# block 1

**Block 1: cells coloured by class**

Drawn at 4 px/um. Fill, decap, tap and diode cells in grey.
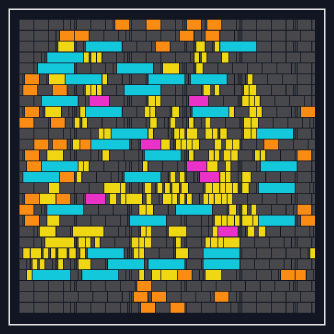

<file path="src/rtl/bsk_mgr_cut_rd_sched.sv">
`default_nettype none
// ============================================================================
// Module      : bsk_mgr_cut_rd_sched (with bsk_mgr_common_param_pkg)
// Description : BSK cut read scheduler. Accepts one batch command at a time
//               and expands it into ordered per-cut read requests, for each
//               iteration cut 0..BSK_CUT_NB-1. Each request is gated by a
//               per-cut credit counter that mirrors free downstream slots.
//               A one-cycle completion pulse follows the last read.
// Ports       : clk, a_rst_n          clock, async active-low reset
//               cmd_vld/cmd_rdy       batch command handshake
//               cmd_iter_nb, cmd_bid  iterations minus one, batch id
//               rd_vld/rd_rdy         read request handshake
//               rd_cut_id, rd_iter,   request fields
//               rd_bid, rd_last
//               credit_rtn            per-cut slot-freed pulse
//               batch_done(_bid)      completion pulse and its batch id
//               err_credit_ovf        sticky credit overflow flag
// Revision    : 1.0 - initial release
// ============================================================================

package bsk_mgr_common_param_pkg;
  parameter int BSK_CUT_NB = 1;
endpackage

module bsk_mgr_cut_rd_sched #(
  parameter  int BSK_CUT_NB = bsk_mgr_common_param_pkg::BSK_CUT_NB,
  parameter  int ITER_W     = 8,
  parameter  int BID_W      = 4,
  parameter  int CREDIT_NB  = 4,
  localparam int CUT_W      = $clog2((BSK_CUT_NB > 2) ? BSK_CUT_NB : 2)
) (
  input  logic                  clk,
  input  logic                  a_rst_n,
  input  logic                  cmd_vld,
  output logic                  cmd_rdy,
  input  logic [ITER_W-1:0]     cmd_iter_nb,
  input  logic [BID_W-1:0]      cmd_bid,
  output logic                  rd_vld,
  input  logic                  rd_rdy,
  output logic [CUT_W-1:0]      rd_cut_id,
  output logic [ITER_W-1:0]     rd_iter,
  output logic [BID_W-1:0]      rd_bid,
  output logic                  rd_last,
  input  logic [BSK_CUT_NB-1:0] credit_rtn,
  output logic                  batch_done,
  output logic [BID_W-1:0]      batch_done_bid,
  output logic                  err_credit_ovf
);

  localparam int                CRD_W        = $clog2(CREDIT_NB + 1);
  localparam logic [CUT_W-1:0]  C_CUT_LAST   = CUT_W'(BSK_CUT_NB - 1);
  localparam logic [CRD_W-1:0]  C_CRD_FULL   = CRD_W'(CREDIT_NB);
  localparam logic              C_SINGLE_CUT = (BSK_CUT_NB == 1);

  typedef enum logic [0:0] {
    ST_IDLE = 1'b0,
    ST_RUN  = 1'b1
  } state_t;

  state_t              r_state;
  logic                r_cmd_rdy;
  logic [CUT_W-1:0]    r_cut;
  logic [ITER_W-1:0]   r_iter;
  logic [ITER_W-1:0]   r_iter_nb;
  logic [BID_W-1:0]    r_bid;
  logic                r_last;
  logic                r_batch_done;
  logic [BID_W-1:0]    r_done_bid;
  logic                r_err_ovf;

  logic [BSK_CUT_NB-1:0] w_crd_avail;
  logic [BSK_CUT_NB-1:0] w_ovf;
  logic                  w_cur_avail;
  logic                  w_rd_hs;
  logic                  w_cmd_hs;
  logic                  w_cut_wrap;
  logic [CUT_W-1:0]      w_cut_nxt;
  logic [ITER_W-1:0]     w_iter_nxt;

  // Credit availability of the currently addressed cut.
  always_comb begin
    w_cur_avail = 1'b0;
    for (int i = 0; i < BSK_CUT_NB; i++) begin
      if (r_cut == CUT_W'(i)) begin
        w_cur_avail = w_crd_avail[i];
      end
    end
  end

  assign rd_vld     = (r_state == ST_RUN) & w_cur_avail;
  assign w_rd_hs    = rd_vld & rd_rdy;
  assign w_cmd_hs   = cmd_vld & r_cmd_rdy;
  assign w_cut_wrap = (r_cut == C_CUT_LAST);
  assign w_cut_nxt  = w_cut_wrap ? '0 : r_cut + CUT_W'(1);
  assign w_iter_nxt = w_cut_wrap ? r_iter + ITER_W'(1) : r_iter;

  // Per-cut credit counters. A consume and a return in the same cycle
  // cancel; a return into a full counter is dropped and flagged.
  for (genvar gi = 0; gi < BSK_CUT_NB; gi++) begin : g_credit
    logic [CRD_W-1:0] r_credit;
    logic             w_take;
    logic             w_full;

    assign w_take          = w_rd_hs & (r_cut == CUT_W'(gi));
    assign w_full          = (r_credit == C_CRD_FULL);
    assign w_crd_avail[gi] = (r_credit != '0);
    assign w_ovf[gi]       = credit_rtn[gi] & ~w_take & w_full;

    always_ff @(posedge clk or negedge a_rst_n) begin
      if (!a_rst_n) begin
        r_credit <= C_CRD_FULL;
      end else if (w_take & ~credit_rtn[gi]) begin
        r_credit <= r_credit - CRD_W'(1);
      end else if (~w_take & credit_rtn[gi] & ~w_full) begin
        r_credit <= r_credit + CRD_W'(1);
      end
    end
  end

  always_ff @(posedge clk or negedge a_rst_n) begin
    if (!a_rst_n) begin
      r_err_ovf <= 1'b0;
    end else if (|w_ovf) begin
      r_err_ovf <= 1'b1;
    end
  end

  // Batch sequencer. rd_last is precomputed for the next request so that
  // it is register-driven alongside the other request fields.
  always_ff @(posedge clk or negedge a_rst_n) begin
    if (!a_rst_n) begin
      r_state      <= ST_IDLE;
      r_cmd_rdy    <= 1'b1;
      r_cut        <= '0;
      r_iter       <= '0;
      r_iter_nb    <= '0;
      r_bid        <= '0;
      r_last       <= 1'b0;
      r_batch_done <= 1'b0;
      r_done_bid   <= '0;
    end else begin
      r_batch_done <= 1'b0;
      case (r_state)
        ST_IDLE: begin
          if (w_cmd_hs) begin
            r_state   <= ST_RUN;
            r_cmd_rdy <= 1'b0;
            r_iter_nb <= cmd_iter_nb;
            r_bid     <= cmd_bid;
            r_cut     <= '0;
            r_iter    <= '0;
            r_last    <= (cmd_iter_nb == '0) & C_SINGLE_CUT;
          end
        end
        ST_RUN: begin
          if (w_rd_hs) begin
            if (r_last) begin
              // Counters are not advanced past the last request, so an
              // all-ones iteration count never wraps.
              r_state      <= ST_IDLE;
              r_cmd_rdy    <= 1'b1;
              r_batch_done <= 1'b1;
              r_done_bid   <= r_bid;
              r_last       <= 1'b0;
              r_cut        <= '0;
              r_iter       <= '0;
            end else begin
              r_cut  <= w_cut_nxt;
              r_iter <= w_iter_nxt;
              r_last <= (w_iter_nxt == r_iter_nb) & (w_cut_nxt == C_CUT_LAST);
            end
          end
        end
        default: begin
          r_state   <= ST_IDLE;
          r_cmd_rdy <= 1'b1;
        end
      endcase
    end
  end

  assign cmd_rdy        = r_cmd_rdy;
  assign rd_cut_id      = r_cut;
  assign rd_iter        = r_iter;
  assign rd_bid         = r_bid;
  assign rd_last        = r_last;
  assign batch_done     = r_batch_done;
  assign batch_done_bid = r_done_bid;
  assign err_credit_ovf = r_err_ovf;

endmodule

`default_nettype wire

</file>
<file path="config.mk">
export PLATFORM = sky130hd
export DESIGN_NAME = bsk_mgr_cut_rd_sched
export DESIGN_NICKNAME = d
export VERILOG_FILES = /design/src/rtl/bsk_mgr_cut_rd_sched.sv
export SDC_FILE = /design/constraint.sdc
export NUM_CORES = 1
export LEC_CHECK = 0
export ABC_AREA = 1
export CAP_MARGIN = 20
export CORE_MARGIN = 2
export CORE_UTILIZATION = 30
export CTS_BUF_LIST = sky130_fd_sc_hd__clkbuf_8
export DETAILED_ROUTE_END_ITERATION = 16
export PLACE_DENSITY_LB_ADDON = 0.15
export SKIP_CTS_REPAIR_TIMING = 1
export SYNTH_ARGS = -nofsm -noshare
export SYNTH_HDL_FRONTEND = slang
export SYNTH_SLANG_ARGS = --single-unit
</file>
<file path="constraint.sdc">
create_clock -name clk -period 5 [get_ports clk]
set_input_delay 1.25 -clock clk [delete_from_list [all_inputs] [get_ports clk]]
set_output_delay 1.25 -clock clk [all_outputs]
set_load 0.005 [all_outputs]
</file>
# block 2

File: src/rtl/gate_exhaustive_tester_pkg.sv
// Shared definitions for the exhaustive 2-input gate tester: FSM encodings and
// truth-table constants for the standard library gates.
package gate_exhaustive_tester_pkg;

    typedef logic [1:0] gt_state_t;

    localparam gt_state_t ST_IDLE   = 2'd0;
    localparam gt_state_t ST_SETTLE = 2'd1;
    localparam gt_state_t ST_SAMPLE = 2'd2;
    localparam gt_state_t ST_DONE   = 2'd3;

    // Bit n holds the expected output for input vector {a,b} = n.
    localparam logic [3:0] TT_AND  = 4'b1000;
    localparam logic [3:0] TT_OR   = 4'b1110;
    localparam logic [3:0] TT_XOR  = 4'b0110;
    localparam logic [3:0] TT_NAND = 4'b0111;
    localparam logic [3:0] TT_NOR  = 4'b0001;
    localparam logic [3:0] TT_XNOR = 4'b1001;

    function automatic logic tt_lookup(input logic [3:0] tt, input logic [1:0] idx);
        return tt[idx];
    endfunction

endpackage

File: src/rtl/gate_exhaustive_tester_if.sv
// Control/status bundle of the gate tester. fail_mask exists only when
// GATE_EXHAUSTIVE_TESTER_FAILMASK_EN is defined.
interface gate_exhaustive_tester_if;
    logic       start;
    logic       busy;
    logic       done;
    logic       pass;
    logic [2:0] err_cnt;
`ifdef GATE_EXHAUSTIVE_TESTER_FAILMASK_EN
    logic [3:0] fail_mask;

    modport master (output start, input busy, input done, input pass, input err_cnt, input fail_mask);
    modport slave  (input start, output busy, output done, output pass, output err_cnt, output fail_mask);
`else
    modport master (output start, input busy, input done, input pass, input err_cnt);
    modport slave  (input start, output busy, output done, output pass, output err_cnt);
`endif
endinterface

File: src/rtl/gate_tester_settle_cnt.sv
// 4-bit loadable down-counter with terminal-count flag, used to time how long
// each stimulus vector is held before the output is sampled.
module gate_tester_settle_cnt (
    input  logic       clk,
    input  logic       rst,
    input  logic       load,
    input  logic [3:0] load_val,
    input  logic       dec,
    output logic       tc
);

    logic [3:0] cnt;

    always_ff @(posedge clk) begin
        if (rst) begin
            cnt <= 4'd0;
        end else if (load) begin
            cnt <= load_val;
        end else if (dec && (cnt != 4'd0)) begin
            cnt <= cnt - 4'd1;
        end
    end

    assign tc = (cnt == 4'd0);

endmodule

File: src/rtl/gate_exhaustive_tester.sv
// Exhaustive stimulus/check engine for a 2-input gate: drives 00,01,10,11, holds each
// for SETTLE_CYC cycles, samples y_i and compares against TRUTH.
// Optional fail_mask output enabled by GATE_EXHAUSTIVE_TESTER_FAILMASK_EN.
//
// state  | meaning
// IDLE   | waiting for start, outputs cleared
// SETTLE | current vector driven, waiting for gate output to settle
// SAMPLE | compare y_i with expected, advance or finish
// DONE   | result valid (done/pass/err_cnt), a_o/b_o hold 11
module gate_exhaustive_tester
    import gate_exhaustive_tester_pkg::*;
#(
    parameter logic [3:0]  TRUTH      = TT_AND,
    parameter int unsigned SETTLE_CYC = 2
) (
    input  logic                      clk,
    input  logic                      rst,
    gate_exhaustive_tester_if.slave   bus,
    input  logic                      y_i,
    output logic                      a_o,
    output logic                      b_o
);

    localparam logic [3:0] SETTLE_LOAD = 4'(SETTLE_CYC - 1);

    gt_state_t  state;
    logic [1:0] idx;
    logic       busy_r;
    logic       done_r;
    logic       pass_r;
    logic [2:0] err_cnt_r;
    logic       accept;
    logic       miss;
    logic [2:0] err_nxt;
    logic       cnt_load;
    logic       cnt_dec;
    logic       settle_tc;

    assign accept   = ((state == ST_IDLE) || (state == ST_DONE)) && bus.start;
    assign miss     = (y_i != tt_lookup(TRUTH, idx));
    assign err_nxt  = err_cnt_r + {2'b00, miss};
    // Counter reloads for the first vector and for every following vector on the sample edge.
    assign cnt_load = accept || ((state == ST_SAMPLE) && (idx != 2'd3));
    assign cnt_dec  = (state == ST_SETTLE) && !settle_tc;

    gate_tester_settle_cnt u_settle_cnt (
        .clk      (clk),
        .rst      (rst),
        .load     (cnt_load),
        .load_val (SETTLE_LOAD),
        .dec      (cnt_dec),
        .tc       (settle_tc)
    );

    always_ff @(posedge clk) begin
        if (rst) begin
            state     <= ST_IDLE;
            idx       <= 2'd0;
            busy_r    <= 1'b0;
            done_r    <= 1'b0;
            pass_r    <= 1'b0;
            err_cnt_r <= 3'd0;
        end else begin
            case (state)
                ST_IDLE, ST_DONE: begin
                    if (bus.start) begin
                        idx       <= 2'd0;
                        err_cnt_r <= 3'd0;
                        done_r    <= 1'b0;
                        pass_r    <= 1'b0;
                        busy_r    <= 1'b1;
                        state     <= ST_SETTLE;
                    end
                end
                ST_SETTLE: begin
                    if (settle_tc) begin
                        state <= ST_SAMPLE;
                    end
                end
                ST_SAMPLE: begin
                    err_cnt_r <= err_nxt;
                    if (idx == 2'd3) begin
                        busy_r <= 1'b0;
                        done_r <= 1'b1;
                        pass_r <= (err_nxt == 3'd0);
                        state  <= ST_DONE;
                    end else begin
                        idx   <= idx + 2'd1;
                        state <= ST_SETTLE;
                    end
                end
                default: begin
                    state <= ST_IDLE;
                end
            endcase
        end
    end

`ifdef GATE_EXHAUSTIVE_TESTER_FAILMASK_EN
    logic [3:0] fail_mask_r;

    always_ff @(posedge clk) begin
        if (rst) begin
            fail_mask_r <= 4'd0;
        end else if (accept) begin
            fail_mask_r <= 4'd0;
        end else if ((state == ST_SAMPLE) && miss) begin
            fail_mask_r[idx] <= 1'b1;
        end
    end

    assign bus.fail_mask = fail_mask_r;
`endif

    assign a_o         = idx[1];
    assign b_o         = idx[0];
    assign bus.busy    = busy_r;
    assign bus.done    = done_r;
    assign bus.pass    = pass_r;
    assign bus.err_cnt = err_cnt_r;

endmodule

File: src/flat_wrapper.sv
// flat-port wrapper written by rule: the top's interface ports become plain ports
module gate_exhaustive_tester_flat import gate_exhaustive_tester_pkg::*;
#(
    parameter logic [3:0]  TRUTH      = TT_AND,
    parameter int unsigned SETTLE_CYC = 2
)
  (clk, rst, y_i, a_o, b_o, bus_start, bus_busy, bus_done, bus_pass, bus_err_cnt);
  gate_exhaustive_tester_if bus_i ();
  input  logic clk;
  input  logic rst;
  input  logic y_i;
  output logic a_o;
  output logic b_o;
  input wire logic [$bits(bus_i.start)-1:0] bus_start;
  output wire logic [$bits(bus_i.busy)-1:0] bus_busy;
  output wire logic [$bits(bus_i.done)-1:0] bus_done;
  output wire logic [$bits(bus_i.pass)-1:0] bus_pass;
  output wire logic [$bits(bus_i.err_cnt)-1:0] bus_err_cnt;
  assign bus_i.start = bus_start;
  assign bus_busy = bus_i.busy;
  assign bus_done = bus_i.done;
  assign bus_pass = bus_i.pass;
  assign bus_err_cnt = bus_i.err_cnt;
  gate_exhaustive_tester #(.TRUTH(TRUTH), .SETTLE_CYC(SETTLE_CYC)) u_core (.clk(clk), .rst(rst), .bus(bus_i), .y_i(y_i), .a_o(a_o), .b_o(b_o));
endmodule
File: config.mk
export PLATFORM = sky130hd
export DESIGN_NAME = gate_exhaustive_tester_flat
export DESIGN_NICKNAME = d
export VERILOG_FILES = /design/src/rtl/gate_exhaustive_tester_pkg.sv /design/src/rtl/gate_exhaustive_tester_if.sv /design/src/rtl/gate_tester_settle_cnt.sv /design/src/rtl/gate_exhaustive_tester.sv /design/src/flat_wrapper.sv
export SDC_FILE = /design/constraint.sdc
export NUM_CORES = 1
export LEC_CHECK = 0
export CORE_AREA = 3 3 48 50
export CTS_CLUSTER_DIAMETER = 30
export DETAILED_ROUTE_END_ITERATION = 8
export DIE_AREA = 0 0 51 53
export PLACE_DENSITY_LB_ADDON = 0.15
export SLEW_MARGIN = 20
export SYNTH_ARGS = -nofsm -noshare
export SYNTH_HDL_FRONTEND = slang
export SYNTH_HIERARCHICAL = 1
export SYNTH_SLANG_ARGS = --single-unit
File: constraint.sdc
create_clock -name clk -period 2.76 [get_ports clk]
set_clock_uncertainty 0.2 [all_clocks]
set_input_delay 0.276 -clock clk [delete_from_list [all_inputs] [get_ports clk]]
set_output_delay 0.276 -clock clk [all_outputs]
set_load 0.05 [all_outputs]
# block 3

File: src/rtl/lwe_decrypt.sv
// Serial LWE decryption: pt = round((b - <a,s>) mod q / delta) mod t; result 1 cycle after b, held until pt_ready.
// ct_ready drops while a result waits; optional noise_flag via LWE_DECRYPT_NOISE_CHECK_EN.
module lwe_decrypt #(
  parameter int unsigned PLAINTEXT_MODULUS  = 64,
  parameter int unsigned PLAINTEXT_WIDTH    = 6,
  parameter int unsigned CIPHERTEXT_MODULUS = 1024,
  parameter int unsigned CIPHERTEXT_WIDTH   = 10,
  parameter int unsigned DIMENSION          = 4
) (
  input  logic                        clk,
  input  logic                        rst_n,
  input  logic                        ct_valid,
  output logic                        ct_ready,
  input  logic [CIPHERTEXT_WIDTH-1:0] ct_a,
  input  logic [CIPHERTEXT_WIDTH-1:0] ct_s,
  output logic                        pt_valid,
  input  logic                        pt_ready,
`ifdef LWE_DECRYPT_NOISE_CHECK_EN
  output logic                        noise_flag,
`endif
  output logic [PLAINTEXT_WIDTH-1:0]  plaintext
);

  localparam int unsigned CW    = CIPHERTEXT_WIDTH;
  localparam int unsigned DELTA = CIPHERTEXT_MODULUS / PLAINTEXT_MODULUS;
  localparam int unsigned LD    = $clog2(DELTA);
  localparam int unsigned IW    = (DIMENSION < 1) ? 1 : $clog2(DIMENSION + 1);

  typedef enum logic {ACCUM, OUT} state_t;

  state_t        state;
  logic [CW-1:0] acc;
  logic [CW-1:0] diff;
  logic [IW-1:0] idx;
  logic [CW-1:0] prod_lo;
  logic [CW-1:0] rounded;
  logic          accept;

  // Full 2*CW-bit product; only the residue mod q is accumulated.
  assign prod_lo = CW'({{CW{1'b0}}, ct_a} * {{CW{1'b0}}, ct_s});
  assign accept  = ct_valid && (state == ACCUM);

  always_ff @(posedge clk or negedge rst_n) begin
    if (!rst_n) begin
      state <= ACCUM;
      acc   <= '0;
      idx   <= '0;
      diff  <= '0;
    end else begin
      case (state)
        ACCUM: begin
          if (accept) begin
            if (idx == IW'(DIMENSION)) begin
              diff  <= ct_a - acc;
              state <= OUT;
            end else begin
              acc <= acc + prod_lo;
              idx <= idx + 1'b1;
            end
          end
        end
        OUT: begin
          if (pt_ready) begin
            acc   <= '0;
            idx   <= '0;
            state <= ACCUM;
          end
        end
        default: state <= ACCUM;
      endcase
    end
  end

  assign ct_ready = (state == ACCUM);
  assign pt_valid = (state == OUT);

  // Adding delta/2 before the shift rounds to nearest; wrap past q maps to 0.
  assign rounded   = diff + CW'(DELTA / 2);
  assign plaintext = PLAINTEXT_WIDTH'(rounded >> LD);

`ifdef LWE_DECRYPT_NOISE_CHECK_EN
  // Residue in [delta/4, 3*delta/4) sits near the decision boundary.
  assign noise_flag = pt_valid && (diff[LD-1] ^ diff[LD-2]);
`endif

endmodule
File: config.mk
export PLATFORM = sky130hd
export DESIGN_NAME = lwe_decrypt
export DESIGN_NICKNAME = d
export VERILOG_FILES = /design/src/rtl/lwe_decrypt.sv
export SDC_FILE = /design/constraint.sdc
export NUM_CORES = 1
export LEC_CHECK = 0
export CAP_MARGIN = 20
export CORE_UTILIZATION = 58
export CTS_CLUSTER_DIAMETER = 150
export DETAILED_ROUTE_END_ITERATION = 8
export PLACE_DENSITY = 0.82
export SYNTH_ARGS = -nofsm -noshare
export SYNTH_HDL_FRONTEND = slang
export SYNTH_SLANG_ARGS = --single-unit
File: constraint.sdc
create_clock -name clk -period 4.3 [get_ports clk]
set_input_delay 0.86 -clock clk [delete_from_list [all_inputs] [get_ports clk]]
set_output_delay 0.86 -clock clk [all_outputs]
set_load 0.02 [all_outputs]

==> gallery <==
Cell placement.
(a)
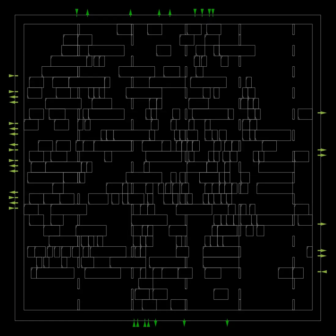
(b)
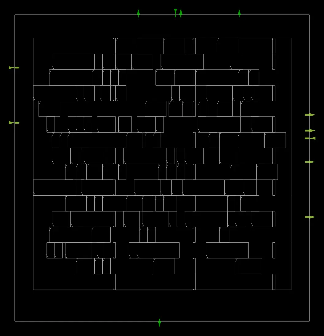
(c)
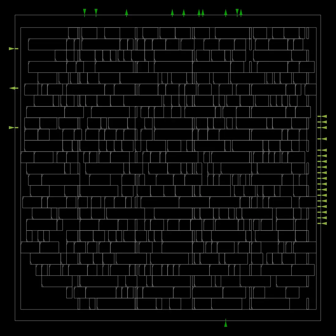
- (c) = block 3
- (b) = block 2
- (a) = block 1

**Block 1: wiring by layer**

Drawn at 4 px/um. Only two layers are drawn.
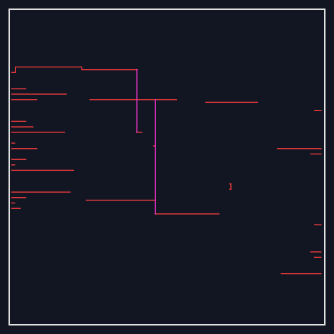
- M4: magenta (wire length 44.2 um)
- M3: red (wire length 227 um)
detailed-route wire length per cell: 12.1 um
final wirelength: 3770 um

Notes on 'cells coloured by class' of block 1 above:
- remaining logic cells: yellow (cells 162)
- registers: cyan (cells 32)
- remaining buffers and delay cells: orange (cells 39)
- clock drivers and dummy loads: magenta (cells 7)
standard-cell row count: 27
final cell area excluding filler cells: 2220 um2
final core utilization: 0.408
area of the placeable core: 5440 um2
share of the final layout cell area in sequential cells: 0.362

==> run summary, block 1 <==
Implementation numbers.

- The flow ran to the end, and the final reports show no timing, DRC or antenna violations.
- The pin count of the biggest net entering global routing is 33.
- The detailed router used layers up to and including met4.
- STA puts the critical path data arrival time at 1.67 ns.
- The number of clock buffers inserted by TritonCTS is 5.
- The number of synthesized register bits reads 32.
- The type of element capturing the critical path reads an output pin.
- The tool warning count for the run is 26.
- Power attributed to combinational cells is 469 uW.
- TritonCTS built the clock tree.
- The number of non-clock buffers in the layout reads 39.
- The number of logic inverters in the finished layout is 28.
- The sequential cell area in the final layout is 803 um2.
- The worst vdd rail ir drop is 223 uV.
- The number of buffers between clock root and the deepest sink is 2.
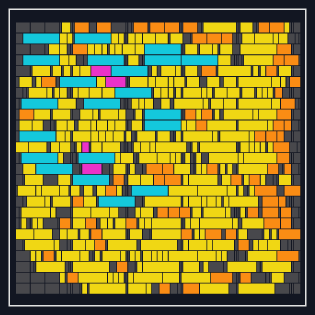
**Above:** block 3 (cells coloured by class).
Drawn at 4 px/um. Fill, decap, tap and diode cells in grey.
- clock drivers and dummy loads: magenta (cells 4)
- registers: cyan (cells 21)
- remaining logic cells: yellow (cells 306)
- remaining buffers and delay cells: orange (cells 75)
area of the placeable core: 4850 um2
share of the final layout cell area in sequential cells: 0.134
final core utilization: 0.809
final cell area excluding filler cells: 3920 um2
standard-cell row count: 25

**Block 3: floorplan with the power grid**

Drawn at 4 px/um. Pins as bars on the die edge.
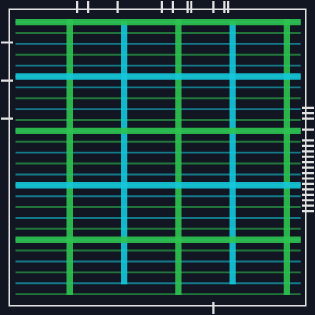
- VDD: cyan
- VSS: green
- rows: 25
- signal pins: 32
die span in y: 73.7 um
peak ir drop on the vdd network: 535 uV
die span in x: 73.7 um

==> run summary, block 3 <==
Implementation numbers.

- The checks that failed: negative setup slack.
- The class of the most critical setup path reads in2reg.
- The register-to-register setup slack is 0.92 ns.
- The number of non-clock buffers in the layout reads 75.
- The run finished, with violations left.
- The count of final setup violators reads 3.
- The via count of the first global-routing pass is 2803.
- The number of buffers between clock root and the deepest sink reads 2.
- In the final timing run, aggregate negative setup slack is -0.406 ns.
- The sequential cell area in the final layout reads 526 um2.
- The cell depth of the worst setup path is 16.
- The top-level port count is 32.
- The final critical-path setup slack is -0.279 ns.
- The final instance count without filler cells is 473.
- The power consumed by the clock network is 134 uW.
- The cell family with the largest share of critical-path delay reads adder cells.
- The worst hold-check path type reads reg2reg.
- In the post-synthesis netlist, the biggest area contributors are fa_1 (20%), dfrtp_1 (18%), ha_1 (16%).
**Block 2: clock wires, drivers and flops**

Drawn at 12 px/um.
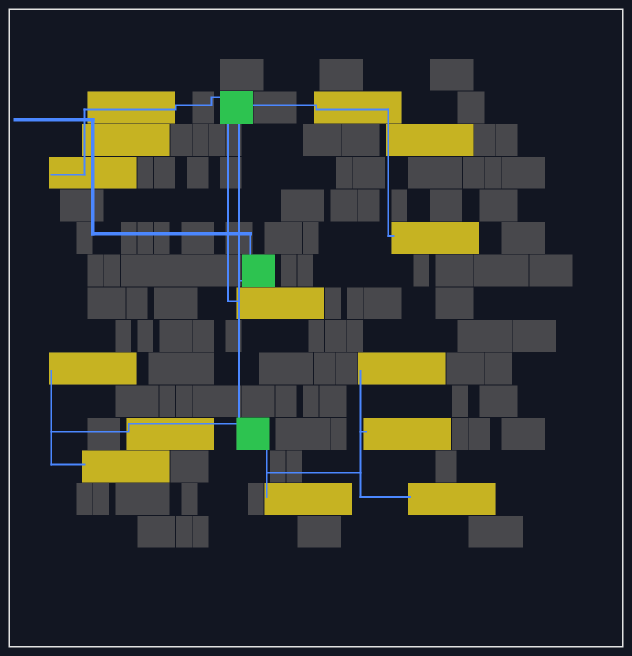
- clock-net drivers: green (count 3)
- flip-flops: yellow (count 14)
- clock wires: blue (length 181 um)
- routed clock nets: 4
Clock Power Share: 0.207
clock group power: 110 uW

**Block 2: cells coloured by class**

Drawn at 4 px/um. Fill, decap, tap and diode cells in grey.
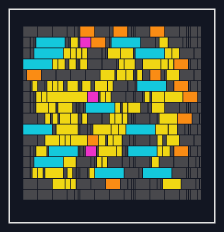
- clock-net drivers: magenta (cells 3)
- remaining buffers and delay cells: orange (cells 13)
- remaining logic cells: yellow (cells 89)
- registers: cyan (cells 14)
area of the placeable core: 1940 um2
standard-cell row count: 16
share of the final layout cell area in sequential cells: 0.273
final cell area excluding filler cells: 1030 um2

==> run summary, block 2 <==
Implementation numbers.

- The flow ran to the end, and the final reports show no timing, DRC or antenna violations.
- The detailed router used layers up to and including met4.
- The tally of OpenROAD warnings is 27.
- Sequential cells placed in the final layout were counted as 14.
- The growth of design area from synthesis to finish reads 20.6%.
- The most used cell along the critical path is inv_1.
- In the layout the commonest cells are nor2_1 (14), dfxtp_1 (14), nand2_1 (12).
- The wire length the detailed router placed on met1 is 807 um.
- The number of max-slew violations in the final report reads 0.
- Across all register-to-register paths, the minimum setup slack is 0.52 ns.
- The final critical path time including I/O delays and setup reads 2.24 ns.
- The setup slack after placement is 0.533 ns.
- The first global-routing pass estimated 2940 um of wire.
- The post-CTS hold buffer count recorded in the log is 0.
- Data on the critical path is required at its endpoint by 2.69 ns.
- The destination of the critical timing path is u_core/u_settle_cnt/cnt[3].
- The buffering stage count on the worst path with inverters included is 3.
- The slew of the pin with the lowest slew margin is 0.670 ns.
- The layout has 3 clock buffers.
- The launch instance of the worst register-to-register path is u_core/u_settle_cnt/cnt[0].
- During tapcell insertion the tool placed 27 well taps.
- The via count of the first global-routing pass reads 689.
- Per the timing report, the achievable frequency comes out to 447 MHz.
- The highest cell delay on the worst timing path reads 0.36 ns.
- The category of the worst setup path launch point is a flop.
- The routed length on met2 is 848 um.

# block 4

<file path="config.mk">
export PLATFORM = sky130hd
export DESIGN_NAME = seven_seg_scan_ctrl_flat
export DESIGN_NICKNAME = d
export VERILOG_FILES = /design/src/rtl/seven_seg_scan_ctrl_pkg.sv /design/src/rtl/seven_seg_scan_ctrl_if.sv /design/src/rtl/seven_seg_scan_ctrl_hex_to_seven_seg.sv /design/src/rtl/seven_seg_scan_ctrl.sv /design/src/flat_wrapper.sv
export SDC_FILE = /design/constraint.sdc
export NUM_CORES = 1
export LEC_CHECK = 0
export ABC_AREA = 1
export CAP_MARGIN = 10
export CORE_UTILIZATION = 26
export CTS_BUF_LIST = sky130_fd_sc_hd__clkbuf_2
export DETAILED_ROUTE_END_ITERATION = 7
export PLACE_DENSITY_LB_ADDON = 0.1
export SETUP_SLACK_MARGIN = 0.2
export SYNTH_ARGS = -nofsm -noshare
export SYNTH_HDL_FRONTEND = slang
export SYNTH_HIERARCHICAL = 1
export SYNTH_SLANG_ARGS = --single-unit
export TNS_END_PERCENT = 100
</file>
<file path="constraint.sdc">
create_clock -name clk -period 2.5 [get_ports clk]
set_input_delay 0.5 -clock clk [delete_from_list [all_inputs] [get_ports clk]]
set_output_delay 0.5 -clock clk [all_outputs]
set_load 0.05 [all_outputs]
</file>
<file path="src/rtl/seven_seg_scan_ctrl_pkg.sv">
// Shared definitions for the seven-segment scan controller: FSM states,
// segment bit positions and the hex-to-segment lookup table.
package seven_seg_scan_ctrl_pkg;

    typedef enum logic {
        ST_IDLE = 1'b0,
        ST_SCAN = 1'b1
    } scan_state_t;

    localparam int SEG_A  = 0;
    localparam int SEG_B  = 1;
    localparam int SEG_C  = 2;
    localparam int SEG_D  = 3;
    localparam int SEG_E  = 4;
    localparam int SEG_F  = 5;
    localparam int SEG_G  = 6;
    localparam int SEG_DP = 7;

    localparam logic [7:0] SEG_OFF = 8'h00;

    // Entry n is the active-high segment pattern for hex digit n (0..F).
    localparam logic [15:0][7:0] SEG_TABLE = {
        8'h71, 8'h79, 8'h5E, 8'h39,   // F E d C
        8'h7C, 8'h77, 8'h6F, 8'h7F,   // b A 9 8
        8'h07, 8'h7D, 8'h6D, 8'h66,   // 7 6 5 4
        8'h4F, 8'h5B, 8'h06, 8'h3F    // 3 2 1 0
    };

endpackage

</file>
<file path="src/rtl/seven_seg_scan_ctrl_if.sv">
// Bus between the value source and the scan controller: value/control in,
// segment and digit drive plus status pulses out.
interface seven_seg_scan_ctrl_if #(
    parameter int NUM_DIGITS = 4
);
    logic                      i_enable;
    logic [4*NUM_DIGITS-1:0]   i_value;
    logic                      i_load;
    logic                      i_lzBlank;
    logic [7:0]                o_segments;
    logic [NUM_DIGITS-1:0]     o_digitEn;
    logic                      o_updateAck;
    logic                      o_frameDone;

    modport master (
        output i_enable, i_value, i_load, i_lzBlank,
        input  o_segments, o_digitEn, o_updateAck, o_frameDone
    );

    modport slave (
        input  i_enable, i_value, i_load, i_lzBlank,
        output o_segments, o_digitEn, o_updateAck, o_frameDone
    );
endinterface

</file>
<file path="src/rtl/seven_seg_scan_ctrl_hex_to_seven_seg.sv">
// Combinational hex nibble to seven-segment encoder; decimal point is never lit.
module hex_to_seven_seg
    import seven_seg_scan_ctrl_pkg::*;
(
    input  logic [3:0] i_nibble,
    output logic [7:0] o_segments
);
    logic [7:0] w_raw;

    assign w_raw = SEG_TABLE[i_nibble];

    // Copy segments a..g from the table and force the decimal point off.
    always_comb begin
        o_segments              = SEG_OFF;
        o_segments[SEG_G:SEG_A] = w_raw[SEG_G:SEG_A];
        o_segments[SEG_DP]      = 1'b0;
    end
endmodule

</file>
<file path="src/rtl/seven_seg_scan_ctrl.sv">
// Time-multiplexed scan controller for NUM_DIGITS common-cathode digits.
// Segment/digit outputs are registered from the next-cycle counter values so
// they line up with the current SlotCnt/DigitIdx. New values are applied only
// in IDLE or on the last cycle of a frame.
module seven_seg_scan_ctrl
    import seven_seg_scan_ctrl_pkg::*;
#(
    parameter int NUM_DIGITS   = 4,
    parameter int PRESCALE     = 1000,
    parameter int BLANK_CYCLES = 16
) (
    input logic               clk,
    input logic               rst_n,
    seven_seg_scan_ctrl_if.slave bus
);
    localparam int VAL_W  = 4 * NUM_DIGITS;
    localparam int SLOT_W = $clog2(PRESCALE);
    localparam int IDX_W  = $clog2(NUM_DIGITS);
    localparam logic [SLOT_W-1:0] SLOT_LAST = SLOT_W'(PRESCALE - 1);
    localparam logic [IDX_W-1:0]  IDX_LAST  = IDX_W'(NUM_DIGITS - 1);

    scan_state_t           r_state, w_stateNext;
    logic [SLOT_W-1:0]     r_slotCnt, w_slotNext;
    logic [IDX_W-1:0]      r_digitIdx, w_idxNext;
    logic [VAL_W-1:0]      r_display, r_pending, w_displayNext;
    logic                  r_pendingValid;
    logic                  w_frameDone, w_apply;
    logic [3:0]            w_nibble;
    logic [7:0]            w_segEnc, w_segNext, r_segments;
    logic [NUM_DIGITS-1:0] w_digitEnNext, r_digitEn, w_leadZero;
    logic                  w_lzChain;

    // State register: FSM state plus slot and digit counters.
    always_ff @(posedge clk or negedge rst_n) begin
        if (!rst_n) begin
            r_state    <= ST_IDLE;
            r_slotCnt  <= '0;
            r_digitIdx <= '0;
        end else begin
            r_state    <= w_stateNext;
            r_slotCnt  <= w_slotNext;
            r_digitIdx <= w_idxNext;
        end
    end

    // Next-state logic: counters run only in SCAN and restart from zero on entry.
    always_comb begin
        w_stateNext = r_state;
        w_slotNext  = '0;
        w_idxNext   = '0;
        case (r_state)
            ST_IDLE: begin
                if (bus.i_enable) w_stateNext = ST_SCAN;
            end
            ST_SCAN: begin
                if (!bus.i_enable) begin
                    w_stateNext = ST_IDLE;
                end else if (r_slotCnt == SLOT_LAST) begin
                    w_slotNext = '0;
                    w_idxNext  = (r_digitIdx == IDX_LAST) ? '0 : r_digitIdx + IDX_W'(1);
                end else begin
                    w_slotNext = r_slotCnt + SLOT_W'(1);
                    w_idxNext  = r_digitIdx;
                end
            end
            default: w_stateNext = ST_IDLE;
        endcase
    end

    // Apply decision: a Load on an apply cycle bypasses Pending (latest value wins).
    always_comb begin
        w_frameDone   = (r_state == ST_SCAN) && (r_slotCnt == SLOT_LAST) &&
                        (r_digitIdx == IDX_LAST);
        w_apply       = ((r_state == ST_IDLE) || w_frameDone) &&
                        (r_pendingValid || bus.i_load);
        w_displayNext = r_display;
        if (w_apply) w_displayNext = bus.i_load ? bus.i_value : r_pending;
    end

    // Display and pending registers; loads mid-frame wait in Pending until frame end.
    always_ff @(posedge clk or negedge rst_n) begin
        if (!rst_n) begin
            r_display      <= '0;
            r_pending      <= '0;
            r_pendingValid <= 1'b0;
        end else begin
            r_display <= w_displayNext;
            if (w_apply) begin
                r_pendingValid <= 1'b0;
            end else if (bus.i_load) begin
                r_pending      <= bus.i_value;
                r_pendingValid <= 1'b1;
            end
        end
    end

    // Leading-zero mask and nibble mux for the digit shown next cycle.
    always_comb begin
        w_nibble   = '0;
        w_leadZero = '0;
        w_lzChain  = 1'b1;
        for (int i = 0; i < NUM_DIGITS; i++) begin
            w_lzChain     = w_lzChain && (w_displayNext[(NUM_DIGITS-1-i)*4 +: 4] == 4'h0);
            w_leadZero[i] = w_lzChain;
            if (w_idxNext == IDX_W'(i)) w_nibble = w_displayNext[(NUM_DIGITS-1-i)*4 +: 4];
        end
    end

    hex_to_seven_seg u_encoder (
        .i_nibble   (w_nibble),
        .o_segments (w_segEnc)
    );

    // Output logic: blank at slot start, otherwise drive the selected digit.
    always_comb begin
        w_digitEnNext = '0;
        w_segNext     = SEG_OFF;
        if ((w_stateNext == ST_SCAN) && !(int'(w_slotNext) < BLANK_CYCLES)) begin
            w_digitEnNext = NUM_DIGITS'(1) << w_idxNext;
            if (!(bus.i_lzBlank && w_leadZero[w_idxNext] && (w_idxNext != IDX_LAST)))
                w_segNext = w_segEnc;
        end
    end

    // Output register so pins change cleanly on the clock edge.
    always_ff @(posedge clk or negedge rst_n) begin
        if (!rst_n) begin
            r_digitEn  <= '0;
            r_segments <= SEG_OFF;
        end else begin
            r_digitEn  <= w_digitEnNext;
            r_segments <= w_segNext;
        end
    end

    assign bus.o_digitEn   = r_digitEn;
    assign bus.o_segments  = r_segments;
    assign bus.o_frameDone = w_frameDone;
    assign bus.o_updateAck = w_apply & rst_n;
endmodule
</file>
<file path="src/flat_wrapper.sv">
// flat-port wrapper written by rule: the top's interface ports become plain ports
module seven_seg_scan_ctrl_flat import seven_seg_scan_ctrl_pkg::*;
#(
    parameter int NUM_DIGITS   = 4,
    parameter int PRESCALE     = 1000,
    parameter int BLANK_CYCLES = 16
)
  (clk, rst_n, bus_i_enable, bus_i_value, bus_i_load, bus_i_lzBlank, bus_o_segments, bus_o_digitEn, bus_o_updateAck, bus_o_frameDone);
  seven_seg_scan_ctrl_if #(.NUM_DIGITS(NUM_DIGITS)) bus_i ();
  input logic clk;
  input logic rst_n;
  input wire logic [$bits(bus_i.i_enable)-1:0] bus_i_enable;
  input wire logic [$bits(bus_i.i_value)-1:0] bus_i_value;
  input wire logic [$bits(bus_i.i_load)-1:0] bus_i_load;
  input wire logic [$bits(bus_i.i_lzBlank)-1:0] bus_i_lzBlank;
  output wire logic [$bits(bus_i.o_segments)-1:0] bus_o_segments;
  output wire logic [$bits(bus_i.o_digitEn)-1:0] bus_o_digitEn;
  output wire logic [$bits(bus_i.o_updateAck)-1:0] bus_o_updateAck;
  output wire logic [$bits(bus_i.o_frameDone)-1:0] bus_o_frameDone;
  assign bus_i.i_enable = bus_i_enable;
  assign bus_i.i_value = bus_i_value;
  assign bus_i.i_load = bus_i_load;
  assign bus_i.i_lzBlank = bus_i_lzBlank;
  assign bus_o_segments = bus_i.o_segments;
  assign bus_o_digitEn = bus_i.o_digitEn;
  assign bus_o_updateAck = bus_i.o_updateAck;
  assign bus_o_frameDone = bus_i.o_frameDone;
  seven_seg_scan_ctrl #(.NUM_DIGITS(NUM_DIGITS), .PRESCALE(PRESCALE), .BLANK_CYCLES(BLANK_CYCLES)) u_core (.clk(clk), .rst_n(rst_n), .bus(bus_i));
endmodule
</file>
# block 5

===== config.mk =====
export PLATFORM = sky130hd
export DESIGN_NAME = gpio_handoff_ctrl
export DESIGN_NICKNAME = d
export VERILOG_FILES = /design/src/rtl/gpio_handoff_ctrl.sv
export SDC_FILE = /design/constraint.sdc
export NUM_CORES = 1
export LEC_CHECK = 0
export ABC_AREA = 0
export CAP_MARGIN = 10
export CORE_ASPECT_RATIO = 1.5
export CORE_UTILIZATION = 45
export DETAILED_ROUTE_END_ITERATION = 8
export PLACE_DENSITY_LB_ADDON = 0.2
export SLEW_MARGIN = 30
export SYNTH_ARGS = -nofsm -noshare
export SYNTH_HDL_FRONTEND = slang
export SYNTH_SLANG_ARGS = --single-unit

===== constraint.sdc =====
create_clock -name clk -period 5.4 [get_ports clk]
set_clock_uncertainty 0.1 [all_clocks]
set_input_delay 0.81 -clock clk [delete_from_list [all_inputs] [get_ports clk]]
set_output_delay 0.81 -clock clk [all_outputs]
set_load 0.02 [all_outputs]

===== src/rtl/gpio_handoff_ctrl.sv =====
// Glitch-free ownership handoff sequencer for the 38 shared GPIO pins.
// Optional per-pin lock check is enabled by defining GPIO_HANDOFF_LOCK_EN.
module gpio_handoff_ctrl #(
    parameter int unsigned NUM_TEAMS    = 12,
    parameter int unsigned SEL_W        = 4,
    parameter int unsigned GUARD_CYCLES = 4
) (
    input  logic                clk,
    input  logic                nrst,
    input  logic                req_valid,
    output logic                req_ready,
    input  logic [5:0]          req_pin,
    input  logic [SEL_W-1:0]    req_team,
    output logic                busy,
    output logic                done,
    output logic                err,
    output logic [38*SEL_W-1:0] pin_sel_flat,
    output logic [37:0]         force_oeb
`ifdef GPIO_HANDOFF_LOCK_EN
    ,
    input  logic [37:0]         lock_mask
`endif
);

    localparam int unsigned      NUM_PINS = 38;
    localparam logic [5:0]       MAX_PIN  = 6'd37;
    localparam logic [SEL_W-1:0] MAX_TEAM = SEL_W'(NUM_TEAMS);
    localparam logic [7:0]       G_EFF    = (GUARD_CYCLES == 0) ? 8'd1 : 8'(GUARD_CYCLES);

    typedef enum logic [2:0] {
        IDLE,
        GUARD,
        SWITCH,
        DONE,
        ERR
    } state_e;

    state_e             state_q, state_d;
    logic [5:0]         pin_q, pin_d;
    logic [SEL_W-1:0]   team_q, team_d;
    logic [7:0]         cnt_q, cnt_d;
    logic [SEL_W-1:0]   sel_q [NUM_PINS];
    logic [SEL_W-1:0]   sel_d [NUM_PINS];

    logic               pin_bad;
    logic               team_bad;
    logic               locked;
    logic [SEL_W-1:0]   cur_owner;

    // Request checks, evaluated against the live inputs at acceptance only.
    always_comb begin
        pin_bad   = (req_pin > MAX_PIN);
        team_bad  = (req_team > MAX_TEAM);
        cur_owner = '0;
        locked    = 1'b0;
        for (int unsigned p = 0; p < NUM_PINS; p++) begin
            if (req_pin == 6'(p)) begin
                cur_owner = sel_q[p];
`ifdef GPIO_HANDOFF_LOCK_EN
                locked    = lock_mask[p];
`endif
            end
        end
    end

    always_ff @(posedge clk) begin
        if (!nrst) begin
            state_q <= IDLE;
            pin_q   <= '0;
            team_q  <= '0;
            cnt_q   <= '0;
            for (int unsigned p = 0; p < NUM_PINS; p++) begin
                sel_q[p] <= '0;
            end
        end else begin
            state_q <= state_d;
            pin_q   <= pin_d;
            team_q  <= team_d;
            cnt_q   <= cnt_d;
            for (int unsigned p = 0; p < NUM_PINS; p++) begin
                sel_q[p] <= sel_d[p];
            end
        end
    end

    always_comb begin
        state_d = state_q;
        pin_d   = pin_q;
        team_d  = team_q;
        cnt_d   = cnt_q;
        unique case (state_q)
            IDLE: begin
                if (req_valid) begin
                    pin_d  = req_pin;
                    team_d = req_team;
                    if (pin_bad || team_bad || locked) begin
                        state_d = ERR;
                    end else if (req_team == cur_owner) begin
                        state_d = DONE;
                    end else begin
                        state_d = GUARD;
                        cnt_d   = G_EFF;
                    end
                end
            end
            GUARD: begin
                if (cnt_q <= 8'd1) begin
                    state_d = SWITCH;
                end else begin
                    cnt_d = cnt_q - 8'd1;
                end
            end
            SWITCH:  state_d = DONE;
            DONE:    state_d = IDLE;
            ERR:     state_d = IDLE;
            default: state_d = IDLE;
        endcase
    end

    // The select only changes at the end of SWITCH, while the pin is still forced to input.
    always_comb begin
        for (int unsigned p = 0; p < NUM_PINS; p++) begin
            sel_d[p] = sel_q[p];
            if (state_q == SWITCH && pin_q == 6'(p)) begin
                sel_d[p] = team_q;
            end
        end
    end

    always_comb begin
        req_ready = (state_q == IDLE);
        busy      = (state_q != IDLE);
        done      = (state_q == DONE);
        err       = (state_q == ERR);
        force_oeb = '0;
        for (int unsigned p = 0; p < NUM_PINS; p++) begin
            if ((state_q == GUARD || state_q == SWITCH) && pin_q == 6'(p)) begin
                force_oeb[p] = 1'b1;
            end
            pin_sel_flat[p*SEL_W +: SEL_W] = sel_q[p];
        end
    end

endmodule


# block 6

==> src/rtl/nbit_reg_arbiter.sv <==
// nbit_reg_arbiter
//   Round-robin write arbiter in front of one shared N-bit holding register.
//   M requesters compete for the write port and at most one write happens per
//   cycle. A winner that also raises lock can keep the register for a burst of
//   consecutive cycles. The burst is capped at LOCK_MAX cycles spent in LOCKED,
//   after which the arbiter releases it.
//
// Ports
//   clk      in   1           rising-edge clock
//   rst      in   1           synchronous, active-high reset
//   req      in   M           per-requester write request (level)
//   lock     in   M           per-requester lock request, sampled with req
//   wdata    in   M*N         requester i data at [i*N +: N]
//   gnt      out  M           one-hot grant (combinational); the write happens at this edge
//   q        out  N           shared register contents
//   q_owner  out  $clog2(M)   index of the requester that performed the last write
//   q_valid  out  1           set once any write has occurred since reset
//   locked   out  1           high while the FSM is in LOCKED
//
// FSM states
//   state     | meaning
//   ST_ARB    | round-robin scan from ptr; the winner writes and may start a lock
//   ST_LOCKED | only the owner is served; hold_cnt counts cycles spent in LOCKED

module nbit_reg_arbiter #(
  parameter int N        = 6,
  parameter int M        = 4,
  parameter int LOCK_MAX = 8
) (
  input  logic                 clk,
  input  logic                 rst,
  input  logic [M-1:0]         req,
  input  logic [M-1:0]         lock,
  input  logic [M*N-1:0]       wdata,
  output logic [M-1:0]         gnt,
  output logic [N-1:0]         q,
  output logic [$clog2(M)-1:0] q_owner,
  output logic                 q_valid,
  output logic                 locked
);

  localparam int PW = $clog2(M);
  localparam int CW = $clog2(LOCK_MAX + 1);

  typedef enum logic {
    ST_ARB    = 1'b0,
    ST_LOCKED = 1'b1
  } state_t;

  state_t          state;
  state_t          state_next;
  logic [PW-1:0]   ptr;
  logic [PW-1:0]   owner;
  logic [CW-1:0]   hold_cnt;

  logic [N-1:0]    wdata_arr [M];
  logic            found;
  logic [PW-1:0]   winner;
  logic [PW-1:0]   wr_idx;
  logic            wr_en;
  logic            lock_exit;

  // Wraps M-1 back to 0, so M need not be a power of two.
  function automatic logic [PW-1:0] next_idx(input logic [PW-1:0] i);
    if (int'(i) == M - 1) return '0;
    return i + 1'b1;
  endfunction

  for (genvar i = 0; i < M; i++) begin : g_unpack
    assign wdata_arr[i] = wdata[i*N +: N];
  end

  // Round-robin scan: the first requester at or after ptr, wrapping modulo M.
  always_comb begin
    int idx;
    found  = 1'b0;
    winner = '0;
    idx    = 0;
    for (int k = 0; k < M; k++) begin
      idx = int'(ptr) + k;
      if (idx >= M) idx = idx - M;
      if (!found && req[idx]) begin
        found  = 1'b1;
        winner = PW'(idx);
      end
    end
  end

  // The burst ends on the owner's own release or when the cycle cap is reached.
  // In both cases the owner's write in the final cycle still goes through.
  assign lock_exit = !lock[owner] || (hold_cnt == CW'(LOCK_MAX));

  // State register
  always_ff @(posedge clk) begin
    if (rst) state <= ST_ARB;
    else     state <= state_next;
  end

  // Next-state logic
  always_comb begin
    state_next = state;
    case (state)
      ST_ARB:    if (found && lock[winner]) state_next = ST_LOCKED;
      ST_LOCKED: if (lock_exit)             state_next = ST_ARB;
      default:                              state_next = ST_ARB;
    endcase
  end

  // Output logic. gnt is held low during reset even though req may be active.
  always_comb begin
    gnt    = '0;
    wr_idx = winner;
    if (!rst) begin
      case (state)
        ST_ARB: begin
          if (found) gnt[winner] = 1'b1;
        end
        ST_LOCKED: begin
          wr_idx     = owner;
          gnt[owner] = req[owner];
        end
        default: ;
      endcase
    end
  end

  assign wr_en  = |gnt;
  assign locked = (state == ST_LOCKED);

  // Shared register and arbitration bookkeeping
  always_ff @(posedge clk) begin
    if (rst) begin
      q        <= '0;
      q_owner  <= '0;
      q_valid  <= 1'b0;
      ptr      <= '0;
      owner    <= '0;
      hold_cnt <= '0;
    end else begin
      if (wr_en) begin
        q       <= wdata_arr[wr_idx];
        q_owner <= wr_idx;
        q_valid <= 1'b1;
      end
      case (state)
        ST_ARB: begin
          if (found) begin
            ptr <= next_idx(winner);
            if (lock[winner]) begin
              owner    <= winner;
              hold_cnt <= CW'(1);
            end
          end
        end
        ST_LOCKED: begin
          if (lock_exit) begin
            hold_cnt <= '0;
            ptr      <= next_idx(owner);
          end else begin
            hold_cnt <= hold_cnt + 1'b1;
          end
        end
        default: ;
      endcase
    end
  end

  a_gnt_onehot0 : assert property (@(posedge clk) $onehot0(gnt));

endmodule

==> config.mk <==
export PLATFORM = sky130hd
export DESIGN_NAME = nbit_reg_arbiter
export DESIGN_NICKNAME = d
export VERILOG_FILES = /design/src/rtl/nbit_reg_arbiter.sv
export SDC_FILE = /design/constraint.sdc
export NUM_CORES = 1
export LEC_CHECK = 0
export CAP_MARGIN = 10
export CORE_ASPECT_RATIO = 1.4
export CORE_MARGIN = 5
export CORE_UTILIZATION = 49
export CTS_CLUSTER_SIZE = 20
export DETAILED_ROUTE_END_ITERATION = 7
export PLACE_DENSITY = 0.86
export SETUP_SLACK_MARGIN = 0.3
export SLEW_MARGIN = 0
export SYNTH_ARGS = -nofsm -noshare
export SYNTH_HDL_FRONTEND = slang
export SYNTH_SLANG_ARGS = --single-unit
==> constraint.sdc <==
create_clock -name clk -period 4.8 [get_ports clk]
set_clock_uncertainty 0.2 [all_clocks]
set_input_delay 0.48 -clock clk [delete_from_list [all_inputs] [get_ports clk]]
set_output_delay 0.48 -clock clk [all_outputs]
set_load 0.02 [all_outputs]
**Block 4: floorplan with the power grid**

Drawn at 3 px/um. Pins as bars on the die edge.
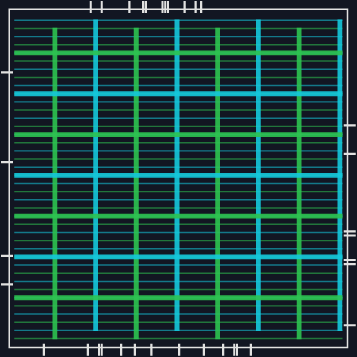
- VSS: green
- VDD: cyan
- met4 straps: 8
- met1 rails: 40
peak ir drop on the vdd network: 251 uV
die span in x: 112 um

==> run summary, block 4 <==
Implementation numbers.

- The run finished, with violations left.
- The final reports fail on design-rule violations.
- The clock share of power is 0.289.
- The ratio of total power to cell area is 514 nW/um2.
- The busiest metal layer after global routing is met2.
- The path class of the tightest hold or removal check is in2async.
- Recorded from the global router log, the overflow total was 0.
- The data arrival time of the critical path reads 1.99 ns.
- The number of buffers between clock root and the deepest sink is 2.
- The clock latency on the worst-skew pair is 0.47 ns.
- All stages included, the depth of the critical timing path comes to 9.
- The final weighted congestion of routability-driven global placement reads 0.805.
- The count of clock buffers in the final design is 9.
- The post-layout utilization of the core is 0.398.
- The total DRC errors in the routed layout is 2.
- The share of post-route cells with drive strength above 1 is 0.364.
- The number of synthesized register bits reads 58.
- The pin count of the biggest net entering global routing is 59.
- The first element of the critical path is u_core/r_slotCnt[1].
- The largest total area in the synthesized netlist belongs to dfrtp_1.
- In the post-synthesis netlist, the cell with the most instances is nand2_1.
- Excluding fillers, the count of instances in the completed layout stands at 650.
- The synthesized instance count is 397.
- The total core area reads 11600 um2.
- The clock-cell share of area reads 0.0279.
- The largest registers in the layout are u_core/r_display (16), u_core/r_pending (16), u_core/r_slotCnt (10).
- The tally of OpenROAD warnings is 35.
- The number of max-slew violations in the final report reads 0.
- The average cell area after synthesis is 7.96 um2.
- The cell family with the largest share of critical-path delay is simple AND/OR/NAND/NOR gates.
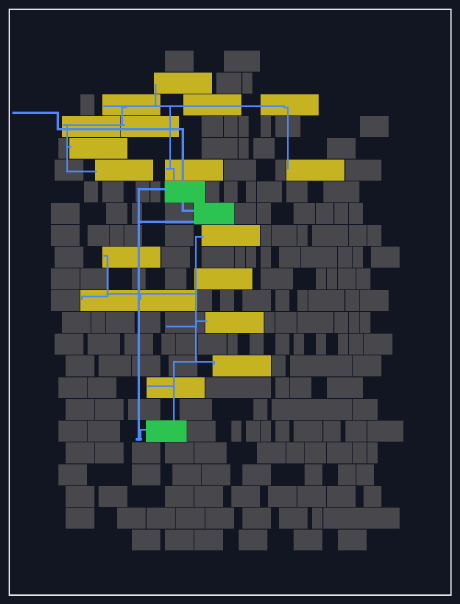
**Above:** block 6 (clock wires, drivers and flops).
Drawn at 8 px/um.
- flip-flops: yellow (count 18)
- clock wires: blue (length 214 um)
- clock-net drivers: green (count 3)
- routed clock nets: 4
clock latency (worst-skew pair): 0.26 ns
Clock Power Share: 0.134

**Block 6: wiring by layer**

Drawn at 4 px/um. Only two layers are drawn.
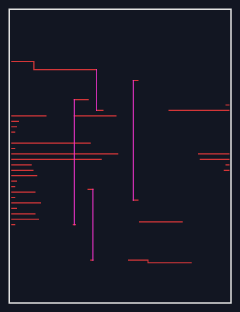
- M3: red (wire length 229 um)
- M4: magenta (wire length 89.1 um)
detailed-route wire length per cell: 15.6 um
combined global-route utilization of all metal layers: 0.215
count of vias placed by the detailed router: 1339
final wirelength: 3690 um

==> run summary, block 6 <==
Implementation numbers.

- The starting density of the core is 0.498.
- In the final report, the number of hold violations comes to 0.
- The number of H-tree branching levels is 1.
- The overall power of the completed layout is 918 uW.
- The flow ran to the end, and the final reports show no timing, DRC or antenna violations.
- Once synthesis finished, the tally of register bits stood at 18.
- TritonCTS built the clock tree.
- The power report lists the sequential group at 254 uW.
- The leading cell type by number of instances after synthesis is dfxtp_1.
- The flip-flop count of the largest register, all copies and words added is 6.
- Checking hold timing, the worst path is listed with class reg2reg.
- OpenSTA lists the critical path startpoint as req[0].
- The top-level port count is 48.
- Non-clock inverters in the final layout number 8.
- The placement stage leaves a total instance area of 1870 um2.
- The dominant synthesized flop cell reads dfxtp_1.
- The antenna violation net count after detailed routing reads 0.
- The largest registers in the layout are q (6), hold_cnt (4).
- The required time at the worst-slack endpoint is 4.12 ns.
- The register-to-register setup slack is 1.85 ns.
- The async set or reset register ratio after synthesis is 0.
- The count of mapped cells out of synthesis is 156.
- The most frequent logic cell in the layout is clkdlybuf4s50_1.
- The worst-case headroom to the max-slew limit is 0.302.
- Setup slack closes at 1.21 ns.
**Block 5: floorplan with the power grid**

Drawn at 2 px/um. Pins as bars on the die edge.
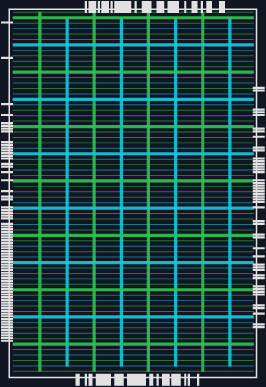
- VDD: cyan
- VSS: green
- rows: 66
- met4 straps: 8
- met1 rails: 67
die span in y: 183 um
die span in x: 123 um
area of the placeable core: 21600 um2
peak ir drop on the vdd network: 248 uV

**Block 5: wiring by layer**

Drawn at 2 px/um. Only two layers are drawn.
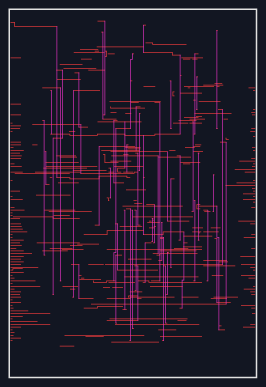
- M3: red (wire length 2700 um)
- M4: magenta (wire length 2410 um)
detailed-route wire length per cell: 22.1 um
combined global-route utilization of all metal layers: 0.341

==> run summary, block 5 <==
Implementation numbers.

- The cell area after synthesis is 9870 um2.
- The buffering stage count on the worst path with inverters included reads 2.
- The clock slew seen by the registers of the worst setup and hold paths reads 0.07 ns.
- The number of buffers added for setup after CTS is 0.
- The via count of the first global-routing pass is 10.1k.
- The tally of OpenROAD warnings is 27.
- The report counts max-capacitance violations totalling 0.
- The async set or reset register ratio after synthesis is 0.
- The cell depth of the worst setup path is 11.
- The most used cell along the critical path is a21oi_1.
- The run finished with clean final reports.
- The post-synthesis net count is 1305.
- The area of the synthesized netlist per yosys stat reads 9870 um2.
- The worst-path maximum fanout reads 13.
- For this block, the via count after detailed routing is 10.5k.
- The hold violation total from the final report reads 0.
- The clock latency on the worst-skew pair reads 0.45 ns.
- In this run, the synthesized area fraction spent on AND-OR/OR-AND gates is recorded as 0.233.
- The met1 demand-to-capacity share in global routing is 0.397.
- Of the synthesized area, sequential elements account for 0.351.
- The clock share of power is 0.407.
- After routing the design area is 12600 um2.
- The multi-input combinational cell count is 992.
- The flip-flop count of the largest register, all copies and words added reads 152.
- The post-layout utilization of the core reads 0.582.

## Gallery

Cells coloured by class.
picture 1
Drawn at 2 px/um. Fill, decap, tap and diode cells in grey.
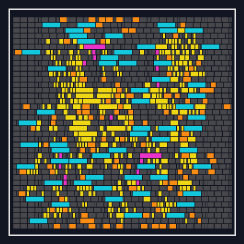
picture 2
Drawn at 1.5 px/um. Fill, decap, tap and diode cells in grey.
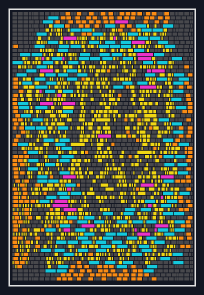
picture 3
Drawn at 4 px/um. Fill, decap, tap and diode cells in grey.
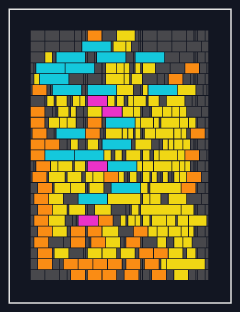
Picture 1 comes from block 4.
Picture 3 comes from block 6.
Picture 2 comes from block 5.


# block 7

--- src/rtl/stream_dmux_pkg.sv ---
// rtl/stream_dmux_pkg.sv - shared occupancy encoding and default widths for stream_dmux
package stream_dmux_pkg;

  localparam int DEF_W     = 8;
  localparam int DEF_CNT_W = 16;

  typedef enum logic [1:0] {
    OCC_EMPTY = 2'd0,
    OCC_ONE   = 2'd1,
    OCC_TWO   = 2'd2
  } occ_e;

endpackage

--- src/rtl/stream_dmux_if.sv ---
// rtl/stream_dmux_if.sv - producer stream plus two consumer channels of stream_dmux
interface stream_dmux_if
  import stream_dmux_pkg::*;
#(
  parameter int W     = DEF_W,
  parameter int CNT_W = DEF_CNT_W
) ();

  logic             in_valid;
  logic             in_ready;
  logic [W-1:0]     in_data;
  logic             sel;
  logic             a_valid;
  logic             a_ready;
  logic [W-1:0]     a_data;
  logic             b_valid;
  logic             b_ready;
  logic [W-1:0]     b_data;
  logic [CNT_W-1:0] a_count;
  logic [CNT_W-1:0] b_count;

  modport master (
    output in_valid, in_data, sel, a_ready, b_ready,
    input  in_ready, a_valid, a_data, b_valid, b_data, a_count, b_count
  );

  modport slave (
    input  in_valid, in_data, sel, a_ready, b_ready,
    output in_ready, a_valid, a_data, b_valid, b_data, a_count, b_count
  );

endinterface

--- src/rtl/dmux_chan_buf.sv ---
// rtl/dmux_chan_buf.sv - 2-entry FIFO buffer with occupancy FSM and delivered-beat counter
module dmux_chan_buf
  import stream_dmux_pkg::*;
#(
  parameter int W     = DEF_W,
  parameter int CNT_W = DEF_CNT_W
) (
  input  logic             clk,
  input  logic             reset,
  input  logic             push,
  input  logic [W-1:0]     push_data,
  output logic             full,
  output logic             valid,
  input  logic             ready,
  output logic [W-1:0]     data,
  output logic [CNT_W-1:0] count
);

  localparam logic [CNT_W-1:0] CNT_ONE = {{(CNT_W-1){1'b0}}, 1'b1};

  occ_e             occ_q, occ_d;
  logic [W-1:0]     head_q, head_d;
  logic [W-1:0]     tail_q, tail_d;
  logic [CNT_W-1:0] cnt_q, cnt_d;
  logic             pop;

  always_ff @(posedge clk or posedge reset) begin
    if (reset) begin
      occ_q  <= OCC_EMPTY;
      head_q <= '0;
      tail_q <= '0;
      cnt_q  <= '0;
    end else begin
      occ_q  <= occ_d;
      head_q <= head_d;
      tail_q <= tail_d;
      cnt_q  <= cnt_d;
    end
  end

  // head_q is always the oldest beat, so output data comes straight from a flop
  always_comb begin
    occ_d  = occ_q;
    head_d = head_q;
    tail_d = tail_q;
    pop    = (occ_q != OCC_EMPTY) && ready;
    cnt_d  = pop ? cnt_q + CNT_ONE : cnt_q;
    case (occ_q)
      OCC_EMPTY: begin
        if (push) begin
          occ_d  = OCC_ONE;
          head_d = push_data;
        end
      end
      OCC_ONE: begin
        if (push && pop) begin
          head_d = push_data;
        end else if (push) begin
          tail_d = push_data;
          occ_d  = OCC_TWO;
        end else if (pop) begin
          occ_d = OCC_EMPTY;
        end
      end
      OCC_TWO: begin
        if (pop) begin
          head_d = tail_q;
          occ_d  = OCC_ONE;
        end
      end
      default: occ_d = OCC_EMPTY;
    endcase
  end

  assign full  = (occ_q == OCC_TWO);
  assign valid = (occ_q != OCC_EMPTY);
  assign data  = head_q;
  assign count = cnt_q;

endmodule

--- src/rtl/stream_dmux.sv ---
// rtl/stream_dmux.sv - routes one valid/ready stream to channel a or b through registered 2-entry buffers
module stream_dmux
  import stream_dmux_pkg::*;
#(
  parameter int W     = DEF_W,
  parameter int CNT_W = DEF_CNT_W
) (
  input  logic         clk,
  input  logic         reset,
  stream_dmux_if.slave bus
);

  logic full_a, full_b;
  logic push_a, push_b;
  logic accept;

  // in_ready looks only at registered fullness of the selected channel, never at a_ready/b_ready
  always_comb begin
    bus.in_ready = bus.sel ? !full_b : !full_a;
    accept       = bus.in_valid && bus.in_ready;
    push_a       = accept && !bus.sel;
    push_b       = accept && bus.sel;
  end

  dmux_chan_buf #(.W(W), .CNT_W(CNT_W)) u_chan_a (
    .clk       (clk),
    .reset     (reset),
    .push      (push_a),
    .push_data (bus.in_data),
    .full      (full_a),
    .valid     (bus.a_valid),
    .ready     (bus.a_ready),
    .data      (bus.a_data),
    .count     (bus.a_count)
  );

  dmux_chan_buf #(.W(W), .CNT_W(CNT_W)) u_chan_b (
    .clk       (clk),
    .reset     (reset),
    .push      (push_b),
    .push_data (bus.in_data),
    .full      (full_b),
    .valid     (bus.b_valid),
    .ready     (bus.b_ready),
    .data      (bus.b_data),
    .count     (bus.b_count)
  );

endmodule

--- src/flat_wrapper.sv ---
// flat-port wrapper written by rule: the top's interface ports become plain ports
module stream_dmux_flat import stream_dmux_pkg::*;
#(
  parameter int W     = DEF_W,
  parameter int CNT_W = DEF_CNT_W
)
  (clk, reset, bus_in_valid, bus_in_data, bus_sel, bus_a_ready, bus_b_ready, bus_in_ready, bus_a_valid, bus_a_data, bus_b_valid, bus_b_data, bus_a_count, bus_b_count);
  stream_dmux_if #(.W(W), .CNT_W(CNT_W)) bus_i ();
  input  logic clk;
  input  logic reset;
  input wire logic [$bits(bus_i.in_valid)-1:0] bus_in_valid;
  input wire logic [$bits(bus_i.in_data)-1:0] bus_in_data;
  input wire logic [$bits(bus_i.sel)-1:0] bus_sel;
  input wire logic [$bits(bus_i.a_ready)-1:0] bus_a_ready;
  input wire logic [$bits(bus_i.b_ready)-1:0] bus_b_ready;
  output wire logic [$bits(bus_i.in_ready)-1:0] bus_in_ready;
  output wire logic [$bits(bus_i.a_valid)-1:0] bus_a_valid;
  output wire logic [$bits(bus_i.a_data)-1:0] bus_a_data;
  output wire logic [$bits(bus_i.b_valid)-1:0] bus_b_valid;
  output wire logic [$bits(bus_i.b_data)-1:0] bus_b_data;
  output wire logic [$bits(bus_i.a_count)-1:0] bus_a_count;
  output wire logic [$bits(bus_i.b_count)-1:0] bus_b_count;
  assign bus_i.in_valid = bus_in_valid;
  assign bus_i.in_data = bus_in_data;
  assign bus_i.sel = bus_sel;
  assign bus_i.a_ready = bus_a_ready;
  assign bus_i.b_ready = bus_b_ready;
  assign bus_in_ready = bus_i.in_ready;
  assign bus_a_valid = bus_i.a_valid;
  assign bus_a_data = bus_i.a_data;
  assign bus_b_valid = bus_i.b_valid;
  assign bus_b_data = bus_i.b_data;
  assign bus_a_count = bus_i.a_count;
  assign bus_b_count = bus_i.b_count;
  stream_dmux #(.W(W), .CNT_W(CNT_W)) u_core (.clk(clk), .reset(reset), .bus(bus_i));
endmodule
--- config.mk ---
export PLATFORM = sky130hd
export DESIGN_NAME = stream_dmux_flat
export DESIGN_NICKNAME = d
export VERILOG_FILES = /design/src/rtl/stream_dmux_pkg.sv /design/src/rtl/stream_dmux_if.sv /design/src/rtl/dmux_chan_buf.sv /design/src/rtl/stream_dmux.sv /design/src/flat_wrapper.sv
export SDC_FILE = /design/constraint.sdc
export NUM_CORES = 1
export LEC_CHECK = 0
export CORE_MARGIN = 5
export CORE_UTILIZATION = 27
export CTS_CLUSTER_SIZE = 10
export DETAILED_ROUTE_END_ITERATION = 7
export GPL_ROUTABILITY_DRIVEN = 0
export PLACE_DENSITY = 0.61
export SETUP_SLACK_MARGIN = 0.1
export SLEW_MARGIN = 20
export SYNTH_ARGS = -nofsm -noshare
export SYNTH_HDL_FRONTEND = slang
export SYNTH_HIERARCHICAL = 1
export SYNTH_SLANG_ARGS = --single-unit
--- constraint.sdc ---
create_clock -name clk -period 2.5 [get_ports clk]
set_clock_uncertainty 0.15 [all_clocks]
set_input_delay 0.25 -clock clk [delete_from_list [all_inputs] [get_ports clk]]
set_output_delay 0.25 -clock clk [all_outputs]
set_load 0.005 [all_outputs]
# block 8

`src/rtl/wb_arb_pkg.sv`:
```
// Shared types for the two-master Wishbone arbiter.
//   arb_state_t : arbiter FSM states (IDLE, GRANT, WAIT)
//   GNT_*       : one-hot grant encodings driven on grant_o
//   rr_pick     : round-robin winner selection from the two CYC requests
package wb_arb_pkg;

    typedef enum logic [1:0] {
        IDLE  = 2'd0,
        GRANT = 2'd1,
        WAIT  = 2'd2
    } arb_state_t;

    localparam logic [1:0] GNT_NONE = 2'b00;
    localparam logic [1:0] GNT_M0   = 2'b01;
    localparam logic [1:0] GNT_M1   = 2'b10;

    // req[0] is master 0's CYC, req[1] master 1's. last is the index of the
    // master granted most recently; on a tie the other master wins.
    function automatic logic [1:0] rr_pick(input logic [1:0] req, input logic last);
        if (req == 2'b11) begin
            return last ? GNT_M0 : GNT_M1;
        end else if (req[0]) begin
            return GNT_M0;
        end else if (req[1]) begin
            return GNT_M1;
        end
        return GNT_NONE;
    endfunction

endpackage

```
`src/rtl/wb_arb_watchdog.sv`:
```
// Saturating cycle counter used to detect hung slave transfers.
//   clk    : clock
//   srst   : synchronous active-high reset
//   clr    : clear the count to zero (takes priority over en)
//   en     : count up by one, holding at TIMEOUT
//   expire : high while the count equals TIMEOUT
module wb_arb_watchdog #(
    parameter int TIMEOUT = 255
) (
    input  logic clk,
    input  logic srst,
    input  logic clr,
    input  logic en,
    output logic expire
);

    localparam int CNT_W = $clog2(TIMEOUT + 1);
    localparam logic [CNT_W-1:0] LIMIT = CNT_W'(TIMEOUT);

    logic [CNT_W-1:0] count_reg;
    logic [CNT_W-1:0] count_next;

    always_comb begin
        count_next = count_reg;
        if (clr) begin
            count_next = '0;
        end else if (en && (count_reg != LIMIT)) begin
            count_next = count_reg + CNT_W'(1);
        end
    end

    always_ff @(posedge clk) begin
        if (srst) begin
            count_reg <= '0;
        end else begin
            count_reg <= count_next;
        end
    end

    assign expire = (count_reg == LIMIT);

endmodule

```
`src/rtl/wb_arbiter_2m.sv`:
```
// Two-master, one-slave pipelined Wishbone arbiter with round-robin grant per
// bus cycle, a single outstanding transfer and a watchdog that answers hung
// transfers with ERR.
//   clk_i, rst_i                : clock, synchronous active-high reset
//   m0_* / m1_*                 : master ports (cyc/stb/we/adr/sel/dat in,
//                                 dat/ack/err/stall out)
//   s_*                         : slave port (cyc/stb/we/adr/sel/dat out,
//                                 dat/ack/err/stall in)
//   grant_o                     : one-hot current grant, 00 when idle
module wb_arbiter_2m
    import wb_arb_pkg::*;
#(
    parameter int ADDR_W  = 32,
    parameter int DATA_W  = 32,
    parameter int TIMEOUT = 255
) (
    input  logic                clk_i,
    input  logic                rst_i,
    input  logic                m0_cyc_i,
    input  logic                m0_stb_i,
    input  logic                m0_we_i,
    input  logic [ADDR_W-1:0]   m0_adr_i,
    input  logic [DATA_W/8-1:0] m0_sel_i,
    input  logic [DATA_W-1:0]   m0_dat_i,
    output logic [DATA_W-1:0]   m0_dat_o,
    output logic                m0_ack_o,
    output logic                m0_err_o,
    output logic                m0_stall_o,
    input  logic                m1_cyc_i,
    input  logic                m1_stb_i,
    input  logic                m1_we_i,
    input  logic [ADDR_W-1:0]   m1_adr_i,
    input  logic [DATA_W/8-1:0] m1_sel_i,
    input  logic [DATA_W-1:0]   m1_dat_i,
    output logic [DATA_W-1:0]   m1_dat_o,
    output logic                m1_ack_o,
    output logic                m1_err_o,
    output logic                m1_stall_o,
    output logic                s_cyc_o,
    output logic                s_stb_o,
    output logic                s_we_o,
    output logic [ADDR_W-1:0]   s_adr_o,
    output logic [DATA_W/8-1:0] s_sel_o,
    output logic [DATA_W-1:0]   s_dat_o,
    input  logic [DATA_W-1:0]   s_dat_i,
    input  logic                s_ack_i,
    input  logic                s_err_i,
    input  logic                s_stall_i,
    output logic [1:0]          grant_o
);

    // Master inputs gathered into arrays so the granted one can be indexed.
    logic [1:0]          cyc;
    logic [1:0]          stb;
    logic [1:0]          we;
    logic [ADDR_W-1:0]   adr  [2];
    logic [DATA_W/8-1:0] sel  [2];
    logic [DATA_W-1:0]   wdat [2];

    assign cyc     = {m1_cyc_i, m0_cyc_i};
    assign stb     = {m1_stb_i, m0_stb_i};
    assign we      = {m1_we_i,  m0_we_i};
    assign adr[0]  = m0_adr_i;
    assign adr[1]  = m1_adr_i;
    assign sel[0]  = m0_sel_i;
    assign sel[1]  = m1_sel_i;
    assign wdat[0] = m0_dat_i;
    assign wdat[1] = m1_dat_i;

    arb_state_t state_reg, state_next;
    logic [1:0] grant_reg, grant_next;
    logic       last_reg, last_next;

    logic granted, gidx, g_cyc, g_stb;
    logic resp_ack, resp_err, stall_g;
    logic s_cyc_c, s_stb_c;
    logic wd_run, wd_expire;

    assign granted = |grant_reg;
    assign gidx    = grant_reg[1];
    assign g_cyc   = granted & cyc[gidx];
    assign g_stb   = granted & stb[gidx];

    always_ff @(posedge clk_i) begin
        if (rst_i) begin
            state_reg <= IDLE;
            grant_reg <= GNT_NONE;
            last_reg  <= 1'b1;
        end else begin
            state_reg <= state_next;
            grant_reg <= grant_next;
            last_reg  <= last_next;
        end
    end

    always_comb begin
        state_next = state_reg;
        grant_next = grant_reg;
        last_next  = last_reg;
        s_cyc_c    = 1'b0;
        s_stb_c    = 1'b0;
        resp_ack   = 1'b0;
        resp_err   = 1'b0;
        stall_g    = 1'b1;
        case (state_reg)
            IDLE: begin
                if (|cyc) begin
                    grant_next = rr_pick(cyc, last_reg);
                    state_next = GRANT;
                end
            end
            GRANT: begin
                s_cyc_c = g_cyc;
                s_stb_c = g_cyc & g_stb;
                stall_g = s_stall_i;
                if (!g_cyc) begin
                    state_next = IDLE;
                    grant_next = GNT_NONE;
                    last_next  = gidx;
                end else if (g_stb && !s_stall_i) begin
                    state_next = WAIT;
                end
            end
            WAIT: begin
                if (!g_cyc) begin
                    // Master abandoned the cycle: drop it silently.
                    state_next = IDLE;
                    grant_next = GNT_NONE;
                    last_next  = gidx;
                end else if (s_ack_i || s_err_i) begin
                    // A real slave response wins over a coincident timeout.
                    s_cyc_c    = 1'b1;
                    resp_ack   = s_ack_i;
                    resp_err   = s_err_i;
                    state_next = GRANT;
                end else if (wd_expire) begin
                    // Drop CYC for one cycle so the slave aborts; any late
                    // ack then lands in GRANT where it is not routed.
                    resp_err   = 1'b1;
                    state_next = GRANT;
                end else begin
                    s_cyc_c = 1'b1;
                end
            end
            default: begin
                state_next = IDLE;
                grant_next = GNT_NONE;
            end
        endcase
    end

    // Count from the accept edge so expire rises TIMEOUT cycles after accept.
    assign wd_run = (state_next == WAIT);

    wb_arb_watchdog #(
        .TIMEOUT (TIMEOUT)
    ) u_watchdog (
        .clk    (clk_i),
        .srst   (rst_i),
        .clr    (~wd_run),
        .en     (wd_run),
        .expire (wd_expire)
    );

    assign s_cyc_o = s_cyc_c;
    assign s_stb_o = s_stb_c;
    assign s_we_o  = granted & we[gidx];
    assign s_adr_o = granted ? adr[gidx]  : '0;
    assign s_sel_o = granted ? sel[gidx]  : '0;
    assign s_dat_o = granted ? wdat[gidx] : '0;
    assign grant_o = grant_reg;

    logic [1:0]        ack_vec, err_vec, stall_vec;
    logic [DATA_W-1:0] rdat_vec [2];

    genvar gi;
    generate
        for (gi = 0; gi < 2; gi++) begin : g_master
            assign ack_vec[gi]   = grant_reg[gi] & resp_ack;
            assign err_vec[gi]   = grant_reg[gi] & resp_err;
            assign stall_vec[gi] = grant_reg[gi] ? stall_g : 1'b1;
            assign rdat_vec[gi]  = grant_reg[gi] ? s_dat_i : '0;
        end
    endgenerate

    assign m0_ack_o   = ack_vec[0];
    assign m0_err_o   = err_vec[0];
    assign m0_stall_o = stall_vec[0];
    assign m0_dat_o   = rdat_vec[0];
    assign m1_ack_o   = ack_vec[1];
    assign m1_err_o   = err_vec[1];
    assign m1_stall_o = stall_vec[1];
    assign m1_dat_o   = rdat_vec[1];

endmodule

```
`config.mk`:
```
export PLATFORM = sky130hd
export DESIGN_NAME = wb_arbiter_2m
export DESIGN_NICKNAME = d
export VERILOG_FILES = /design/src/rtl/wb_arb_pkg.sv /design/src/rtl/wb_arb_watchdog.sv /design/src/rtl/wb_arbiter_2m.sv
export SDC_FILE = /design/constraint.sdc
export NUM_CORES = 1
export LEC_CHECK = 0
export CORE_AREA = 2 2 123 125
export CTS_CLUSTER_DIAMETER = 100
export DETAILED_ROUTE_END_ITERATION = 16
export DIE_AREA = 0 0 125 127
export PLACE_DENSITY = 0.57
export SLEW_MARGIN = 20
export SYNTH_ARGS = -nofsm -noshare
export SYNTH_HDL_FRONTEND = slang
export SYNTH_SLANG_ARGS = --single-unit
```
`constraint.sdc`:
```
create_clock -name clk_i -period 2.6 [get_ports clk_i]
set_clock_uncertainty 0.2 [all_clocks]
set_input_delay 0.52 -clock clk_i [delete_from_list [all_inputs] [get_ports clk_i]]
set_output_delay 0.52 -clock clk_i [all_outputs]
set_load 0.05 [all_outputs]
```
# block 9

## config.mk

```make
export PLATFORM = sky130hd
export DESIGN_NAME = reset_seq_ctrl_flat
export DESIGN_NICKNAME = d
export VERILOG_FILES = /design/src/rtl/reset_seq_ctrl_pkg.sv /design/src/rtl/reset_seq_ctrl_if.sv /design/src/rtl/reset_seq_ctrl_sync_bit.sv /design/src/rtl/reset_seq_ctrl.sv /design/src/flat_wrapper.sv
export SDC_FILE = /design/constraint.sdc
export NUM_CORES = 1
export LEC_CHECK = 0
export CAP_MARGIN = 30
export CORE_MARGIN = 1
export CORE_UTILIZATION = 45
export DETAILED_ROUTE_END_ITERATION = 10
export HOLD_SLACK_MARGIN = 0.06
export PLACE_DENSITY_LB_ADDON = 0.05
export SLEW_MARGIN = 20
export SYNTH_ARGS = -nofsm -noshare
export SYNTH_HDL_FRONTEND = slang
export SYNTH_SLANG_ARGS = --single-unit
```

## constraint.sdc

```tcl
create_clock -name clock -period 1.95 [get_ports clock]
set_clock_uncertainty 0.15 [all_clocks]
set_input_delay 0.2925 -clock clock [delete_from_list [all_inputs] [get_ports clock]]
set_output_delay 0.2925 -clock clock [all_outputs]
set_load 0.03 [all_outputs]
```

## src/rtl/reset_seq_ctrl_pkg.sv

```systemverilog
`default_nettype none
// ============================================================================
//  Module   : reset_seq_pkg
//  Brief    : Shared state encoding and reset-cause codes for the reset sequencer.
//  Revision : 1.0 - initial release
// ============================================================================
package reset_seq_pkg;

    typedef enum logic [2:0] {
        ST_IDLE        = 3'd0,
        ST_HOLD        = 3'd1,
        ST_WAIT_ASSERT = 3'd2,
        ST_WAIT_REL    = 3'd3,
        ST_DONE        = 3'd4
    } rs_state_t;

    localparam logic [1:0] CAUSE_POR = 2'b00;
    localparam logic [1:0] CAUSE_SW  = 2'b01;
    localparam logic [1:0] CAUSE_WDT = 2'b10;

    function automatic int max_int(input int a, input int b);
        return (a > b) ? a : b;
    endfunction

endpackage
`default_nettype wire

```

## src/rtl/reset_seq_ctrl_if.sv

```systemverilog
`default_nettype none
// ============================================================================
//  Module   : reset_seq_ctrl_if
//  Brief    : Request, domain reset and status bundle of the reset sequencer.
//  Revision : 1.0 - initial release
// ============================================================================
interface reset_seq_ctrl_if #(
    parameter int NUM_DOMAINS = 2
) ();

    logic                   sw_req;
    logic                   wdt_req;
    logic [NUM_DOMAINS-1:0] rst_out_n;
    logic [NUM_DOMAINS-1:0] rst_ack_n;
    logic                   busy;
    logic                   done;
    logic [1:0]             cause;
    logic                   timeout_err;

    modport master (
        input  sw_req,
        input  wdt_req,
        input  rst_ack_n,
        output rst_out_n,
        output busy,
        output done,
        output cause,
        output timeout_err
    );

    modport slave (
        output sw_req,
        output wdt_req,
        output rst_ack_n,
        input  rst_out_n,
        input  busy,
        input  done,
        input  cause,
        input  timeout_err
    );

endinterface
`default_nettype wire

```

## src/rtl/reset_seq_ctrl_sync_bit.sv

```systemverilog
`default_nettype none
// ============================================================================
//  Module   : sync_bit
//  Brief    : Single-bit multi-flop synchronizer, clears to 0 on reset.
//  Revision : 1.0 - initial release
// ============================================================================
module sync_bit #(
    parameter int SYNC_STAGES = 2
) (
    input  wire logic clk,
    input  wire logic rst,
    input  wire logic i_async,
    output logic      o_sync
);

    logic [SYNC_STAGES-1:0] r_chain;

    always_ff @(posedge clk) begin
        if (rst) begin
            r_chain <= '0;
        end else begin
            r_chain <= {r_chain[SYNC_STAGES-2:0], i_async};
        end
    end

    assign o_sync = r_chain[SYNC_STAGES-1];

endmodule
`default_nettype wire

```

## src/rtl/reset_seq_ctrl.sv

```systemverilog
`default_nettype none
// ============================================================================
//  Module   : reset_seq_ctrl
//  Brief    : Multi-domain reset sequencer: hold all, confirm entry, release in order.
//  Revision : 1.0 - initial release
// ============================================================================
module reset_seq_ctrl
    import reset_seq_pkg::*;
#(
    parameter int NUM_DOMAINS  = 2,
    parameter int PULSE_CYCLES = 16,
    parameter int ACK_TIMEOUT  = 255,
    parameter int SYNC_STAGES  = 2
) (
    input  wire logic           clock,
    input  wire logic           reset,
    reset_seq_ctrl_if.master    bus
);

    localparam int CNT_W = $clog2(max_int(PULSE_CYCLES, ACK_TIMEOUT)) + 1;
    localparam int IDX_W = (NUM_DOMAINS > 1) ? $clog2(NUM_DOMAINS) : 1;

    localparam logic [CNT_W-1:0] c_PULSE_LAST = CNT_W'(PULSE_CYCLES - 1);
    localparam logic [CNT_W-1:0] c_ACK_LAST   = CNT_W'(ACK_TIMEOUT - 1);
    localparam logic [IDX_W-1:0] c_IDX_LAST   = IDX_W'(NUM_DOMAINS - 1);

    rs_state_t              r_state;
    logic [NUM_DOMAINS-1:0] r_rst_out_n;
    logic                   r_busy;
    logic                   r_done;
    logic [1:0]             r_cause;
    logic                   r_terr;
    logic [IDX_W-1:0]       r_idx;
    logic [CNT_W-1:0]       r_cnt;

    logic [NUM_DOMAINS-1:0] w_ack_s;
    logic                   w_req;
    logic [1:0]             w_req_cause;
    logic [IDX_W-1:0]       w_idx_nxt;
    logic                   w_abort;

    for (genvar gi = 0; gi < NUM_DOMAINS; gi++) begin : g_ack_sync
        sync_bit #(
            .SYNC_STAGES (SYNC_STAGES)
        ) u_sync (
            .clk     (clock),
            .rst     (reset),
            .i_async (bus.rst_ack_n[gi]),
            .o_sync  (w_ack_s[gi])
        );
    end

    assign w_req       = bus.sw_req | bus.wdt_req;
    assign w_req_cause = (bus.sw_req  ? CAUSE_SW  : CAUSE_POR)
                       | (bus.wdt_req ? CAUSE_WDT : CAUSE_POR);
    assign w_idx_nxt   = r_idx + 1'b1;
    // A new request after the hold phase throws away any partial release.
    assign w_abort     = w_req && ((r_state == ST_WAIT_ASSERT) ||
                                   (r_state == ST_WAIT_REL)    ||
                                   (r_state == ST_DONE));

    always_ff @(posedge clock) begin
        if (reset) begin
            r_state     <= ST_HOLD;
            r_rst_out_n <= '0;
            r_busy      <= 1'b1;
            r_done      <= 1'b0;
            r_cause     <= CAUSE_POR;
            r_terr      <= 1'b0;
            r_idx       <= '0;
            r_cnt       <= '0;
        end else begin
            r_done <= 1'b0;
            if (w_abort) begin
                r_state     <= ST_HOLD;
                r_rst_out_n <= '0;
                r_cnt       <= '0;
                r_idx       <= '0;
                r_cause     <= r_cause | w_req_cause;
            end else begin
                unique case (r_state)
                    ST_IDLE: begin
                        if (w_req) begin
                            r_state     <= ST_HOLD;
                            r_cause     <= w_req_cause;
                            r_terr      <= 1'b0;
                            r_rst_out_n <= '0;
                            r_cnt       <= '0;
                            r_busy      <= 1'b1;
                        end
                    end
                    ST_HOLD: begin
                        if (w_req) begin
                            r_cnt   <= '0;
                            r_cause <= r_cause | w_req_cause;
                        end else if (r_cnt == c_PULSE_LAST) begin
                            r_state <= ST_WAIT_ASSERT;
                            r_cnt   <= '0;
                        end else begin
                            r_cnt <= r_cnt + 1'b1;
                        end
                    end
                    ST_WAIT_ASSERT: begin
                        if ((w_ack_s == '0) || (r_cnt == c_ACK_LAST)) begin
                            if (w_ack_s != '0) begin
                                r_terr <= 1'b1;
                            end
                            r_state        <= ST_WAIT_REL;
                            r_idx          <= '0;
                            r_rst_out_n[0] <= 1'b1;
                            r_cnt          <= '0;
                        end else begin
                            r_cnt <= r_cnt + 1'b1;
                        end
                    end
                    ST_WAIT_REL: begin
                        if (w_ack_s[r_idx] || (r_cnt == c_ACK_LAST)) begin
                            if (!w_ack_s[r_idx]) begin
                                r_terr <= 1'b1;
                            end
                            if (r_idx < c_IDX_LAST) begin
                                r_idx                  <= w_idx_nxt;
                                r_rst_out_n[w_idx_nxt] <= 1'b1;
                            end else begin
                                r_state <= ST_DONE;
                                r_done  <= 1'b1;
                            end
                            r_cnt <= '0;
                        end else begin
                            r_cnt <= r_cnt + 1'b1;
                        end
                    end
                    ST_DONE: begin
                        r_state <= ST_IDLE;
                        r_busy  <= 1'b0;
                    end
                    default: begin
                        r_state <= ST_IDLE;
                        r_busy  <= 1'b0;
                    end
                endcase
            end
        end
    end

    assign bus.rst_out_n   = r_rst_out_n;
    assign bus.busy        = r_busy;
    assign bus.done        = r_done;
    assign bus.cause       = r_cause;
    assign bus.timeout_err = r_terr;

endmodule
`default_nettype wire

```

## src/flat_wrapper.sv

```systemverilog
// flat-port wrapper written by rule: the top's interface ports become plain ports
module reset_seq_ctrl_flat import reset_seq_pkg::*;
#(
    parameter int NUM_DOMAINS  = 2,
    parameter int PULSE_CYCLES = 16,
    parameter int ACK_TIMEOUT  = 255,
    parameter int SYNC_STAGES  = 2
)
  (clock, reset, bus_sw_req, bus_wdt_req, bus_rst_ack_n, bus_rst_out_n, bus_busy, bus_done, bus_cause, bus_timeout_err);
  reset_seq_ctrl_if #(.NUM_DOMAINS(NUM_DOMAINS)) bus_i ();
  input  wire logic clock;
  input  wire logic reset;
  input wire logic [$bits(bus_i.sw_req)-1:0] bus_sw_req;
  input wire logic [$bits(bus_i.wdt_req)-1:0] bus_wdt_req;
  input wire logic [$bits(bus_i.rst_ack_n)-1:0] bus_rst_ack_n;
  output wire logic [$bits(bus_i.rst_out_n)-1:0] bus_rst_out_n;
  output wire logic [$bits(bus_i.busy)-1:0] bus_busy;
  output wire logic [$bits(bus_i.done)-1:0] bus_done;
  output wire logic [$bits(bus_i.cause)-1:0] bus_cause;
  output wire logic [$bits(bus_i.timeout_err)-1:0] bus_timeout_err;
  assign bus_i.sw_req = bus_sw_req;
  assign bus_i.wdt_req = bus_wdt_req;
  assign bus_i.rst_ack_n = bus_rst_ack_n;
  assign bus_rst_out_n = bus_i.rst_out_n;
  assign bus_busy = bus_i.busy;
  assign bus_done = bus_i.done;
  assign bus_cause = bus_i.cause;
  assign bus_timeout_err = bus_i.timeout_err;
  reset_seq_ctrl #(.NUM_DOMAINS(NUM_DOMAINS), .PULSE_CYCLES(PULSE_CYCLES), .ACK_TIMEOUT(ACK_TIMEOUT), .SYNC_STAGES(SYNC_STAGES)) u_core (.clock(clock), .reset(reset), .bus(bus_i));
endmodule
```

**Block 9: cells coloured by class**

Drawn at 4 px/um. Fill, decap, tap and diode cells in grey.
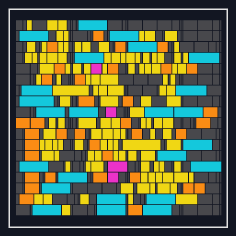
- registers: cyan (cells 24)
- clock drivers and dummy loads: magenta (cells 4)
- remaining buffers and delay cells: orange (cells 35)
- remaining logic cells: yellow (cells 118)
area of the placeable core: 2520 um2
standard-cell row count: 18
final cell area excluding filler cells: 1590 um2

==> run summary, block 9 <==
Implementation numbers.

- The flow ran to the end, and the final reports show no timing, DRC or antenna violations.
- The peak clock frequency supported by timing is 514 MHz.
- When the netlist entered floorplanning its net count stood at 157.
- Between the synthesized netlist and the finished layout, the area growth was recorded as 30.2%.
- The clock latency on the worst-skew pair is 0.32 ns.
- After synthesis, the largest family of logic cells by area is simple AND/OR/NAND/NOR gates.
- The pin count of the biggest net entering global routing reads 14.
- The flip-flop and latch power is 516 uW.
- Per the detailed-route log, wirelength across all metal layers totals 2670 um.
- The logic area reads 709 um2.
- Per report_power, the Clock row totals 270 uW.
- Grouping stages by cell kind, the critical path spends the most delay in simple AND/OR/NAND/NOR gates.
- The share of post-route cells with drive strength above 1 is 0.238.
- The final report gives the core utilization as 0.631.
- Setup slack on the worst reg-to-reg path comes out at 0.005 ns.
- After synthesis, the share of flip-flops with an asynchronous set or reset is 0.
- The hold violation total from the final report reads 0.
- The final setup TNS reads 0 ns.
- The buffering stage count on the worst path with inverters included reads 0.
- In the global route stage, overall resource usage came out at 0.213.
- The cell count after placement reads 206.
- The report lists the power per cell area as 589 nW/um2.
**Block 7: cells coloured by class**

Drawn at 2 px/um. Fill, decap, tap and diode cells in grey.
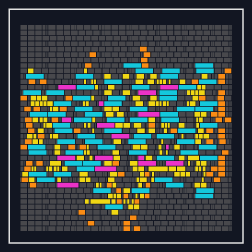
- registers: cyan (cells 68)
- clock drivers and dummy loads: magenta (cells 16)
- remaining logic cells: yellow (cells 173)
- remaining buffers and delay cells: orange (cells 72)
share of the final layout cell area in sequential cells: 0.404
standard-cell row count: 38

**Block 7: wiring by layer**

Drawn at 3 px/um. Only two layers are drawn.
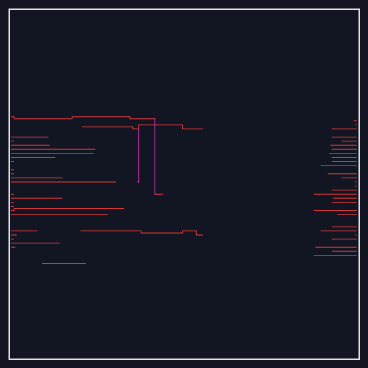
- M3: red (wire length 631 um)
- M4: magenta (wire length 42.8 um)
combined global-route utilization of all metal layers: 0.106
detailed-route wire length per cell: 13.9 um

==> run summary, block 7 <==
Implementation numbers.

- The run finished with clean final reports.
- The post-route clock period utilization is 0.900.
- The first global-routing pass estimated 11100 um of wire.
- The final instance count without filler cells is 469.
- The tally of OpenROAD warnings is 26.
- met1 track demand over resource after global routing is 0.140.
- The per-cell via count in the routed design is 4.38.
- The fraction of final cell area spent on clock buffers and inverters in this run is 0.0831.
- The largest single stage delay on the critical path is 0.47 ns.
- The sequential fraction of design power is 0.411.
- Setup total negative slack on the finished layout was measured at 0 ns.
- The final design instance area without fill is 4220 um2.
- The sequential cell area in the final layout is 1700 um2.
- The buffering stage count on the worst path with inverters included reads 1.
- The number of filler cells placed in the layout reads 1084.
- The final layout report lists a clock buffer count of 10.
- The wire length on met3 reads 630 um.
- The type of element capturing the critical path reads a flop.
- The capture point of the critical path was reported as u_core/u_chan_a/tail_q[3].
- The number of cells on the worst reg-to-reg path is 6.
- The fraction of area in non-clock buffers reads 0.166.
- dfrtp_1 takes more of the synthesized area than any other cell.
- The height of the chip is 116 um.
- The net switching share of the total power is 0.257.
- The flip-flop and latch power reads 1590 uW.
- The proportion of power drawn by combinational gates is 0.213.
- The group with the largest share of power reads registers.
- The pin count of the biggest net entering global routing reads 35.
- The worst hold-check path type reads in2async.
**Block 8: clock wires, drivers and flops**

Drawn at 4 px/um.
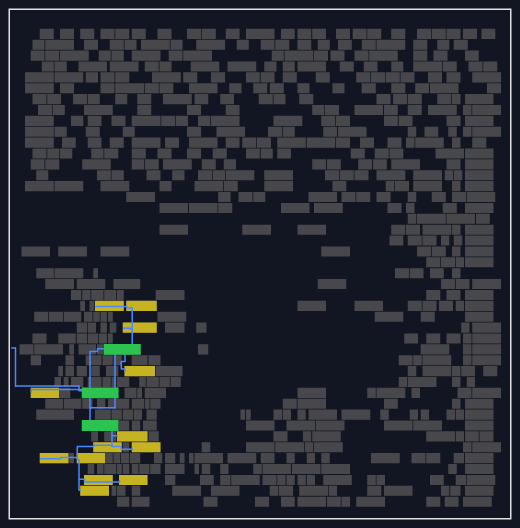
- clock wires: blue (length 188 um)
- clock-net drivers: green (count 3)
- flip-flops: yellow (count 13)
- routed clock nets: 4
- flops lie: lower left
clock latency (worst-skew pair): 0.24 ns
clock group power: 291 uW
Clock Power Share: 0.128

**Block 8: cells coloured by class**

Drawn at 2 px/um. Fill, decap, tap and diode cells in grey.
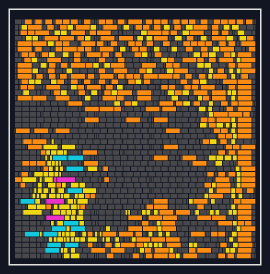
- registers: cyan (cells 13)
- remaining buffers and delay cells: orange (cells 334)
- remaining logic cells: yellow (cells 230)
- clock drivers and dummy loads: magenta (cells 4)
area of the placeable core: 14400 um2
final cell area excluding filler cells: 7120 um2

==> run summary, block 8 <==
Implementation numbers.

- The total DRC errors in the routed layout is 0.
- The final instance count without filler cells is 765.
- The proportion of power drawn by combinational gates is 0.777.
- The power report attributes to the sequential group a share of 0.095.
- The destination of the critical timing path reads s_stb_o.
- The standard cell area after detailed placement reads 6970 um2.
- The multi-input combinational cell count is 225.
- The type of element capturing the critical path is an output pin.
- The overall power of the completed layout is 2280 uW.
- The post-synthesis net count reads 454.
- The top-level port count is 322.
- The leakage power is 0.00291 uW.
- The remaining global-route overflow reads 0.
- The logic area is 1770 um2.
- The library cell used most frequently in the layout, excluding fill and tap cells, is clkdlybuf4s50_1.
- The wire length after detailed routing reads 17100 um.
- The number of inserted diodes reads 0.
- For this design, the CTS-stage hold fixing added 0 buffers.
- The flow ran to the end, and the final reports show no timing, DRC or antenna violations.
- The post-synthesis cell type count reads 46.
- Registers represent a cell area share of 0.0376.
- For the worst flop-to-flop path, the logic depth is 7.
- After synthesis, the largest family of logic cells by area is AND-OR/OR-AND gates.
- The number of filler cells placed in the layout reads 1282.
- The ratio of total power to cell area reads 320 nW/um2.
- The launch instance of the worst min-delay path is last_reg.

# block 10

**Block 10: wiring by layer**

Drawn at 4 px/um. Only two layers are drawn.
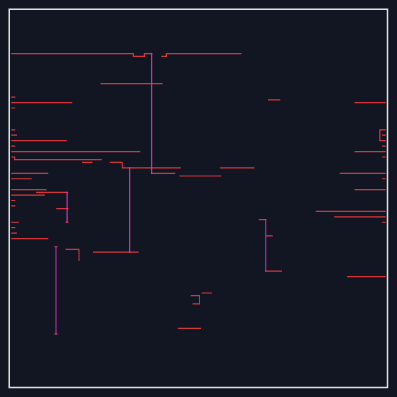

`config.mk`:
```
export PLATFORM = sky130hd
export DESIGN_NAME = hpt_image_drawer
export DESIGN_NICKNAME = d
export VERILOG_FILES = /design/src/rtl/hpt_image_drawer.sv
export SDC_FILE = /design/constraint.sdc
export NUM_CORES = 1
export LEC_CHECK = 0
export CAP_MARGIN = 25
export CORE_MARGIN = 5
export CORE_UTILIZATION = 58
export CTS_BUF_LIST = sky130_fd_sc_hd__clkbuf_4
export CTS_CLUSTER_SIZE = 10
export DETAILED_ROUTE_END_ITERATION = 8
export GPL_ROUTABILITY_DRIVEN = 1
export PLACE_DENSITY_LB_ADDON = 0.3
export SYNTH_ARGS = -nofsm -noshare
export SYNTH_HDL_FRONTEND = slang
export SYNTH_SLANG_ARGS = --single-unit
```
`constraint.sdc`:
```
create_clock -name clk -period 8.4 [get_ports clk]
set_input_delay 2.52 -clock clk [delete_from_list [all_inputs] [get_ports clk]]
set_output_delay 2.52 -clock clk [all_outputs]
set_load 0.02 [all_outputs]
```
`src/rtl/hpt_image_drawer.sv`:
```
// Frame redraw engine: on a change of the one-hot image select, streams every pixel of
// the selected sprite from a synchronous ROM to a 160x120 VGA adapter as x/y/colour/plot.
module hpt_image_drawer #(
    parameter int unsigned WIDTH   = 160,
    parameter int unsigned HEIGHT  = 120,
    parameter int unsigned NUM_IMG = 10,
    parameter int unsigned ADDR_W  = 18,
    parameter int unsigned COLOR_W = 3
) (
    input  logic               clk,
    input  logic               resetn,
    input  logic [NUM_IMG-1:0] image,
    output logic [ADDR_W-1:0]  rom_addr,
    input  logic [COLOR_W-1:0] rom_data,
    output logic [7:0]         x,
    output logic [6:0]         y,
    output logic [COLOR_W-1:0] colour,
    output logic               plot,
    output logic               busy,
    output logic               done
);

    localparam logic [3:0] IDX_NONE = 4'hF;
    localparam logic [7:0] X_LAST   = 8'(WIDTH - 1);
    localparam logic [6:0] Y_LAST   = 7'(HEIGHT - 1);

    typedef enum logic [1:0] {IDLE, DRAW, FLUSH, DONE} state_t;

    state_t      state, state_next;
    logic [7:0]  x_c;
    logic [6:0]  y_c;
    logic [3:0]  cur_idx, pend_idx, dec_idx;
    logic        pending, img_valid;
    logic        start, issue, finish, retire, last_px;
    int unsigned hot_cnt;

    always_comb begin
        hot_cnt = 0;
        dec_idx = '0;
        for (int unsigned i = 0; i < NUM_IMG; i++) begin
            if (image[i]) begin
                hot_cnt = hot_cnt + 1;
                dec_idx = 4'(i);
            end
        end
        img_valid = (hot_cnt == 1);
    end

    assign last_px = (x_c == X_LAST) && (y_c == Y_LAST);
    assign colour  = rom_data;

    always_ff @(posedge clk) begin
        if (!resetn) state <= IDLE;
        else         state <= state_next;
    end

    always_comb begin
        state_next = state;
        start      = 1'b0;
        issue      = 1'b0;
        finish     = 1'b0;
        retire     = 1'b0;
        case (state)
            IDLE: if (pending) begin
                state_next = DRAW;
                start      = 1'b1;
            end
            DRAW: begin
                issue = 1'b1;
                if (last_px) state_next = FLUSH;
            end
            FLUSH: begin
                finish     = 1'b1;
                state_next = DONE;
            end
            DONE: begin
                retire     = 1'b1;
                state_next = IDLE;
            end
            default: state_next = IDLE;
        endcase
    end

    // Raster order over a full-width frame makes the address a plain increment from the image base.
    always_ff @(posedge clk) begin
        if (!resetn) begin
            x_c      <= '0;
            y_c      <= '0;
            x        <= '0;
            y        <= '0;
            rom_addr <= '0;
            plot     <= 1'b0;
            busy     <= 1'b0;
            done     <= 1'b0;
            cur_idx  <= IDX_NONE;
            pend_idx <= '0;
            pending  <= 1'b0;
        end else begin
            plot <= issue;
            done <= finish;
            if (issue) begin
                x <= x_c;
                y <= y_c;
                if (!last_px) begin
                    rom_addr <= rom_addr + 1'b1;
                    if (x_c == X_LAST) begin
                        x_c <= '0;
                        y_c <= y_c + 1'b1;
                    end else begin
                        x_c <= x_c + 1'b1;
                    end
                end
            end
            if (start) begin
                cur_idx  <= pend_idx;
                x_c      <= '0;
                y_c      <= '0;
                rom_addr <= ADDR_W'(pend_idx) * ADDR_W'(WIDTH * HEIGHT);
                busy     <= 1'b1;
                pending  <= 1'b0;
            end
            if (retire) busy <= 1'b0;
            // A fresh change seen on the consuming cycle re-arms pending for the following frame.
            if (img_valid && (dec_idx != (pending ? pend_idx : cur_idx))) begin
                pend_idx <= dec_idx;
                pending  <= 1'b1;
            end
        end
    end

endmodule

```
# block 11

**config.mk**
```make
export PLATFORM = sky130hd
export DESIGN_NAME = pipeline_stage_skid
export DESIGN_NICKNAME = d
export VERILOG_FILES = /design/src/rtl/pipe_pkg.sv /design/src/rtl/sat_counter.sv /design/src/rtl/pipeline_stage_skid.sv
export SDC_FILE = /design/constraint.sdc
export NUM_CORES = 1
export LEC_CHECK = 0
export ABC_AREA = 0
export ABC_CLOCK_PERIOD_IN_PS = 15690
export CORE_MARGIN = 2
export CORE_UTILIZATION = 51
export DETAILED_ROUTE_END_ITERATION = 7
export PLACE_DENSITY = 0.85
export SYNTH_ARGS = -nofsm -noshare
export SYNTH_HDL_FRONTEND = slang
export SYNTH_SLANG_ARGS = --single-unit
```
**constraint.sdc**
```tcl
create_clock -name clk -period 15.69 [get_ports clk]
set_clock_uncertainty 0.1 [all_clocks]
set_input_delay 3.9225 -clock clk [delete_from_list [all_inputs] [get_ports clk]]
set_output_delay 3.9225 -clock clk [all_outputs]
set_load 0.02 [all_outputs]
```
**src/rtl/pipe_pkg.sv**
```systemverilog
// Shared types and per-boundary widths for the pipeline stage registers.
package pipe_pkg;

  // Occupancy of a skid-buffered stage: nothing, main only, main plus skid.
  typedef enum logic [1:0] {
    EMPTY = 2'd0,
    ONE   = 2'd1,
    TWO   = 2'd2
  } stage_state_t;

  // A bubble carries all-zero control, so every control bit reads as "do nothing".
  localparam logic CTRL_NOP_BIT = 1'b0;

  // Default payload widths for each stage boundary of the core.
  localparam int IFID_CTRL_W  = 1;
  localparam int IFID_DATA_W  = 64;
  localparam int IDEX_CTRL_W  = 9;
  localparam int IDEX_DATA_W  = 160;
  localparam int EXMEM_CTRL_W = 5;
  localparam int EXMEM_DATA_W = 101;
  localparam int MEMWB_CTRL_W = 2;
  localparam int MEMWB_DATA_W = 69;

endpackage

```
**src/rtl/sat_counter.sv**
```systemverilog
// Saturating up-counter with synchronous clear, shared by the performance counters.
module sat_counter #(
  parameter int CNT_W = 16
) (
  input  logic             clk,
  input  logic             rst,
  input  logic             inc,
  input  logic             clear,
  output logic [CNT_W-1:0] count
);

  logic [CNT_W-1:0] count_reg;

  // Count up on inc, stick at all-ones, clear has priority over inc.
  always_ff @(posedge clk or posedge rst) begin
    if (rst) begin
      count_reg <= '0;
    end else if (clear) begin
      count_reg <= '0;
    end else if (inc && (count_reg != {CNT_W{1'b1}})) begin
      count_reg <= count_reg + 1'b1;
    end
  end

  assign count = count_reg;

endmodule

```
**src/rtl/pipeline_stage_skid.sv**
```systemverilog
// Flow-controlled pipeline stage register with a two-entry skid buffer,
// registered in_ready, synchronous flush and a saturating stall counter.
module pipeline_stage_skid
  import pipe_pkg::*;
#(
  parameter int CTRL_W            = IDEX_CTRL_W,
  parameter int DATA_W            = IDEX_DATA_W,
  parameter bit FLUSH_CLEARS_DATA = 1'b0,
  parameter int CNT_W             = 16
) (
  input  logic              clk,
  input  logic              rst,
  input  logic              in_valid,
  output logic              in_ready,
  input  logic [CTRL_W-1:0] in_ctrl,
  input  logic [DATA_W-1:0] in_data,
  output logic              out_valid,
  input  logic              out_ready,
  output logic [CTRL_W-1:0] out_ctrl,
  output logic [DATA_W-1:0] out_data,
  input  logic              flush,
  output logic [CNT_W-1:0]  stall_cnt
);

  localparam logic [CTRL_W-1:0] CTRL_NOP = {CTRL_W{CTRL_NOP_BIT}};

  stage_state_t      state_reg, state_next;
  logic [CTRL_W-1:0] main_ctrl_reg, main_ctrl_next;
  logic [DATA_W-1:0] main_data_reg, main_data_next;
  logic [CTRL_W-1:0] skid_ctrl_reg, skid_ctrl_next;
  logic [DATA_W-1:0] skid_data_reg, skid_data_next;
  logic              in_ready_reg, in_ready_next;

  logic in_hs;
  logic out_hs;

  assign in_hs  = in_valid && in_ready_reg;
  assign out_hs = (state_reg != EMPTY) && out_ready;

  // Next-state and storage steering; flush overrides every handshake.
  always_comb begin
    state_next     = state_reg;
    main_ctrl_next = main_ctrl_reg;
    main_data_next = main_data_reg;
    skid_ctrl_next = skid_ctrl_reg;
    skid_data_next = skid_data_reg;

    if (flush) begin
      state_next     = EMPTY;
      main_ctrl_next = CTRL_NOP;
      skid_ctrl_next = CTRL_NOP;
      if (FLUSH_CLEARS_DATA) begin
        main_data_next = '0;
        skid_data_next = '0;
      end
    end else begin
      case (state_reg)
        EMPTY: begin
          if (in_hs) begin
            state_next     = ONE;
            main_ctrl_next = in_ctrl;
            main_data_next = in_data;
          end
        end
        ONE: begin
          if (out_hs && in_hs) begin
            main_ctrl_next = in_ctrl;
            main_data_next = in_data;
          end else if (out_hs) begin
            // Draining to a bubble: control goes NOP, data is left as-is.
            state_next     = EMPTY;
            main_ctrl_next = CTRL_NOP;
          end else if (in_hs) begin
            state_next     = TWO;
            skid_ctrl_next = in_ctrl;
            skid_data_next = in_data;
          end
        end
        TWO: begin
          if (out_hs) begin
            state_next     = ONE;
            main_ctrl_next = skid_ctrl_reg;
            main_data_next = skid_data_reg;
            skid_ctrl_next = CTRL_NOP;
          end
        end
        default: begin
          state_next     = EMPTY;
          main_ctrl_next = CTRL_NOP;
          skid_ctrl_next = CTRL_NOP;
        end
      endcase
    end

    // Only a full skid buffer blocks upstream; decided from next state so it is registered.
    in_ready_next = (state_next != TWO);
  end

  // State and payload registers; reset empties the stage and zeroes all payload.
  always_ff @(posedge clk or posedge rst) begin
    if (rst) begin
      state_reg     <= EMPTY;
      main_ctrl_reg <= CTRL_NOP;
      main_data_reg <= '0;
      skid_ctrl_reg <= CTRL_NOP;
      skid_data_reg <= '0;
      in_ready_reg  <= 1'b1;
    end else begin
      state_reg     <= state_next;
      main_ctrl_reg <= main_ctrl_next;
      main_data_reg <= main_data_next;
      skid_ctrl_reg <= skid_ctrl_next;
      skid_data_reg <= skid_data_next;
      in_ready_reg  <= in_ready_next;
    end
  end

  assign in_ready  = in_ready_reg;
  assign out_valid = (state_reg != EMPTY);
  assign out_ctrl  = main_ctrl_reg;
  assign out_data  = main_data_reg;

  sat_counter #(
    .CNT_W (CNT_W)
  ) u_stall_counter (
    .clk   (clk),
    .rst   (rst),
    .inc   (out_valid && !out_ready),
    .clear (1'b0),
    .count (stall_cnt)
  );

endmodule

```
# block 12

**src/rtl/seg_display_scheduler.sv**
```systemverilog
// Shares the 4-digit seven-segment display between three requesters: round-robin
// ownership with a minimum hold, a blank frame on every hand-over, and the digit scan.
module seg_display_scheduler #(
  parameter int SCAN_DIV = 65536,
  parameter int MIN_HOLD = 4
) (
  input  logic        clk,
  input  logic        rst,
  input  logic [2:0]  req,
  input  logic [15:0] data0,
  input  logic [15:0] data1,
  input  logic [15:0] data2,
  output logic [2:0]  grant,
  output logic [3:0]  an,
  output logic [3:0]  nibble,
  output logic        blank
);

  localparam int PW = (SCAN_DIV > 2) ? $clog2(SCAN_DIV) : 1;
  localparam logic [PW-1:0] PRESC_LAST = PW'(SCAN_DIV - 1);
  localparam logic [7:0]    HOLD_MAX   = 8'(MIN_HOLD);

  typedef enum logic [1:0] {
    IDLE   = 2'd0,
    OWN    = 2'd1,
    SWITCH = 2'd2
  } state_t;

  state_t          state, state_nxt;
  logic [PW-1:0]   presc;
  logic [3:0]      an_q;
  logic [15:0]     shown;
  logic [7:0]      hold_cnt;
  logic [1:0]      owner;
  logic [1:0]      pick;
  logic [2:0]      own_oh;
  logic [15:0]     own_data;
  logic            scan_tick, frame_tick;
  logic            any_req, owner_req, other_req;
  logic            take;

  // ---------------------------------------------------------------- digit scan
  assign scan_tick  = (presc == PRESC_LAST);
  assign frame_tick = scan_tick && (an_q == 4'b0111);

  always_ff @(posedge clk or posedge rst) begin
    if (rst) begin
      presc <= '0;
      an_q  <= 4'b1110;
    end else begin
      presc <= scan_tick ? '0 : presc + PW'(1);
      if (scan_tick) an_q <= {an_q[2:0], an_q[3]};
    end
  end

  assign an = an_q;

  always_comb begin
    case (an_q)
      4'b1110: nibble = shown[3:0];
      4'b1101: nibble = shown[7:4];
      4'b1011: nibble = shown[11:8];
      4'b0111: nibble = shown[15:12];
      default: nibble = 4'h0;
    endcase
  end

  // ---------------------------------------------------------------- owner decode
  always_comb begin
    case (owner)
      2'd0:    begin own_oh = 3'b001; own_data = data0; end
      2'd1:    begin own_oh = 3'b010; own_data = data1; end
      default: begin own_oh = 3'b100; own_data = data2; end
    endcase
  end

  assign any_req   = |req;
  assign owner_req = |(req & own_oh);
  assign other_req = |(req & ~own_oh);

  // Round-robin: search starts just after the previous owner and ends on it,
  // so a sole requester can win again.
  always_comb begin
    pick = owner;
    case (owner)
      2'd0: begin
        if      (req[1]) pick = 2'd1;
        else if (req[2]) pick = 2'd2;
        else             pick = 2'd0;
      end
      2'd1: begin
        if      (req[2]) pick = 2'd2;
        else if (req[0]) pick = 2'd0;
        else             pick = 2'd1;
      end
      default: begin
        if      (req[0]) pick = 2'd0;
        else if (req[1]) pick = 2'd1;
        else             pick = 2'd2;
      end
    endcase
  end

  // ---------------------------------------------------------------- FSM
  always_ff @(posedge clk or posedge rst) begin
    if (rst) state <= IDLE;
    else     state <= state_nxt;
  end

  always_comb begin
    state_nxt = state;
    take      = 1'b0;
    case (state)
      IDLE: begin
        if (any_req) begin
          state_nxt = OWN;
          take      = 1'b1;
        end
      end
      OWN: begin
        // A dropped owner leaves at once; pre-emption only at a frame boundary.
        if (!owner_req)
          state_nxt = SWITCH;
        else if (frame_tick && (hold_cnt == HOLD_MAX) && other_req)
          state_nxt = SWITCH;
      end
      SWITCH: begin
        if (frame_tick) begin
          if (any_req) begin
            state_nxt = OWN;
            take      = 1'b1;
          end else begin
            state_nxt = IDLE;
          end
        end
      end
      default: state_nxt = IDLE;
    endcase
  end

  // owner doubles as last_owner; reset to 2 so the first pick favours requester 0.
  always_ff @(posedge clk or posedge rst) begin
    if (rst) begin
      owner    <= 2'd2;
      hold_cnt <= 8'd0;
      shown    <= 16'h0000;
    end else begin
      if (take) begin
        owner    <= pick;
        hold_cnt <= 8'd0;
      end else if (state == OWN && frame_tick && hold_cnt != HOLD_MAX) begin
        hold_cnt <= hold_cnt + 8'd1;
      end
      if (state == OWN) shown <= own_data;
    end
  end

  assign grant = (state == OWN) ? own_oh : 3'b000;
  assign blank = (state != OWN);

endmodule
```
**config.mk**
```make
export PLATFORM = sky130hd
export DESIGN_NAME = seg_display_scheduler
export DESIGN_NICKNAME = d
export VERILOG_FILES = /design/src/rtl/seg_display_scheduler.sv
export SDC_FILE = /design/constraint.sdc
export NUM_CORES = 1
export LEC_CHECK = 0
export CELL_PAD_IN_SITES_DETAIL_PLACEMENT = 2
export CELL_PAD_IN_SITES_GLOBAL_PLACEMENT = 2
export CORE_MARGIN = 2
export CORE_UTILIZATION = 30
export DETAILED_ROUTE_END_ITERATION = 16
export PLACE_DENSITY = 0.81
export SETUP_SLACK_MARGIN = 0.1
export SKIP_CTS_REPAIR_TIMING = 1
export SYNTH_ARGS = -nofsm -noshare
export SYNTH_HDL_FRONTEND = slang
export SYNTH_SLANG_ARGS = --single-unit
```
**constraint.sdc**
```tcl
create_clock -name clk -period 2.2 [get_ports clk]
set_input_delay 0.33 -clock clk [delete_from_list [all_inputs] [get_ports clk]]
set_output_delay 0.33 -clock clk [all_outputs]
set_load 0.05 [all_outputs]
```
# block 13

**src/rtl/uart_rx_monitor.sv**
```systemverilog
// 8N1 UART receiver with mid-bit sampling, framing/glitch/overrun detection,
// a valid/ack holding register and saturating match/mismatch byte counters.
module uart_rx_monitor #(
   parameter int          CLKS_PER_BIT  = 10408,
   parameter logic [7:0]  EXPECTED_BYTE = 8'h55
) (
   input  logic        clk,
   input  logic        rst,
   input  logic        rx,
   output logic [7:0]  data_out,
   output logic        data_valid,
   input  logic        data_ack,
   output logic        frame_err,
   output logic        overrun,
   output logic [15:0] match_cnt,
   output logic [15:0] mismatch_cnt
);

   localparam logic [15:0] HALF_LOAD = 16'(CLKS_PER_BIT / 2 - 1);
   localparam logic [15:0] FULL_LOAD = 16'(CLKS_PER_BIT - 1);

   typedef enum logic [2:0] {
      S_IDLE,
      S_START,
      S_DATA,
      S_STOP,
      S_BREAK
   } state_t;

   logic        rx_meta_q;
   logic        rx_s_q;
   state_t      state_q,        state_d;
   logic [15:0] baud_cnt_q,     baud_cnt_d;
   logic [2:0]  bit_idx_q,      bit_idx_d;
   logic [7:0]  shift_q,        shift_d;
   logic [7:0]  data_out_q,     data_out_d;
   logic        data_valid_q,   data_valid_d;
   logic        frame_err_q,    frame_err_d;
   logic        overrun_q,      overrun_d;
   logic [15:0] match_cnt_q,    match_cnt_d;
   logic [15:0] mismatch_cnt_q, mismatch_cnt_d;

   // Two-flop synchronizer; resets to the idle (high) line level.
   always_ff @(posedge clk) begin
      if (rst) begin
         rx_meta_q <= 1'b1;
         rx_s_q    <= 1'b1;
      end else begin
         rx_meta_q <= rx;
         rx_s_q    <= rx_meta_q;
      end
   end

   always_ff @(posedge clk) begin
      if (rst) begin
         state_q        <= S_IDLE;
         baud_cnt_q     <= '0;
         bit_idx_q      <= '0;
         shift_q        <= '0;
         data_out_q     <= '0;
         data_valid_q   <= 1'b0;
         frame_err_q    <= 1'b0;
         overrun_q      <= 1'b0;
         match_cnt_q    <= '0;
         mismatch_cnt_q <= '0;
      end else begin
         state_q        <= state_d;
         baud_cnt_q     <= baud_cnt_d;
         bit_idx_q      <= bit_idx_d;
         shift_q        <= shift_d;
         data_out_q     <= data_out_d;
         data_valid_q   <= data_valid_d;
         frame_err_q    <= frame_err_d;
         overrun_q      <= overrun_d;
         match_cnt_q    <= match_cnt_d;
         mismatch_cnt_q <= mismatch_cnt_d;
      end
   end

   always_comb begin
      state_d        = state_q;
      baud_cnt_d     = baud_cnt_q;
      bit_idx_d      = bit_idx_q;
      shift_d        = shift_q;
      data_out_d     = data_out_q;
      data_valid_d   = data_valid_q;
      frame_err_d    = 1'b0;
      overrun_d      = 1'b0;
      match_cnt_d    = match_cnt_q;
      mismatch_cnt_d = mismatch_cnt_q;

      // Ack is applied first so a completing byte below overrides it.
      if (data_ack && data_valid_q) begin
         data_valid_d = 1'b0;
      end

      case (state_q)
         S_IDLE: begin
            if (!rx_s_q) begin
               state_d    = S_START;
               baud_cnt_d = HALF_LOAD;
            end
         end
         S_START: begin
            if (baud_cnt_q == 16'd0) begin
               if (rx_s_q) begin
                  state_d = S_IDLE;
               end else begin
                  state_d    = S_DATA;
                  baud_cnt_d = FULL_LOAD;
                  bit_idx_d  = 3'd0;
               end
            end else begin
               baud_cnt_d = baud_cnt_q - 16'd1;
            end
         end
         S_DATA: begin
            if (baud_cnt_q == 16'd0) begin
               shift_d[bit_idx_q] = rx_s_q;
               baud_cnt_d         = FULL_LOAD;
               bit_idx_d          = bit_idx_q + 3'd1;
               if (bit_idx_q == 3'd7) begin
                  state_d = S_STOP;
               end
            end else begin
               baud_cnt_d = baud_cnt_q - 16'd1;
            end
         end
         S_STOP: begin
            if (baud_cnt_q == 16'd0) begin
               if (rx_s_q) begin
                  data_out_d   = shift_q;
                  data_valid_d = 1'b1;
                  overrun_d    = data_valid_q && !data_ack;
                  if (shift_q == EXPECTED_BYTE) begin
                     if (match_cnt_q != 16'hFFFF) match_cnt_d = match_cnt_q + 16'd1;
                  end else begin
                     if (mismatch_cnt_q != 16'hFFFF) mismatch_cnt_d = mismatch_cnt_q + 16'd1;
                  end
                  state_d = S_IDLE;
               end else begin
                  frame_err_d = 1'b1;
                  state_d     = S_BREAK;
               end
            end else begin
               baud_cnt_d = baud_cnt_q - 16'd1;
            end
         end
         S_BREAK: begin
            // Hold here so a stuck-low line reports a single framing error.
            if (rx_s_q) begin
               state_d = S_IDLE;
            end
         end
         default: begin
            state_d = S_IDLE;
         end
      endcase
   end

   assign data_out     = data_out_q;
   assign data_valid   = data_valid_q;
   assign frame_err    = frame_err_q;
   assign overrun      = overrun_q;
   assign match_cnt    = match_cnt_q;
   assign mismatch_cnt = mismatch_cnt_q;

endmodule

```
**config.mk**
```make
export PLATFORM = sky130hd
export DESIGN_NAME = uart_rx_monitor
export DESIGN_NICKNAME = d
export VERILOG_FILES = /design/src/rtl/uart_rx_monitor.sv
export SDC_FILE = /design/constraint.sdc
export NUM_CORES = 1
export LEC_CHECK = 0
export ABC_AREA = 1
export CELL_PAD_IN_SITES_DETAIL_PLACEMENT = 1
export CELL_PAD_IN_SITES_GLOBAL_PLACEMENT = 2
export CORE_ASPECT_RATIO = 0.5
export CORE_MARGIN = 2
export CORE_UTILIZATION = 28
export CTS_BUF_LIST = sky130_fd_sc_hd__clkbuf_4 sky130_fd_sc_hd__clkbuf_8
export CTS_CLUSTER_DIAMETER = 200
export DETAILED_ROUTE_END_ITERATION = 10
export GPL_TIMING_DRIVEN = 0
export MAX_ROUTING_LAYER = met4
export PLACE_DENSITY = 0.81
export SYNTH_ARGS = -nofsm -noshare
export SYNTH_HDL_FRONTEND = slang
export SYNTH_SLANG_ARGS = --single-unit
```
**constraint.sdc**
```tcl
create_clock -name clk -period 4.6 [get_ports clk]
set_input_delay 0.92 -clock clk [delete_from_list [all_inputs] [get_ports clk]]
set_output_delay 0.92 -clock clk [all_outputs]
set_load 0.005 [all_outputs]
```
# block 14

<file path="config.mk">
export PLATFORM = sky130hd
export DESIGN_NAME = sel_bit_deserializer
export DESIGN_NICKNAME = d
export VERILOG_FILES = /design/src/rtl/sel_bit_deserializer_pkg.sv /design/src/rtl/sel_bit_deserializer_collector.sv /design/src/rtl/sel_bit_deserializer.sv
export SDC_FILE = /design/constraint.sdc
export NUM_CORES = 1
export LEC_CHECK = 0
export ABC_AREA = 1
export CAP_MARGIN = 20
export CORE_MARGIN = 2
export CORE_UTILIZATION = 45
export DETAILED_ROUTE_END_ITERATION = 12
export PLACE_DENSITY = 0.78
export SLEW_MARGIN = 25
export SYNTH_ARGS = -nofsm -noshare
export SYNTH_HDL_FRONTEND = slang
export SYNTH_SLANG_ARGS = --single-unit
export TNS_END_PERCENT = 20
</file>
<file path="constraint.sdc">
create_clock -name i_clk -period 1.52 [get_ports i_clk]
set_input_delay 0.304 -clock i_clk [delete_from_list [all_inputs] [get_ports i_clk]]
set_output_delay 0.304 -clock i_clk [all_outputs]
set_load 0.05 [all_outputs]
</file>
<file path="src/rtl/sel_bit_deserializer_pkg.sv">
// Shared types and helpers for the selection-bit deserializer.
// The optional parity mode is enabled by SEL_BIT_DESERIALIZER_PARITY_EN.
package deserPkg;

  typedef enum logic [1:0] {
    S_COLLECT = 2'd0,
    S_PARITY  = 2'd1,
    S_STALL   = 2'd2
  } state_t;

  localparam int DEFAULT_WIDTH = 8;

  // Even-parity check over a zero-extended word plus parity bit; 1 means error.
  function automatic logic parity_of(input logic [32:0] vec);
    return ^vec;
  endfunction

endpackage

</file>
<file path="src/rtl/sel_bit_deserializer_collector.sv">
// Bit collector: writes accepted bits LSB-first at the running count and
// flags the acceptance of the final data bit of a word.
module bitCollector
  import deserPkg::*;
#(
  parameter int WIDTH = DEFAULT_WIDTH
) (
  input  logic             i_clk,
  input  logic             i_arst_n,
  input  logic             i_bit,
  input  logic             i_accept,
  input  logic             i_flush,
  input  logic             i_clear,
  output logic [WIDTH-1:0] o_word,
  output logic             o_last
);

  localparam int CW = $clog2(WIDTH + 1);

  logic [WIDTH-1:0] shift_r;
  logic [CW-1:0]    count_r;

  // Merged view of the collector including a bit accepted this cycle.
  always_comb begin
    o_word = shift_r;
    for (int i = 0; i < WIDTH; i++) begin
      if (i_accept && (count_r == CW'(i))) begin
        o_word[i] = i_bit;
      end else begin
        o_word[i] = shift_r[i];
      end
    end
  end

  assign o_last = i_accept && (count_r == CW'(WIDTH - 1));

  // Shift register and bit count; count parks at WIDTH until cleared.
  always_ff @(posedge i_clk or negedge i_arst_n) begin
    if (!i_arst_n) begin
      shift_r <= '0;
      count_r <= '0;
    end else begin
      if (i_accept) begin
        shift_r <= o_word;
      end
      if (i_clear || i_flush) begin
        count_r <= '0;
      end else if (i_accept) begin
        count_r <= count_r + CW'(1);
      end
    end
  end

endmodule

</file>
<file path="src/rtl/sel_bit_deserializer.sv">
// Packs decision-tree selection bits into WIDTH-bit words on a valid/ready port.
// Define SEL_BIT_DESERIALIZER_PARITY_EN to expect an even-parity bit after each word.
module sel_bit_deserializer
  import deserPkg::*;
#(
  parameter int WIDTH = DEFAULT_WIDTH
) (
  input  logic             i_clk,
  input  logic             i_arst_n,
  input  logic             i_bit,
  input  logic             i_bitValid,
  input  logic             i_flush,
  input  logic             i_clrOverflow,
  output logic [WIDTH-1:0] o_data,
  output logic             o_valid,
  input  logic             i_ready,
  output logic             o_overflow,
  output logic             o_parityErr
);

  state_t           state_r;
  state_t           next_state_s;
  logic [WIDTH-1:0] word_s;
  logic             last_s;
  logic             accept_s;
  logic             drain_s;
  logic             can_load_s;
  logic             word_done_s;
  logic             load_s;
  logic             drop_s;
  logic             coll_flush_s;
  logic             perr_s;

  assign accept_s     = i_bitValid && !i_flush && (state_r == S_COLLECT);
  assign drain_s      = o_valid && i_ready;
  assign can_load_s   = !o_valid || drain_s;
  assign drop_s       = i_bitValid && (state_r == S_STALL);
  assign coll_flush_s = i_flush && (state_r != S_STALL);
  assign load_s       = (word_done_s && can_load_s) || ((state_r == S_STALL) && drain_s);

`ifdef SEL_BIT_DESERIALIZER_PARITY_EN
  logic par_accept_s;
  logic par_r;

  assign par_accept_s = i_bitValid && !i_flush && (state_r == S_PARITY);
  assign word_done_s  = par_accept_s;
  assign perr_s       = (state_r == S_STALL) ? parity_of(33'({word_s, par_r}))
                                             : parity_of(33'({word_s, i_bit}));

  // Parity bit is kept so a stalled word still reports its own check.
  always_ff @(posedge i_clk or negedge i_arst_n) begin
    if (!i_arst_n) begin
      par_r <= 1'b0;
    end else if (par_accept_s) begin
      par_r <= i_bit;
    end
  end
`else
  assign word_done_s = last_s;
  assign perr_s      = 1'b0;
`endif

  bitCollector #(.WIDTH(WIDTH)) u_collector (
    .i_clk    (i_clk),
    .i_arst_n (i_arst_n),
    .i_bit    (i_bit),
    .i_accept (accept_s),
    .i_flush  (coll_flush_s),
    .i_clear  (load_s),
    .o_word   (word_s),
    .o_last   (last_s)
  );

  // State register.
  always_ff @(posedge i_clk or negedge i_arst_n) begin
    if (!i_arst_n) begin
      state_r <= S_COLLECT;
    end else begin
      state_r <= next_state_s;
    end
  end

  // Next-state logic; a completed word stalls only when the output is occupied.
  always_comb begin
    next_state_s = state_r;
    case (state_r)
      S_COLLECT: begin
        if (i_flush) begin
          next_state_s = S_COLLECT;
        end else if (last_s) begin
`ifdef SEL_BIT_DESERIALIZER_PARITY_EN
          next_state_s = S_PARITY;
`else
          next_state_s = can_load_s ? S_COLLECT : S_STALL;
`endif
        end else begin
          next_state_s = S_COLLECT;
        end
      end
`ifdef SEL_BIT_DESERIALIZER_PARITY_EN
      S_PARITY: begin
        if (i_flush) begin
          next_state_s = S_COLLECT;
        end else if (par_accept_s) begin
          next_state_s = can_load_s ? S_COLLECT : S_STALL;
        end else begin
          next_state_s = S_PARITY;
        end
      end
`endif
      S_STALL: begin
        if (drain_s) begin
          next_state_s = S_COLLECT;
        end else begin
          next_state_s = S_STALL;
        end
      end
      default: begin
        next_state_s = S_COLLECT;
      end
    endcase
  end

  // Output register and handshake.
  always_ff @(posedge i_clk or negedge i_arst_n) begin
    if (!i_arst_n) begin
      o_data      <= '0;
      o_valid     <= 1'b0;
      o_parityErr <= 1'b0;
    end else if (load_s) begin
      o_data      <= word_s;
      o_valid     <= 1'b1;
      o_parityErr <= perr_s;
    end else if (drain_s) begin
      o_valid     <= 1'b0;
      o_parityErr <= 1'b0;
    end
  end

  // Sticky overflow; a drop in the same cycle beats a clear.
  always_ff @(posedge i_clk or negedge i_arst_n) begin
    if (!i_arst_n) begin
      o_overflow <= 1'b0;
    end else if (drop_s) begin
      o_overflow <= 1'b1;
    end else if (i_clrOverflow) begin
      o_overflow <= 1'b0;
    end
  end

endmodule

</file>

==> gallery <==
Cells coloured by class.
panel A
Drawn at 1.5 px/um. Fill, decap, tap and diode cells in grey.
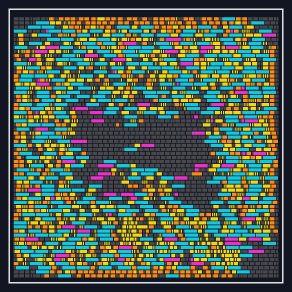
panel B
Drawn at 4 px/um. Fill, decap, tap and diode cells in grey.
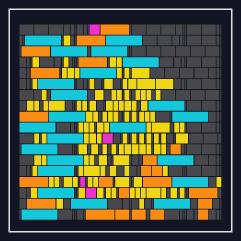
panel C
Drawn at 2 px/um. Fill, decap, tap and diode cells in grey.
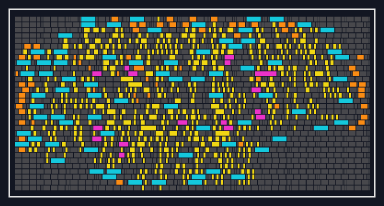
panel D
Drawn at 3 px/um. Fill, decap, tap and diode cells in grey.
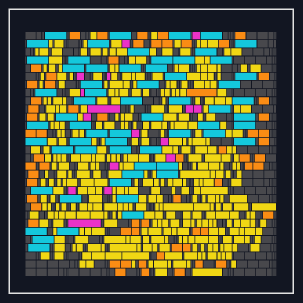
panel E
Drawn at 3 px/um. Fill, decap, tap and diode cells in grey.
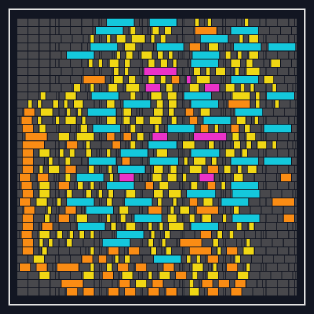
Panel A is block 11.
Panel D is block 10.
Panel E is block 12.
Panel C is block 13.
Panel B is block 14.
The one with the fewest sequential cells is panel B.
The one with the most cells is panel A.

**Block 14: wiring by layer**

Drawn at 6 px/um. Only two layers are drawn.
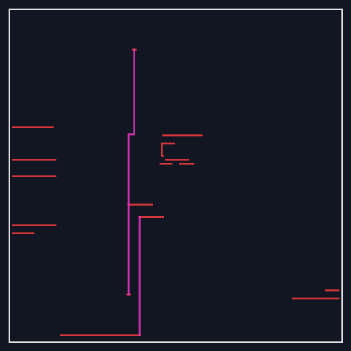
- M3: red (wire length 81.2 um)
- M4: magenta (wire length 61.4 um)
combined global-route utilization of all metal layers: 0.167
final wirelength: 2320 um
count of vias placed by the detailed router: 972

==> run summary, block 14 <==
Implementation numbers.

- The run finished with clean final reports.
- The final hold slack reads 0.319 ns.
- The launch instance of the worst register-to-register path is u_collector.count_r[1].
- The total die size reads 3050 um2.
- The first element of the critical path reads u_collector.count_r[1].
- Excluding fillers, the count of instances in the completed layout stands at 197.
- The highest cell delay on the worst timing path is 0.42 ns.
- Entering global routing, the biggest net connects 24 pins.
- The net switching share of the total power reads 0.262.
- The destination of the critical timing path is o_data[2].
- The post-layout utilization of the core reads 0.615.
- The synthesized-area fraction occupied by and/or/nand/nor cells is 0.364.
- Yosys stat counts 146 cells in the synthesized netlist.
- The number of non-clock buffers in the layout reads 22.
- For reference, the critical path cell chain is ha_1 > nand3_1 > nor2_4 > nand2_4 > nand2_4 > nand2_1 > nand2_1.
- The tally of OpenROAD warnings reads 29.
- The hold violation total from the final report reads 0.
- The count of flip-flops with a built-in enable after synthesis is 0.
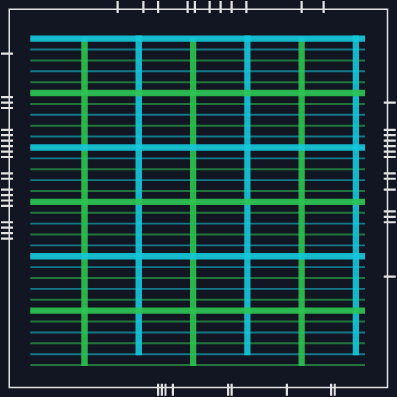
**Above:** block 10 (floorplan with the power grid).
Drawn at 4 px/um. Pins as bars on the die edge.
- VSS: green
- VDD: cyan
- met5 straps: 6
- met4 straps: 6
- rows: 30
- met1 rails: 31
- signal pins: 54
die span in y: 94.2 um
peak ir drop on the vdd network: 166 uV

**Block 10: clock wires, drivers and flops**

Drawn at 6 px/um.
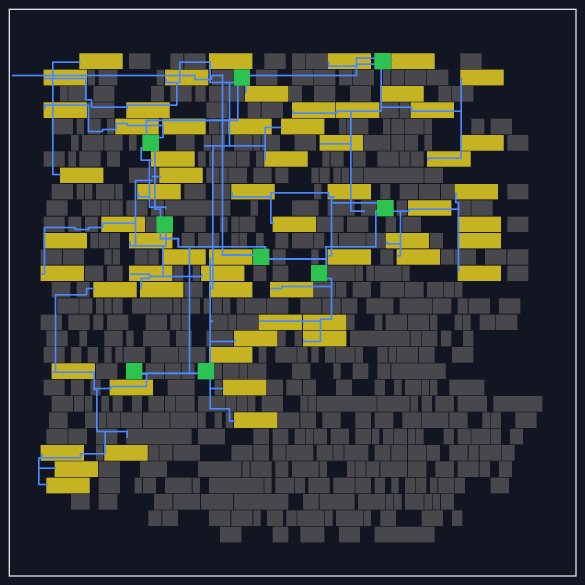
- clock-net drivers: green (count 9)
- flip-flops: yellow (count 62)
- clock wires: blue (length 808 um)
- routed clock nets: 10
clock latency (worst-skew pair): 0.41 ns
Clock Power Share: 0.205
Clock Skew: 0.0226 ns
clock group power: 236 uW

Notes on 'wiring by layer' of block 10 above:
- M4: magenta (wire length 93.2 um)
- M3: red (wire length 382 um)
final wirelength: 8730 um
count of vias placed by the detailed router: 3418

==> run summary, block 10 <==
Implementation numbers.

- Buffers placed on the I/O ports in this run total 47.
- The adder-cell share of the synthesized area is 0.0961.
- Summed over all layers, the global routing overflow is 0.
- In the power breakdown, the internal column shows 715 uW.
- The worst setup path is launched from a primary input.
- The HPWL after detailed placement is 6210 um.
- Counting the inverters off the clock network in the layout gives 20.
- The peak clock frequency supported by timing reads 122 MHz.
- The final instance count without filler cells reads 616.
- The tally of OpenROAD warnings is 31.
- For this run, combinational gates with multiple inputs come to 359.
- The die boundary width reads 94.2 um.
- According to the floorplan report, the total die area is 8870 um2.
- The via count of the first global-routing pass is 3338.
- The floorplan step defined a core boundary enclosing 6830 um2.
- The flow ran to the end, and the final reports show no timing, DRC or antenna violations.
- The proportion of synthesized area in mux cells reads 0.0788.
- met3 track demand over resource after global routing is 0.0585.
- The total number of yosys warnings is 0.
- The H-tree was split into 3 levels.
- The share of the core area taken by cells at floorplan is 0.602.
- The post-detailed-route wirelength per cell is 14.2 um.
- The final design instance area without fill is 4900 um2.
- For this run, the script counts the antenna cells in the layout as 0.
- The group with the largest share of power is combinational cells.
- OpenSTA lists the critical path startpoint as image[0].
- At the placement stage, the worst setup path has a slack of -0.199 ns.
- The destination of the critical timing path reads pend_idx[0].
- The total routing resource utilization after global routing is 0.203.
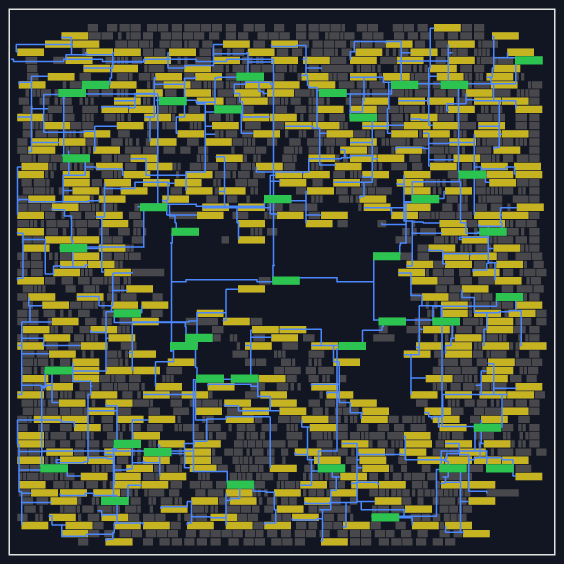
**Above:** block 11 (clock wires, drivers and flops).
Drawn at 3 px/um.
- clock wires: blue (length 4430 um)
- clock-net drivers: green (count 40)
- flip-flops: yellow (count 357)
- routed clock nets: 41
- flops lie: widely spread
clock group power: 980 uW
clock latency (worst-skew pair): 0.51 ns
Clock Power Share: 0.319

==> run summary, block 11 <==
Implementation numbers.

- The run finished with clean final reports.
- The count of flip-flops with a built-in enable after synthesis reads 0.
- The group with the largest share of power is registers.
- The number of cells on the worst reg-to-reg path reads 6.
- The layout has 11 inverters outside the clock class.
- The growth of design area from synthesis to finish reads 32.4%.
- The final hold slack is 0.382 ns.
- In the CTS report, the clock slew at the register clock pins of the worst setup and hold paths is listed as 0.06 ns.
- The first element of the critical path is out_ready.
- The cell family with the largest share of critical-path delay reads buffers and inverters.
- Detailed routing inserted a total of 11.4k vias.
- The highest signal layer in the routed design reads met4.
- The count of buffers from port buffering is 360.
- 7 antenna diodes ended up in the layout.
- The destination of the critical timing path is skid_data_reg[57].
- The remaining global-route overflow is 0.
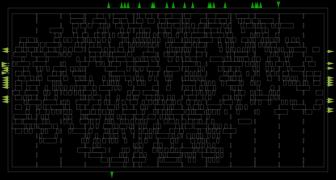
**Above:** block 13 (cell placement).
standard-cell row count: 32
share of the final layout cell area in sequential cells: 0.281
Flop Count: 75
fill cell count: 1999
Tapcells: 204

**Block 13: wiring by layer**

Drawn at 3 px/um. Only two layers are drawn.
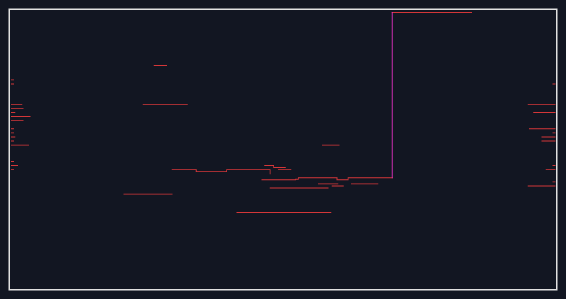
- M3: red (wire length 310 um)
- M4: magenta (wire length 55.1 um)
final wirelength: 13900 um
combined global-route utilization of all metal layers: 0.180
count of vias placed by the detailed router: 4472
detailed-route wire length per cell: 14.8 um

==> run summary, block 13 <==
Implementation numbers.

- The number of sinks handled by clock tree synthesis is 75.
- The number of logic inverters in the finished layout is 62.
- The leading cell type by number of instances after synthesis reads nand2_1.
- The cell area after synthesis reads 4430 um2.
- The cell count after placement reads 920.
- The final hold slack reads 0.416 ns.
- The power consumed by the clock network reads 561 uW.
- The met1 demand-to-capacity share in global routing reads 0.252.
- The run finished with clean final reports.
- The area of the synthesized netlist per yosys stat is 4430 um2.
- The post-CTS resize count reads 0.
- The worst-path maximum fanout is 6.
- The multi-input combinational cells in the finished layout cover a total of 2600 um2.
- The standard cell area after detailed placement is 5140 um2.
- The and-or/or-and share of the synthesized area is 0.104.
- The starting density of the core is 0.287.
- The final instance count without filler cells reads 936.
- On the reported timing paths, the clock transition at the registers reads 0.09 ns.
- Summing all non-filler instances in the final layout gives an area of 5350 um2.
- The count of mapped cells out of synthesis reads 671.
- Summing over the stages, the warning tally comes to 27.
- Entering global routing, the biggest net connects 15 pins.
- The count of final setup violators is 0.
- The worst setup path is of the reg2out kind.
- Per the Yosys statistics, synthesis produced 671 cells.
- The total die size reads 16900 um2.
- Detailed routing placed a total of 5980 um of wire on met2.
- The average cell area after synthesis is 6.61 um2.
- Per the post-run analysis, buffers plus inverters along the critical path come to 1.
**Block 12: floorplan with the power grid**

Drawn at 4 px/um. Pins as bars on the die edge.
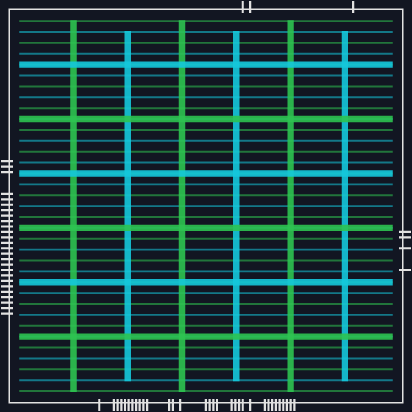
- VDD: cyan
- VSS: green
- met4 straps: 6
- met5 straps: 6
- signal pins: 65
die span in x: 98.0 um
peak ir drop on the vdd network: 498 uV
area of the placeable core: 8640 um2
die span in y: 98.0 um

==> run summary, block 12 <==
Implementation numbers.

- The max-capacitance violation count is 0.
- The number of clock buffers inserted by TritonCTS reads 5.
- The hold violation total from the final report is 0.
- The pin closest to its max-slew limit shows a slew of 0.534 ns.
- Signal nets in the final route climb as high as met4.
- After detailed routing, the met2 layer carries 4080 um of wire.
- The number of inserted diodes reads 0.
- The cell count after placement reads 453.
- On the critical path the data arrives at 1.74 ns.
- The number of antenna violations at the first check in global routing reads 0.
- The multi-input combinational cell count is 217.
- The net switching share of the total power reads 0.359.
- The detailed-route via count reads 2374.
- The number of cells in the yosys synthesis report reads 286.
- The total DRC errors in the routed layout reads 0.
- Per the cell usage report, the commonest logic cell in the layout is clkdlybuf4s50_1.
- The clock slew seen by the registers of the worst setup and hold paths is 0.10 ns.
- The class of the most critical setup path reads reg2out.
- Per the synthesis report, the adder-cell share of the synthesized area is 0.0142.
- The capture point of the critical path was reported as nibble[0].
- The flow ran to the end, and the final reports show no timing, DRC or antenna violations.
- The fraction of post-synthesis cell area in the top cell type by area is 0.415.

# block 15

**Block 15: cell placement**

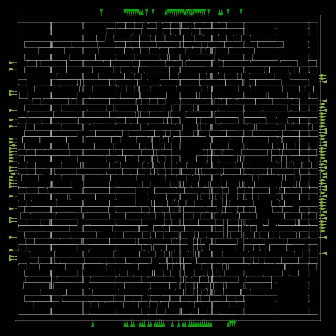

[config.mk]
export PLATFORM = sky130hd
export DESIGN_NAME = branch_resolve_unit
export DESIGN_NICKNAME = d
export VERILOG_FILES = /design/src/rtl/bp_pkg.sv /design/src/rtl/bru_pred_fifo.sv /design/src/rtl/branch_resolve_unit.sv
export SDC_FILE = /design/constraint.sdc
export NUM_CORES = 1
export LEC_CHECK = 0
export ABC_CLOCK_PERIOD_IN_PS = 5600
export CAP_MARGIN = 5
export CORE_UTILIZATION = 50
export DETAILED_ROUTE_END_ITERATION = 10
export GPL_ROUTABILITY_DRIVEN = 1
export PLACE_DENSITY = 0.76
export SLEW_MARGIN = 10
export SYNTH_ARGS = -nofsm -noshare
export SYNTH_HDL_FRONTEND = slang
export SYNTH_SLANG_ARGS = --single-unit
[constraint.sdc]
create_clock -name clk -period 5.6 [get_ports clk]
set_input_delay 1.4 -clock clk [delete_from_list [all_inputs] [get_ports clk]]
set_output_delay 1.4 -clock clk [all_outputs]
set_load 0.02 [all_outputs]
[src/rtl/bp_pkg.sv]
// Shared definitions for the branch predictor / branch resolve unit pair:
// BHT index width, outcome encoding, in-flight queue entry and FSM states.
package bp_pkg;

  localparam int unsigned IDX_W = 4;

  localparam logic TAKEN     = 1'b1;
  localparam logic NOT_TAKEN = 1'b0;

  typedef struct packed {
    logic [31:0]      pc;
    logic             taken;
    logic [IDX_W-1:0] index;
  } bru_entry_t;

  typedef enum logic [1:0] {
    ST_IDLE,
    ST_TRACK,
    ST_FLUSH
  } bru_state_t;

  // Fetch restart address after a resolved branch: target if taken, else fall-through.
  function automatic logic [31:0] bru_redirect(input logic        taken,
                                               input logic [31:0] pc,
                                               input logic [31:0] target);
    return (taken == TAKEN) ? target : pc + 32'd4;
  endfunction

endpackage

[src/rtl/bru_pred_fifo.sv]
// Generic DEPTH-entry circular queue with wrap-bit pointers, synchronous
// clear, and a combinational head read port.
module bru_pred_fifo #(
  parameter int unsigned DEPTH = 4,
  parameter int unsigned WIDTH = 8
) (
  input  logic                       clk,
  input  logic                       rst_n,
  input  logic                       clear_i,
  input  logic                       push_i,
  input  logic [WIDTH-1:0]           wdata_i,
  input  logic                       pop_i,
  output logic [WIDTH-1:0]           rdata_o,
  output logic                       full_o,
  output logic                       empty_o,
  output logic [$clog2(DEPTH):0]     count_o
);

  localparam int unsigned AW = $clog2(DEPTH);

  logic [AW:0]      wr_q, rd_q;
  logic [WIDTH-1:0] mem_q [DEPTH];
  logic             do_push, do_pop;

  assign count_o = wr_q - rd_q;
  assign full_o  = (count_o == (AW+1)'(DEPTH));
  assign empty_o = (wr_q == rd_q);
  assign rdata_o = mem_q[rd_q[AW-1:0]];

  // A push into a full queue is only accepted when the head leaves on the same edge.
  assign do_push = push_i && (!full_o || pop_i);
  assign do_pop  = pop_i && !empty_o;

  // Pointer update; clear discards every stored entry.
  always_ff @(posedge clk) begin
    if (!rst_n || clear_i) begin
      wr_q <= '0;
      rd_q <= '0;
    end else begin
      if (do_push) wr_q <= wr_q + 1'b1;
      if (do_pop)  rd_q <= rd_q + 1'b1;
    end
  end

  // Entry storage, no reset needed since pointers define validity.
  always_ff @(posedge clk) begin
    if (rst_n && !clear_i && do_push) mem_q[wr_q[AW-1:0]] <= wdata_i;
  end

endmodule

[src/rtl/branch_resolve_unit.sv]
// EX-stage branch resolve unit: queues fetch predictions, checks them against
// EX outcomes, trains the predictor and flushes/redirects on mispredict.
// Optional build macro BRU_STATS_EN adds saturating branch/mispredict counters.
// IDX_W must match bp_pkg::IDX_W since the queue entry is sized from the package.
module branch_resolve_unit
  import bp_pkg::*;
#(
  parameter int unsigned DEPTH = 4,
  parameter int unsigned IDX_W = bp_pkg::IDX_W
) (
  input  logic             clk,
  input  logic             rst_n,
  input  logic             pred_valid,
  input  logic [31:0]      pred_pc,
  input  logic             pred_taken,
  input  logic [IDX_W-1:0] pred_index,
  input  logic             ex_valid,
  input  logic [31:0]      ex_pc,
  input  logic             ex_taken,
  input  logic [31:0]      ex_target,
  output logic             q_full,
  output logic             upd_valid,
  output logic             upd_taken,
  output logic [IDX_W-1:0] upd_index,
  output logic             flush,
  output logic [31:0]      redirect_pc,
  output logic             err_orphan
`ifdef BRU_STATS_EN
  ,
  output logic [15:0]      stat_branches,
  output logic [15:0]      stat_mispredicts
`endif
);

  localparam int unsigned CNT_W = $clog2(DEPTH) + 1;

  bru_entry_t       wr_entry, head;
  logic             fifo_full, fifo_empty;
  logic [CNT_W-1:0] count, count_nxt;
  logic             pop, push, pc_err, mispred, orphan;

  bru_state_t       state_q, state_d;
  logic             upd_valid_q, upd_valid_d;
  logic             upd_taken_q, upd_taken_d;
  logic [IDX_W-1:0] upd_index_q, upd_index_d;
  logic             flush_q, flush_d;
  logic [31:0]      redirect_q, redirect_d;
  logic             err_q, err_d;

  assign wr_entry = '{pc: pred_pc, taken: pred_taken, index: pred_index};

  bru_pred_fifo #(
    .DEPTH (DEPTH),
    .WIDTH ($bits(bru_entry_t))
  ) u_fifo (
    .clk     (clk),
    .rst_n   (rst_n),
    .clear_i (mispred),
    .push_i  (push),
    .wdata_i (wr_entry),
    .pop_i   (pop),
    .rdata_o (head),
    .full_o  (fifo_full),
    .empty_o (fifo_empty),
    .count_o (count)
  );

  // Resolve/enqueue decisions and next values of the registered outputs.
  always_comb begin
    pop     = ex_valid && !fifo_empty;
    orphan  = ex_valid && fifo_empty;
    pc_err  = pop && (head.pc != ex_pc);
    mispred = pop && ((head.taken != ex_taken) || pc_err);
    // Younger predictions are wrong-path on a mispredict, and fetch is being
    // restarted while flush is out, so neither edge accepts an enqueue.
    push    = pred_valid && (!fifo_full || pop) && !mispred && (state_q != ST_FLUSH);

    count_nxt = count + CNT_W'(push) - CNT_W'(pop);

    upd_valid_d = pop;
    upd_taken_d = pop ? ex_taken : NOT_TAKEN;
    upd_index_d = pop ? head.index : '0;
    flush_d     = mispred;
    redirect_d  = mispred ? bru_redirect(ex_taken, ex_pc, ex_target) : '0;
    err_d       = err_q || orphan || pc_err;

    state_d = ST_IDLE;
    if (mispred)                state_d = ST_FLUSH;
    else if (count_nxt != '0)   state_d = ST_TRACK;
  end

  // Output and FSM registers.
  always_ff @(posedge clk) begin
    if (!rst_n) begin
      state_q     <= ST_IDLE;
      upd_valid_q <= 1'b0;
      upd_taken_q <= NOT_TAKEN;
      upd_index_q <= '0;
      flush_q     <= 1'b0;
      redirect_q  <= '0;
      err_q       <= 1'b0;
    end else begin
      state_q     <= state_d;
      upd_valid_q <= upd_valid_d;
      upd_taken_q <= upd_taken_d;
      upd_index_q <= upd_index_d;
      flush_q     <= flush_d;
      redirect_q  <= redirect_d;
      err_q       <= err_d;
    end
  end

  assign q_full      = fifo_full;
  assign upd_valid   = upd_valid_q;
  assign upd_taken   = upd_taken_q;
  assign upd_index   = upd_index_q;
  assign flush       = flush_q;
  assign redirect_pc = redirect_q;
  assign err_orphan  = err_q;

`ifdef BRU_STATS_EN
  logic [15:0] stat_br_q, stat_mp_q;

  // Saturating counters, bumped on the edge that launches upd_valid / flush.
  always_ff @(posedge clk) begin
    if (!rst_n) begin
      stat_br_q <= '0;
      stat_mp_q <= '0;
    end else begin
      if (pop && (stat_br_q != '1))     stat_br_q <= stat_br_q + 16'd1;
      if (mispred && (stat_mp_q != '1)) stat_mp_q <= stat_mp_q + 16'd1;
    end
  end

  assign stat_branches    = stat_br_q;
  assign stat_mispredicts = stat_mp_q;
`endif

endmodule
# block 16

[src/rtl/instr_encoder_if.sv]
// Operation/write-port bundle between a program loader and instr_encoder.
// The master issues operations and sinks instruction words; the slave is the encoder.
interface instr_encoder_if #(
  parameter int unsigned ADDR_W = 10
);
  logic              in_valid;
  logic              in_ready;
  logic [2:0]        op_class;
  logic [4:0]        rs;
  logic [4:0]        rt;
  logic [4:0]        rd;
  logic [4:0]        shamt;
  logic [5:0]        funct;
  logic [31:0]       imm;
  logic              wr_en;
  logic              wr_ready;
  logic [ADDR_W-1:0] wr_addr;
  logic [31:0]       wr_data;
  logic [ADDR_W:0]   word_count;
  logic              full;

  modport master (
    output in_valid, op_class, rs, rt, rd, shamt, funct, imm, wr_ready,
    input  in_ready, wr_en, wr_addr, wr_data, word_count, full
  );

  modport slave (
    input  in_valid, op_class, rs, rt, rd, shamt, funct, imm, wr_ready,
    output in_ready, wr_en, wr_addr, wr_data, word_count, full
  );
endinterface

[src/rtl/instr_encoder.sv]
// Packs abstract MIPS operations into R/I-type words (expanding li) and streams
// them into instruction memory through a one-entry, backpressured output register.
module instr_encoder #(
  parameter int unsigned ADDR_W = 10
) (
  input  logic            clk_i,
  input  logic            rst_i,
  input  logic            clear_i,
  instr_encoder_if.slave  bus_io
);

  localparam int unsigned CntW = ADDR_W + 1;
  localparam logic [CntW-1:0] Cap = {1'b1, {ADDR_W{1'b0}}};

  localparam logic StIdle = 1'b0;
  localparam logic StLiLo = 1'b1;

  logic            state_q, state_d;
  logic            wr_en_q, wr_en_d;
  logic [31:0]     wr_data_q, wr_data_d;
  logic [31:0]     pend_q, pend_d;
  logic [CntW-1:0] count_q, count_d;

  logic [15:0]     imm_lo, imm_hi;
  logic [31:0]     first_word, ori_word;
  logic            need_two;
  logic            retire, slot_open, in_ready, accept;
  logic [CntW-1:0] free_slots;

  assign imm_lo   = bus_io.imm[15:0];
  assign imm_hi   = bus_io.imm[31:16];
  assign need_two = (bus_io.op_class == 3'b111) && (imm_hi != 16'h0000);
  assign ori_word = {6'b001101, bus_io.rt, bus_io.rt, imm_lo};

  always_comb begin
    first_word = '0;
    case (bus_io.op_class)
      3'b000: first_word = {6'b000000, bus_io.rs, bus_io.rt, bus_io.rd, bus_io.shamt,
                            bus_io.funct};
      3'b001: first_word = {6'b001000, bus_io.rs, bus_io.rt, imm_lo};
      3'b010: first_word = {6'b000100, bus_io.rs, bus_io.rt, imm_lo};
      3'b011: first_word = {6'b000101, bus_io.rs, bus_io.rt, imm_lo};
      3'b100: first_word = {6'b001111, 5'd0, bus_io.rt, imm_lo};
      3'b101: first_word = {6'b001101, bus_io.rs, bus_io.rt, imm_lo};
      3'b110: first_word = {6'b001011, bus_io.rs, bus_io.rt, imm_lo};
      3'b111: first_word = need_two ? {6'b001111, 5'd0, bus_io.rt, imm_hi}
                                    : {6'b001101, 5'd0, bus_io.rt, imm_lo};
    endcase
  end

  // A word sitting in the output register already owns a memory slot.
  assign free_slots = Cap - (count_q + CntW'(wr_en_q));
  assign retire     = wr_en_q & bus_io.wr_ready;
  assign slot_open  = ~wr_en_q | bus_io.wr_ready;
  assign in_ready   = (state_q == StIdle) & slot_open & (free_slots != '0);
  assign accept     = bus_io.in_valid & in_ready & (~need_two | (free_slots > CntW'(1)));

  always_comb begin
    state_d   = state_q;
    wr_en_d   = wr_en_q & ~retire;
    wr_data_d = wr_data_q;
    pend_d    = pend_q;
    count_d   = count_q + CntW'(retire);
    if (clear_i) begin
      state_d = StIdle;
      wr_en_d = 1'b0;
      count_d = '0;
    end else if (state_q == StLiLo) begin
      if (slot_open) begin
        wr_en_d   = 1'b1;
        wr_data_d = pend_q;
        state_d   = StIdle;
      end
    end else if (accept) begin
      wr_en_d   = 1'b1;
      wr_data_d = first_word;
      if (need_two) begin
        pend_d  = ori_word;
        state_d = StLiLo;
      end
    end
  end

  always_ff @(posedge clk_i or negedge rst_i) begin
    if (!rst_i) begin
      state_q   <= StIdle;
      wr_en_q   <= 1'b0;
      wr_data_q <= '0;
      pend_q    <= '0;
      count_q   <= '0;
    end else begin
      state_q   <= state_d;
      wr_en_q   <= wr_en_d;
      wr_data_q <= wr_data_d;
      pend_q    <= pend_d;
      count_q   <= count_d;
    end
  end

  assign bus_io.in_ready   = in_ready;
  assign bus_io.wr_en      = wr_en_q;
  assign bus_io.wr_data    = wr_data_q;
  assign bus_io.wr_addr    = count_q[ADDR_W-1:0];
  assign bus_io.word_count = count_q;
  assign bus_io.full       = (count_q == Cap);

endmodule

[src/flat_wrapper.sv]
// flat-port wrapper written by rule: the top's interface ports become plain ports
module instr_encoder_flat 
#(
  parameter int unsigned ADDR_W = 10
)
  (clk_i, rst_i, clear_i, bus_io_in_valid, bus_io_op_class, bus_io_rs, bus_io_rt, bus_io_rd, bus_io_shamt, bus_io_funct, bus_io_imm, bus_io_wr_ready, bus_io_in_ready, bus_io_wr_en, bus_io_wr_addr, bus_io_wr_data, bus_io_word_count, bus_io_full);
  instr_encoder_if #(.ADDR_W(ADDR_W)) bus_io_i ();
  input  logic clk_i;
  input  logic rst_i;
  input  logic clear_i;
  input wire logic [$bits(bus_io_i.in_valid)-1:0] bus_io_in_valid;
  input wire logic [$bits(bus_io_i.op_class)-1:0] bus_io_op_class;
  input wire logic [$bits(bus_io_i.rs)-1:0] bus_io_rs;
  input wire logic [$bits(bus_io_i.rt)-1:0] bus_io_rt;
  input wire logic [$bits(bus_io_i.rd)-1:0] bus_io_rd;
  input wire logic [$bits(bus_io_i.shamt)-1:0] bus_io_shamt;
  input wire logic [$bits(bus_io_i.funct)-1:0] bus_io_funct;
  input wire logic [$bits(bus_io_i.imm)-1:0] bus_io_imm;
  input wire logic [$bits(bus_io_i.wr_ready)-1:0] bus_io_wr_ready;
  output wire logic [$bits(bus_io_i.in_ready)-1:0] bus_io_in_ready;
  output wire logic [$bits(bus_io_i.wr_en)-1:0] bus_io_wr_en;
  output wire logic [$bits(bus_io_i.wr_addr)-1:0] bus_io_wr_addr;
  output wire logic [$bits(bus_io_i.wr_data)-1:0] bus_io_wr_data;
  output wire logic [$bits(bus_io_i.word_count)-1:0] bus_io_word_count;
  output wire logic [$bits(bus_io_i.full)-1:0] bus_io_full;
  assign bus_io_i.in_valid = bus_io_in_valid;
  assign bus_io_i.op_class = bus_io_op_class;
  assign bus_io_i.rs = bus_io_rs;
  assign bus_io_i.rt = bus_io_rt;
  assign bus_io_i.rd = bus_io_rd;
  assign bus_io_i.shamt = bus_io_shamt;
  assign bus_io_i.funct = bus_io_funct;
  assign bus_io_i.imm = bus_io_imm;
  assign bus_io_i.wr_ready = bus_io_wr_ready;
  assign bus_io_in_ready = bus_io_i.in_ready;
  assign bus_io_wr_en = bus_io_i.wr_en;
  assign bus_io_wr_addr = bus_io_i.wr_addr;
  assign bus_io_wr_data = bus_io_i.wr_data;
  assign bus_io_word_count = bus_io_i.word_count;
  assign bus_io_full = bus_io_i.full;
  instr_encoder #(.ADDR_W(ADDR_W)) u_core (.clk_i(clk_i), .rst_i(rst_i), .clear_i(clear_i), .bus_io(bus_io_i));
endmodule
[config.mk]
export PLATFORM = sky130hd
export DESIGN_NAME = instr_encoder_flat
export DESIGN_NICKNAME = d
export VERILOG_FILES = /design/src/rtl/instr_encoder_if.sv /design/src/rtl/instr_encoder.sv /design/src/flat_wrapper.sv
export SDC_FILE = /design/constraint.sdc
export NUM_CORES = 1
export LEC_CHECK = 0
export CORE_MARGIN = 5
export CORE_UTILIZATION = 43
export CTS_BUF_LIST = sky130_fd_sc_hd__clkbuf_8 sky130_fd_sc_hd__clkbuf_16
export DETAILED_ROUTE_END_ITERATION = 7
export PLACE_DENSITY = 0.86
export SETUP_SLACK_MARGIN = 0.15
export SLEW_MARGIN = 20
export SYNTH_ARGS = -nofsm -noshare
export SYNTH_HDL_FRONTEND = slang
export SYNTH_SLANG_ARGS = --single-unit
[constraint.sdc]
create_clock -name clk_i -period 3.2 [get_ports clk_i]
set_input_delay 0.96 -clock clk_i [delete_from_list [all_inputs] [get_ports clk_i]]
set_output_delay 0.96 -clock clk_i [all_outputs]
set_load 0.01 [all_outputs]
# block 17

File: src/rtl/config_sequencer_pkg.sv
// Shared configuration-bus definitions: element plane codes, idle address,
// the buffered word layout and the sequencer state encoding. Tile modules
// import the same plane constants so addresses decode consistently.
package config_sequencer_pkg;

  localparam int unsigned CFG_ADDR_W   = 32;
  localparam int unsigned CFG_DATA_W   = 32;
  localparam int unsigned WORD_COUNT_W = 16;
  localparam int unsigned HOLD_W       = 4;

  // Element plane codes carried in address bits [31:16].
  localparam logic [15:0] PLANE_SB  = 16'd7;
  localparam logic [15:0] PLANE_CB0 = 16'd6;
  localparam logic [15:0] PLANE_CB1 = 16'd5;
  localparam logic [15:0] PLANE_CLB = 16'd4;

  // Plane 16'hFFFF matches no tile element, so this address is harmless.
  localparam logic [CFG_ADDR_W-1:0] IDLE_ADDR_DEFAULT = 32'hFFFF_FFFF;

  // One buffered configuration word.
  typedef struct packed {
    logic                  last;
    logic [CFG_ADDR_W-1:0] addr;
    logic [CFG_DATA_W-1:0] data;
  } cfg_word_t;

  localparam int unsigned CFG_WORD_W = $bits(cfg_word_t);

  typedef enum logic [1:0] {
    ST_IDLE  = 2'd0,
    ST_DRIVE = 2'd1,
    ST_GAP   = 2'd2,
    ST_DONE  = 2'd3
  } seq_state_e;

  // Address field helpers shared with tile decoders.
  function automatic logic [15:0] cfg_plane(input logic [CFG_ADDR_W-1:0] addr);
    return addr[31:16];
  endfunction

  function automatic logic [15:0] cfg_tile(input logic [CFG_ADDR_W-1:0] addr);
    return addr[15:0];
  endfunction

endpackage

File: src/rtl/config_fifo.sv
// Show-ahead FIFO buffering configuration words ahead of the bus sequencer.
// Ports:
//   clk, rst_n       clock, asynchronous active-low reset (empties the FIFO)
//   push_i, wdata_i  write request and word; ignored while full
//   pop_i            advance head; ignored while empty
//   rdata_o          current head word (valid when !empty_o)
//   full_o, empty_o  occupancy flags, derived from registered pointers
module config_fifo #(
  parameter int unsigned WIDTH = 65,
  parameter int unsigned DEPTH = 4
) (
  input  logic             clk,
  input  logic             rst_n,
  input  logic             push_i,
  input  logic [WIDTH-1:0] wdata_i,
  input  logic             pop_i,
  output logic [WIDTH-1:0] rdata_o,
  output logic             full_o,
  output logic             empty_o
);

  localparam int unsigned PTR_W = $clog2(DEPTH);

  logic [WIDTH-1:0] mem_q [DEPTH];
  // Extra MSB distinguishes full from empty when the index bits match.
  logic [PTR_W:0]   wr_ptr_q, wr_ptr_d;
  logic [PTR_W:0]   rd_ptr_q, rd_ptr_d;
  logic             do_push, do_pop;

  assign empty_o = (wr_ptr_q == rd_ptr_q);
  assign full_o  = (wr_ptr_q[PTR_W] != rd_ptr_q[PTR_W]) &&
                   (wr_ptr_q[PTR_W-1:0] == rd_ptr_q[PTR_W-1:0]);
  assign do_push = push_i && !full_o;
  assign do_pop  = pop_i && !empty_o;
  assign rdata_o = mem_q[rd_ptr_q[PTR_W-1:0]];

  // Pointer next-state.
  always_comb begin
    wr_ptr_d = wr_ptr_q;
    rd_ptr_d = rd_ptr_q;
    if (do_push) wr_ptr_d = wr_ptr_q + (PTR_W+1)'(1);
    if (do_pop)  rd_ptr_d = rd_ptr_q + (PTR_W+1)'(1);
  end

  always_ff @(posedge clk or negedge rst_n) begin
    if (!rst_n) begin
      wr_ptr_q <= '0;
      rd_ptr_q <= '0;
    end else begin
      wr_ptr_q <= wr_ptr_d;
      rd_ptr_q <= rd_ptr_d;
    end
  end

  // Storage needs no reset: contents are only read behind a valid pointer.
  always_ff @(posedge clk) begin
    if (do_push) mem_q[wr_ptr_q[PTR_W-1:0]] <= wdata_i;
  end

endmodule

File: src/rtl/config_sequencer.sv
// Configuration bitstream sequencer: buffers incoming words and broadcasts
// each one on the shared configuration bus for HOLD_CYCLES cycles, followed
// by one idle cycle, until the word flagged last has been written.
// Ports:
//   clk, reset               clock, asynchronous active-low reset
//   cfg_valid/cfg_ready      upstream handshake
//   cfg_addr/cfg_data/cfg_last  upstream word ({plane, tile_id}, payload, end flag)
//   restart                  pulse: leave DONE and clear word_count
//   config_addr/config_data  registered broadcast bus
//   busy                     words buffered or a write in progress
//   done                     registered; last word written, held until restart
//   word_count               registered, saturating count of words driven
module config_sequencer
  import config_sequencer_pkg::*;
#(
  parameter int unsigned            FIFO_DEPTH      = 4,
  parameter int unsigned            HOLD_CYCLES     = 1,
  parameter logic [CFG_ADDR_W-1:0]  IDLE_ADDR       = IDLE_ADDR_DEFAULT,
  // word_count value loaded by reset; 0 in normal use.
  parameter logic [WORD_COUNT_W-1:0] WORD_COUNT_INIT = '0
) (
  input  logic                    clk,
  input  logic                    reset,
  input  logic                    cfg_valid,
  output logic                    cfg_ready,
  input  logic [CFG_ADDR_W-1:0]   cfg_addr,
  input  logic [CFG_DATA_W-1:0]   cfg_data,
  input  logic                    cfg_last,
  input  logic                    restart,
  output logic [CFG_ADDR_W-1:0]   config_addr,
  output logic [CFG_DATA_W-1:0]   config_data,
  output logic                    busy,
  output logic                    done,
  output logic [WORD_COUNT_W-1:0] word_count
);

  localparam logic [HOLD_W-1:0] HOLD_LAST = HOLD_W'(HOLD_CYCLES - 1);

  seq_state_e              state_q, state_d;
  logic [HOLD_W-1:0]       hold_q, hold_d;
  logic                    last_q, last_d;
  logic [CFG_ADDR_W-1:0]   addr_q, addr_d;
  logic [CFG_DATA_W-1:0]   data_q, data_d;
  logic                    done_q, done_d;
  logic [WORD_COUNT_W-1:0] wcnt_q, wcnt_d;
  logic                    alive_q;

  cfg_word_t fifo_wdata, fifo_head;
  logic      fifo_full, fifo_empty;
  logic      push_c, pop_c, cnt_inc_c;

  // Held low during reset, rises on the first edge after release.
  assign cfg_ready  = alive_q && !fifo_full;
  assign push_c     = cfg_valid && cfg_ready;
  assign fifo_wdata = {cfg_last, cfg_addr, cfg_data};

  config_fifo #(
    .WIDTH (CFG_WORD_W),
    .DEPTH (FIFO_DEPTH)
  ) u_fifo (
    .clk     (clk),
    .rst_n   (reset),
    .push_i  (push_c),
    .wdata_i (fifo_wdata),
    .pop_i   (pop_c),
    .rdata_o (fifo_head),
    .full_o  (fifo_full),
    .empty_o (fifo_empty)
  );

  // Next-state, bus and status logic; bus defaults to idle every cycle.
  always_comb begin
    state_d   = state_q;
    hold_d    = hold_q;
    last_d    = last_q;
    addr_d    = IDLE_ADDR;
    data_d    = '0;
    done_d    = 1'b0;
    pop_c     = 1'b0;
    cnt_inc_c = 1'b0;

    unique case (state_q)
      ST_IDLE: begin
        if (!fifo_empty) begin
          pop_c     = 1'b1;
          cnt_inc_c = 1'b1;
          state_d   = ST_DRIVE;
          hold_d    = HOLD_LAST;
          last_d    = fifo_head.last;
          addr_d    = fifo_head.addr;
          data_d    = fifo_head.data;
        end
      end
      ST_DRIVE: begin
        if (hold_q == '0) begin
          state_d = ST_GAP;
        end else begin
          hold_d = hold_q - HOLD_W'(1);
          addr_d = addr_q;
          data_d = data_q;
        end
      end
      ST_GAP: begin
        if (last_q) begin
          state_d = ST_DONE;
          done_d  = 1'b1;
        end else if (!fifo_empty) begin
          pop_c     = 1'b1;
          cnt_inc_c = 1'b1;
          state_d   = ST_DRIVE;
          hold_d    = HOLD_LAST;
          last_d    = fifo_head.last;
          addr_d    = fifo_head.addr;
          data_d    = fifo_head.data;
        end else begin
          state_d = ST_IDLE;
        end
      end
      ST_DONE: begin
        // FIFO keeps filling here; nothing is popped until restart.
        if (restart) begin
          state_d = ST_IDLE;
        end else begin
          done_d = 1'b1;
        end
      end
      default: state_d = ST_IDLE;
    endcase
  end

  // Saturating word counter; restart clears it in any state.
  always_comb begin
    wcnt_d = wcnt_q;
    if (restart) begin
      wcnt_d = WORD_COUNT_W'(cnt_inc_c);
    end else if (cnt_inc_c && (wcnt_q != '1)) begin
      wcnt_d = wcnt_q + WORD_COUNT_W'(1);
    end
  end

  always_ff @(posedge clk or negedge reset) begin
    if (!reset) begin
      state_q <= ST_IDLE;
      hold_q  <= '0;
      last_q  <= 1'b0;
      addr_q  <= IDLE_ADDR;
      data_q  <= '0;
      done_q  <= 1'b0;
      wcnt_q  <= WORD_COUNT_INIT;
      alive_q <= 1'b0;
    end else begin
      state_q <= state_d;
      hold_q  <= hold_d;
      last_q  <= last_d;
      addr_q  <= addr_d;
      data_q  <= data_d;
      done_q  <= done_d;
      wcnt_q  <= wcnt_d;
      alive_q <= 1'b1;
    end
  end

  assign config_addr = addr_q;
  assign config_data = data_q;
  assign done        = done_q;
  assign word_count  = wcnt_q;
  assign busy        = !fifo_empty || (state_q == ST_DRIVE) || (state_q == ST_GAP);

endmodule
File: config.mk
export PLATFORM = sky130hd
export DESIGN_NAME = config_sequencer
export DESIGN_NICKNAME = d
export VERILOG_FILES = /design/src/rtl/config_sequencer_pkg.sv /design/src/rtl/config_fifo.sv /design/src/rtl/config_sequencer.sv
export SDC_FILE = /design/constraint.sdc
export NUM_CORES = 1
export LEC_CHECK = 0
export CAP_MARGIN = 20
export CORE_MARGIN = 5
export CORE_UTILIZATION = 35
export CTS_BUF_LIST = sky130_fd_sc_hd__clkbuf_4 sky130_fd_sc_hd__clkbuf_8
export DETAILED_ROUTE_END_ITERATION = 6
export PLACE_DENSITY = 0.63
export SLEW_MARGIN = 20
export SYNTH_ARGS = -nofsm -noshare
export SYNTH_HDL_FRONTEND = slang
export SYNTH_SLANG_ARGS = --single-unit
File: constraint.sdc
create_clock -name clk -period 3 [get_ports clk]
set_input_delay 0.3 -clock clk [delete_from_list [all_inputs] [get_ports clk]]
set_output_delay 0.3 -clock clk [all_outputs]
set_load 0.01 [all_outputs]
# block 18

### src/rtl/timestamp_logger_group_collector.sv
// Timestamp logger group collector: captures per-group event messages with a free-running
// timestamp, buffers them in per-group FIFOs and drains them round-robin into one entry stream.
module timestamp_logger_group_collector #(
    parameter int NumGroups     = 3,
    parameter int MsgWidth      = 8,
    parameter int FifoDepth     = 4,
    parameter int TsWidth       = 32,
    parameter int DropCntWidth  = 8,
    parameter int GroupIdxWidth = (NumGroups > 1) ? $clog2(NumGroups) : 1
) (
    input  logic                              i_clk,
    input  logic                              i_rst,
    input  logic                              i_enable,
    input  logic                              i_change_mode,
    input  logic [NumGroups*MsgWidth-1:0]     i_msg,
    output logic                              o_entry_valid,
    input  logic                              i_entry_ready,
    output logic [GroupIdxWidth-1:0]          o_entry_group,
    output logic [MsgWidth-1:0]               o_entry_msg,
    output logic [TsWidth-1:0]                o_entry_ts,
    output logic [NumGroups*DropCntWidth-1:0] o_drop_cnt,
    input  logic                              i_clear_drop,
    output logic [TsWidth-1:0]                o_timestamp,
    output logic                              o_busy
);

    localparam int PtrWidth = (FifoDepth > 1) ? $clog2(FifoDepth) : 1;
    localparam int CntWidth = PtrWidth + 1;
    localparam logic [CntWidth-1:0] FullCnt = CntWidth'(FifoDepth);

    logic [TsWidth-1:0]            r_timestamp;
    logic [NumGroups*MsgWidth-1:0] r_prev_msg;
    logic [MsgWidth-1:0]           r_fifo_msg [NumGroups][FifoDepth];
    logic [TsWidth-1:0]            r_fifo_ts  [NumGroups][FifoDepth];
    logic [PtrWidth-1:0]           r_wr_ptr   [NumGroups];
    logic [PtrWidth-1:0]           r_rd_ptr   [NumGroups];
    logic [CntWidth-1:0]           r_count    [NumGroups];
    logic [DropCntWidth-1:0]       r_drop_cnt [NumGroups];
    logic                          r_valid;
    logic [GroupIdxWidth-1:0]      r_group;
    logic [MsgWidth-1:0]           r_msg;
    logic [TsWidth-1:0]            r_ts;
    logic [GroupIdxWidth-1:0]      r_rr_ptr;

    logic [NumGroups-1:0]          w_capture;
    logic [NumGroups-1:0]          w_full;
    logic [NumGroups-1:0]          w_nonempty;
    logic [NumGroups-1:0]          w_push;
    logic [NumGroups-1:0]          w_drop;
    logic [NumGroups-1:0]          w_pop;
    logic                          w_load;
    logic                          w_grant_valid;
    logic [GroupIdxWidth-1:0]      w_grant;
    logic [GroupIdxWidth-1:0]      w_rr_next;
    logic [MsgWidth-1:0]           w_head_msg;
    logic [TsWidth-1:0]            w_head_ts;

    // Full is judged on the occupancy at the start of the cycle, so a same-cycle pop
    // never makes room for an event arriving into a full FIFO.
    always_comb begin
        w_capture  = '0;
        w_full     = '0;
        w_nonempty = '0;
        w_push     = '0;
        w_drop     = '0;
        for (int g = 0; g < NumGroups; g++) begin
            w_capture[g]  = i_enable && (i_change_mode
                ? (i_msg[g*MsgWidth +: MsgWidth] != r_prev_msg[g*MsgWidth +: MsgWidth])
                : (i_msg[g*MsgWidth +: MsgWidth] != '0));
            w_full[g]     = (r_count[g] == FullCnt);
            w_nonempty[g] = (r_count[g] != '0);
            w_push[g]     = w_capture[g] && !w_full[g];
            w_drop[g]     = w_capture[g] && w_full[g];
        end
    end

    // Handshake: an entry transfers on a cycle with o_entry_valid && i_entry_ready; while
    // valid is high and ready low, group/msg/ts hold. The output register reloads whenever
    // it is empty or its entry is being accepted.
    assign w_load = !r_valid || i_entry_ready;

    // Two-pass scan: first from the RR pointer upward, then wrap to the lowest index.
    always_comb begin
        w_grant_valid = 1'b0;
        w_grant       = '0;
        w_head_msg    = '0;
        w_head_ts     = '0;
        for (int g = 0; g < NumGroups; g++) begin
            if (!w_grant_valid && (g >= int'(r_rr_ptr)) && w_nonempty[g]) begin
                w_grant_valid = 1'b1;
                w_grant       = GroupIdxWidth'(g);
                w_head_msg    = r_fifo_msg[g][r_rd_ptr[g]];
                w_head_ts     = r_fifo_ts[g][r_rd_ptr[g]];
            end
        end
        for (int g = 0; g < NumGroups; g++) begin
            if (!w_grant_valid && w_nonempty[g]) begin
                w_grant_valid = 1'b1;
                w_grant       = GroupIdxWidth'(g);
                w_head_msg    = r_fifo_msg[g][r_rd_ptr[g]];
                w_head_ts     = r_fifo_ts[g][r_rd_ptr[g]];
            end
        end
        w_pop = '0;
        for (int g = 0; g < NumGroups; g++) begin
            w_pop[g] = w_load && w_grant_valid && (w_grant == GroupIdxWidth'(g));
        end
        w_rr_next = (w_grant == GroupIdxWidth'(NumGroups - 1)) ? '0
                                                               : w_grant + GroupIdxWidth'(1);
    end

    always_ff @(posedge i_clk) begin
        for (int g = 0; g < NumGroups; g++) begin
            if (w_push[g]) begin
                r_fifo_msg[g][r_wr_ptr[g]] <= i_msg[g*MsgWidth +: MsgWidth];
                r_fifo_ts[g][r_wr_ptr[g]]  <= r_timestamp;
            end
        end
    end

    always_ff @(posedge i_clk) begin
        if (i_rst) begin
            r_timestamp <= '0;
            r_prev_msg  <= '0;
            r_valid     <= 1'b0;
            r_group     <= '0;
            r_msg       <= '0;
            r_ts        <= '0;
            r_rr_ptr    <= '0;
            for (int g = 0; g < NumGroups; g++) begin
                r_wr_ptr[g]   <= '0;
                r_rd_ptr[g]   <= '0;
                r_count[g]    <= '0;
                r_drop_cnt[g] <= '0;
            end
        end else begin
            if (i_enable) begin
                r_timestamp <= r_timestamp + TsWidth'(1);
            end
            r_prev_msg <= i_msg;
            for (int g = 0; g < NumGroups; g++) begin
                if (w_push[g]) begin
                    r_wr_ptr[g] <= r_wr_ptr[g] + PtrWidth'(1);
                end
                if (w_pop[g]) begin
                    r_rd_ptr[g] <= r_rd_ptr[g] + PtrWidth'(1);
                end
                case ({w_push[g], w_pop[g]})
                    2'b10:   r_count[g] <= r_count[g] + CntWidth'(1);
                    2'b01:   r_count[g] <= r_count[g] - CntWidth'(1);
                    default: r_count[g] <= r_count[g];
                endcase
                if (i_clear_drop) begin
                    r_drop_cnt[g] <= '0;
                end else if (w_drop[g] && (r_drop_cnt[g] != '1)) begin
                    r_drop_cnt[g] <= r_drop_cnt[g] + DropCntWidth'(1);
                end
            end
            if (w_load) begin
                if (w_grant_valid) begin
                    r_valid  <= 1'b1;
                    r_group  <= w_grant;
                    r_msg    <= w_head_msg;
                    r_ts     <= w_head_ts;
                    r_rr_ptr <= w_rr_next;
                end else begin
                    r_valid  <= 1'b0;
                end
            end
        end
    end

    always_comb begin
        o_drop_cnt = '0;
        for (int g = 0; g < NumGroups; g++) begin
            o_drop_cnt[g*DropCntWidth +: DropCntWidth] = r_drop_cnt[g];
        end
    end

    assign o_entry_valid = r_valid;
    assign o_entry_group = r_group;
    assign o_entry_msg   = r_msg;
    assign o_entry_ts    = r_ts;
    assign o_timestamp   = r_timestamp;
    assign o_busy        = (|w_nonempty) || r_valid;

endmodule

### config.mk
export PLATFORM = sky130hd
export DESIGN_NAME = timestamp_logger_group_collector
export DESIGN_NICKNAME = d
export VERILOG_FILES = /design/src/rtl/timestamp_logger_group_collector.sv
export SDC_FILE = /design/constraint.sdc
export NUM_CORES = 1
export LEC_CHECK = 0
export CORE_MARGIN = 1.5
export CORE_UTILIZATION = 60
export CTS_CLUSTER_SIZE = 40
export DETAILED_ROUTE_END_ITERATION = 10
export GPL_ROUTABILITY_DRIVEN = 0
export GPL_TIMING_DRIVEN = 0
export PLACE_DENSITY = 0.8
export SLEW_MARGIN = 30
export SYNTH_ARGS = -nofsm -noshare
export SYNTH_HDL_FRONTEND = slang
export SYNTH_SLANG_ARGS = --single-unit
### constraint.sdc
create_clock -name i_clk -period 5.25 [get_ports i_clk]
set_input_delay 1.3125 -clock i_clk [delete_from_list [all_inputs] [get_ports i_clk]]
set_output_delay 1.3125 -clock i_clk [all_outputs]
set_load 0.1 [all_outputs]
**Block 17: cells coloured by class**

Drawn at 1.5 px/um. Fill, decap, tap and diode cells in grey.
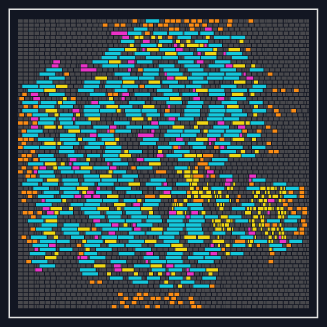
- remaining logic cells: yellow (cells 259)
- registers: cyan (cells 355)
- remaining buffers and delay cells: orange (cells 168)
- clock drivers and dummy loads: magenta (cells 106)
area of the placeable core: 37500 um2
share of the final layout cell area in sequential cells: 0.613
standard-cell row count: 71
final cell area excluding filler cells: 16700 um2
final core utilization: 0.446

**Block 17: floorplan with the power grid**

Drawn at 2 px/um. Pins as bars on the die edge.
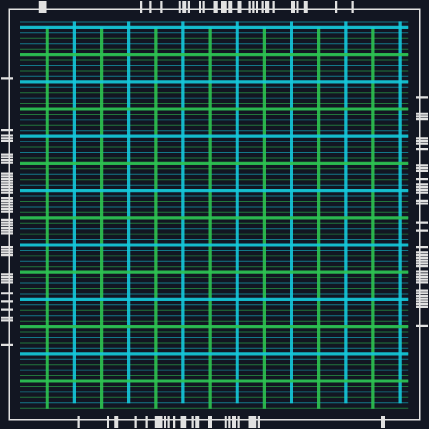
- VSS: green
- VDD: cyan
- met1 rails: 72
- met5 straps: 14
- rows: 71
- signal pins: 152
die span in y: 205 um
peak ir drop on the vdd network: 667 uV
die span in x: 205 um

==> run summary, block 17 <==
Implementation numbers.

- The average cell area after synthesis reads 20.4 um2.
- The number of DRC markers after the initial detailed-route iteration reads 301.
- The total number of yosys warnings is 0.
- After layout, the minimum clock period comes to 2.77 ns.
- The ratio of total power to cell area reads 879 nW/um2.
- The cell family with the largest share of critical-path delay reads buffers and inverters.
- For this block, the via count after detailed routing is 6827.
- The fraction of area in non-clock buffers reads 0.103.
- The highest signal layer in the routed design is met5.
- The leakage power is 0.00571 uW.
- The cell area after synthesis reads 13200 um2.
- The setup slack after placement reads 0.584 ns.
- The flow ran to the end, and the final reports show no timing, DRC or antenna violations.
- By count the netlist is led by edfxtp_1 (260), mux4_2 (65), dfrtp_1 (63).
- Per report_power, the top consumer among the power groups is registers.
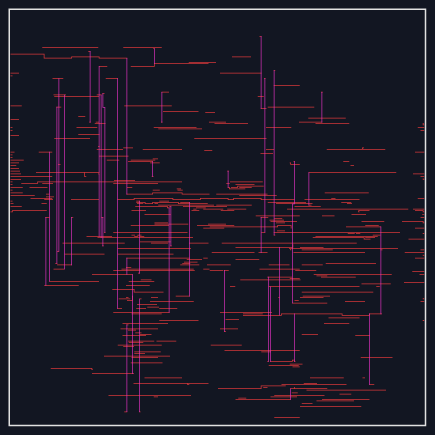
**Above:** block 18 (wiring by layer).
Drawn at 2 px/um. Only two layers are drawn.
- M3: red (wire length 4330 um)
- M4: magenta (wire length 1750 um)
final wirelength: 56600 um
detailed-route wire length per cell: 25.5 um
count of vias placed by the detailed router: 13.9k
combined global-route utilization of all metal layers: 0.269

==> run summary, block 18 <==
Implementation numbers.

- The area of the synthesized netlist per yosys stat reads 25100 um2.
- The total DRC errors in the routed layout reads 8.
- The cell count after placement reads 2110.
- Per the OpenROAD power report, switching power amounts to 5410 uW.
- The leading cell type by number of instances after synthesis reads edfxtp_1.
- The standard cell area after detailed placement reads 27300 um2.
- The checks that failed: design-rule violations.
- The synthesis run identifies the leading combinational cell family as multiplexers.
- The share of total power dissipated in combinational logic is 0.329.
- Per the post-route antenna check, the number of violating nets is 0.
- The final report gives the core utilization as 0.713.
- The power consumed by the clock network is 4260 uW.
- The share of cell area taken by multi-input logic gates reads 0.233.
- The worst-case IR drop observed on VDD is 290 uV.
- Detailed routing placed a total of 28500 um of wire on met2.
- The fraction of post-synthesis cell area in the top cell type by area reads 0.629.
- Of the total power, the clock network draws 0.269.
- The flow ran to the end, but the final reports show violations.
- Listed in order, past its start point the critical path passes inv_1 > ha_1 > nor2b_1 > buf_2 > nand3_1 > or2_2 > clkdlybuf4s50_1.
- The final instance count without filler cells reads 2222.
- Per the post-place timing report, worst setup slack is 0.728 ns.
- The per-cell via count in the routed design is 6.27.
- The total number of yosys warnings is 0.
- Clock-pin slew was measured on the worst setup and hold paths at 0.06 ns.
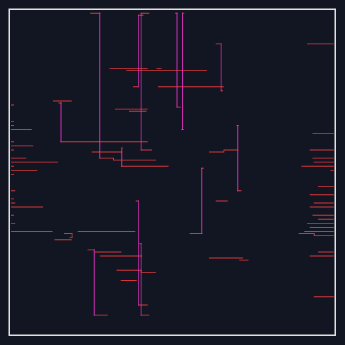
**Above:** block 16 (wiring by layer).
Drawn at 3 px/um. Only two layers are drawn.
- M4: magenta (wire length 345 um)
- M3: red (wire length 511 um)
final wirelength: 12600 um
count of vias placed by the detailed router: 3783

==> run summary, block 16 <==
Implementation numbers.

- The highest signal layer in the routed design is met4.
- The setup slack after placement reads -0.548 ns.
- In the detailed route, the total length drawn on met2 is 6640 um.
- The sequential fraction of design power is 0.436.
- The post-CTS resize count reads 48.
- The final design instance area without fill reads 6490 um2.
- The power report lists cell-internal power as 1750 uW.
- The peak clock frequency supported by timing is 269 MHz.
- The required time at the worst-slack endpoint reads 2.24 ns.
- The pin count of the biggest net entering global routing reads 66.
- The commonest cells after synthesis are dfrtp_1 (65), a21oi_1 (30), mux2_2 (30), nor2b_1 (30), nor2_1 (26).
- The count of final setup violators reads 41.
- Per the detail_route report, DRC violations left total 0.
- The number of buffers between clock root and the deepest sink is 2.
- Leaving out fill and tap cells, the most frequent cells in the layout are clkdlybuf4s50_1 (116), dfrtp_1 (64), buf_4 (59).
- The cell family with the largest share of critical-path delay is AND-OR/OR-AND gates.
- The checks that failed: negative setup slack.
- The final critical-path setup slack reads -0.520 ns.
- The growth of design area from synthesis to finish reads 56.5%.
- The power consumed by the clock network is 628 uW.
- The main logic family after synthesis is multiplexers.
- The run finished, with violations left.
**Block 15: clock wires, drivers and flops**

Drawn at 4 px/um.
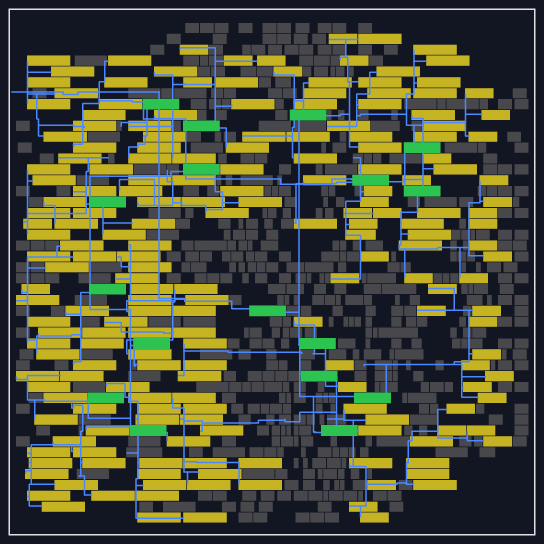
- clock-net drivers: green (count 17)
- flip-flops: yellow (count 197)
- clock wires: blue (length 2020 um)
- flops lie: widely spread
- routed clock nets: 18
Clock Power Share: 0.365
Clock Skew: 0.0155 ns
clock latency (worst-skew pair): 0.43 ns
clock group power: 1140 uW

Notes on 'cell placement' of block 15 above:
Tapcells: 216
standard-cell row count: 46

==> run summary, block 15 <==
Implementation numbers.

- The post-detailed-route wirelength per cell is 21.1 um.
- The number of synthesized register bits reads 197.
- The area growth from synthesis to layout is 27.7%.
- The buffering stage count on the worst path with inverters included is 3.
- The share of cell area taken by multi-input logic gates is 0.259.
- The pin count of the biggest net entering global routing is 63.
- Of the post-synthesis cell area, the part taken by muxes is 0.104.
- The category of the worst setup path launch point reads a primary input.
- The destination of the critical timing path reads state_q[0].
- STA reports a reg2reg setup slack of 1.32 ns.
- No sink is reached through more buffers than the 2 on the longest clock path.
- The flow ran to the end, and the final reports show no timing, DRC or antenna violations.
- The cell family with the largest share of critical-path delay reads simple AND/OR/NAND/NOR gates.
- Per the synthesis report, the adder-cell share of the synthesized area is 0.0199.
- The number of cells on the worst reg-to-reg path reads 16.
- The layout report lists the clock-cell share of area as 0.0523.
- Registers take 5430 um2.

# block 19

**Block 19: clock wires, drivers and flops**

Drawn at 8 px/um.
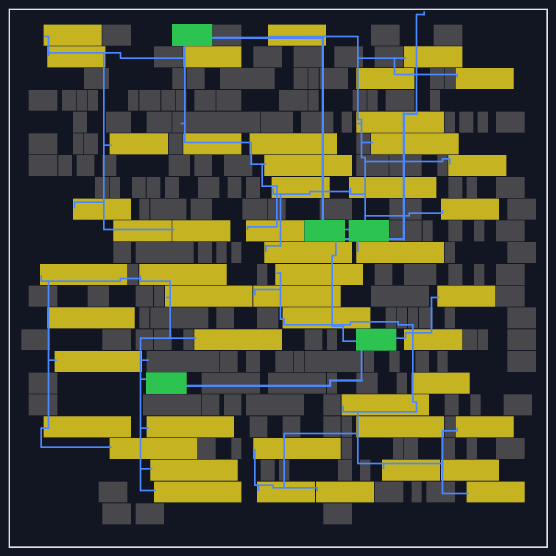

**src/rtl/shift_add_mult_ctrl.sv**
```systemverilog
// Sequential unsigned shift-add multiplier: one WIDTH-bit ripple adder is reused
// over WIDTH steps, with valid/ready handshakes on operand and product sides.

module full_adder_wcarry_nbits #(
    parameter int WIDTH = 8
) (
    input  logic [WIDTH-1:0] a,
    input  logic [WIDTH-1:0] b,
    input  logic             cin,
    output logic [WIDTH-1:0] sum,
    output logic             cout
);
    logic [WIDTH:0] carry;

    assign carry[0] = cin;

    generate
        for (genvar gi = 0; gi < WIDTH; gi++) begin : g_bit
            assign sum[gi]      = a[gi] ^ b[gi] ^ carry[gi];
            assign carry[gi+1]  = (a[gi] & b[gi]) | (carry[gi] & (a[gi] ^ b[gi]));
        end
    endgenerate

    assign cout = carry[WIDTH];
endmodule

module shift_add_mult_ctrl #(
    parameter int WIDTH = 8
) (
    input  logic               clk_i,
    input  logic               rst_ni,
    input  logic               in_valid_i,
    output logic               in_ready_o,
    input  logic [WIDTH-1:0]   a_i,
    input  logic [WIDTH-1:0]   b_i,
    output logic               out_valid_o,
    input  logic               out_ready_i,
    output logic [2*WIDTH-1:0] p_o,
    output logic               busy_o
);
    localparam int CNT_W = $clog2(WIDTH + 1);
    localparam logic [CNT_W-1:0] LAST_STEP = CNT_W'(WIDTH - 1);

    typedef enum logic [1:0] {
        IDLE = 2'd0,
        CALC = 2'd1,
        DONE = 2'd2
    } state_t;

    state_t           state_reg;
    logic [WIDTH-1:0] mcand_reg;
    logic [WIDTH-1:0] acc_hi_reg;
    logic [WIDTH-1:0] acc_lo_reg;
    logic [CNT_W-1:0] cnt_reg;

    logic [WIDTH-1:0] addend;
    logic [WIDTH-1:0] sum;
    logic             cout;

    // Partial product is gated by the current low multiplier bit.
    assign addend = acc_lo_reg[0] ? mcand_reg : '0;

    full_adder_wcarry_nbits #(
        .WIDTH(WIDTH)
    ) u_adder (
        .a    (acc_hi_reg),
        .b    (addend),
        .cin  (1'b0),
        .sum  (sum),
        .cout (cout)
    );

    always_ff @(posedge clk_i) begin
        if (!rst_ni) begin
            state_reg   <= IDLE;
            in_ready_o  <= 1'b1;
            out_valid_o <= 1'b0;
            busy_o      <= 1'b0;
            p_o         <= '0;
            cnt_reg     <= '0;
        end else begin
            case (state_reg)
                IDLE: begin
                    if (in_valid_i && in_ready_o) begin
                        mcand_reg  <= a_i;
                        acc_hi_reg <= '0;
                        acc_lo_reg <= b_i;
                        cnt_reg    <= '0;
                        in_ready_o <= 1'b0;
                        busy_o     <= 1'b1;
                        state_reg  <= CALC;
                    end
                end
                CALC: begin
                    // Carry-out lands in the accumulator MSB as everything shifts right.
                    {acc_hi_reg, acc_lo_reg} <= {cout, sum, acc_lo_reg[WIDTH-1:1]};
                    cnt_reg <= cnt_reg + CNT_W'(1);
                    if (cnt_reg == LAST_STEP) begin
                        state_reg <= DONE;
                    end
                end
                DONE: begin
                    if (!out_valid_o) begin
                        out_valid_o <= 1'b1;
                        p_o         <= {acc_hi_reg, acc_lo_reg};
                    end else if (out_ready_i) begin
                        out_valid_o <= 1'b0;
                        in_ready_o  <= 1'b1;
                        busy_o      <= 1'b0;
                        state_reg   <= IDLE;
                    end
                end
                default: begin
                    state_reg   <= IDLE;
                    in_ready_o  <= 1'b1;
                    out_valid_o <= 1'b0;
                    busy_o      <= 1'b0;
                end
            endcase
        end
    end
endmodule
```
**config.mk**
```make
export PLATFORM = sky130hd
export DESIGN_NAME = shift_add_mult_ctrl
export DESIGN_NICKNAME = d
export VERILOG_FILES = /design/src/rtl/shift_add_mult_ctrl.sv
export SDC_FILE = /design/constraint.sdc
export NUM_CORES = 1
export LEC_CHECK = 0
export CAP_MARGIN = 20
export CORE_UTILIZATION = 50
export DETAILED_ROUTE_END_ITERATION = 10
export PLACE_DENSITY = 0.77
export SLEW_MARGIN = 20
export SYNTH_ARGS = -nofsm -noshare
export SYNTH_HDL_FRONTEND = slang
export SYNTH_HIERARCHICAL = 1
export SYNTH_SLANG_ARGS = --single-unit
```
**constraint.sdc**
```tcl
create_clock -name clk_i -period 4.26 [get_ports clk_i]
set_input_delay 0.426 -clock clk_i [delete_from_list [all_inputs] [get_ports clk_i]]
set_output_delay 0.426 -clock clk_i [all_outputs]
set_load 0.03 [all_outputs]
```
# block 20

--- src/rtl/jd_byte_streamer.sv ---
// jd_byte_streamer: buffers byte-write pulses in a small FIFO and plays each
// byte out on the JD header. Every byte gets a setup window, a strobe pulse
// and a hold window of fixed length. Lives entirely in the clk_5mhz domain.
`timescale 1ns/1ps

module jd_byte_streamer #(
    parameter int FIFO_DEPTH    = 8,
    parameter int SETUP_CYCLES  = 2,
    parameter int STROBE_CYCLES = 4,
    parameter int HOLD_CYCLES   = 2
) (
    input  logic                          clk_5mhz,
    input  logic                          rst_ni,
    input  logic                          wr_i,
    input  logic [7:0]                    wr_data_i,
    input  logic                          clr_i,
    output logic [7:0]                    jd_data_o,
    output logic                          jd_stb_o,
    output logic                          busy_o,
    output logic [$clog2(FIFO_DEPTH):0]   level_o,
    output logic                          overflow_o,
    output logic [15:0]                   drop_cnt_o
);

    localparam int PTR_W   = $clog2(FIFO_DEPTH);
    localparam int LVL_W   = PTR_W + 1;
    localparam int MAX_CYC = (SETUP_CYCLES > STROBE_CYCLES)
                           ? ((SETUP_CYCLES > HOLD_CYCLES) ? SETUP_CYCLES : HOLD_CYCLES)
                           : ((STROBE_CYCLES > HOLD_CYCLES) ? STROBE_CYCLES : HOLD_CYCLES);
    localparam int TCNT_W  = (MAX_CYC > 1) ? $clog2(MAX_CYC) : 1;

    localparam logic [TCNT_W-1:0] SETUP_LD  = TCNT_W'(SETUP_CYCLES - 1);
    localparam logic [TCNT_W-1:0] STROBE_LD = TCNT_W'(STROBE_CYCLES - 1);
    localparam logic [TCNT_W-1:0] HOLD_LD   = TCNT_W'(HOLD_CYCLES - 1);

    typedef enum logic [1:0] {
        IDLE,
        SETUP,
        STROBE,
        HOLD
    } state_e;

    // FIFO storage and bookkeeping
    logic [7:0]       mem [FIFO_DEPTH];
    logic [PTR_W-1:0] wr_ptr_q;
    logic [PTR_W-1:0] rd_ptr_q;
    logic [LVL_W-1:0] level_q;

    // Play-out sequencer
    state_e           state_q;
    state_e           state_d;
    logic [TCNT_W-1:0] tcnt_q;
    logic [TCNT_W-1:0] tcnt_d;
    logic             stb_q;
    logic             stb_d;
    logic [7:0]       data_q;

    // Error tracking
    logic             overflow_q;
    logic [15:0]      drop_cnt_q;

    logic fifo_nempty;
    logic pop;
    logic push;
    logic drop;

    assign fifo_nempty = (level_q != '0);

    // A full FIFO still takes a write when the head leaves in the same cycle.
    assign push = wr_i && ((level_q < LVL_W'(FIFO_DEPTH)) || pop);
    assign drop = wr_i && !push;

    // Write side of the byte store.
    // NOTE: the storage array has no reset; level_q and the pointers alone
    // decide which entries are valid, so clearing it would only cost logic.
    always_ff @(posedge clk_5mhz) begin
        if (push) begin
            mem[wr_ptr_q] <= wr_data_i;
        end
    end

    // Pointers and occupancy counter; pointers wrap naturally at FIFO_DEPTH.
    // NOTE: sequential state uses non-blocking assignments only, so every
    // flop samples the values from before this edge.
    always_ff @(posedge clk_5mhz or negedge rst_ni) begin
        if (!rst_ni) begin
            wr_ptr_q <= '0;
            rd_ptr_q <= '0;
            level_q  <= '0;
        end else begin
            if (push) begin
                wr_ptr_q <= wr_ptr_q + PTR_W'(1);
            end
            if (pop) begin
                rd_ptr_q <= rd_ptr_q + PTR_W'(1);
            end
            if (push && !pop) begin
                level_q <= level_q + LVL_W'(1);
            end else if (pop && !push) begin
                level_q <= level_q - LVL_W'(1);
            end
        end
    end

    // Sticky overflow flag and saturating drop counter; a drop in the same
    // cycle as a clear wins over the clear.
    always_ff @(posedge clk_5mhz or negedge rst_ni) begin
        if (!rst_ni) begin
            overflow_q <= 1'b0;
            drop_cnt_q <= '0;
        end else if (clr_i) begin
            overflow_q <= drop;
            drop_cnt_q <= drop ? 16'd1 : 16'd0;
        end else if (drop) begin
            overflow_q <= 1'b1;
            if (drop_cnt_q != 16'hFFFF) begin
                drop_cnt_q <= drop_cnt_q + 16'd1;
            end
        end
    end

    // Sequencer state, window timer, strobe flop and the byte on the pins.
    always_ff @(posedge clk_5mhz or negedge rst_ni) begin
        if (!rst_ni) begin
            state_q <= IDLE;
            tcnt_q  <= '0;
            stb_q   <= 1'b0;
            data_q  <= '0;
        end else begin
            state_q <= state_d;
            tcnt_q  <= tcnt_d;
            stb_q   <= stb_d;
            if (pop) begin
                data_q <= mem[rd_ptr_q];
            end
        end
    end

    // Next-state logic: each window counts down to zero before moving on;
    // HOLD chains straight into the next SETUP when a byte is waiting.
    // NOTE: every signal driven here gets a default first so no latch is
    // inferred on paths that leave it untouched.
    always_comb begin
        state_d = state_q;
        tcnt_d  = tcnt_q;
        pop     = 1'b0;
        unique case (state_q)
            IDLE: begin
                if (fifo_nempty) begin
                    pop     = 1'b1;
                    tcnt_d  = SETUP_LD;
                    state_d = SETUP;
                end
            end
            SETUP: begin
                if (tcnt_q == '0) begin
                    tcnt_d  = STROBE_LD;
                    state_d = STROBE;
                end else begin
                    tcnt_d = tcnt_q - TCNT_W'(1);
                end
            end
            STROBE: begin
                if (tcnt_q == '0) begin
                    tcnt_d  = HOLD_LD;
                    state_d = HOLD;
                end else begin
                    tcnt_d = tcnt_q - TCNT_W'(1);
                end
            end
            HOLD: begin
                if (tcnt_q == '0) begin
                    if (fifo_nempty) begin
                        pop     = 1'b1;
                        tcnt_d  = SETUP_LD;
                        state_d = SETUP;
                    end else begin
                        state_d = IDLE;
                    end
                end else begin
                    tcnt_d = tcnt_q - TCNT_W'(1);
                end
            end
            default: begin
                state_d = IDLE;
            end
        endcase
    end

    // Outputs: the strobe is precomputed from the next state so the pin
    // is driven straight from a flop and cannot glitch.
    always_comb begin
        stb_d  = (state_d == STROBE);
        busy_o = (state_q != IDLE) || fifo_nempty;
    end

    assign jd_data_o  = data_q;
    assign jd_stb_o   = stb_q;
    assign level_o    = level_q;
    assign overflow_o = overflow_q;
    assign drop_cnt_o = drop_cnt_q;

endmodule

--- config.mk ---
export PLATFORM = sky130hd
export DESIGN_NAME = jd_byte_streamer
export DESIGN_NICKNAME = d
export VERILOG_FILES = /design/src/rtl/jd_byte_streamer.sv
export SDC_FILE = /design/constraint.sdc
export NUM_CORES = 1
export LEC_CHECK = 0
export CAP_MARGIN = 20
export CORE_ASPECT_RATIO = 1.25
export CORE_MARGIN = 3
export CORE_UTILIZATION = 45
export CTS_CLUSTER_DIAMETER = 120
export DETAILED_ROUTE_END_ITERATION = 10
export GPL_ROUTABILITY_DRIVEN = 0
export GPL_TIMING_DRIVEN = 0
export MAX_ROUTING_LAYER = met4
export PLACE_DENSITY_LB_ADDON = 0.1
export SYNTH_ARGS = -nofsm -noshare
export SYNTH_HDL_FRONTEND = slang
export SYNTH_SLANG_ARGS = --single-unit
--- constraint.sdc ---
create_clock -name clk_5mhz -period 4.7 [get_ports clk_5mhz]
set_input_delay 0.705 -clock clk_5mhz [delete_from_list [all_inputs] [get_ports clk_5mhz]]
set_output_delay 0.705 -clock clk_5mhz [all_outputs]
set_load 0.005 [all_outputs]
# block 21

**src/rtl/mem_arb_pkg.sv**
```systemverilog
// Shared types and constants for the IF/MEM memory port arbiter.
package mem_arb_pkg;

    typedef enum logic [1:0] {
        IDLE,
        WAIT,
        RESP
    } state_t;

    typedef enum logic {
        OWN_IF,
        OWN_D
    } owner_t;

    localparam logic [3:0] BE_WORD = 4'hF;

endpackage

```
**src/rtl/mem_arb_prio.sv**
```systemverilog
// Fetch/data grant selection with a data-streak limit so fetch always makes progress.
module mem_arb_prio
    import mem_arb_pkg::*;
#(
    parameter int MaxStreak = 4
) (
    input  logic clk_i,
    input  logic rst_i,
    input  logic arb_en,
    input  logic if_req,
    input  logic d_req,
    output logic grant_if,
    output logic grant_d
);

    localparam int SW = (MaxStreak < 1) ? 1 : $clog2(MaxStreak + 1);

    logic [SW-1:0] streak;
    logic          streak_hit;

    assign streak_hit = (streak == SW'(MaxStreak));

    // Data wins unless it has already taken MaxStreak grants in a row past a waiting fetch.
    assign grant_d  = arb_en & d_req & ~(if_req & streak_hit);
    assign grant_if = arb_en & if_req & ~grant_d;

    // NOTE: sequential state uses non-blocking assignments so every flop samples pre-edge values.
    always_ff @(posedge clk_i or posedge rst_i) begin
        if (rst_i) begin
            streak <= '0;
        end else if (grant_if) begin
            streak <= '0;
        end else if (grant_d) begin
            if (!if_req)
                streak <= '0;
            else if (!streak_hit)
                streak <= streak + 1'b1;
        end
    end

endmodule

```
**src/rtl/mem_port_arbiter.sv**
```systemverilog
// Shares one fixed-latency single-port memory between fetch and load/store ports.
// Optional performance counters are built only when MEM_ARB_PERF_EN is defined.
module mem_port_arbiter
    import mem_arb_pkg::*;
#(
    parameter int Width     = 32,
    parameter int AddrW     = 13,
    parameter int MemLat    = 2,
    parameter int MaxStreak = 4
) (
    input  logic             clk_i,
    input  logic             rst_i,
    input  logic             if_req_i,
    input  logic [AddrW-1:0] if_addr_i,
    input  logic             if_kill_i,
    output logic             if_gnt_o,
    output logic             if_rvalid_o,
    output logic [Width-1:0] if_rdata_o,
    input  logic             d_req_i,
    input  logic             d_we_i,
    input  logic [3:0]       d_be_i,
    input  logic [AddrW-1:0] d_addr_i,
    input  logic [Width-1:0] d_wdata_i,
    output logic             d_gnt_o,
    output logic             d_rvalid_o,
    output logic [Width-1:0] d_rdata_o,
    output logic             mem_req_o,
    output logic             mem_we_o,
    output logic [3:0]       mem_be_o,
    output logic [AddrW-1:0] mem_addr_o,
    output logic [Width-1:0] mem_wdata_o,
    input  logic [Width-1:0] mem_rdata_i,
    output logic             stall_if_o,
    output logic             stall_mem_o,
    output logic [31:0]      perf_conflict_o,
    output logic [31:0]      perf_if_wait_o
);

    localparam int LW = $clog2(MemLat + 1);

    state_t        state, state_nx;
    owner_t        owner, owner_nx;
    logic [LW-1:0] lat_cnt, lat_cnt_nx;
    logic          we_q, we_nx;
    logic          kill_q, kill_nx;
    logic          arb_en;
    logic          grant_if, grant_d;

    // Holding arbitration off during reset keeps every output quiet while rst_i is high.
    assign arb_en = (state == IDLE) & ~rst_i;

    mem_arb_prio #(
        .MaxStreak(MaxStreak)
    ) u_prio (
        .clk_i   (clk_i),
        .rst_i   (rst_i),
        .arb_en  (arb_en),
        .if_req  (if_req_i),
        .d_req   (d_req_i),
        .grant_if(grant_if),
        .grant_d (grant_d)
    );

    always_ff @(posedge clk_i or posedge rst_i) begin
        if (rst_i) begin
            state   <= IDLE;
            owner   <= OWN_IF;
            lat_cnt <= '0;
            we_q    <= 1'b0;
            kill_q  <= 1'b0;
        end else begin
            state   <= state_nx;
            owner   <= owner_nx;
            lat_cnt <= lat_cnt_nx;
            we_q    <= we_nx;
            kill_q  <= kill_nx;
        end
    end

    // NOTE: every signal gets a default first so no path through the case infers a latch.
    always_comb begin
        state_nx    = state;
        owner_nx    = owner;
        lat_cnt_nx  = lat_cnt;
        we_nx       = we_q;
        kill_nx     = kill_q;
        if_gnt_o    = grant_if;
        d_gnt_o     = grant_d;
        mem_req_o   = 1'b0;
        mem_we_o    = 1'b0;
        mem_be_o    = '0;
        mem_addr_o  = '0;
        mem_wdata_o = '0;
        if_rvalid_o = 1'b0;
        if_rdata_o  = '0;
        d_rvalid_o  = 1'b0;
        d_rdata_o   = '0;

        unique case (state)
            IDLE: begin
                if (grant_if || grant_d) begin
                    mem_req_o = 1'b1;
                    if (grant_d) begin
                        mem_we_o    = d_we_i;
                        mem_be_o    = d_be_i;
                        mem_addr_o  = d_addr_i;
                        mem_wdata_o = d_wdata_i;
                    end else begin
                        mem_be_o    = BE_WORD;
                        mem_addr_o  = if_addr_i;
                    end
                    owner_nx   = grant_d ? OWN_D : OWN_IF;
                    we_nx      = grant_d & d_we_i;
                    kill_nx    = 1'b0;
                    lat_cnt_nx = LW'(1);
                    state_nx   = (MemLat == 1) ? RESP : WAIT;
                end
            end
            WAIT: begin
                lat_cnt_nx = lat_cnt + 1'b1;
                if (lat_cnt == LW'(MemLat - 1))
                    state_nx = RESP;
                if (owner == OWN_IF && if_kill_i)
                    kill_nx = 1'b1;
            end
            RESP: begin
                if (owner == OWN_D) begin
                    d_rvalid_o = 1'b1;
                    d_rdata_o  = we_q ? '0 : mem_rdata_i;
                end else if (!kill_q && !if_kill_i) begin
                    if_rvalid_o = 1'b1;
                    if_rdata_o  = mem_rdata_i;
                end
                kill_nx    = 1'b0;
                lat_cnt_nx = '0;
                state_nx   = IDLE;
            end
            default: state_nx = IDLE;
        endcase
    end

    assign stall_if_o  = if_req_i & ~if_rvalid_o;
    assign stall_mem_o = d_req_i & ~d_rvalid_o;

`ifdef MEM_ARB_PERF_EN
    logic [31:0] perf_conflict_q, perf_if_wait_q;

    always_ff @(posedge clk_i or posedge rst_i) begin
        if (rst_i) begin
            perf_conflict_q <= '0;
            perf_if_wait_q  <= '0;
        end else begin
            if (state == IDLE && if_req_i && d_req_i && perf_conflict_q != '1)
                perf_conflict_q <= perf_conflict_q + 1'b1;
            if (stall_if_o && perf_if_wait_q != '1)
                perf_if_wait_q <= perf_if_wait_q + 1'b1;
        end
    end

    assign perf_conflict_o = perf_conflict_q;
    assign perf_if_wait_o  = perf_if_wait_q;
`else
    assign perf_conflict_o = '0;
    assign perf_if_wait_o  = '0;
`endif

endmodule

```
**config.mk**
```make
export PLATFORM = sky130hd
export DESIGN_NAME = mem_port_arbiter
export DESIGN_NICKNAME = d
export VERILOG_FILES = /design/src/rtl/mem_arb_pkg.sv /design/src/rtl/mem_arb_prio.sv /design/src/rtl/mem_port_arbiter.sv
export SDC_FILE = /design/constraint.sdc
export NUM_CORES = 1
export LEC_CHECK = 0
export CAP_MARGIN = 20
export CORE_AREA = 4 4 107 109
export DETAILED_ROUTE_END_ITERATION = 8
export DIE_AREA = 0 0 111 113
export PLACE_DENSITY = 0.74
export SLEW_MARGIN = 15
export SYNTH_ARGS = -nofsm -noshare
export SYNTH_HDL_FRONTEND = slang
export SYNTH_SLANG_ARGS = --single-unit
```
**constraint.sdc**
```tcl
create_clock -name clk_i -period 5.06 [get_ports clk_i]
set_input_delay 1.012 -clock clk_i [delete_from_list [all_inputs] [get_ports clk_i]]
set_output_delay 1.012 -clock clk_i [all_outputs]
set_load 0.01 [all_outputs]
```
**Block 21: cells coloured by class**

Drawn at 2 px/um. Fill, decap, tap and diode cells in grey.
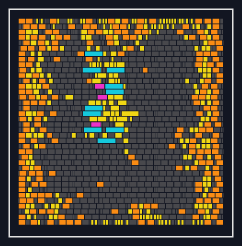
- remaining logic cells: yellow (cells 243)
- remaining buffers and delay cells: orange (cells 223)
- clock-net drivers: magenta (cells 3)
- registers: cyan (cells 10)
standard-cell row count: 38
final cell area excluding filler cells: 4170 um2
area of the placeable core: 10600 um2
final core utilization: 0.393
share of the final layout cell area in sequential cells: 0.0601

==> run summary, block 21 <==
Implementation numbers.

- After technology mapping, the gate count stands at 274.
- The run finished with clean final reports.
- The number of buffers added for setup after CTS reads 0.
- Counting flops with an async set or reset pin after synthesis yields a share of 1.00.
- Detailed routing placed a total of 978 um of wire on met3.
- STA classifies the critical path endpoint as an output pin.
- The layout report gives the multi-input gate share of total cell area as 0.345.
- The leading cell type by number of instances after synthesis is and2_1.
- The post-CTS resize count reads 0.
- The slew of the pin with the lowest slew margin is 0.834 ns.
- The max-capacitance violation count is 0.
- The highest signal layer in the routed design is met4.
- The number of H-tree branching levels reads 1.
- According to the timing report, the critical path is captured at if_gnt_o.
- The starting density of the core is 0.196.
- The timing report gives the worst reg2reg path a setup slack of 2.88 ns.
- Per Yosys stat, the portion of area used by sequential elements is 0.120.
- The global routing report lists met1 layer usage as 0.114.
- The net count reported at finish is 588.
- The flip-flop and latch power is 140 uW.
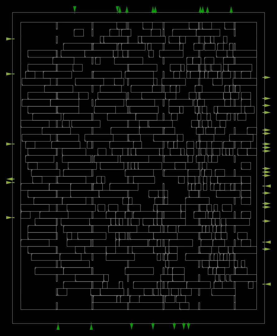
**Above:** block 20 (cell placement).
Tapcells: 129
standard-cell row count: 41
share of the final layout cell area in sequential cells: 0.515
Flop Count: 104
fill cell count: 852

==> run summary, block 20 <==
Implementation numbers.

- The net switching share of the total power reads 0.334.
- The worst vdd rail ir drop reads 282 uV.
- The script parses the final routing iteration and logs DRC violations as 0.
- The group with the largest share of power reads registers.
- The setup slack after placement is 1.51 ns.
- In this run the critical register-to-register path is launched from tcnt_q[0].
- The first element of the critical path is tcnt_q[0].
- The required time at the worst-slack endpoint reads 4.97 ns.
- The flow ran to the end, and the final reports show no timing, DRC or antenna violations.
- The number of H-tree branching levels is 3.
- The final hold slack is 0.330 ns.
- Of the total power, the clock network draws 0.230.
- The class of the most critical setup path is reg2reg.
- Using the TritonRoute via totals, the vias-per-cell ratio works out to 5.60.
- On the final layout, the worst clock skew is 0.00693 ns.
- In the final layout, the clock buffer count is 10.
- The flip-flop count of the largest register, all copies and words added reads 64.
**Block 19: cells coloured by class**

Drawn at 4 px/um. Fill, decap, tap and diode cells in grey.
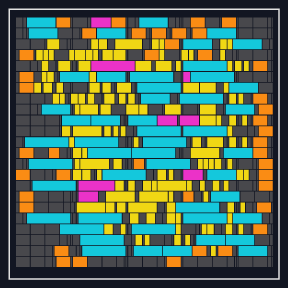
- clock drivers and dummy loads: magenta (cells 8)
- remaining buffers and delay cells: orange (cells 41)
- remaining logic cells: yellow (cells 130)
- registers: cyan (cells 49)
final cell area excluding filler cells: 2660 um2
area of the placeable core: 4030 um2
standard-cell row count: 23
share of the final layout cell area in sequential cells: 0.460
final core utilization: 0.659

## Picture notes: 'clock wires, drivers and flops' of block 19
- clock wires: blue (length 558 um)
- flip-flops: yellow (count 49)
- clock-net drivers: green (count 5)
- routed clock nets: 6
clock group power: 364 uW
Clock Power Share: 0.361
Clock Skew: 0.00893 ns
clock latency (worst-skew pair): 0.30 ns

==> run summary, block 19 <==
Implementation numbers.

- The cell-mix breakdown from Yosys lists the simple-gate area share as 0.165.
- According to the floorplan report, the total die area is 4500 um2.
- Among the stages of the critical path, the cell type that occurs most often is fa_1.
- The highest signal layer in the routed design is met4.
- The endpoint of the worst hold-timing path reads p_o[6].
- The async set or reset register ratio after synthesis reads 0.
- The data arrival time reported for the critical path is 4.10 ns.
- The run finished with clean final reports.
- The clock slew seen by the registers of the worst setup and hold paths is 0.09 ns.
- The count of buffers from port buffering reads 38.
- The number of filler cells placed in the layout is 333.
- The worst-path maximum fanout reads 2.
- The group with the largest share of power reads registers.
- The via count of the first global-routing pass is 1269.
- The count of final setup violators reads 0.
- The final instance count without filler cells reads 278.
- The flip-flop and latch power reads 538 uW.
- The top-level port count reads 39.
- Per the final layout report, the fraction of cells sized above drive strength 1 comes to 0.105.
- For this run, the detailed router's first-pass iteration total came to 4.
- The number of cells in the yosys synthesis report reads 188.
- The fraction of area in non-clock buffers reads 0.152.
- The detailed-route via count reads 1385.
- The net count reported at finish reads 256.

# block 22

**Block 22: wiring by layer**

Drawn at 3 px/um. Only two layers are drawn.
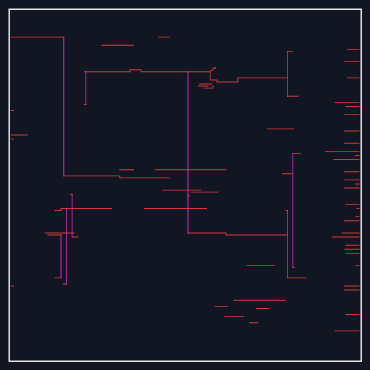

[config.mk]
export PLATFORM = sky130hd
export DESIGN_NAME = program_loader
export DESIGN_NICKNAME = d
export VERILOG_FILES = /design/src/rtl/program_loader.sv
export SDC_FILE = /design/constraint.sdc
export NUM_CORES = 1
export LEC_CHECK = 0
export ABC_AREA = 1
export CAP_MARGIN = 40
export CORE_UTILIZATION = 45
export CTS_CLUSTER_SIZE = 24
export DETAILED_ROUTE_END_ITERATION = 7
export PLACE_DENSITY = 0.66
export SYNTH_ARGS = -nofsm -noshare
export SYNTH_HDL_FRONTEND = slang
export SYNTH_SLANG_ARGS = --single-unit
[constraint.sdc]
create_clock -name fast_clk -period 4.7 [get_ports fast_clk]
set_clock_uncertainty 0.2 [all_clocks]
set_input_delay 1.175 -clock fast_clk [delete_from_list [all_inputs] [get_ports fast_clk]]
set_output_delay 1.175 -clock fast_clk [all_outputs]
set_load 0.02 [all_outputs]
[src/rtl/program_loader.sv]
// Boot-time UART loader: receives a length-prefixed 32-bit instruction image (8N1, LSB first)
// and writes it word by word into instruction memory, then releases the control unit via top_en.
module program_loader #(
    parameter int CLKS_PER_BIT = 868,
    parameter int ADDR_W       = 10
) (
    input  logic              fast_clk,
    input  logic              rst_n,
    input  logic              uart_rx,
    output logic              mem_we,
    output logic [ADDR_W-1:0] mem_addr,
    output logic [31:0]       mem_wdata,
    output logic              top_en,
    output logic              load_busy,
    output logic              load_err,
    output logic [ADDR_W:0]   words_loaded
);
    localparam int CNT_W = $clog2(CLKS_PER_BIT + 1);
    localparam logic [CNT_W-1:0] FULL_M1 = CNT_W'(CLKS_PER_BIT - 1);
    localparam logic [CNT_W-1:0] HALF_M1 = CNT_W'(CLKS_PER_BIT / 2 - 1);
    localparam logic [32:0]      DEPTH   = 33'(1) << ADDR_W;

    typedef enum logic [1:0] {RX_IDLE, RX_START, RX_DATA, RX_STOP} rx_state_t;
    typedef enum logic [2:0] {HDR_HI, HDR_LO, WORD, DONE, ERR} ld_state_t;

    logic             sync1_q, sync2_q;
    rx_state_t        rx_state_q, rx_state_d;
    logic [CNT_W-1:0] cnt_q, cnt_d;
    logic [2:0]       bit_q, bit_d;
    logic [7:0]       shift_q, shift_d;
    logic             byte_valid_q, byte_valid_d;
    logic             frame_err;

    ld_state_t        state_q, state_d;
    logic [7:0]       hdr_hi_q, hdr_hi_d;
    logic [15:0]      count_q, count_d;
    logic [1:0]       byte_idx_q, byte_idx_d;
    logic [23:0]      asm_q, asm_d;
    logic             mem_we_q, mem_we_d;
    logic [ADDR_W-1:0] addr_q, addr_d;
    logic [31:0]      wdata_q, wdata_d;
    logic             top_en_q, top_en_d;
    logic             busy_q, busy_d;
    logic             err_q, err_d;
    logic [ADDR_W:0]  wl_q, wl_d;
    logic [15:0]      hdr_cnt;
    logic             last_word;

    always_ff @(posedge fast_clk or negedge rst_n) begin
        if (!rst_n) begin
            sync1_q      <= 1'b1;
            sync2_q      <= 1'b1;
            rx_state_q   <= RX_IDLE;
            cnt_q        <= '0;
            bit_q        <= '0;
            shift_q      <= '0;
            byte_valid_q <= 1'b0;
        end else begin
            sync1_q      <= uart_rx;
            sync2_q      <= sync1_q;
            rx_state_q   <= rx_state_d;
            cnt_q        <= cnt_d;
            bit_q        <= bit_d;
            shift_q      <= shift_d;
            byte_valid_q <= byte_valid_d;
        end
    end

    // Counter starts at 1 on detection so the start check lands CLKS_PER_BIT/2 after the synced edge.
    always_comb begin
        rx_state_d   = rx_state_q;
        cnt_d        = cnt_q + CNT_W'(1);
        bit_d        = bit_q;
        shift_d      = shift_q;
        byte_valid_d = 1'b0;
        frame_err    = 1'b0;
        case (rx_state_q)
            RX_IDLE: begin
                cnt_d = '0;
                if (!sync2_q) begin
                    rx_state_d = RX_START;
                    cnt_d      = CNT_W'(1);
                end
            end
            RX_START: if (cnt_q == HALF_M1) begin
                cnt_d      = '0;
                bit_d      = '0;
                rx_state_d = sync2_q ? RX_IDLE : RX_DATA;
            end
            RX_DATA: if (cnt_q == FULL_M1) begin
                cnt_d   = '0;
                shift_d = {sync2_q, shift_q[7:1]};
                bit_d   = bit_q + 3'd1;
                if (bit_q == 3'd7) rx_state_d = RX_STOP;
            end
            RX_STOP: if (cnt_q == FULL_M1) begin
                cnt_d        = '0;
                rx_state_d   = RX_IDLE;
                byte_valid_d = sync2_q;
                frame_err    = !sync2_q;
            end
            default: rx_state_d = RX_IDLE;
        endcase
    end

    always_ff @(posedge fast_clk or negedge rst_n) begin
        if (!rst_n) begin
            state_q    <= HDR_HI;
            hdr_hi_q   <= '0;
            count_q    <= '0;
            byte_idx_q <= '0;
            asm_q      <= '0;
            mem_we_q   <= 1'b0;
            addr_q     <= '0;
            wdata_q    <= '0;
            top_en_q   <= 1'b0;
            busy_q     <= 1'b0;
            err_q      <= 1'b0;
            wl_q       <= '0;
        end else begin
            state_q    <= state_d;
            hdr_hi_q   <= hdr_hi_d;
            count_q    <= count_d;
            byte_idx_q <= byte_idx_d;
            asm_q      <= asm_d;
            mem_we_q   <= mem_we_d;
            addr_q     <= addr_d;
            wdata_q    <= wdata_d;
            top_en_q   <= top_en_d;
            busy_q     <= busy_d;
            err_q      <= err_d;
            wl_q       <= wl_d;
        end
    end

    assign hdr_cnt   = {hdr_hi_q, shift_q};
    assign last_word = (33'(wl_q) + 33'd1) == 33'(count_q);

    always_comb begin
        state_d = state_q;
        case (state_q)
            HDR_HI: if (frame_err) state_d = ERR;
                    else if (byte_valid_q) state_d = HDR_LO;
            HDR_LO: if (frame_err) state_d = ERR;
                    else if (byte_valid_q) begin
                        if (hdr_cnt == 16'd0)           state_d = DONE;
                        else if (33'(hdr_cnt) > DEPTH)  state_d = ERR;
                        else                            state_d = WORD;
                    end
            WORD:   if (frame_err) state_d = ERR;
                    else if (byte_valid_q && byte_idx_q == 2'd3 && last_word) state_d = DONE;
            default: state_d = state_q;
        endcase
    end

    // DONE and ERR are absorbing: nothing below reacts to bytes once either is reached.
    always_comb begin
        hdr_hi_d   = hdr_hi_q;
        count_d    = count_q;
        byte_idx_d = byte_idx_q;
        asm_d      = asm_q;
        mem_we_d   = 1'b0;
        addr_d     = addr_q;
        wdata_d    = wdata_q;
        wl_d       = wl_q;
        busy_d     = busy_q;
        top_en_d   = top_en_q | (state_q == DONE) | (state_q == HDR_LO && state_d == DONE);
        err_d      = err_q | (state_d == ERR);
        if (byte_valid_q) begin
            case (state_q)
                HDR_HI: begin
                    hdr_hi_d = shift_q;
                    busy_d   = 1'b1;
                end
                HDR_LO: begin
                    count_d    = hdr_cnt;
                    wl_d       = '0;
                    byte_idx_d = '0;
                end
                WORD: begin
                    byte_idx_d = byte_idx_q + 2'd1;
                    if (byte_idx_q == 2'd3) begin
                        mem_we_d = 1'b1;
                        wdata_d  = {asm_q, shift_q};
                        addr_d   = wl_q[ADDR_W-1:0];
                        wl_d     = wl_q + (ADDR_W+1)'(1);
                    end else begin
                        asm_d = {asm_q[15:0], shift_q};
                    end
                end
                default: ;
            endcase
        end
        if (state_d == DONE || state_d == ERR) busy_d = 1'b0;
    end

    assign mem_we       = mem_we_q;
    assign mem_addr     = addr_q;
    assign mem_wdata    = wdata_q;
    assign top_en       = top_en_q;
    assign load_busy    = busy_q;
    assign load_err     = err_q;
    assign words_loaded = wl_q;
endmodule

# block 23

===== config.mk =====
export PLATFORM = sky130hd
export DESIGN_NAME = mux_i5_arbiter
export DESIGN_NICKNAME = d
export VERILOG_FILES = /design/src/rtl/mux_i5_arbiter.sv
export SDC_FILE = /design/constraint.sdc
export NUM_CORES = 1
export LEC_CHECK = 0
export CELL_PAD_IN_SITES_DETAIL_PLACEMENT = 2
export CELL_PAD_IN_SITES_GLOBAL_PLACEMENT = 2
export CORE_ASPECT_RATIO = 1.25
export CORE_MARGIN = 2
export CORE_UTILIZATION = 25
export DETAILED_ROUTE_END_ITERATION = 6
export PLACE_DENSITY_LB_ADDON = 0.1
export SLEW_MARGIN = 20
export SYNTH_ARGS = -nofsm -noshare
export SYNTH_HDL_FRONTEND = slang
export SYNTH_SLANG_ARGS = --single-unit

===== constraint.sdc =====
create_clock -name i_clk -period 10.65 [get_ports i_clk]
set_clock_uncertainty 0.1 [all_clocks]
set_input_delay 2.13 -clock i_clk [delete_from_list [all_inputs] [get_ports i_clk]]
set_output_delay 2.13 -clock i_clk [all_outputs]
set_load 0.02 [all_outputs]

===== src/rtl/mux_i5_arbiter.sv =====
// Round-robin arbiter for the shared 32-bit result mux with five inputs.
// It grants one requester at a time and drives the mux select from the
// registered o_sel. With no grant it drives SEL_IDLE, so the mux output floats.
// Optional build macro: MUX_I5_ARB_TURNAROUND_EN. When it is defined, every
// change of owner passes through one idle TURN cycle, so two drivers never
// overlap on the shared bus.
//
// state   | meaning
// --------+-----------------------------------------------------------
// S_IDLE  | no owner, outputs idle, search from pointer each cycle
// S_GRANT | o_sel is the owner, hold counter tracks ownership length
// S_TURN  | one idle cycle between two different owners (macro only)
module mux_i5_arbiter #(
  parameter int unsigned MAX_HOLD = 8,
  parameter logic [2:0]  SEL_IDLE = 3'b111
) (
  input  logic       i_clk,
  input  logic       i_rst,
  input  logic [4:0] i_req,
  output logic [4:0] o_gnt,
  output logic [2:0] o_sel,
  output logic       o_valid
);

  localparam int CW = (MAX_HOLD == 0) ? 1 : $clog2(MAX_HOLD + 1);
  localparam logic [CW-1:0] HOLD_MAX = CW'(MAX_HOLD);
  localparam logic [CW-1:0] CNT_ONE  = CW'(1);
  localparam bit HOLD_LIMITED = (MAX_HOLD != 0);

  typedef enum logic [1:0] {
    S_IDLE,
    S_GRANT
`ifdef MUX_I5_ARB_TURNAROUND_EN
    , S_TURN
`endif
  } state_t;

  state_t        state_q, state_n;
  logic [2:0]    ptr_q, ptr_n;
  logic [CW-1:0] cnt_q, cnt_n;
  logic [4:0]    gnt_n;
  logic [2:0]    sel_n;
  logic          valid_n;

  logic [3:0]    pick_ptr, pick_rel;
  logic [2:0]    rel_ptr;
  logic          release_own;

  // Returns {found, index}: first set bit of req scanning upward from start, wrapping 4->0.
  function automatic logic [3:0] rr_pick(input logic [4:0] req, input logic [2:0] start);
    logic [3:0] k;
    logic [3:0] res;
    res = 4'b0000;
    for (int i = 0; i < 5; i++) begin
      k = {1'b0, start} + 4'(i);
      if (k >= 4'd5) k = k - 4'd5;
      if (!res[3] && req[k[2:0]]) res = {1'b1, k[2:0]};
    end
    return res;
  endfunction

  // State, pointer, hold counter and registered outputs.
  always_ff @(posedge i_clk) begin
    if (i_rst) begin
      state_q <= S_IDLE;
      ptr_q   <= 3'd0;
      cnt_q   <= '0;
      o_gnt   <= 5'b00000;
      o_sel   <= SEL_IDLE;
      o_valid <= 1'b0;
    end else begin
      state_q <= state_n;
      ptr_q   <= ptr_n;
      cnt_q   <= cnt_n;
      o_gnt   <= gnt_n;
      o_sel   <= sel_n;
      o_valid <= valid_n;
    end
  end

  // Next-state, pointer, counter and output selection.
  always_comb begin
    state_n = state_q;
    ptr_n   = ptr_q;
    cnt_n   = cnt_q;
    gnt_n   = o_gnt;
    sel_n   = o_sel;
    valid_n = o_valid;

    // While in GRANT, o_sel holds the owner index.
    rel_ptr     = (o_sel >= 3'd4) ? 3'd0 : o_sel + 3'd1;
    pick_ptr    = rr_pick(i_req, ptr_q);
    pick_rel    = rr_pick(i_req, rel_ptr);
    release_own = !i_req[o_sel] || (HOLD_LIMITED && (cnt_q == HOLD_MAX));

    case (state_q)
      S_GRANT: begin
        if (!release_own) begin
          if (HOLD_LIMITED && (cnt_q < HOLD_MAX)) cnt_n = cnt_q + CNT_ONE;
        end else begin
          ptr_n = rel_ptr;
          if (!pick_rel[3]) begin
            state_n = S_IDLE;
            gnt_n   = 5'b00000;
            sel_n   = SEL_IDLE;
            valid_n = 1'b0;
          end else if (pick_rel[2:0] == o_sel) begin
            // Hold expiry with the owner as the only requester: re-grant in place.
            cnt_n = CNT_ONE;
          end else begin
`ifdef MUX_I5_ARB_TURNAROUND_EN
            state_n = S_TURN;
            gnt_n   = 5'b00000;
            sel_n   = SEL_IDLE;
            valid_n = 1'b0;
`else
            gnt_n   = 5'b00001 << pick_rel[2:0];
            sel_n   = pick_rel[2:0];
            valid_n = 1'b1;
            cnt_n   = CNT_ONE;
`endif
          end
        end
      end
      default: begin
        // IDLE and TURN behave alike: search from the pointer.
        if (pick_ptr[3]) begin
          state_n = S_GRANT;
          gnt_n   = 5'b00001 << pick_ptr[2:0];
          sel_n   = pick_ptr[2:0];
          valid_n = 1'b1;
          cnt_n   = CNT_ONE;
        end else begin
          state_n = S_IDLE;
          gnt_n   = 5'b00000;
          sel_n   = SEL_IDLE;
          valid_n = 1'b0;
        end
      end
    endcase
  end

endmodule


# block 24

**src/rtl/pc_seq_pkg.sv**
```systemverilog
// Shared types and default vectors for the program-counter sequencer.
// Used by pc_seq and pc_next_mux.
package pc_seq_pkg;

    typedef enum logic {
        NORMAL = 1'b0,
        EXC    = 1'b1
    } pc_state_t;

    localparam int unsigned RESET_VECTOR_DEF = 32'h0000_0000;
    localparam int unsigned EXC_VECTOR_DEF   = 32'h0000_0080;

endpackage

```
**src/rtl/pc_next_mux.sv**
```systemverilog
// Combinational next-PC priority select for pc_seq.
// PC_SEQ_MISALIGN_TRAP_EN turns unaligned jump/branch targets into an exception entry.
module pc_next_mux
    import pc_seq_pkg::*;
#(
    parameter int unsigned          WIDTH      = 32,
    parameter int unsigned          STEP       = 4,
    parameter logic [WIDTH-1:0]     EXC_VECTOR = WIDTH'(EXC_VECTOR_DEF)
) (
    input  pc_state_t           state,
    input  logic                en,
    input  logic                exc_req,
    input  logic                eret,
    input  logic                jump,
    input  logic [WIDTH-1:0]    jump_tgt,
    input  logic                branch_taken,
    input  logic [WIDTH-1:0]    branch_tgt,
    input  logic [WIDTH-1:0]    pc,
    input  logic [WIDTH-1:0]    epc,
    output logic [WIDTH-1:0]    next_pc,
    output logic                enter_exc,
    output logic                leave_exc
`ifdef PC_SEQ_MISALIGN_TRAP_EN
    ,
    output logic                misalign_set
`endif
);

    logic [WIDTH-1:0] tgt;
    logic             tgt_sel;

    assign tgt     = jump ? jump_tgt : branch_tgt;
    assign tgt_sel = jump | branch_taken;

    always_comb begin
        next_pc   = pc;
        enter_exc = 1'b0;
        leave_exc = 1'b0;
`ifdef PC_SEQ_MISALIGN_TRAP_EN
        misalign_set = 1'b0;
`endif
        // EXC_REQ in NORMAL is the only event that bypasses the stall
        if (state == NORMAL && exc_req) begin
            next_pc   = EXC_VECTOR;
            enter_exc = 1'b1;
        end else if (en) begin
            if (state == EXC && eret) begin
                next_pc   = epc;
                leave_exc = 1'b1;
            end else if (tgt_sel) begin
`ifdef PC_SEQ_MISALIGN_TRAP_EN
                if (state == NORMAL && tgt[1:0] != 2'b00) begin
                    next_pc      = EXC_VECTOR;
                    enter_exc    = 1'b1;
                    misalign_set = 1'b1;
                end else begin
                    next_pc = tgt;
                end
`else
                next_pc = {tgt[WIDTH-1:2], 2'b00};
`endif
            end else begin
                next_pc = pc + WIDTH'(STEP);
            end
        end
    end

endmodule

```
**src/rtl/pc_seq.sv**
```systemverilog
// Program-counter sequencer: sequential/branch/jump/exception PC with EPC save and ERET.
// Optional misalignment trap and MISALIGN output under PC_SEQ_MISALIGN_TRAP_EN.
module pc_seq
    import pc_seq_pkg::*;
#(
    parameter int unsigned          WIDTH        = 32,
    parameter logic [WIDTH-1:0]     RESET_VECTOR = WIDTH'(RESET_VECTOR_DEF),
    parameter logic [WIDTH-1:0]     EXC_VECTOR   = WIDTH'(EXC_VECTOR_DEF),
    parameter int unsigned          STEP         = 4
) (
    input  logic                CLK,
    input  logic                RESET,
    input  logic                EN,
    input  logic                BRANCH_TAKEN,
    input  logic [WIDTH-1:0]    BRANCH_TGT,
    input  logic                JUMP,
    input  logic [WIDTH-1:0]    JUMP_TGT,
    input  logic                EXC_REQ,
    input  logic                ERET,
    output logic [WIDTH-1:0]    PC_OUT,
    output logic [WIDTH-1:0]    PC_PLUS,
    output logic [WIDTH-1:0]    EPC_OUT,
    output logic                IN_EXC
`ifdef PC_SEQ_MISALIGN_TRAP_EN
    ,
    output logic                MISALIGN
`endif
);

    pc_state_t          state_q;
    pc_state_t          state_d;
    logic [WIDTH-1:0]   next_pc;
    logic               enter_exc;
    logic               leave_exc;
`ifdef PC_SEQ_MISALIGN_TRAP_EN
    logic               misalign_set;
`endif

    pc_next_mux #(
        .WIDTH      (WIDTH),
        .STEP       (STEP),
        .EXC_VECTOR (EXC_VECTOR)
    ) u_next_mux (
        .state        (state_q),
        .en           (EN),
        .exc_req      (EXC_REQ),
        .eret         (ERET),
        .jump         (JUMP),
        .jump_tgt     (JUMP_TGT),
        .branch_taken (BRANCH_TAKEN),
        .branch_tgt   (BRANCH_TGT),
        .pc           (PC_OUT),
        .epc          (EPC_OUT),
        .next_pc      (next_pc),
        .enter_exc    (enter_exc),
        .leave_exc    (leave_exc)
`ifdef PC_SEQ_MISALIGN_TRAP_EN
        ,
        .misalign_set (misalign_set)
`endif
    );

    always_ff @(posedge CLK) begin
        if (RESET) begin
            state_q <= NORMAL;
            PC_OUT  <= RESET_VECTOR;
            EPC_OUT <= '0;
        end else begin
            state_q <= state_d;
            PC_OUT  <= next_pc;
            if (enter_exc)
                EPC_OUT <= PC_OUT;
        end
    end

`ifdef PC_SEQ_MISALIGN_TRAP_EN
    always_ff @(posedge CLK) begin
        if (RESET)
            MISALIGN <= 1'b0;
        else if (misalign_set)
            MISALIGN <= 1'b1;
        else if (leave_exc)
            MISALIGN <= 1'b0;
    end
`endif

    always_comb begin
        state_d = state_q;
        unique case (state_q)
            NORMAL:  if (enter_exc) state_d = EXC;
            EXC:     if (leave_exc) state_d = NORMAL;
            default: state_d = NORMAL;
        endcase
    end

    always_comb begin
        IN_EXC = (state_q == EXC);
    end

    assign PC_PLUS = PC_OUT + WIDTH'(STEP);

endmodule

```
**config.mk**
```make
export PLATFORM = sky130hd
export DESIGN_NAME = pc_seq
export DESIGN_NICKNAME = d
export VERILOG_FILES = /design/src/rtl/pc_seq_pkg.sv /design/src/rtl/pc_next_mux.sv /design/src/rtl/pc_seq.sv
export SDC_FILE = /design/constraint.sdc
export NUM_CORES = 1
export LEC_CHECK = 0
export ABC_AREA = 1
export CORE_UTILIZATION = 43
export CTS_BUF_LIST = sky130_fd_sc_hd__clkbuf_8 sky130_fd_sc_hd__clkbuf_16
export CTS_CLUSTER_DIAMETER = 100
export CTS_CLUSTER_SIZE = 25
export DETAILED_ROUTE_END_ITERATION = 12
export PLACE_DENSITY = 0.88
export REMOVE_ABC_BUFFERS = 1
export SYNTH_ARGS = -nofsm -noshare
export SYNTH_HDL_FRONTEND = slang
export SYNTH_SLANG_ARGS = --single-unit
```
**constraint.sdc**
```tcl
create_clock -name CLK -period 1.7 [get_ports CLK]
set_input_delay 0.255 -clock CLK [delete_from_list [all_inputs] [get_ports CLK]]
set_output_delay 0.255 -clock CLK [all_outputs]
set_load 0.01 [all_outputs]
```
# block 25

`src/rtl/alu_scan_pkg.sv`:
```
// ---------------------------------------------------------------------------
// alu_scan_pkg
// Shared definitions for the ALU + multiplexed 7-segment scanner.
//   - op_e      : ALU opcode encoding (OP_ADD .. OP_DEC); codes 10-15 are illegal
//   - SEG_BLANK : active-low segment pattern with every segment dark
//   - hex_to_seg: 4-bit nibble -> active-low segments {g,f,e,d,c,b,a}
// ---------------------------------------------------------------------------
package alu_scan_pkg;

  typedef enum logic [3:0] {
    OP_ADD = 4'd0,  // X + Y + c_in
    OP_SUB = 4'd1,  // X - Y - c_in
    OP_AND = 4'd2,
    OP_OR  = 4'd3,
    OP_XOR = 4'd4,
    OP_NOT = 4'd5,  // ~X
    OP_SHL = 4'd6,  // X << 1
    OP_SHR = 4'd7,  // X >> 1, logical
    OP_INC = 4'd8,  // X + 1
    OP_DEC = 4'd9   // X - 1
  } op_e;

  localparam logic [6:0] SEG_BLANK = 7'h7F;

  // Segments are active-low, bit order {g,f,e,d,c,b,a}.
  function automatic logic [6:0] hex_to_seg(input logic [3:0] nib);
    logic [6:0] seg;
    case (nib)
      4'h0:    seg = 7'h40;
      4'h1:    seg = 7'h79;
      4'h2:    seg = 7'h24;
      4'h3:    seg = 7'h30;
      4'h4:    seg = 7'h19;
      4'h5:    seg = 7'h12;
      4'h6:    seg = 7'h02;
      4'h7:    seg = 7'h78;
      4'h8:    seg = 7'h00;
      4'h9:    seg = 7'h10;
      4'hA:    seg = 7'h08;
      4'hB:    seg = 7'h03;
      4'hC:    seg = 7'h46;
      4'hD:    seg = 7'h21;
      4'hE:    seg = 7'h06;
      default: seg = 7'h0E;  // F
    endcase
    return seg;
  endfunction

endpackage

```
`src/rtl/hex_seg_decode.sv`:
```
// ---------------------------------------------------------------------------
// hex_seg_decode
// Combinational hex digit decoder.
//   nibble : in  [3:0]  hex value 0-F
//   seg_n  : out [6:0]  active-low segments {g,f,e,d,c,b,a}
// ---------------------------------------------------------------------------
module hex_seg_decode
  import alu_scan_pkg::*;
(
  input  logic [3:0] nibble,
  output logic [6:0] seg_n
);

  assign seg_n = hex_to_seg(nibble);

endmodule

```
`src/rtl/alu_hex_scan.sv`:
```
// ---------------------------------------------------------------------------
// alu_hex_scan
// Single-cycle registered ALU whose result is shown in hex on a
// time-multiplexed, active-low 7-segment display.
//
// Parameters
//   DATA_W      operand/result width, multiple of 4 in 4..32
//   NUM_DIGITS  number of display digits, 4*NUM_DIGITS >= DATA_W
//   REFRESH_DIV clocks each digit stays lit, >= 2
//
// Ports
//   clock_100Mhz   in   system clock, rising edge
//   reset          in   synchronous active-high reset
//   X, Y           in   [DATA_W-1:0] operands
//   c_in           in   carry/borrow in
//   Op             in   [3:0] opcode (see alu_scan_pkg::op_e)
//   start          in   load strobe; operands sampled on the same edge
//   result         out  [DATA_W-1:0] registered result
//   c_out          out  carry (add/inc), borrow (sub/dec), shifted-out bit
//   zero           out  result == 0
//   err            out  last accepted opcode was illegal
//   done           out  one-cycle pulse when result/flags update
//   Anode_Activate out  [NUM_DIGITS-1:0] active-low digit enables
//   LED_out        out  [6:0] active-low segments {g,f,e,d,c,b,a}
//
// Build option
//   LEADING_ZERO_BLANK_EN : when defined, digits above the most significant
//   non-zero nibble are blanked (digit 0 always shown); anodes still scan.
// ---------------------------------------------------------------------------
module alu_hex_scan
  import alu_scan_pkg::*;
#(
  parameter int DATA_W      = 8,
  parameter int NUM_DIGITS  = 8,
  parameter int REFRESH_DIV = 100000
) (
  input  logic                  clock_100Mhz,
  input  logic                  reset,
  input  logic [DATA_W-1:0]     X,
  input  logic [DATA_W-1:0]     Y,
  input  logic                  c_in,
  input  logic [3:0]            Op,
  input  logic                  start,
  output logic [DATA_W-1:0]     result,
  output logic                  c_out,
  output logic                  zero,
  output logic                  err,
  output logic                  done,
  output logic [NUM_DIGITS-1:0] Anode_Activate,
  output logic [6:0]            LED_out
);

  localparam int CNT_W  = $clog2(REFRESH_DIV);
  localparam int IDX_W  = (NUM_DIGITS > 1) ? $clog2(NUM_DIGITS) : 1;
  localparam int DISP_W = 4 * NUM_DIGITS;

  localparam logic [CNT_W-1:0] CNT_MAX  = CNT_W'(REFRESH_DIV - 1);
  localparam logic [IDX_W-1:0] IDX_LAST = IDX_W'(NUM_DIGITS - 1);

  // -------------------------------------------------------------------------
  // ALU datapath (combinational, captured on start)
  // -------------------------------------------------------------------------
  logic [DATA_W:0]   x_ext;
  logic [DATA_W:0]   y_ext;
  logic [DATA_W:0]   cin_ext;
  logic [DATA_W:0]   alu_wide;
  logic [DATA_W-1:0] alu_result;
  logic              alu_cout;
  logic              alu_err;

  assign x_ext   = {1'b0, X};
  assign y_ext   = {1'b0, Y};
  assign cin_ext = {{DATA_W{1'b0}}, c_in};

  always_comb begin
    alu_wide = '0;
    alu_cout = 1'b0;
    alu_err  = 1'b0;
    case (Op)
      OP_ADD: begin
        alu_wide = x_ext + y_ext + cin_ext;
        alu_cout = alu_wide[DATA_W];
      end
      OP_SUB: begin
        // The extra top bit goes high exactly when the difference wraps below 0.
        alu_wide = x_ext - y_ext - cin_ext;
        alu_cout = alu_wide[DATA_W];
      end
      OP_AND: alu_wide = {1'b0, X & Y};
      OP_OR:  alu_wide = {1'b0, X | Y};
      OP_XOR: alu_wide = {1'b0, X ^ Y};
      OP_NOT: alu_wide = {1'b0, ~X};
      OP_SHL: begin
        alu_wide = {1'b0, X[DATA_W-2:0], 1'b0};
        alu_cout = X[DATA_W-1];
      end
      OP_SHR: begin
        alu_wide = {2'b00, X[DATA_W-1:1]};
        alu_cout = X[0];
      end
      OP_INC: begin
        alu_wide = x_ext + (DATA_W+1)'(1);
        alu_cout = alu_wide[DATA_W];
      end
      OP_DEC: begin
        alu_wide = x_ext - (DATA_W+1)'(1);
        alu_cout = alu_wide[DATA_W];
      end
      default: alu_err = 1'b1;  // result and carry stay 0
    endcase
  end

  assign alu_result = alu_wide[DATA_W-1:0];

  // -------------------------------------------------------------------------
  // State: ALU output registers and scan position
  // -------------------------------------------------------------------------
  logic [DATA_W-1:0] result_q,      result_d;
  logic              c_out_q,       c_out_d;
  logic              zero_q,        zero_d;
  logic              err_q,         err_d;
  logic              done_q,        done_d;
  logic [CNT_W-1:0]  refresh_cnt_q, refresh_cnt_d;
  logic [IDX_W-1:0]  digit_idx_q,   digit_idx_d;

  always_comb begin
    result_d      = result_q;
    c_out_d       = c_out_q;
    zero_d        = zero_q;
    err_d         = err_q;
    done_d        = 1'b0;
    refresh_cnt_d = refresh_cnt_q + CNT_W'(1);
    digit_idx_d   = digit_idx_q;

    if (start) begin
      result_d = alu_result;
      c_out_d  = alu_cout;
      zero_d   = (alu_result == '0);
      err_d    = alu_err;
      done_d   = 1'b1;
    end

    // The scan free-runs; start never disturbs it.
    if (refresh_cnt_q == CNT_MAX) begin
      refresh_cnt_d = '0;
      digit_idx_d   = (digit_idx_q == IDX_LAST) ? '0 : digit_idx_q + IDX_W'(1);
    end
  end

  always_ff @(posedge clock_100Mhz) begin
    if (reset) begin
      result_q      <= '0;
      c_out_q       <= 1'b0;
      zero_q        <= 1'b1;
      err_q         <= 1'b0;
      done_q        <= 1'b0;
      refresh_cnt_q <= '0;
      digit_idx_q   <= '0;
    end else begin
      result_q      <= result_d;
      c_out_q       <= c_out_d;
      zero_q        <= zero_d;
      err_q         <= err_d;
      done_q        <= done_d;
      refresh_cnt_q <= refresh_cnt_d;
      digit_idx_q   <= digit_idx_d;
    end
  end

  assign result = result_q;
  assign c_out  = c_out_q;
  assign zero   = zero_q;
  assign err    = err_q;
  assign done   = done_q;

  // -------------------------------------------------------------------------
  // Display: driven straight from result_q so a new value shows immediately
  // -------------------------------------------------------------------------
  logic [DISP_W-1:0]     disp_word;
  logic [3:0]            digit_nib [NUM_DIGITS];
  logic [NUM_DIGITS-1:0] digit_blank;
  logic [3:0]            cur_nib;
  logic [6:0]            cur_seg;

  assign disp_word = DISP_W'(result_q);

  for (genvar gi = 0; gi < NUM_DIGITS; gi++) begin : g_digit
    assign digit_nib[gi]      = disp_word[4*gi +: 4];
    assign Anode_Activate[gi] = (digit_idx_q != IDX_W'(gi));
`ifdef LEADING_ZERO_BLANK_EN
    // A digit is a leading zero when it and every nibble above it are zero.
    if (gi == 0) begin : g_keep
      assign digit_blank[gi] = 1'b0;
    end else begin : g_lz
      assign digit_blank[gi] = ~|disp_word[DISP_W-1:4*gi];
    end
`else
    assign digit_blank[gi] = 1'b0;
`endif
  end

  assign cur_nib = digit_nib[digit_idx_q];

  hex_seg_decode u_dec (
    .nibble (cur_nib),
    .seg_n  (cur_seg)
  );

  assign LED_out = digit_blank[digit_idx_q] ? SEG_BLANK : cur_seg;

endmodule

```
`config.mk`:
```
export PLATFORM = sky130hd
export DESIGN_NAME = alu_hex_scan
export DESIGN_NICKNAME = d
export VERILOG_FILES = /design/src/rtl/alu_scan_pkg.sv /design/src/rtl/hex_seg_decode.sv /design/src/rtl/alu_hex_scan.sv
export SDC_FILE = /design/constraint.sdc
export NUM_CORES = 1
export LEC_CHECK = 0
export CORE_ASPECT_RATIO = 1.75
export CORE_UTILIZATION = 45
export CTS_CLUSTER_SIZE = 40
export DETAILED_ROUTE_END_ITERATION = 6
export PLACE_DENSITY = 0.67
export SETUP_SLACK_MARGIN = 0.1
export SYNTH_ARGS = -nofsm -noshare
export SYNTH_HDL_FRONTEND = slang
export SYNTH_SLANG_ARGS = --single-unit
```
`constraint.sdc`:
```
create_clock -name clock_100Mhz -period 3 [get_ports clock_100Mhz]
set_input_delay 0.6 -clock clock_100Mhz [delete_from_list [all_inputs] [get_ports clock_100Mhz]]
set_output_delay 0.6 -clock clock_100Mhz [all_outputs]
set_load 0.02 [all_outputs]
```

==> gallery <==
Wiring by layer.
Plate I
Drawn at 4 px/um. Only two layers are drawn.
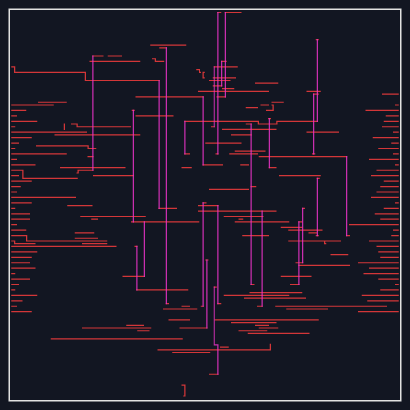
Plate II
Drawn at 3 px/um. Only two layers are drawn.
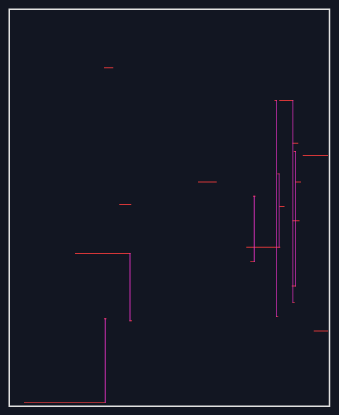
Plate III
Drawn at 4 px/um. Only two layers are drawn.
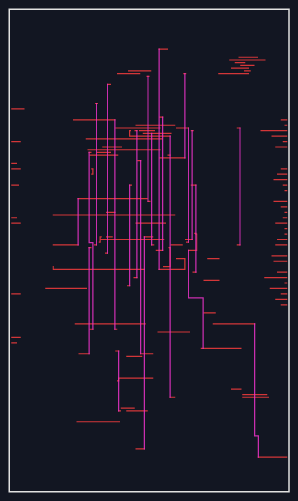
Plate III -> block 25
Plate I -> block 24
Plate II -> block 23

**Block 22: cells coloured by class**

Drawn at 2 px/um. Fill, decap, tap and diode cells in grey.
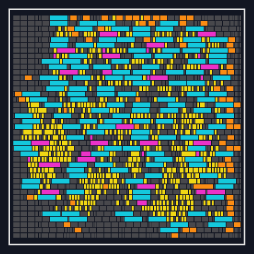
- registers: cyan (cells 136)
- remaining buffers and delay cells: orange (cells 65)
- remaining logic cells: yellow (cells 537)
- clock drivers and dummy loads: magenta (cells 32)
share of the final layout cell area in sequential cells: 0.469
area of the placeable core: 12700 um2
standard-cell row count: 41

**Block 22: clock wires, drivers and flops**

Drawn at 4 px/um.
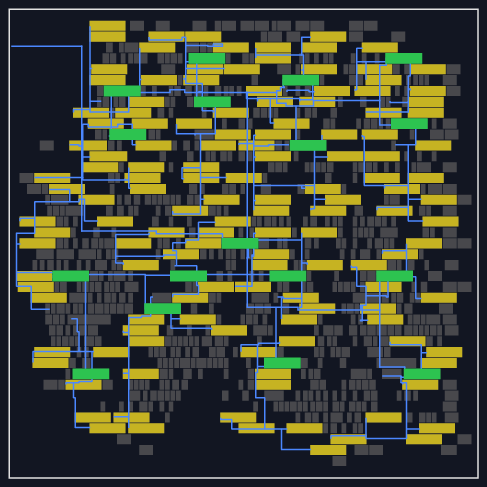
- clock-net drivers: green (count 17)
- flip-flops: yellow (count 136)
- clock wires: blue (length 1570 um)
- flops lie: widely spread
- routed clock nets: 18
Clock Power Share: 0.506
clock group power: 1230 uW

About 'wiring by layer' of block 22:
- M4: magenta (wire length 240 um)
- M3: red (wire length 516 um)
detailed-route wire length per cell: 13.2 um
count of vias placed by the detailed router: 4745

==> run summary, block 22 <==
Implementation numbers.

- The flow ran to the end, and the final reports show no timing, DRC or antenna violations.
- The highest supply drop recorded on VDD is 264 uV.
- In the synthesis report, Yosys lists the chip area as 5930 um2.
- The via count of the first global-routing pass reads 4297.
- The tally of OpenROAD warnings is 27.
- The met3 routing resource usage after global routing is 0.0489.
- The category of the worst setup path launch point is a flop.
- The proportion of synthesized area in mux cells is 0.00169.
- The number of inserted diodes reads 0.
- Yosys attributes the largest share of cell area to dfrtp_1 (57%), nand2_1 (13%), o21ai_0 (8.1%).
- The most common cell in the synthesized netlist is nand2_1.
- The final weighted congestion of routability-driven global placement reads 0.888.
- In the final layout, the multi-input gates occupy 2110 um2.
- The sequential cell area in the final layout reads 3410 um2.
- The pin count of the biggest net entering global routing is 86.
- The max-capacitance violation count is 0.
- The net switching power is 473 uW.
- The number of sequential cells in the layout is 136.
- The standard cell area after detailed placement is 6720 um2.
**Block 23: cells coloured by class**

Drawn at 2 px/um. Fill, decap, tap and diode cells in grey.
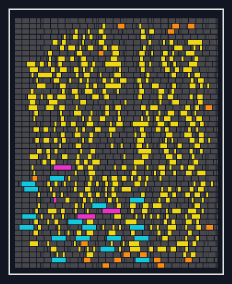
- clock drivers and dummy loads: magenta (cells 4)
- registers: cyan (cells 17)
- remaining buffers and delay cells: orange (cells 17)
- remaining logic cells: yellow (cells 409)
share of the final layout cell area in sequential cells: 0.0945
final cell area excluding filler cells: 3600 um2
final core utilization: 0.283
area of the placeable core: 12700 um2

==> run summary, block 23 <==
Implementation numbers.

- The post-synthesis cell type count reads 78.
- All stages included, the depth of the critical timing path comes to 16.
- The cell family with the largest share of critical-path delay is AND-OR/OR-AND gates.
- The most frequent logic cell in the layout is nand2_1.
- Hold analysis lists the worst path endpoint as o_gnt[1].
- The flow ran to the end, and the final reports show no timing, DRC or antenna violations.
- In this run, the synthesized area fraction spent on AND-OR/OR-AND gates is recorded as 0.309.
- The net switching share of the total power reads 0.561.
- The final hold slack reads 0.363 ns.
- Per the detail_route report, the via count comes to 3460.
- The number of max-slew violations in the final report is 0.
- The detailed placer reported the number of placed instances as 611.
- The max-capacitance violation count is 0.
- The count of final setup violators reads 0.
- The post-route clock period utilization reads 0.629.
- The ratio of total power to cell area reads 328 nW/um2.
- The layout report lists the non-clock buffer share of cell area as 0.0459.
- The number of DRC markers after the initial detailed-route iteration is 108.
- The final setup TNS reads 0 ns.
- Setup repair after global routing left no endpoint under its margin.
- At the later pin of the worst-skew pair, clock insertion delay measures 0.25 ns.
- 382 cells are multi-input combinational gates.
- The number of buffers between clock root and the deepest sink is 2.
- The number of placement rows is 46.
- The slowest cell on the critical path is dfxtp_1.
- The area of the synthesized netlist per yosys stat reads 3270 um2.
- The starting density of the core reads 0.257.
- The top-level port count is 16.
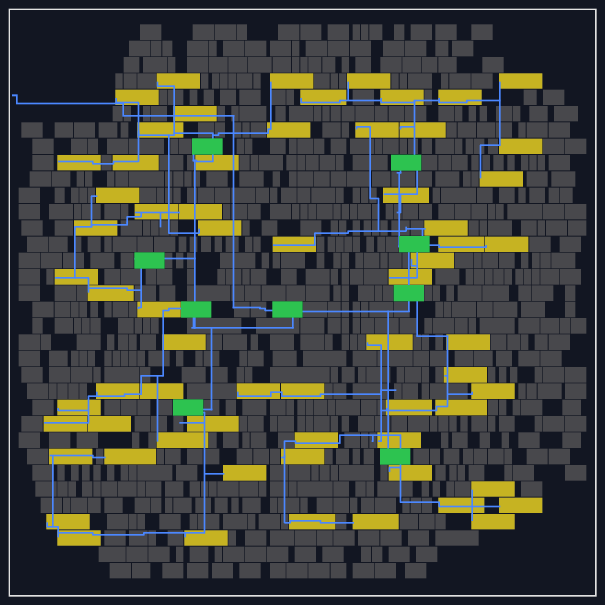
**Above:** block 24 (clock wires, drivers and flops).
Drawn at 6 px/um.
- clock-net drivers: green (count 9)
- flip-flops: yellow (count 65)
- clock wires: blue (length 888 um)
- routed clock nets: 10
clock latency (worst-skew pair): 0.35 ns
Clock Power Share: 0.275
Clock Skew: 0.00947 ns
clock group power: 1110 uW

**Block 24: floorplan with the power grid**

Drawn at 4 px/um. Pins as bars on the die edge.
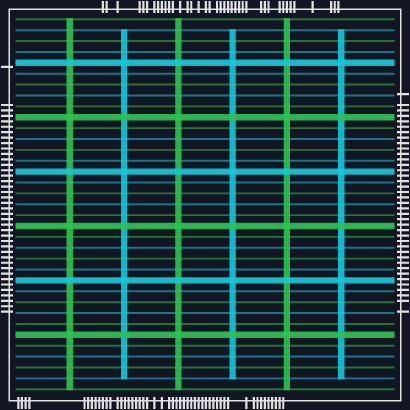
- VSS: green
- VDD: cyan
- met4 straps: 6
- signal pins: 168
area of the placeable core: 8760 um2
peak ir drop on the vdd network: 427 uV
die span in y: 97.5 um
die span in x: 97.5 um

==> run summary, block 24 <==
Implementation numbers.

- The flow ran to the end, but the final reports show violations.
- The checks that failed: negative setup slack.
- In the finished design, the share of the clock period the worst path needs comes to 1.22.
- The type of element capturing the critical path reads an output pin.
- The cell count after placement reads 900.
- Leaving out the clock tree, the finished layout contains a buffer count of 265.
- Per STA, the worst path is made up of buf_6 > nand2_4 > nor2_4 > buf_6 > nand2_4 > nor2_4 > buf_6 > nand2_2 > nand2_2 > nand2_4 > buf_6.
- The wire length on met3 is 1290 um.
- The final hold slack is 0.482 ns.
- The final critical-path setup slack reads -0.368 ns.
- STA puts the critical path data arrival time at 1.81 ns.
- The number of stages on the worst hold path is 2.
- The hold violation total from the final report is 0.
- STA classifies the critical path startpoint as a flop.
- The number of cells in the yosys synthesis report reads 589.
- The count of final setup violators is 33.
- The cell-mix breakdown from Yosys lists the adder-cell area share as 0.00319.
**Block 25: floorplan with the power grid**

Drawn at 4 px/um. Pins as bars on the die edge.
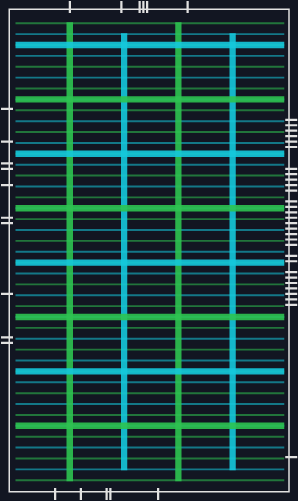
- VSS: green
- VDD: cyan
- signal pins: 51
- met5 straps: 8
- met4 straps: 4
peak ir drop on the vdd network: 255 uV
die span in x: 69.6 um
area of the placeable core: 7670 um2

**Block 25: cells coloured by class**

Drawn at 3 px/um. Fill, decap, tap and diode cells in grey.
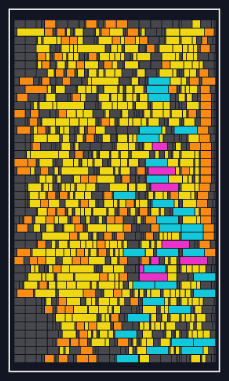
- clock drivers and dummy loads: magenta (cells 8)
- remaining buffers and delay cells: orange (cells 142)
- remaining logic cells: yellow (cells 410)
- registers: cyan (cells 32)
final core utilization: 0.667
standard-cell row count: 42
final cell area excluding filler cells: 5120 um2
share of the final layout cell area in sequential cells: 0.125

==> run summary, block 25 <==
Implementation numbers.

- The net switching share of the total power is 0.329.
- The cell family with the largest share of critical-path delay is simple AND/OR/NAND/NOR gates.
- The count of buffers from port buffering reads 50.
- The ratio of total power to cell area reads 325 nW/um2.
- Per the detail_route report, vias per standard cell equal 5.80.
- The global routing report lists met2 layer usage as 0.546.
- Of the total power, the clock network draws 0.303.
- The leading cell type by number of instances after synthesis is nor2_1.
- The leakage power is 0.00228 uW.
- The main area contributors are dfxtp_1 (18%), ha_1 (16%), nor2_1 (5.6%).
- The run finished with clean final reports.
- The post-route clock period utilization reads 0.959.
- The cell area after synthesis reads 3600 um2.
- According to the timing report, the critical path is captured at zero.
- The top-level port count reads 51.
- The adder-cell share of the synthesized area reads 0.179.
- The type of element capturing the critical path reads a flop.
- The internal power contribution reads 1120 uW.
- The cell-mix breakdown from Yosys lists the compound-gate area share as 0.204.
- Once routing completed, OpenROAD measured the worst setup slack at 0.124 ns.
- The synthesized design contains 0 enable-type register cells.
- On met1, the global router reports a usage of 0.280.

# block 26

[src/rtl/exp_sub_pipe_pkg.sv]
// rtl/exp_sub_pipe_pkg.sv - shared constants for the exponent subtract pipeline
//
// Purpose: carry-network encoding, default operand width and pipeline latency.
//   KILL / PROP / GEN : 2-bit kill/propagate/generate codes used by the prefix tree
//   EXP_SUB_WIDTH     : default operand width
//   EXP_SUB_LAT       : cycles from accepted operands to valid result
package exp_sub_pipe_pkg;

  localparam logic [1:0] KILL = 2'b00;
  localparam logic [1:0] PROP = 2'b01;
  localparam logic [1:0] GEN  = 2'b10;

  localparam int EXP_SUB_WIDTH = 8;
  localparam int EXP_SUB_LAT   = 3;

endpackage

[src/rtl/kpg_sub_cell.sv]
// rtl/kpg_sub_cell.sv - one prefix combine node of the carry network
//
// Purpose: merges a higher span with the span directly below it.
// Ports:
//   hi_i  : K/P/G code of the upper (more significant) span
//   lo_i  : K/P/G code of the lower span
//   kpg_o : K/P/G code of the merged span
module kpg_sub_cell
  import exp_sub_pipe_pkg::*;
(
  input  logic [1:0] hi_i,
  input  logic [1:0] lo_i,
  output logic [1:0] kpg_o
);

  // A kill or generate in the upper span decides the carry on its own;
  // a propagate hands the decision to the lower span.
  assign kpg_o = (hi_i == PROP) ? lo_i : hi_i;

endmodule

[src/rtl/exp_sub_pipe.sv]
// rtl/exp_sub_pipe.sv - three-stage a-b exponent subtractor with prefix carry tree
//
// Purpose: computes a - b as a + ~b + 1, its borrow, magnitude and swap flag.
// Ports:
//   clk, rst             : clock, asynchronous active-high reset
//   in_valid / in_ready  : operand handshake
//   a, b                 : minuend / subtrahend (biased exponents)
//   out_valid / out_ready: result handshake
//   diff, borrow         : a - b modulo 2^WIDTH, a < b
//   abs_diff, swap       : |a - b| (alignment shift), operand swap request (= borrow)
module exp_sub_pipe
  import exp_sub_pipe_pkg::*;
#(
  parameter int WIDTH = EXP_SUB_WIDTH
) (
  input  logic             clk,
  input  logic             rst,
  input  logic             in_valid,
  output logic             in_ready,
  input  logic [WIDTH-1:0] a,
  input  logic [WIDTH-1:0] b,
  output logic             out_valid,
  input  logic             out_ready,
  output logic [WIDTH-1:0] diff,
  output logic             borrow,
  output logic [WIDTH-1:0] abs_diff,
  output logic             swap
);

  localparam int LVLS = $clog2(WIDTH);

  logic                  en;
  logic                  v1_q, v2_q, v3_q;
  logic [WIDTH-1:0][1:0] init_kpg;
  logic [WIDTH-1:0][1:0] s1_pre_d, s1_pre_q;
  logic [WIDTH-1:0][1:0] s2_pre_d, s2_pre_q;
  logic [WIDTH-1:0]      p_d, s1_p_q, s2_p_q;
  logic [WIDTH-1:0]      carry, sum, mag;
  logic                  brw;
  logic [WIDTH-1:0]      diff_d, diff_q, abs_d, abs_q;
  logic                  borrow_d, borrow_q;

  // Single advance enable: the whole pipe moves unless a result is stuck at the output.
  assign en       = ~v3_q | out_ready;
  assign in_ready = en;

  assign p_d = a ^ ~b;

  // Bit 0 absorbs the carry-in of 1, so it can only generate or kill. Every
  // prefix therefore resolves to GEN or KILL and directly names the carry.
  always_comb begin
    init_kpg    = '0;
    init_kpg[0] = (a[0] | ~b[0]) ? GEN : KILL;
    for (int i = 1; i < WIDTH; i++) begin
      if (a[i] & ~b[i])      init_kpg[i] = GEN;
      else if (~a[i] & b[i]) init_kpg[i] = KILL;
      else                   init_kpg[i] = PROP;
    end
  end

  // Stage 1 combine: span 1.
  for (genvar i = 0; i < WIDTH; i++) begin : g_span1
    if (i >= 1) begin : g_cell
      kpg_sub_cell u_cell (.hi_i(init_kpg[i]), .lo_i(init_kpg[i-1]), .kpg_o(s1_pre_d[i]));
    end else begin : g_pass
      assign s1_pre_d[i] = init_kpg[i];
    end
  end

  // Stage 2 combine: spans 2, 4, ... up to the full width (Kogge-Stone).
  for (genvar l = 1; l < LVLS; l++) begin : g_s2
    logic [WIDTH-1:0][1:0] lv_in;
    logic [WIDTH-1:0][1:0] lv_out;
    if (l == 1) begin : g_first
      assign lv_in = s1_pre_q;
    end else begin : g_next
      assign lv_in = g_s2[l-1].lv_out;
    end
    for (genvar i = 0; i < WIDTH; i++) begin : g_bit
      if (i >= (1 << l)) begin : g_cell
        kpg_sub_cell u_cell (.hi_i(lv_in[i]), .lo_i(lv_in[i-(1<<l)]), .kpg_o(lv_out[i]));
      end else begin : g_pass
        assign lv_out[i] = lv_in[i];
      end
    end
  end

  if (LVLS > 1) begin : g_s2_out
    assign s2_pre_d = g_s2[LVLS-1].lv_out;
  end else begin : g_s2_bypass
    assign s2_pre_d = s1_pre_q;
  end

  // Stage 3: carries from the finished prefixes, then sum, borrow and magnitude.
  // Invalid slots load zeros so the outputs read 0 whenever out_valid is low.
  always_comb begin
    carry    = '0;
    carry[0] = 1'b1;
    for (int i = 1; i < WIDTH; i++) carry[i] = (s2_pre_q[i-1] == GEN);
    sum      = s2_p_q ^ carry;
    brw      = (s2_pre_q[WIDTH-1] != GEN);
    mag      = brw ? (~sum + WIDTH'(1)) : sum;
    diff_d   = v2_q ? sum : '0;
    abs_d    = v2_q ? mag : '0;
    borrow_d = v2_q & brw;
  end

  always_ff @(posedge clk or posedge rst) begin
    if (rst) begin
      v1_q     <= 1'b0;
      v2_q     <= 1'b0;
      v3_q     <= 1'b0;
      s1_pre_q <= '0;
      s1_p_q   <= '0;
      s2_pre_q <= '0;
      s2_p_q   <= '0;
      diff_q   <= '0;
      abs_q    <= '0;
      borrow_q <= 1'b0;
    end else if (en) begin
      v1_q     <= in_valid;
      s1_pre_q <= s1_pre_d;
      s1_p_q   <= p_d;
      v2_q     <= v1_q;
      s2_pre_q <= s2_pre_d;
      s2_p_q   <= s1_p_q;
      v3_q     <= v2_q;
      diff_q   <= diff_d;
      abs_q    <= abs_d;
      borrow_q <= borrow_d;
    end
  end

  assign out_valid = v3_q;
  assign diff      = diff_q;
  assign abs_diff  = abs_q;
  assign borrow    = borrow_q;
  assign swap      = borrow_q;

endmodule

[config.mk]
export PLATFORM = sky130hd
export DESIGN_NAME = exp_sub_pipe
export DESIGN_NICKNAME = d
export VERILOG_FILES = /design/src/rtl/exp_sub_pipe_pkg.sv /design/src/rtl/kpg_sub_cell.sv /design/src/rtl/exp_sub_pipe.sv
export SDC_FILE = /design/constraint.sdc
export NUM_CORES = 1
export LEC_CHECK = 0
export CAP_MARGIN = 10
export CORE_MARGIN = 2
export CORE_UTILIZATION = 39
export DETAILED_ROUTE_END_ITERATION = 8
export GPL_TIMING_DRIVEN = 1
export PLACE_DENSITY_LB_ADDON = 0.05
export SLEW_MARGIN = 10
export SYNTH_ARGS = -nofsm -noshare
export SYNTH_HDL_FRONTEND = slang
export SYNTH_SLANG_ARGS = --single-unit
[constraint.sdc]
create_clock -name clk -period 2.25 [get_ports clk]
set_input_delay 0.675 -clock clk [delete_from_list [all_inputs] [get_ports clk]]
set_output_delay 0.675 -clock clk [all_outputs]
set_load 0.01 [all_outputs]
**Block 26: floorplan with the power grid**

Drawn at 4 px/um. Pins as bars on the die edge.
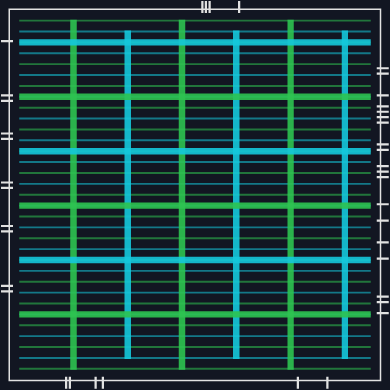
- VDD: cyan
- VSS: green
- met4 straps: 6
- met5 straps: 6
- rows: 32
- signal pins: 40
- met1 rails: 33
peak ir drop on the vdd network: 292 uV
die span in x: 92.4 um
area of the placeable core: 7650 um2

**Block 26: cells coloured by class**

Drawn at 3 px/um. Fill, decap, tap and diode cells in grey.
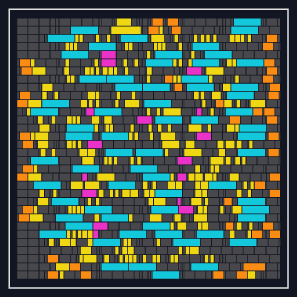
- remaining buffers and delay cells: orange (cells 45)
- clock drivers and dummy loads: magenta (cells 16)
- registers: cyan (cells 65)
- remaining logic cells: yellow (cells 235)
share of the final layout cell area in sequential cells: 0.437
standard-cell row count: 32
final cell area excluding filler cells: 3720 um2
final core utilization: 0.487

**Block 26: clock wires, drivers and flops**

Drawn at 6 px/um.
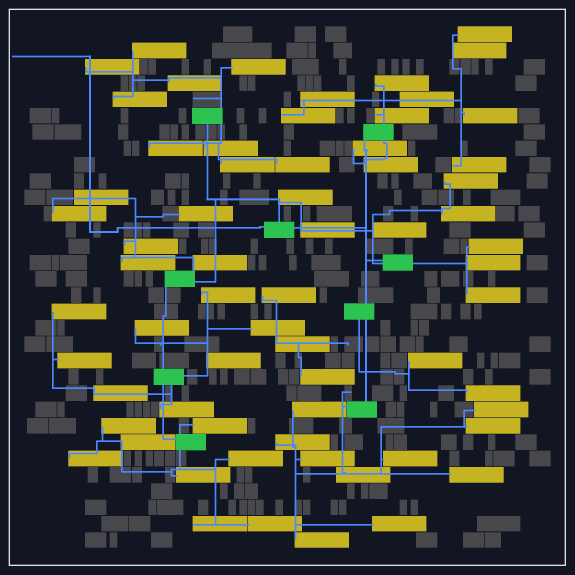
- clock-net drivers: green (count 9)
- clock wires: blue (length 857 um)
- flip-flops: yellow (count 65)
- flops lie: widely spread
Clock Power Share: 0.201
clock group power: 871 uW
Clock Skew: 0.00712 ns
clock latency (worst-skew pair): 0.34 ns

==> run summary <==
Implementation numbers.

- After clock tree synthesis, the flow added hold-fix buffers numbering 0.
- The design has 65 sequential cells.
- The tally of OpenROAD warnings is 26.
- The final critical path time including I/O delays and setup is 2.08 ns.
- After clock tree synthesis, the clock-pin slew on the worst setup and hold paths is 0.07 ns.
- The number of buffers between clock root and the deepest sink is 2.
- The wire length the detailed router placed on met1 reads 2780 um.
- The reg-to-reg critical path endpoint reads abs_diff[6].
- The net count after synthesis is 343.
- By instance count, the cell type seen most on the critical path is dlygate4sd2_1.
- The clock root buffer master reads clkbuf_8.
- The number of maximum-capacitance violations recorded for the run is 0.
- The final instance count without filler cells reads 463.
- The slowest cell on the critical path reads dlygate4sd2_1.
- By area the synthesized netlist is led by dfrtp_1 (53%), nand2_1 (14%), ha_1 (3.7%).
- The run finished with clean final reports.
- The cell-mix breakdown from Yosys lists the adder-cell area share as 0.0369.
- Among all flip-flop cells after synthesis, the most frequent one is dfrtp_1.
- The worst setup path is captured at an output pin.
- The transition time recorded at the tightest slew-check pin is 0.728 ns.
- The final critical-path setup slack is 0.166 ns.


## Gallery

Wiring by layer.
image #1
Drawn at 3 px/um. Only two layers are drawn.
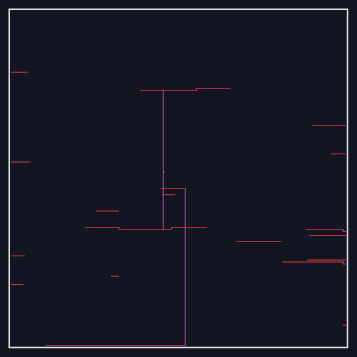
image #2
Drawn at 2 px/um. Only two layers are drawn.
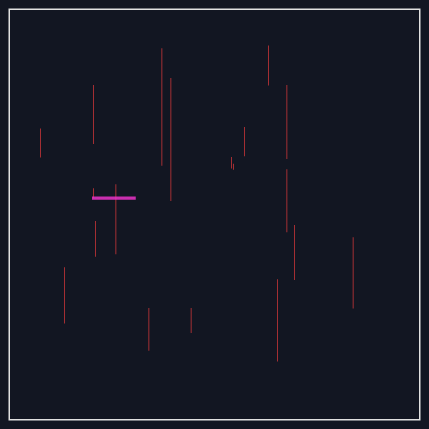
image #3
Drawn at 3 px/um. Only two layers are drawn.
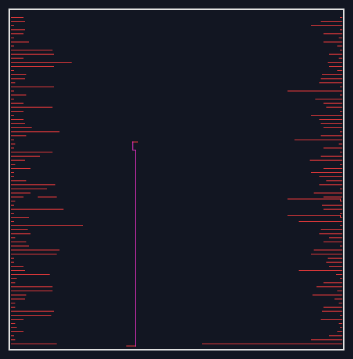
image #4
Drawn at 4 px/um. Only two layers are drawn.
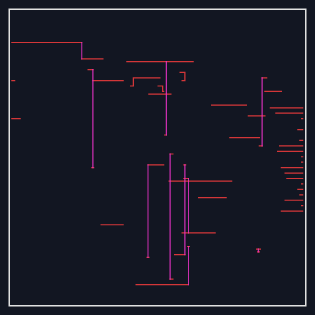
image #5
Drawn at 6 px/um. Only two layers are drawn.
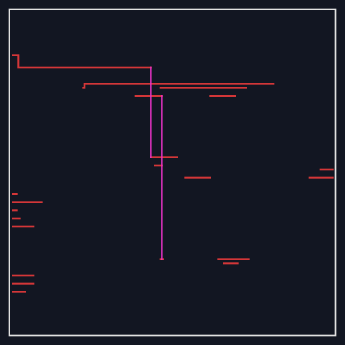
image #6
Drawn at 2 px/um. Only two layers are drawn.
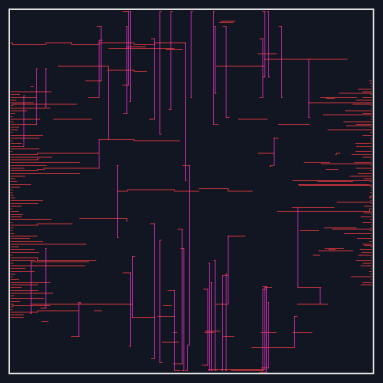
The one with the least wire is image #5.
The one with the most wire is image #6.
Block 11 is image #6.
Block 9 is image #5.
Block 3 is image #4.
Block 21 is image #3.
Block 17 is image #2.
Block 4 is image #1.


==> notes/layouts.md <==
Pictures saved along the way, in no particular order.

Clock wires, drivers and flops.
shot_01.png
Drawn at 3 px/um.
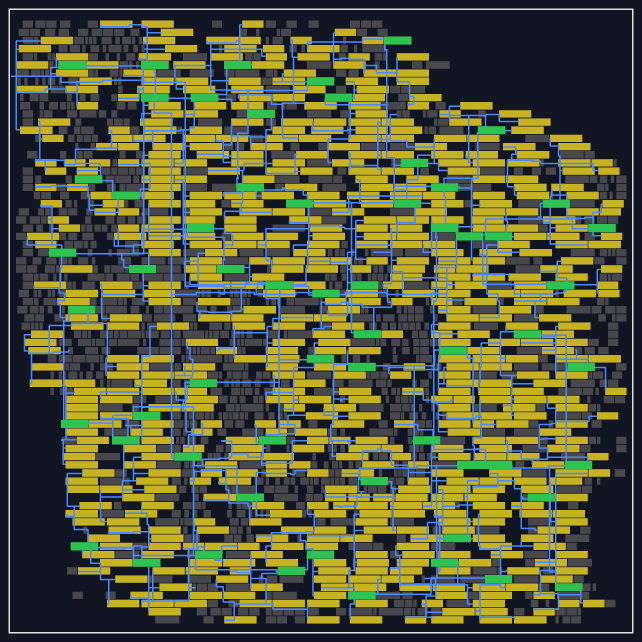
shot_02.png
Drawn at 3 px/um.
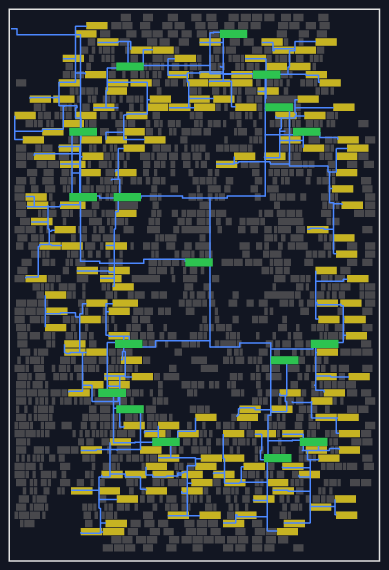
shot_03.png
Drawn at 4 px/um.
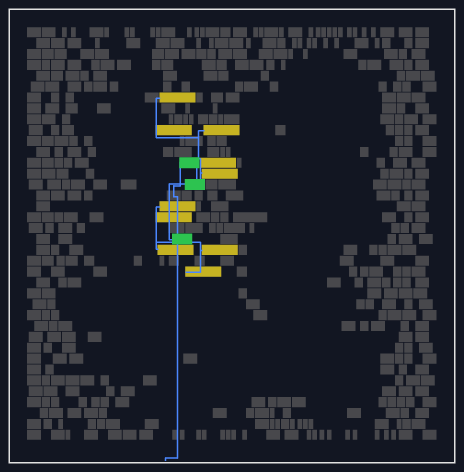
shot_04.png
Drawn at 10 px/um.
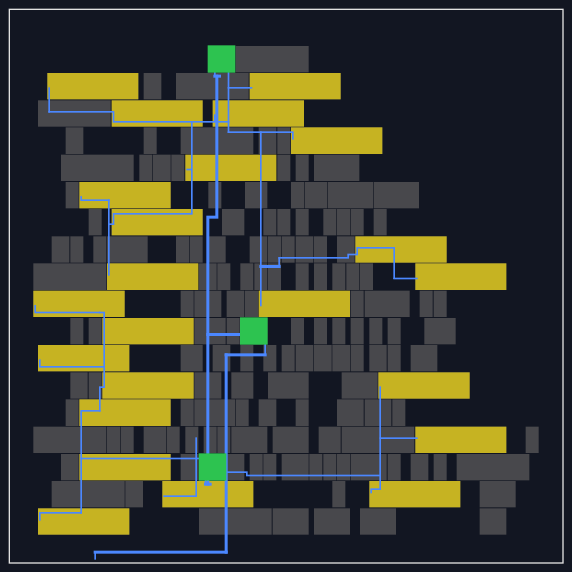
shot_05.png
Drawn at 6 px/um.
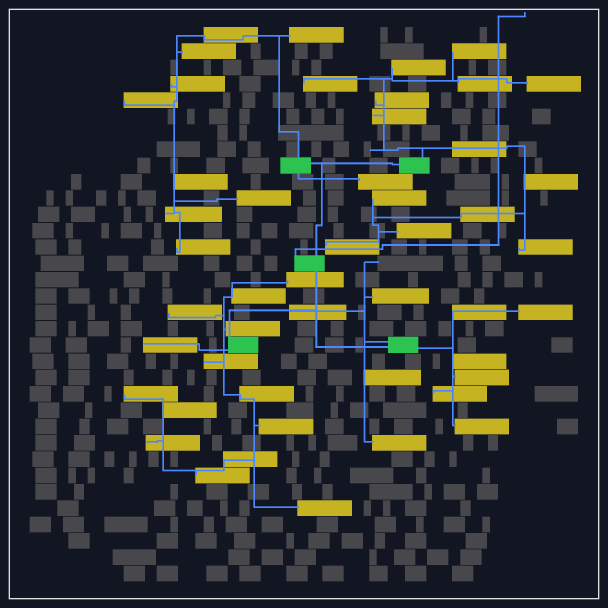
shot_06.png
Drawn at 6 px/um.
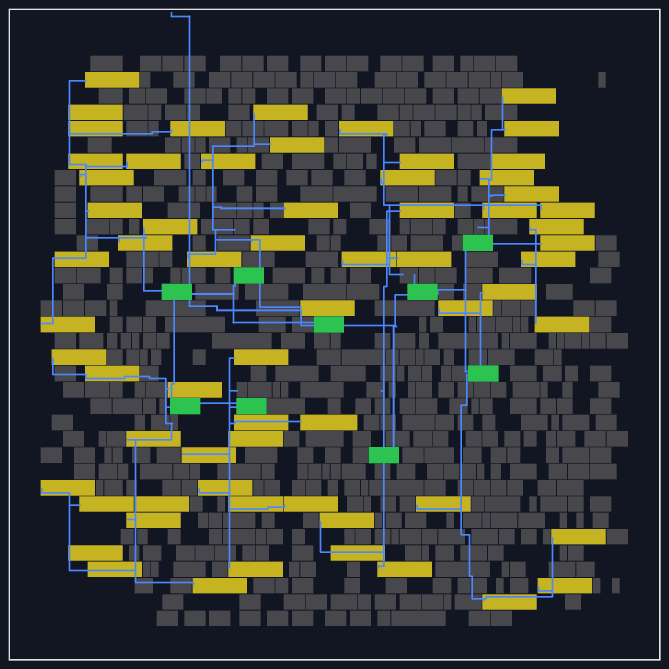
- shot_01.png = block 18
- shot_02.png = block 5
- shot_05.png = block 12
- shot_03.png = block 21
- shot_06.png = block 16
- shot_04.png = block 14

Key to shot_01.png:
- clock-net drivers: green (count 60)
- clock wires: blue (length 6570 um)
- flip-flops: yellow (count 626)
- flops lie: widely spread
- routed clock nets: 61

No activity file was given, so power comes from the tool's default toggle rates.
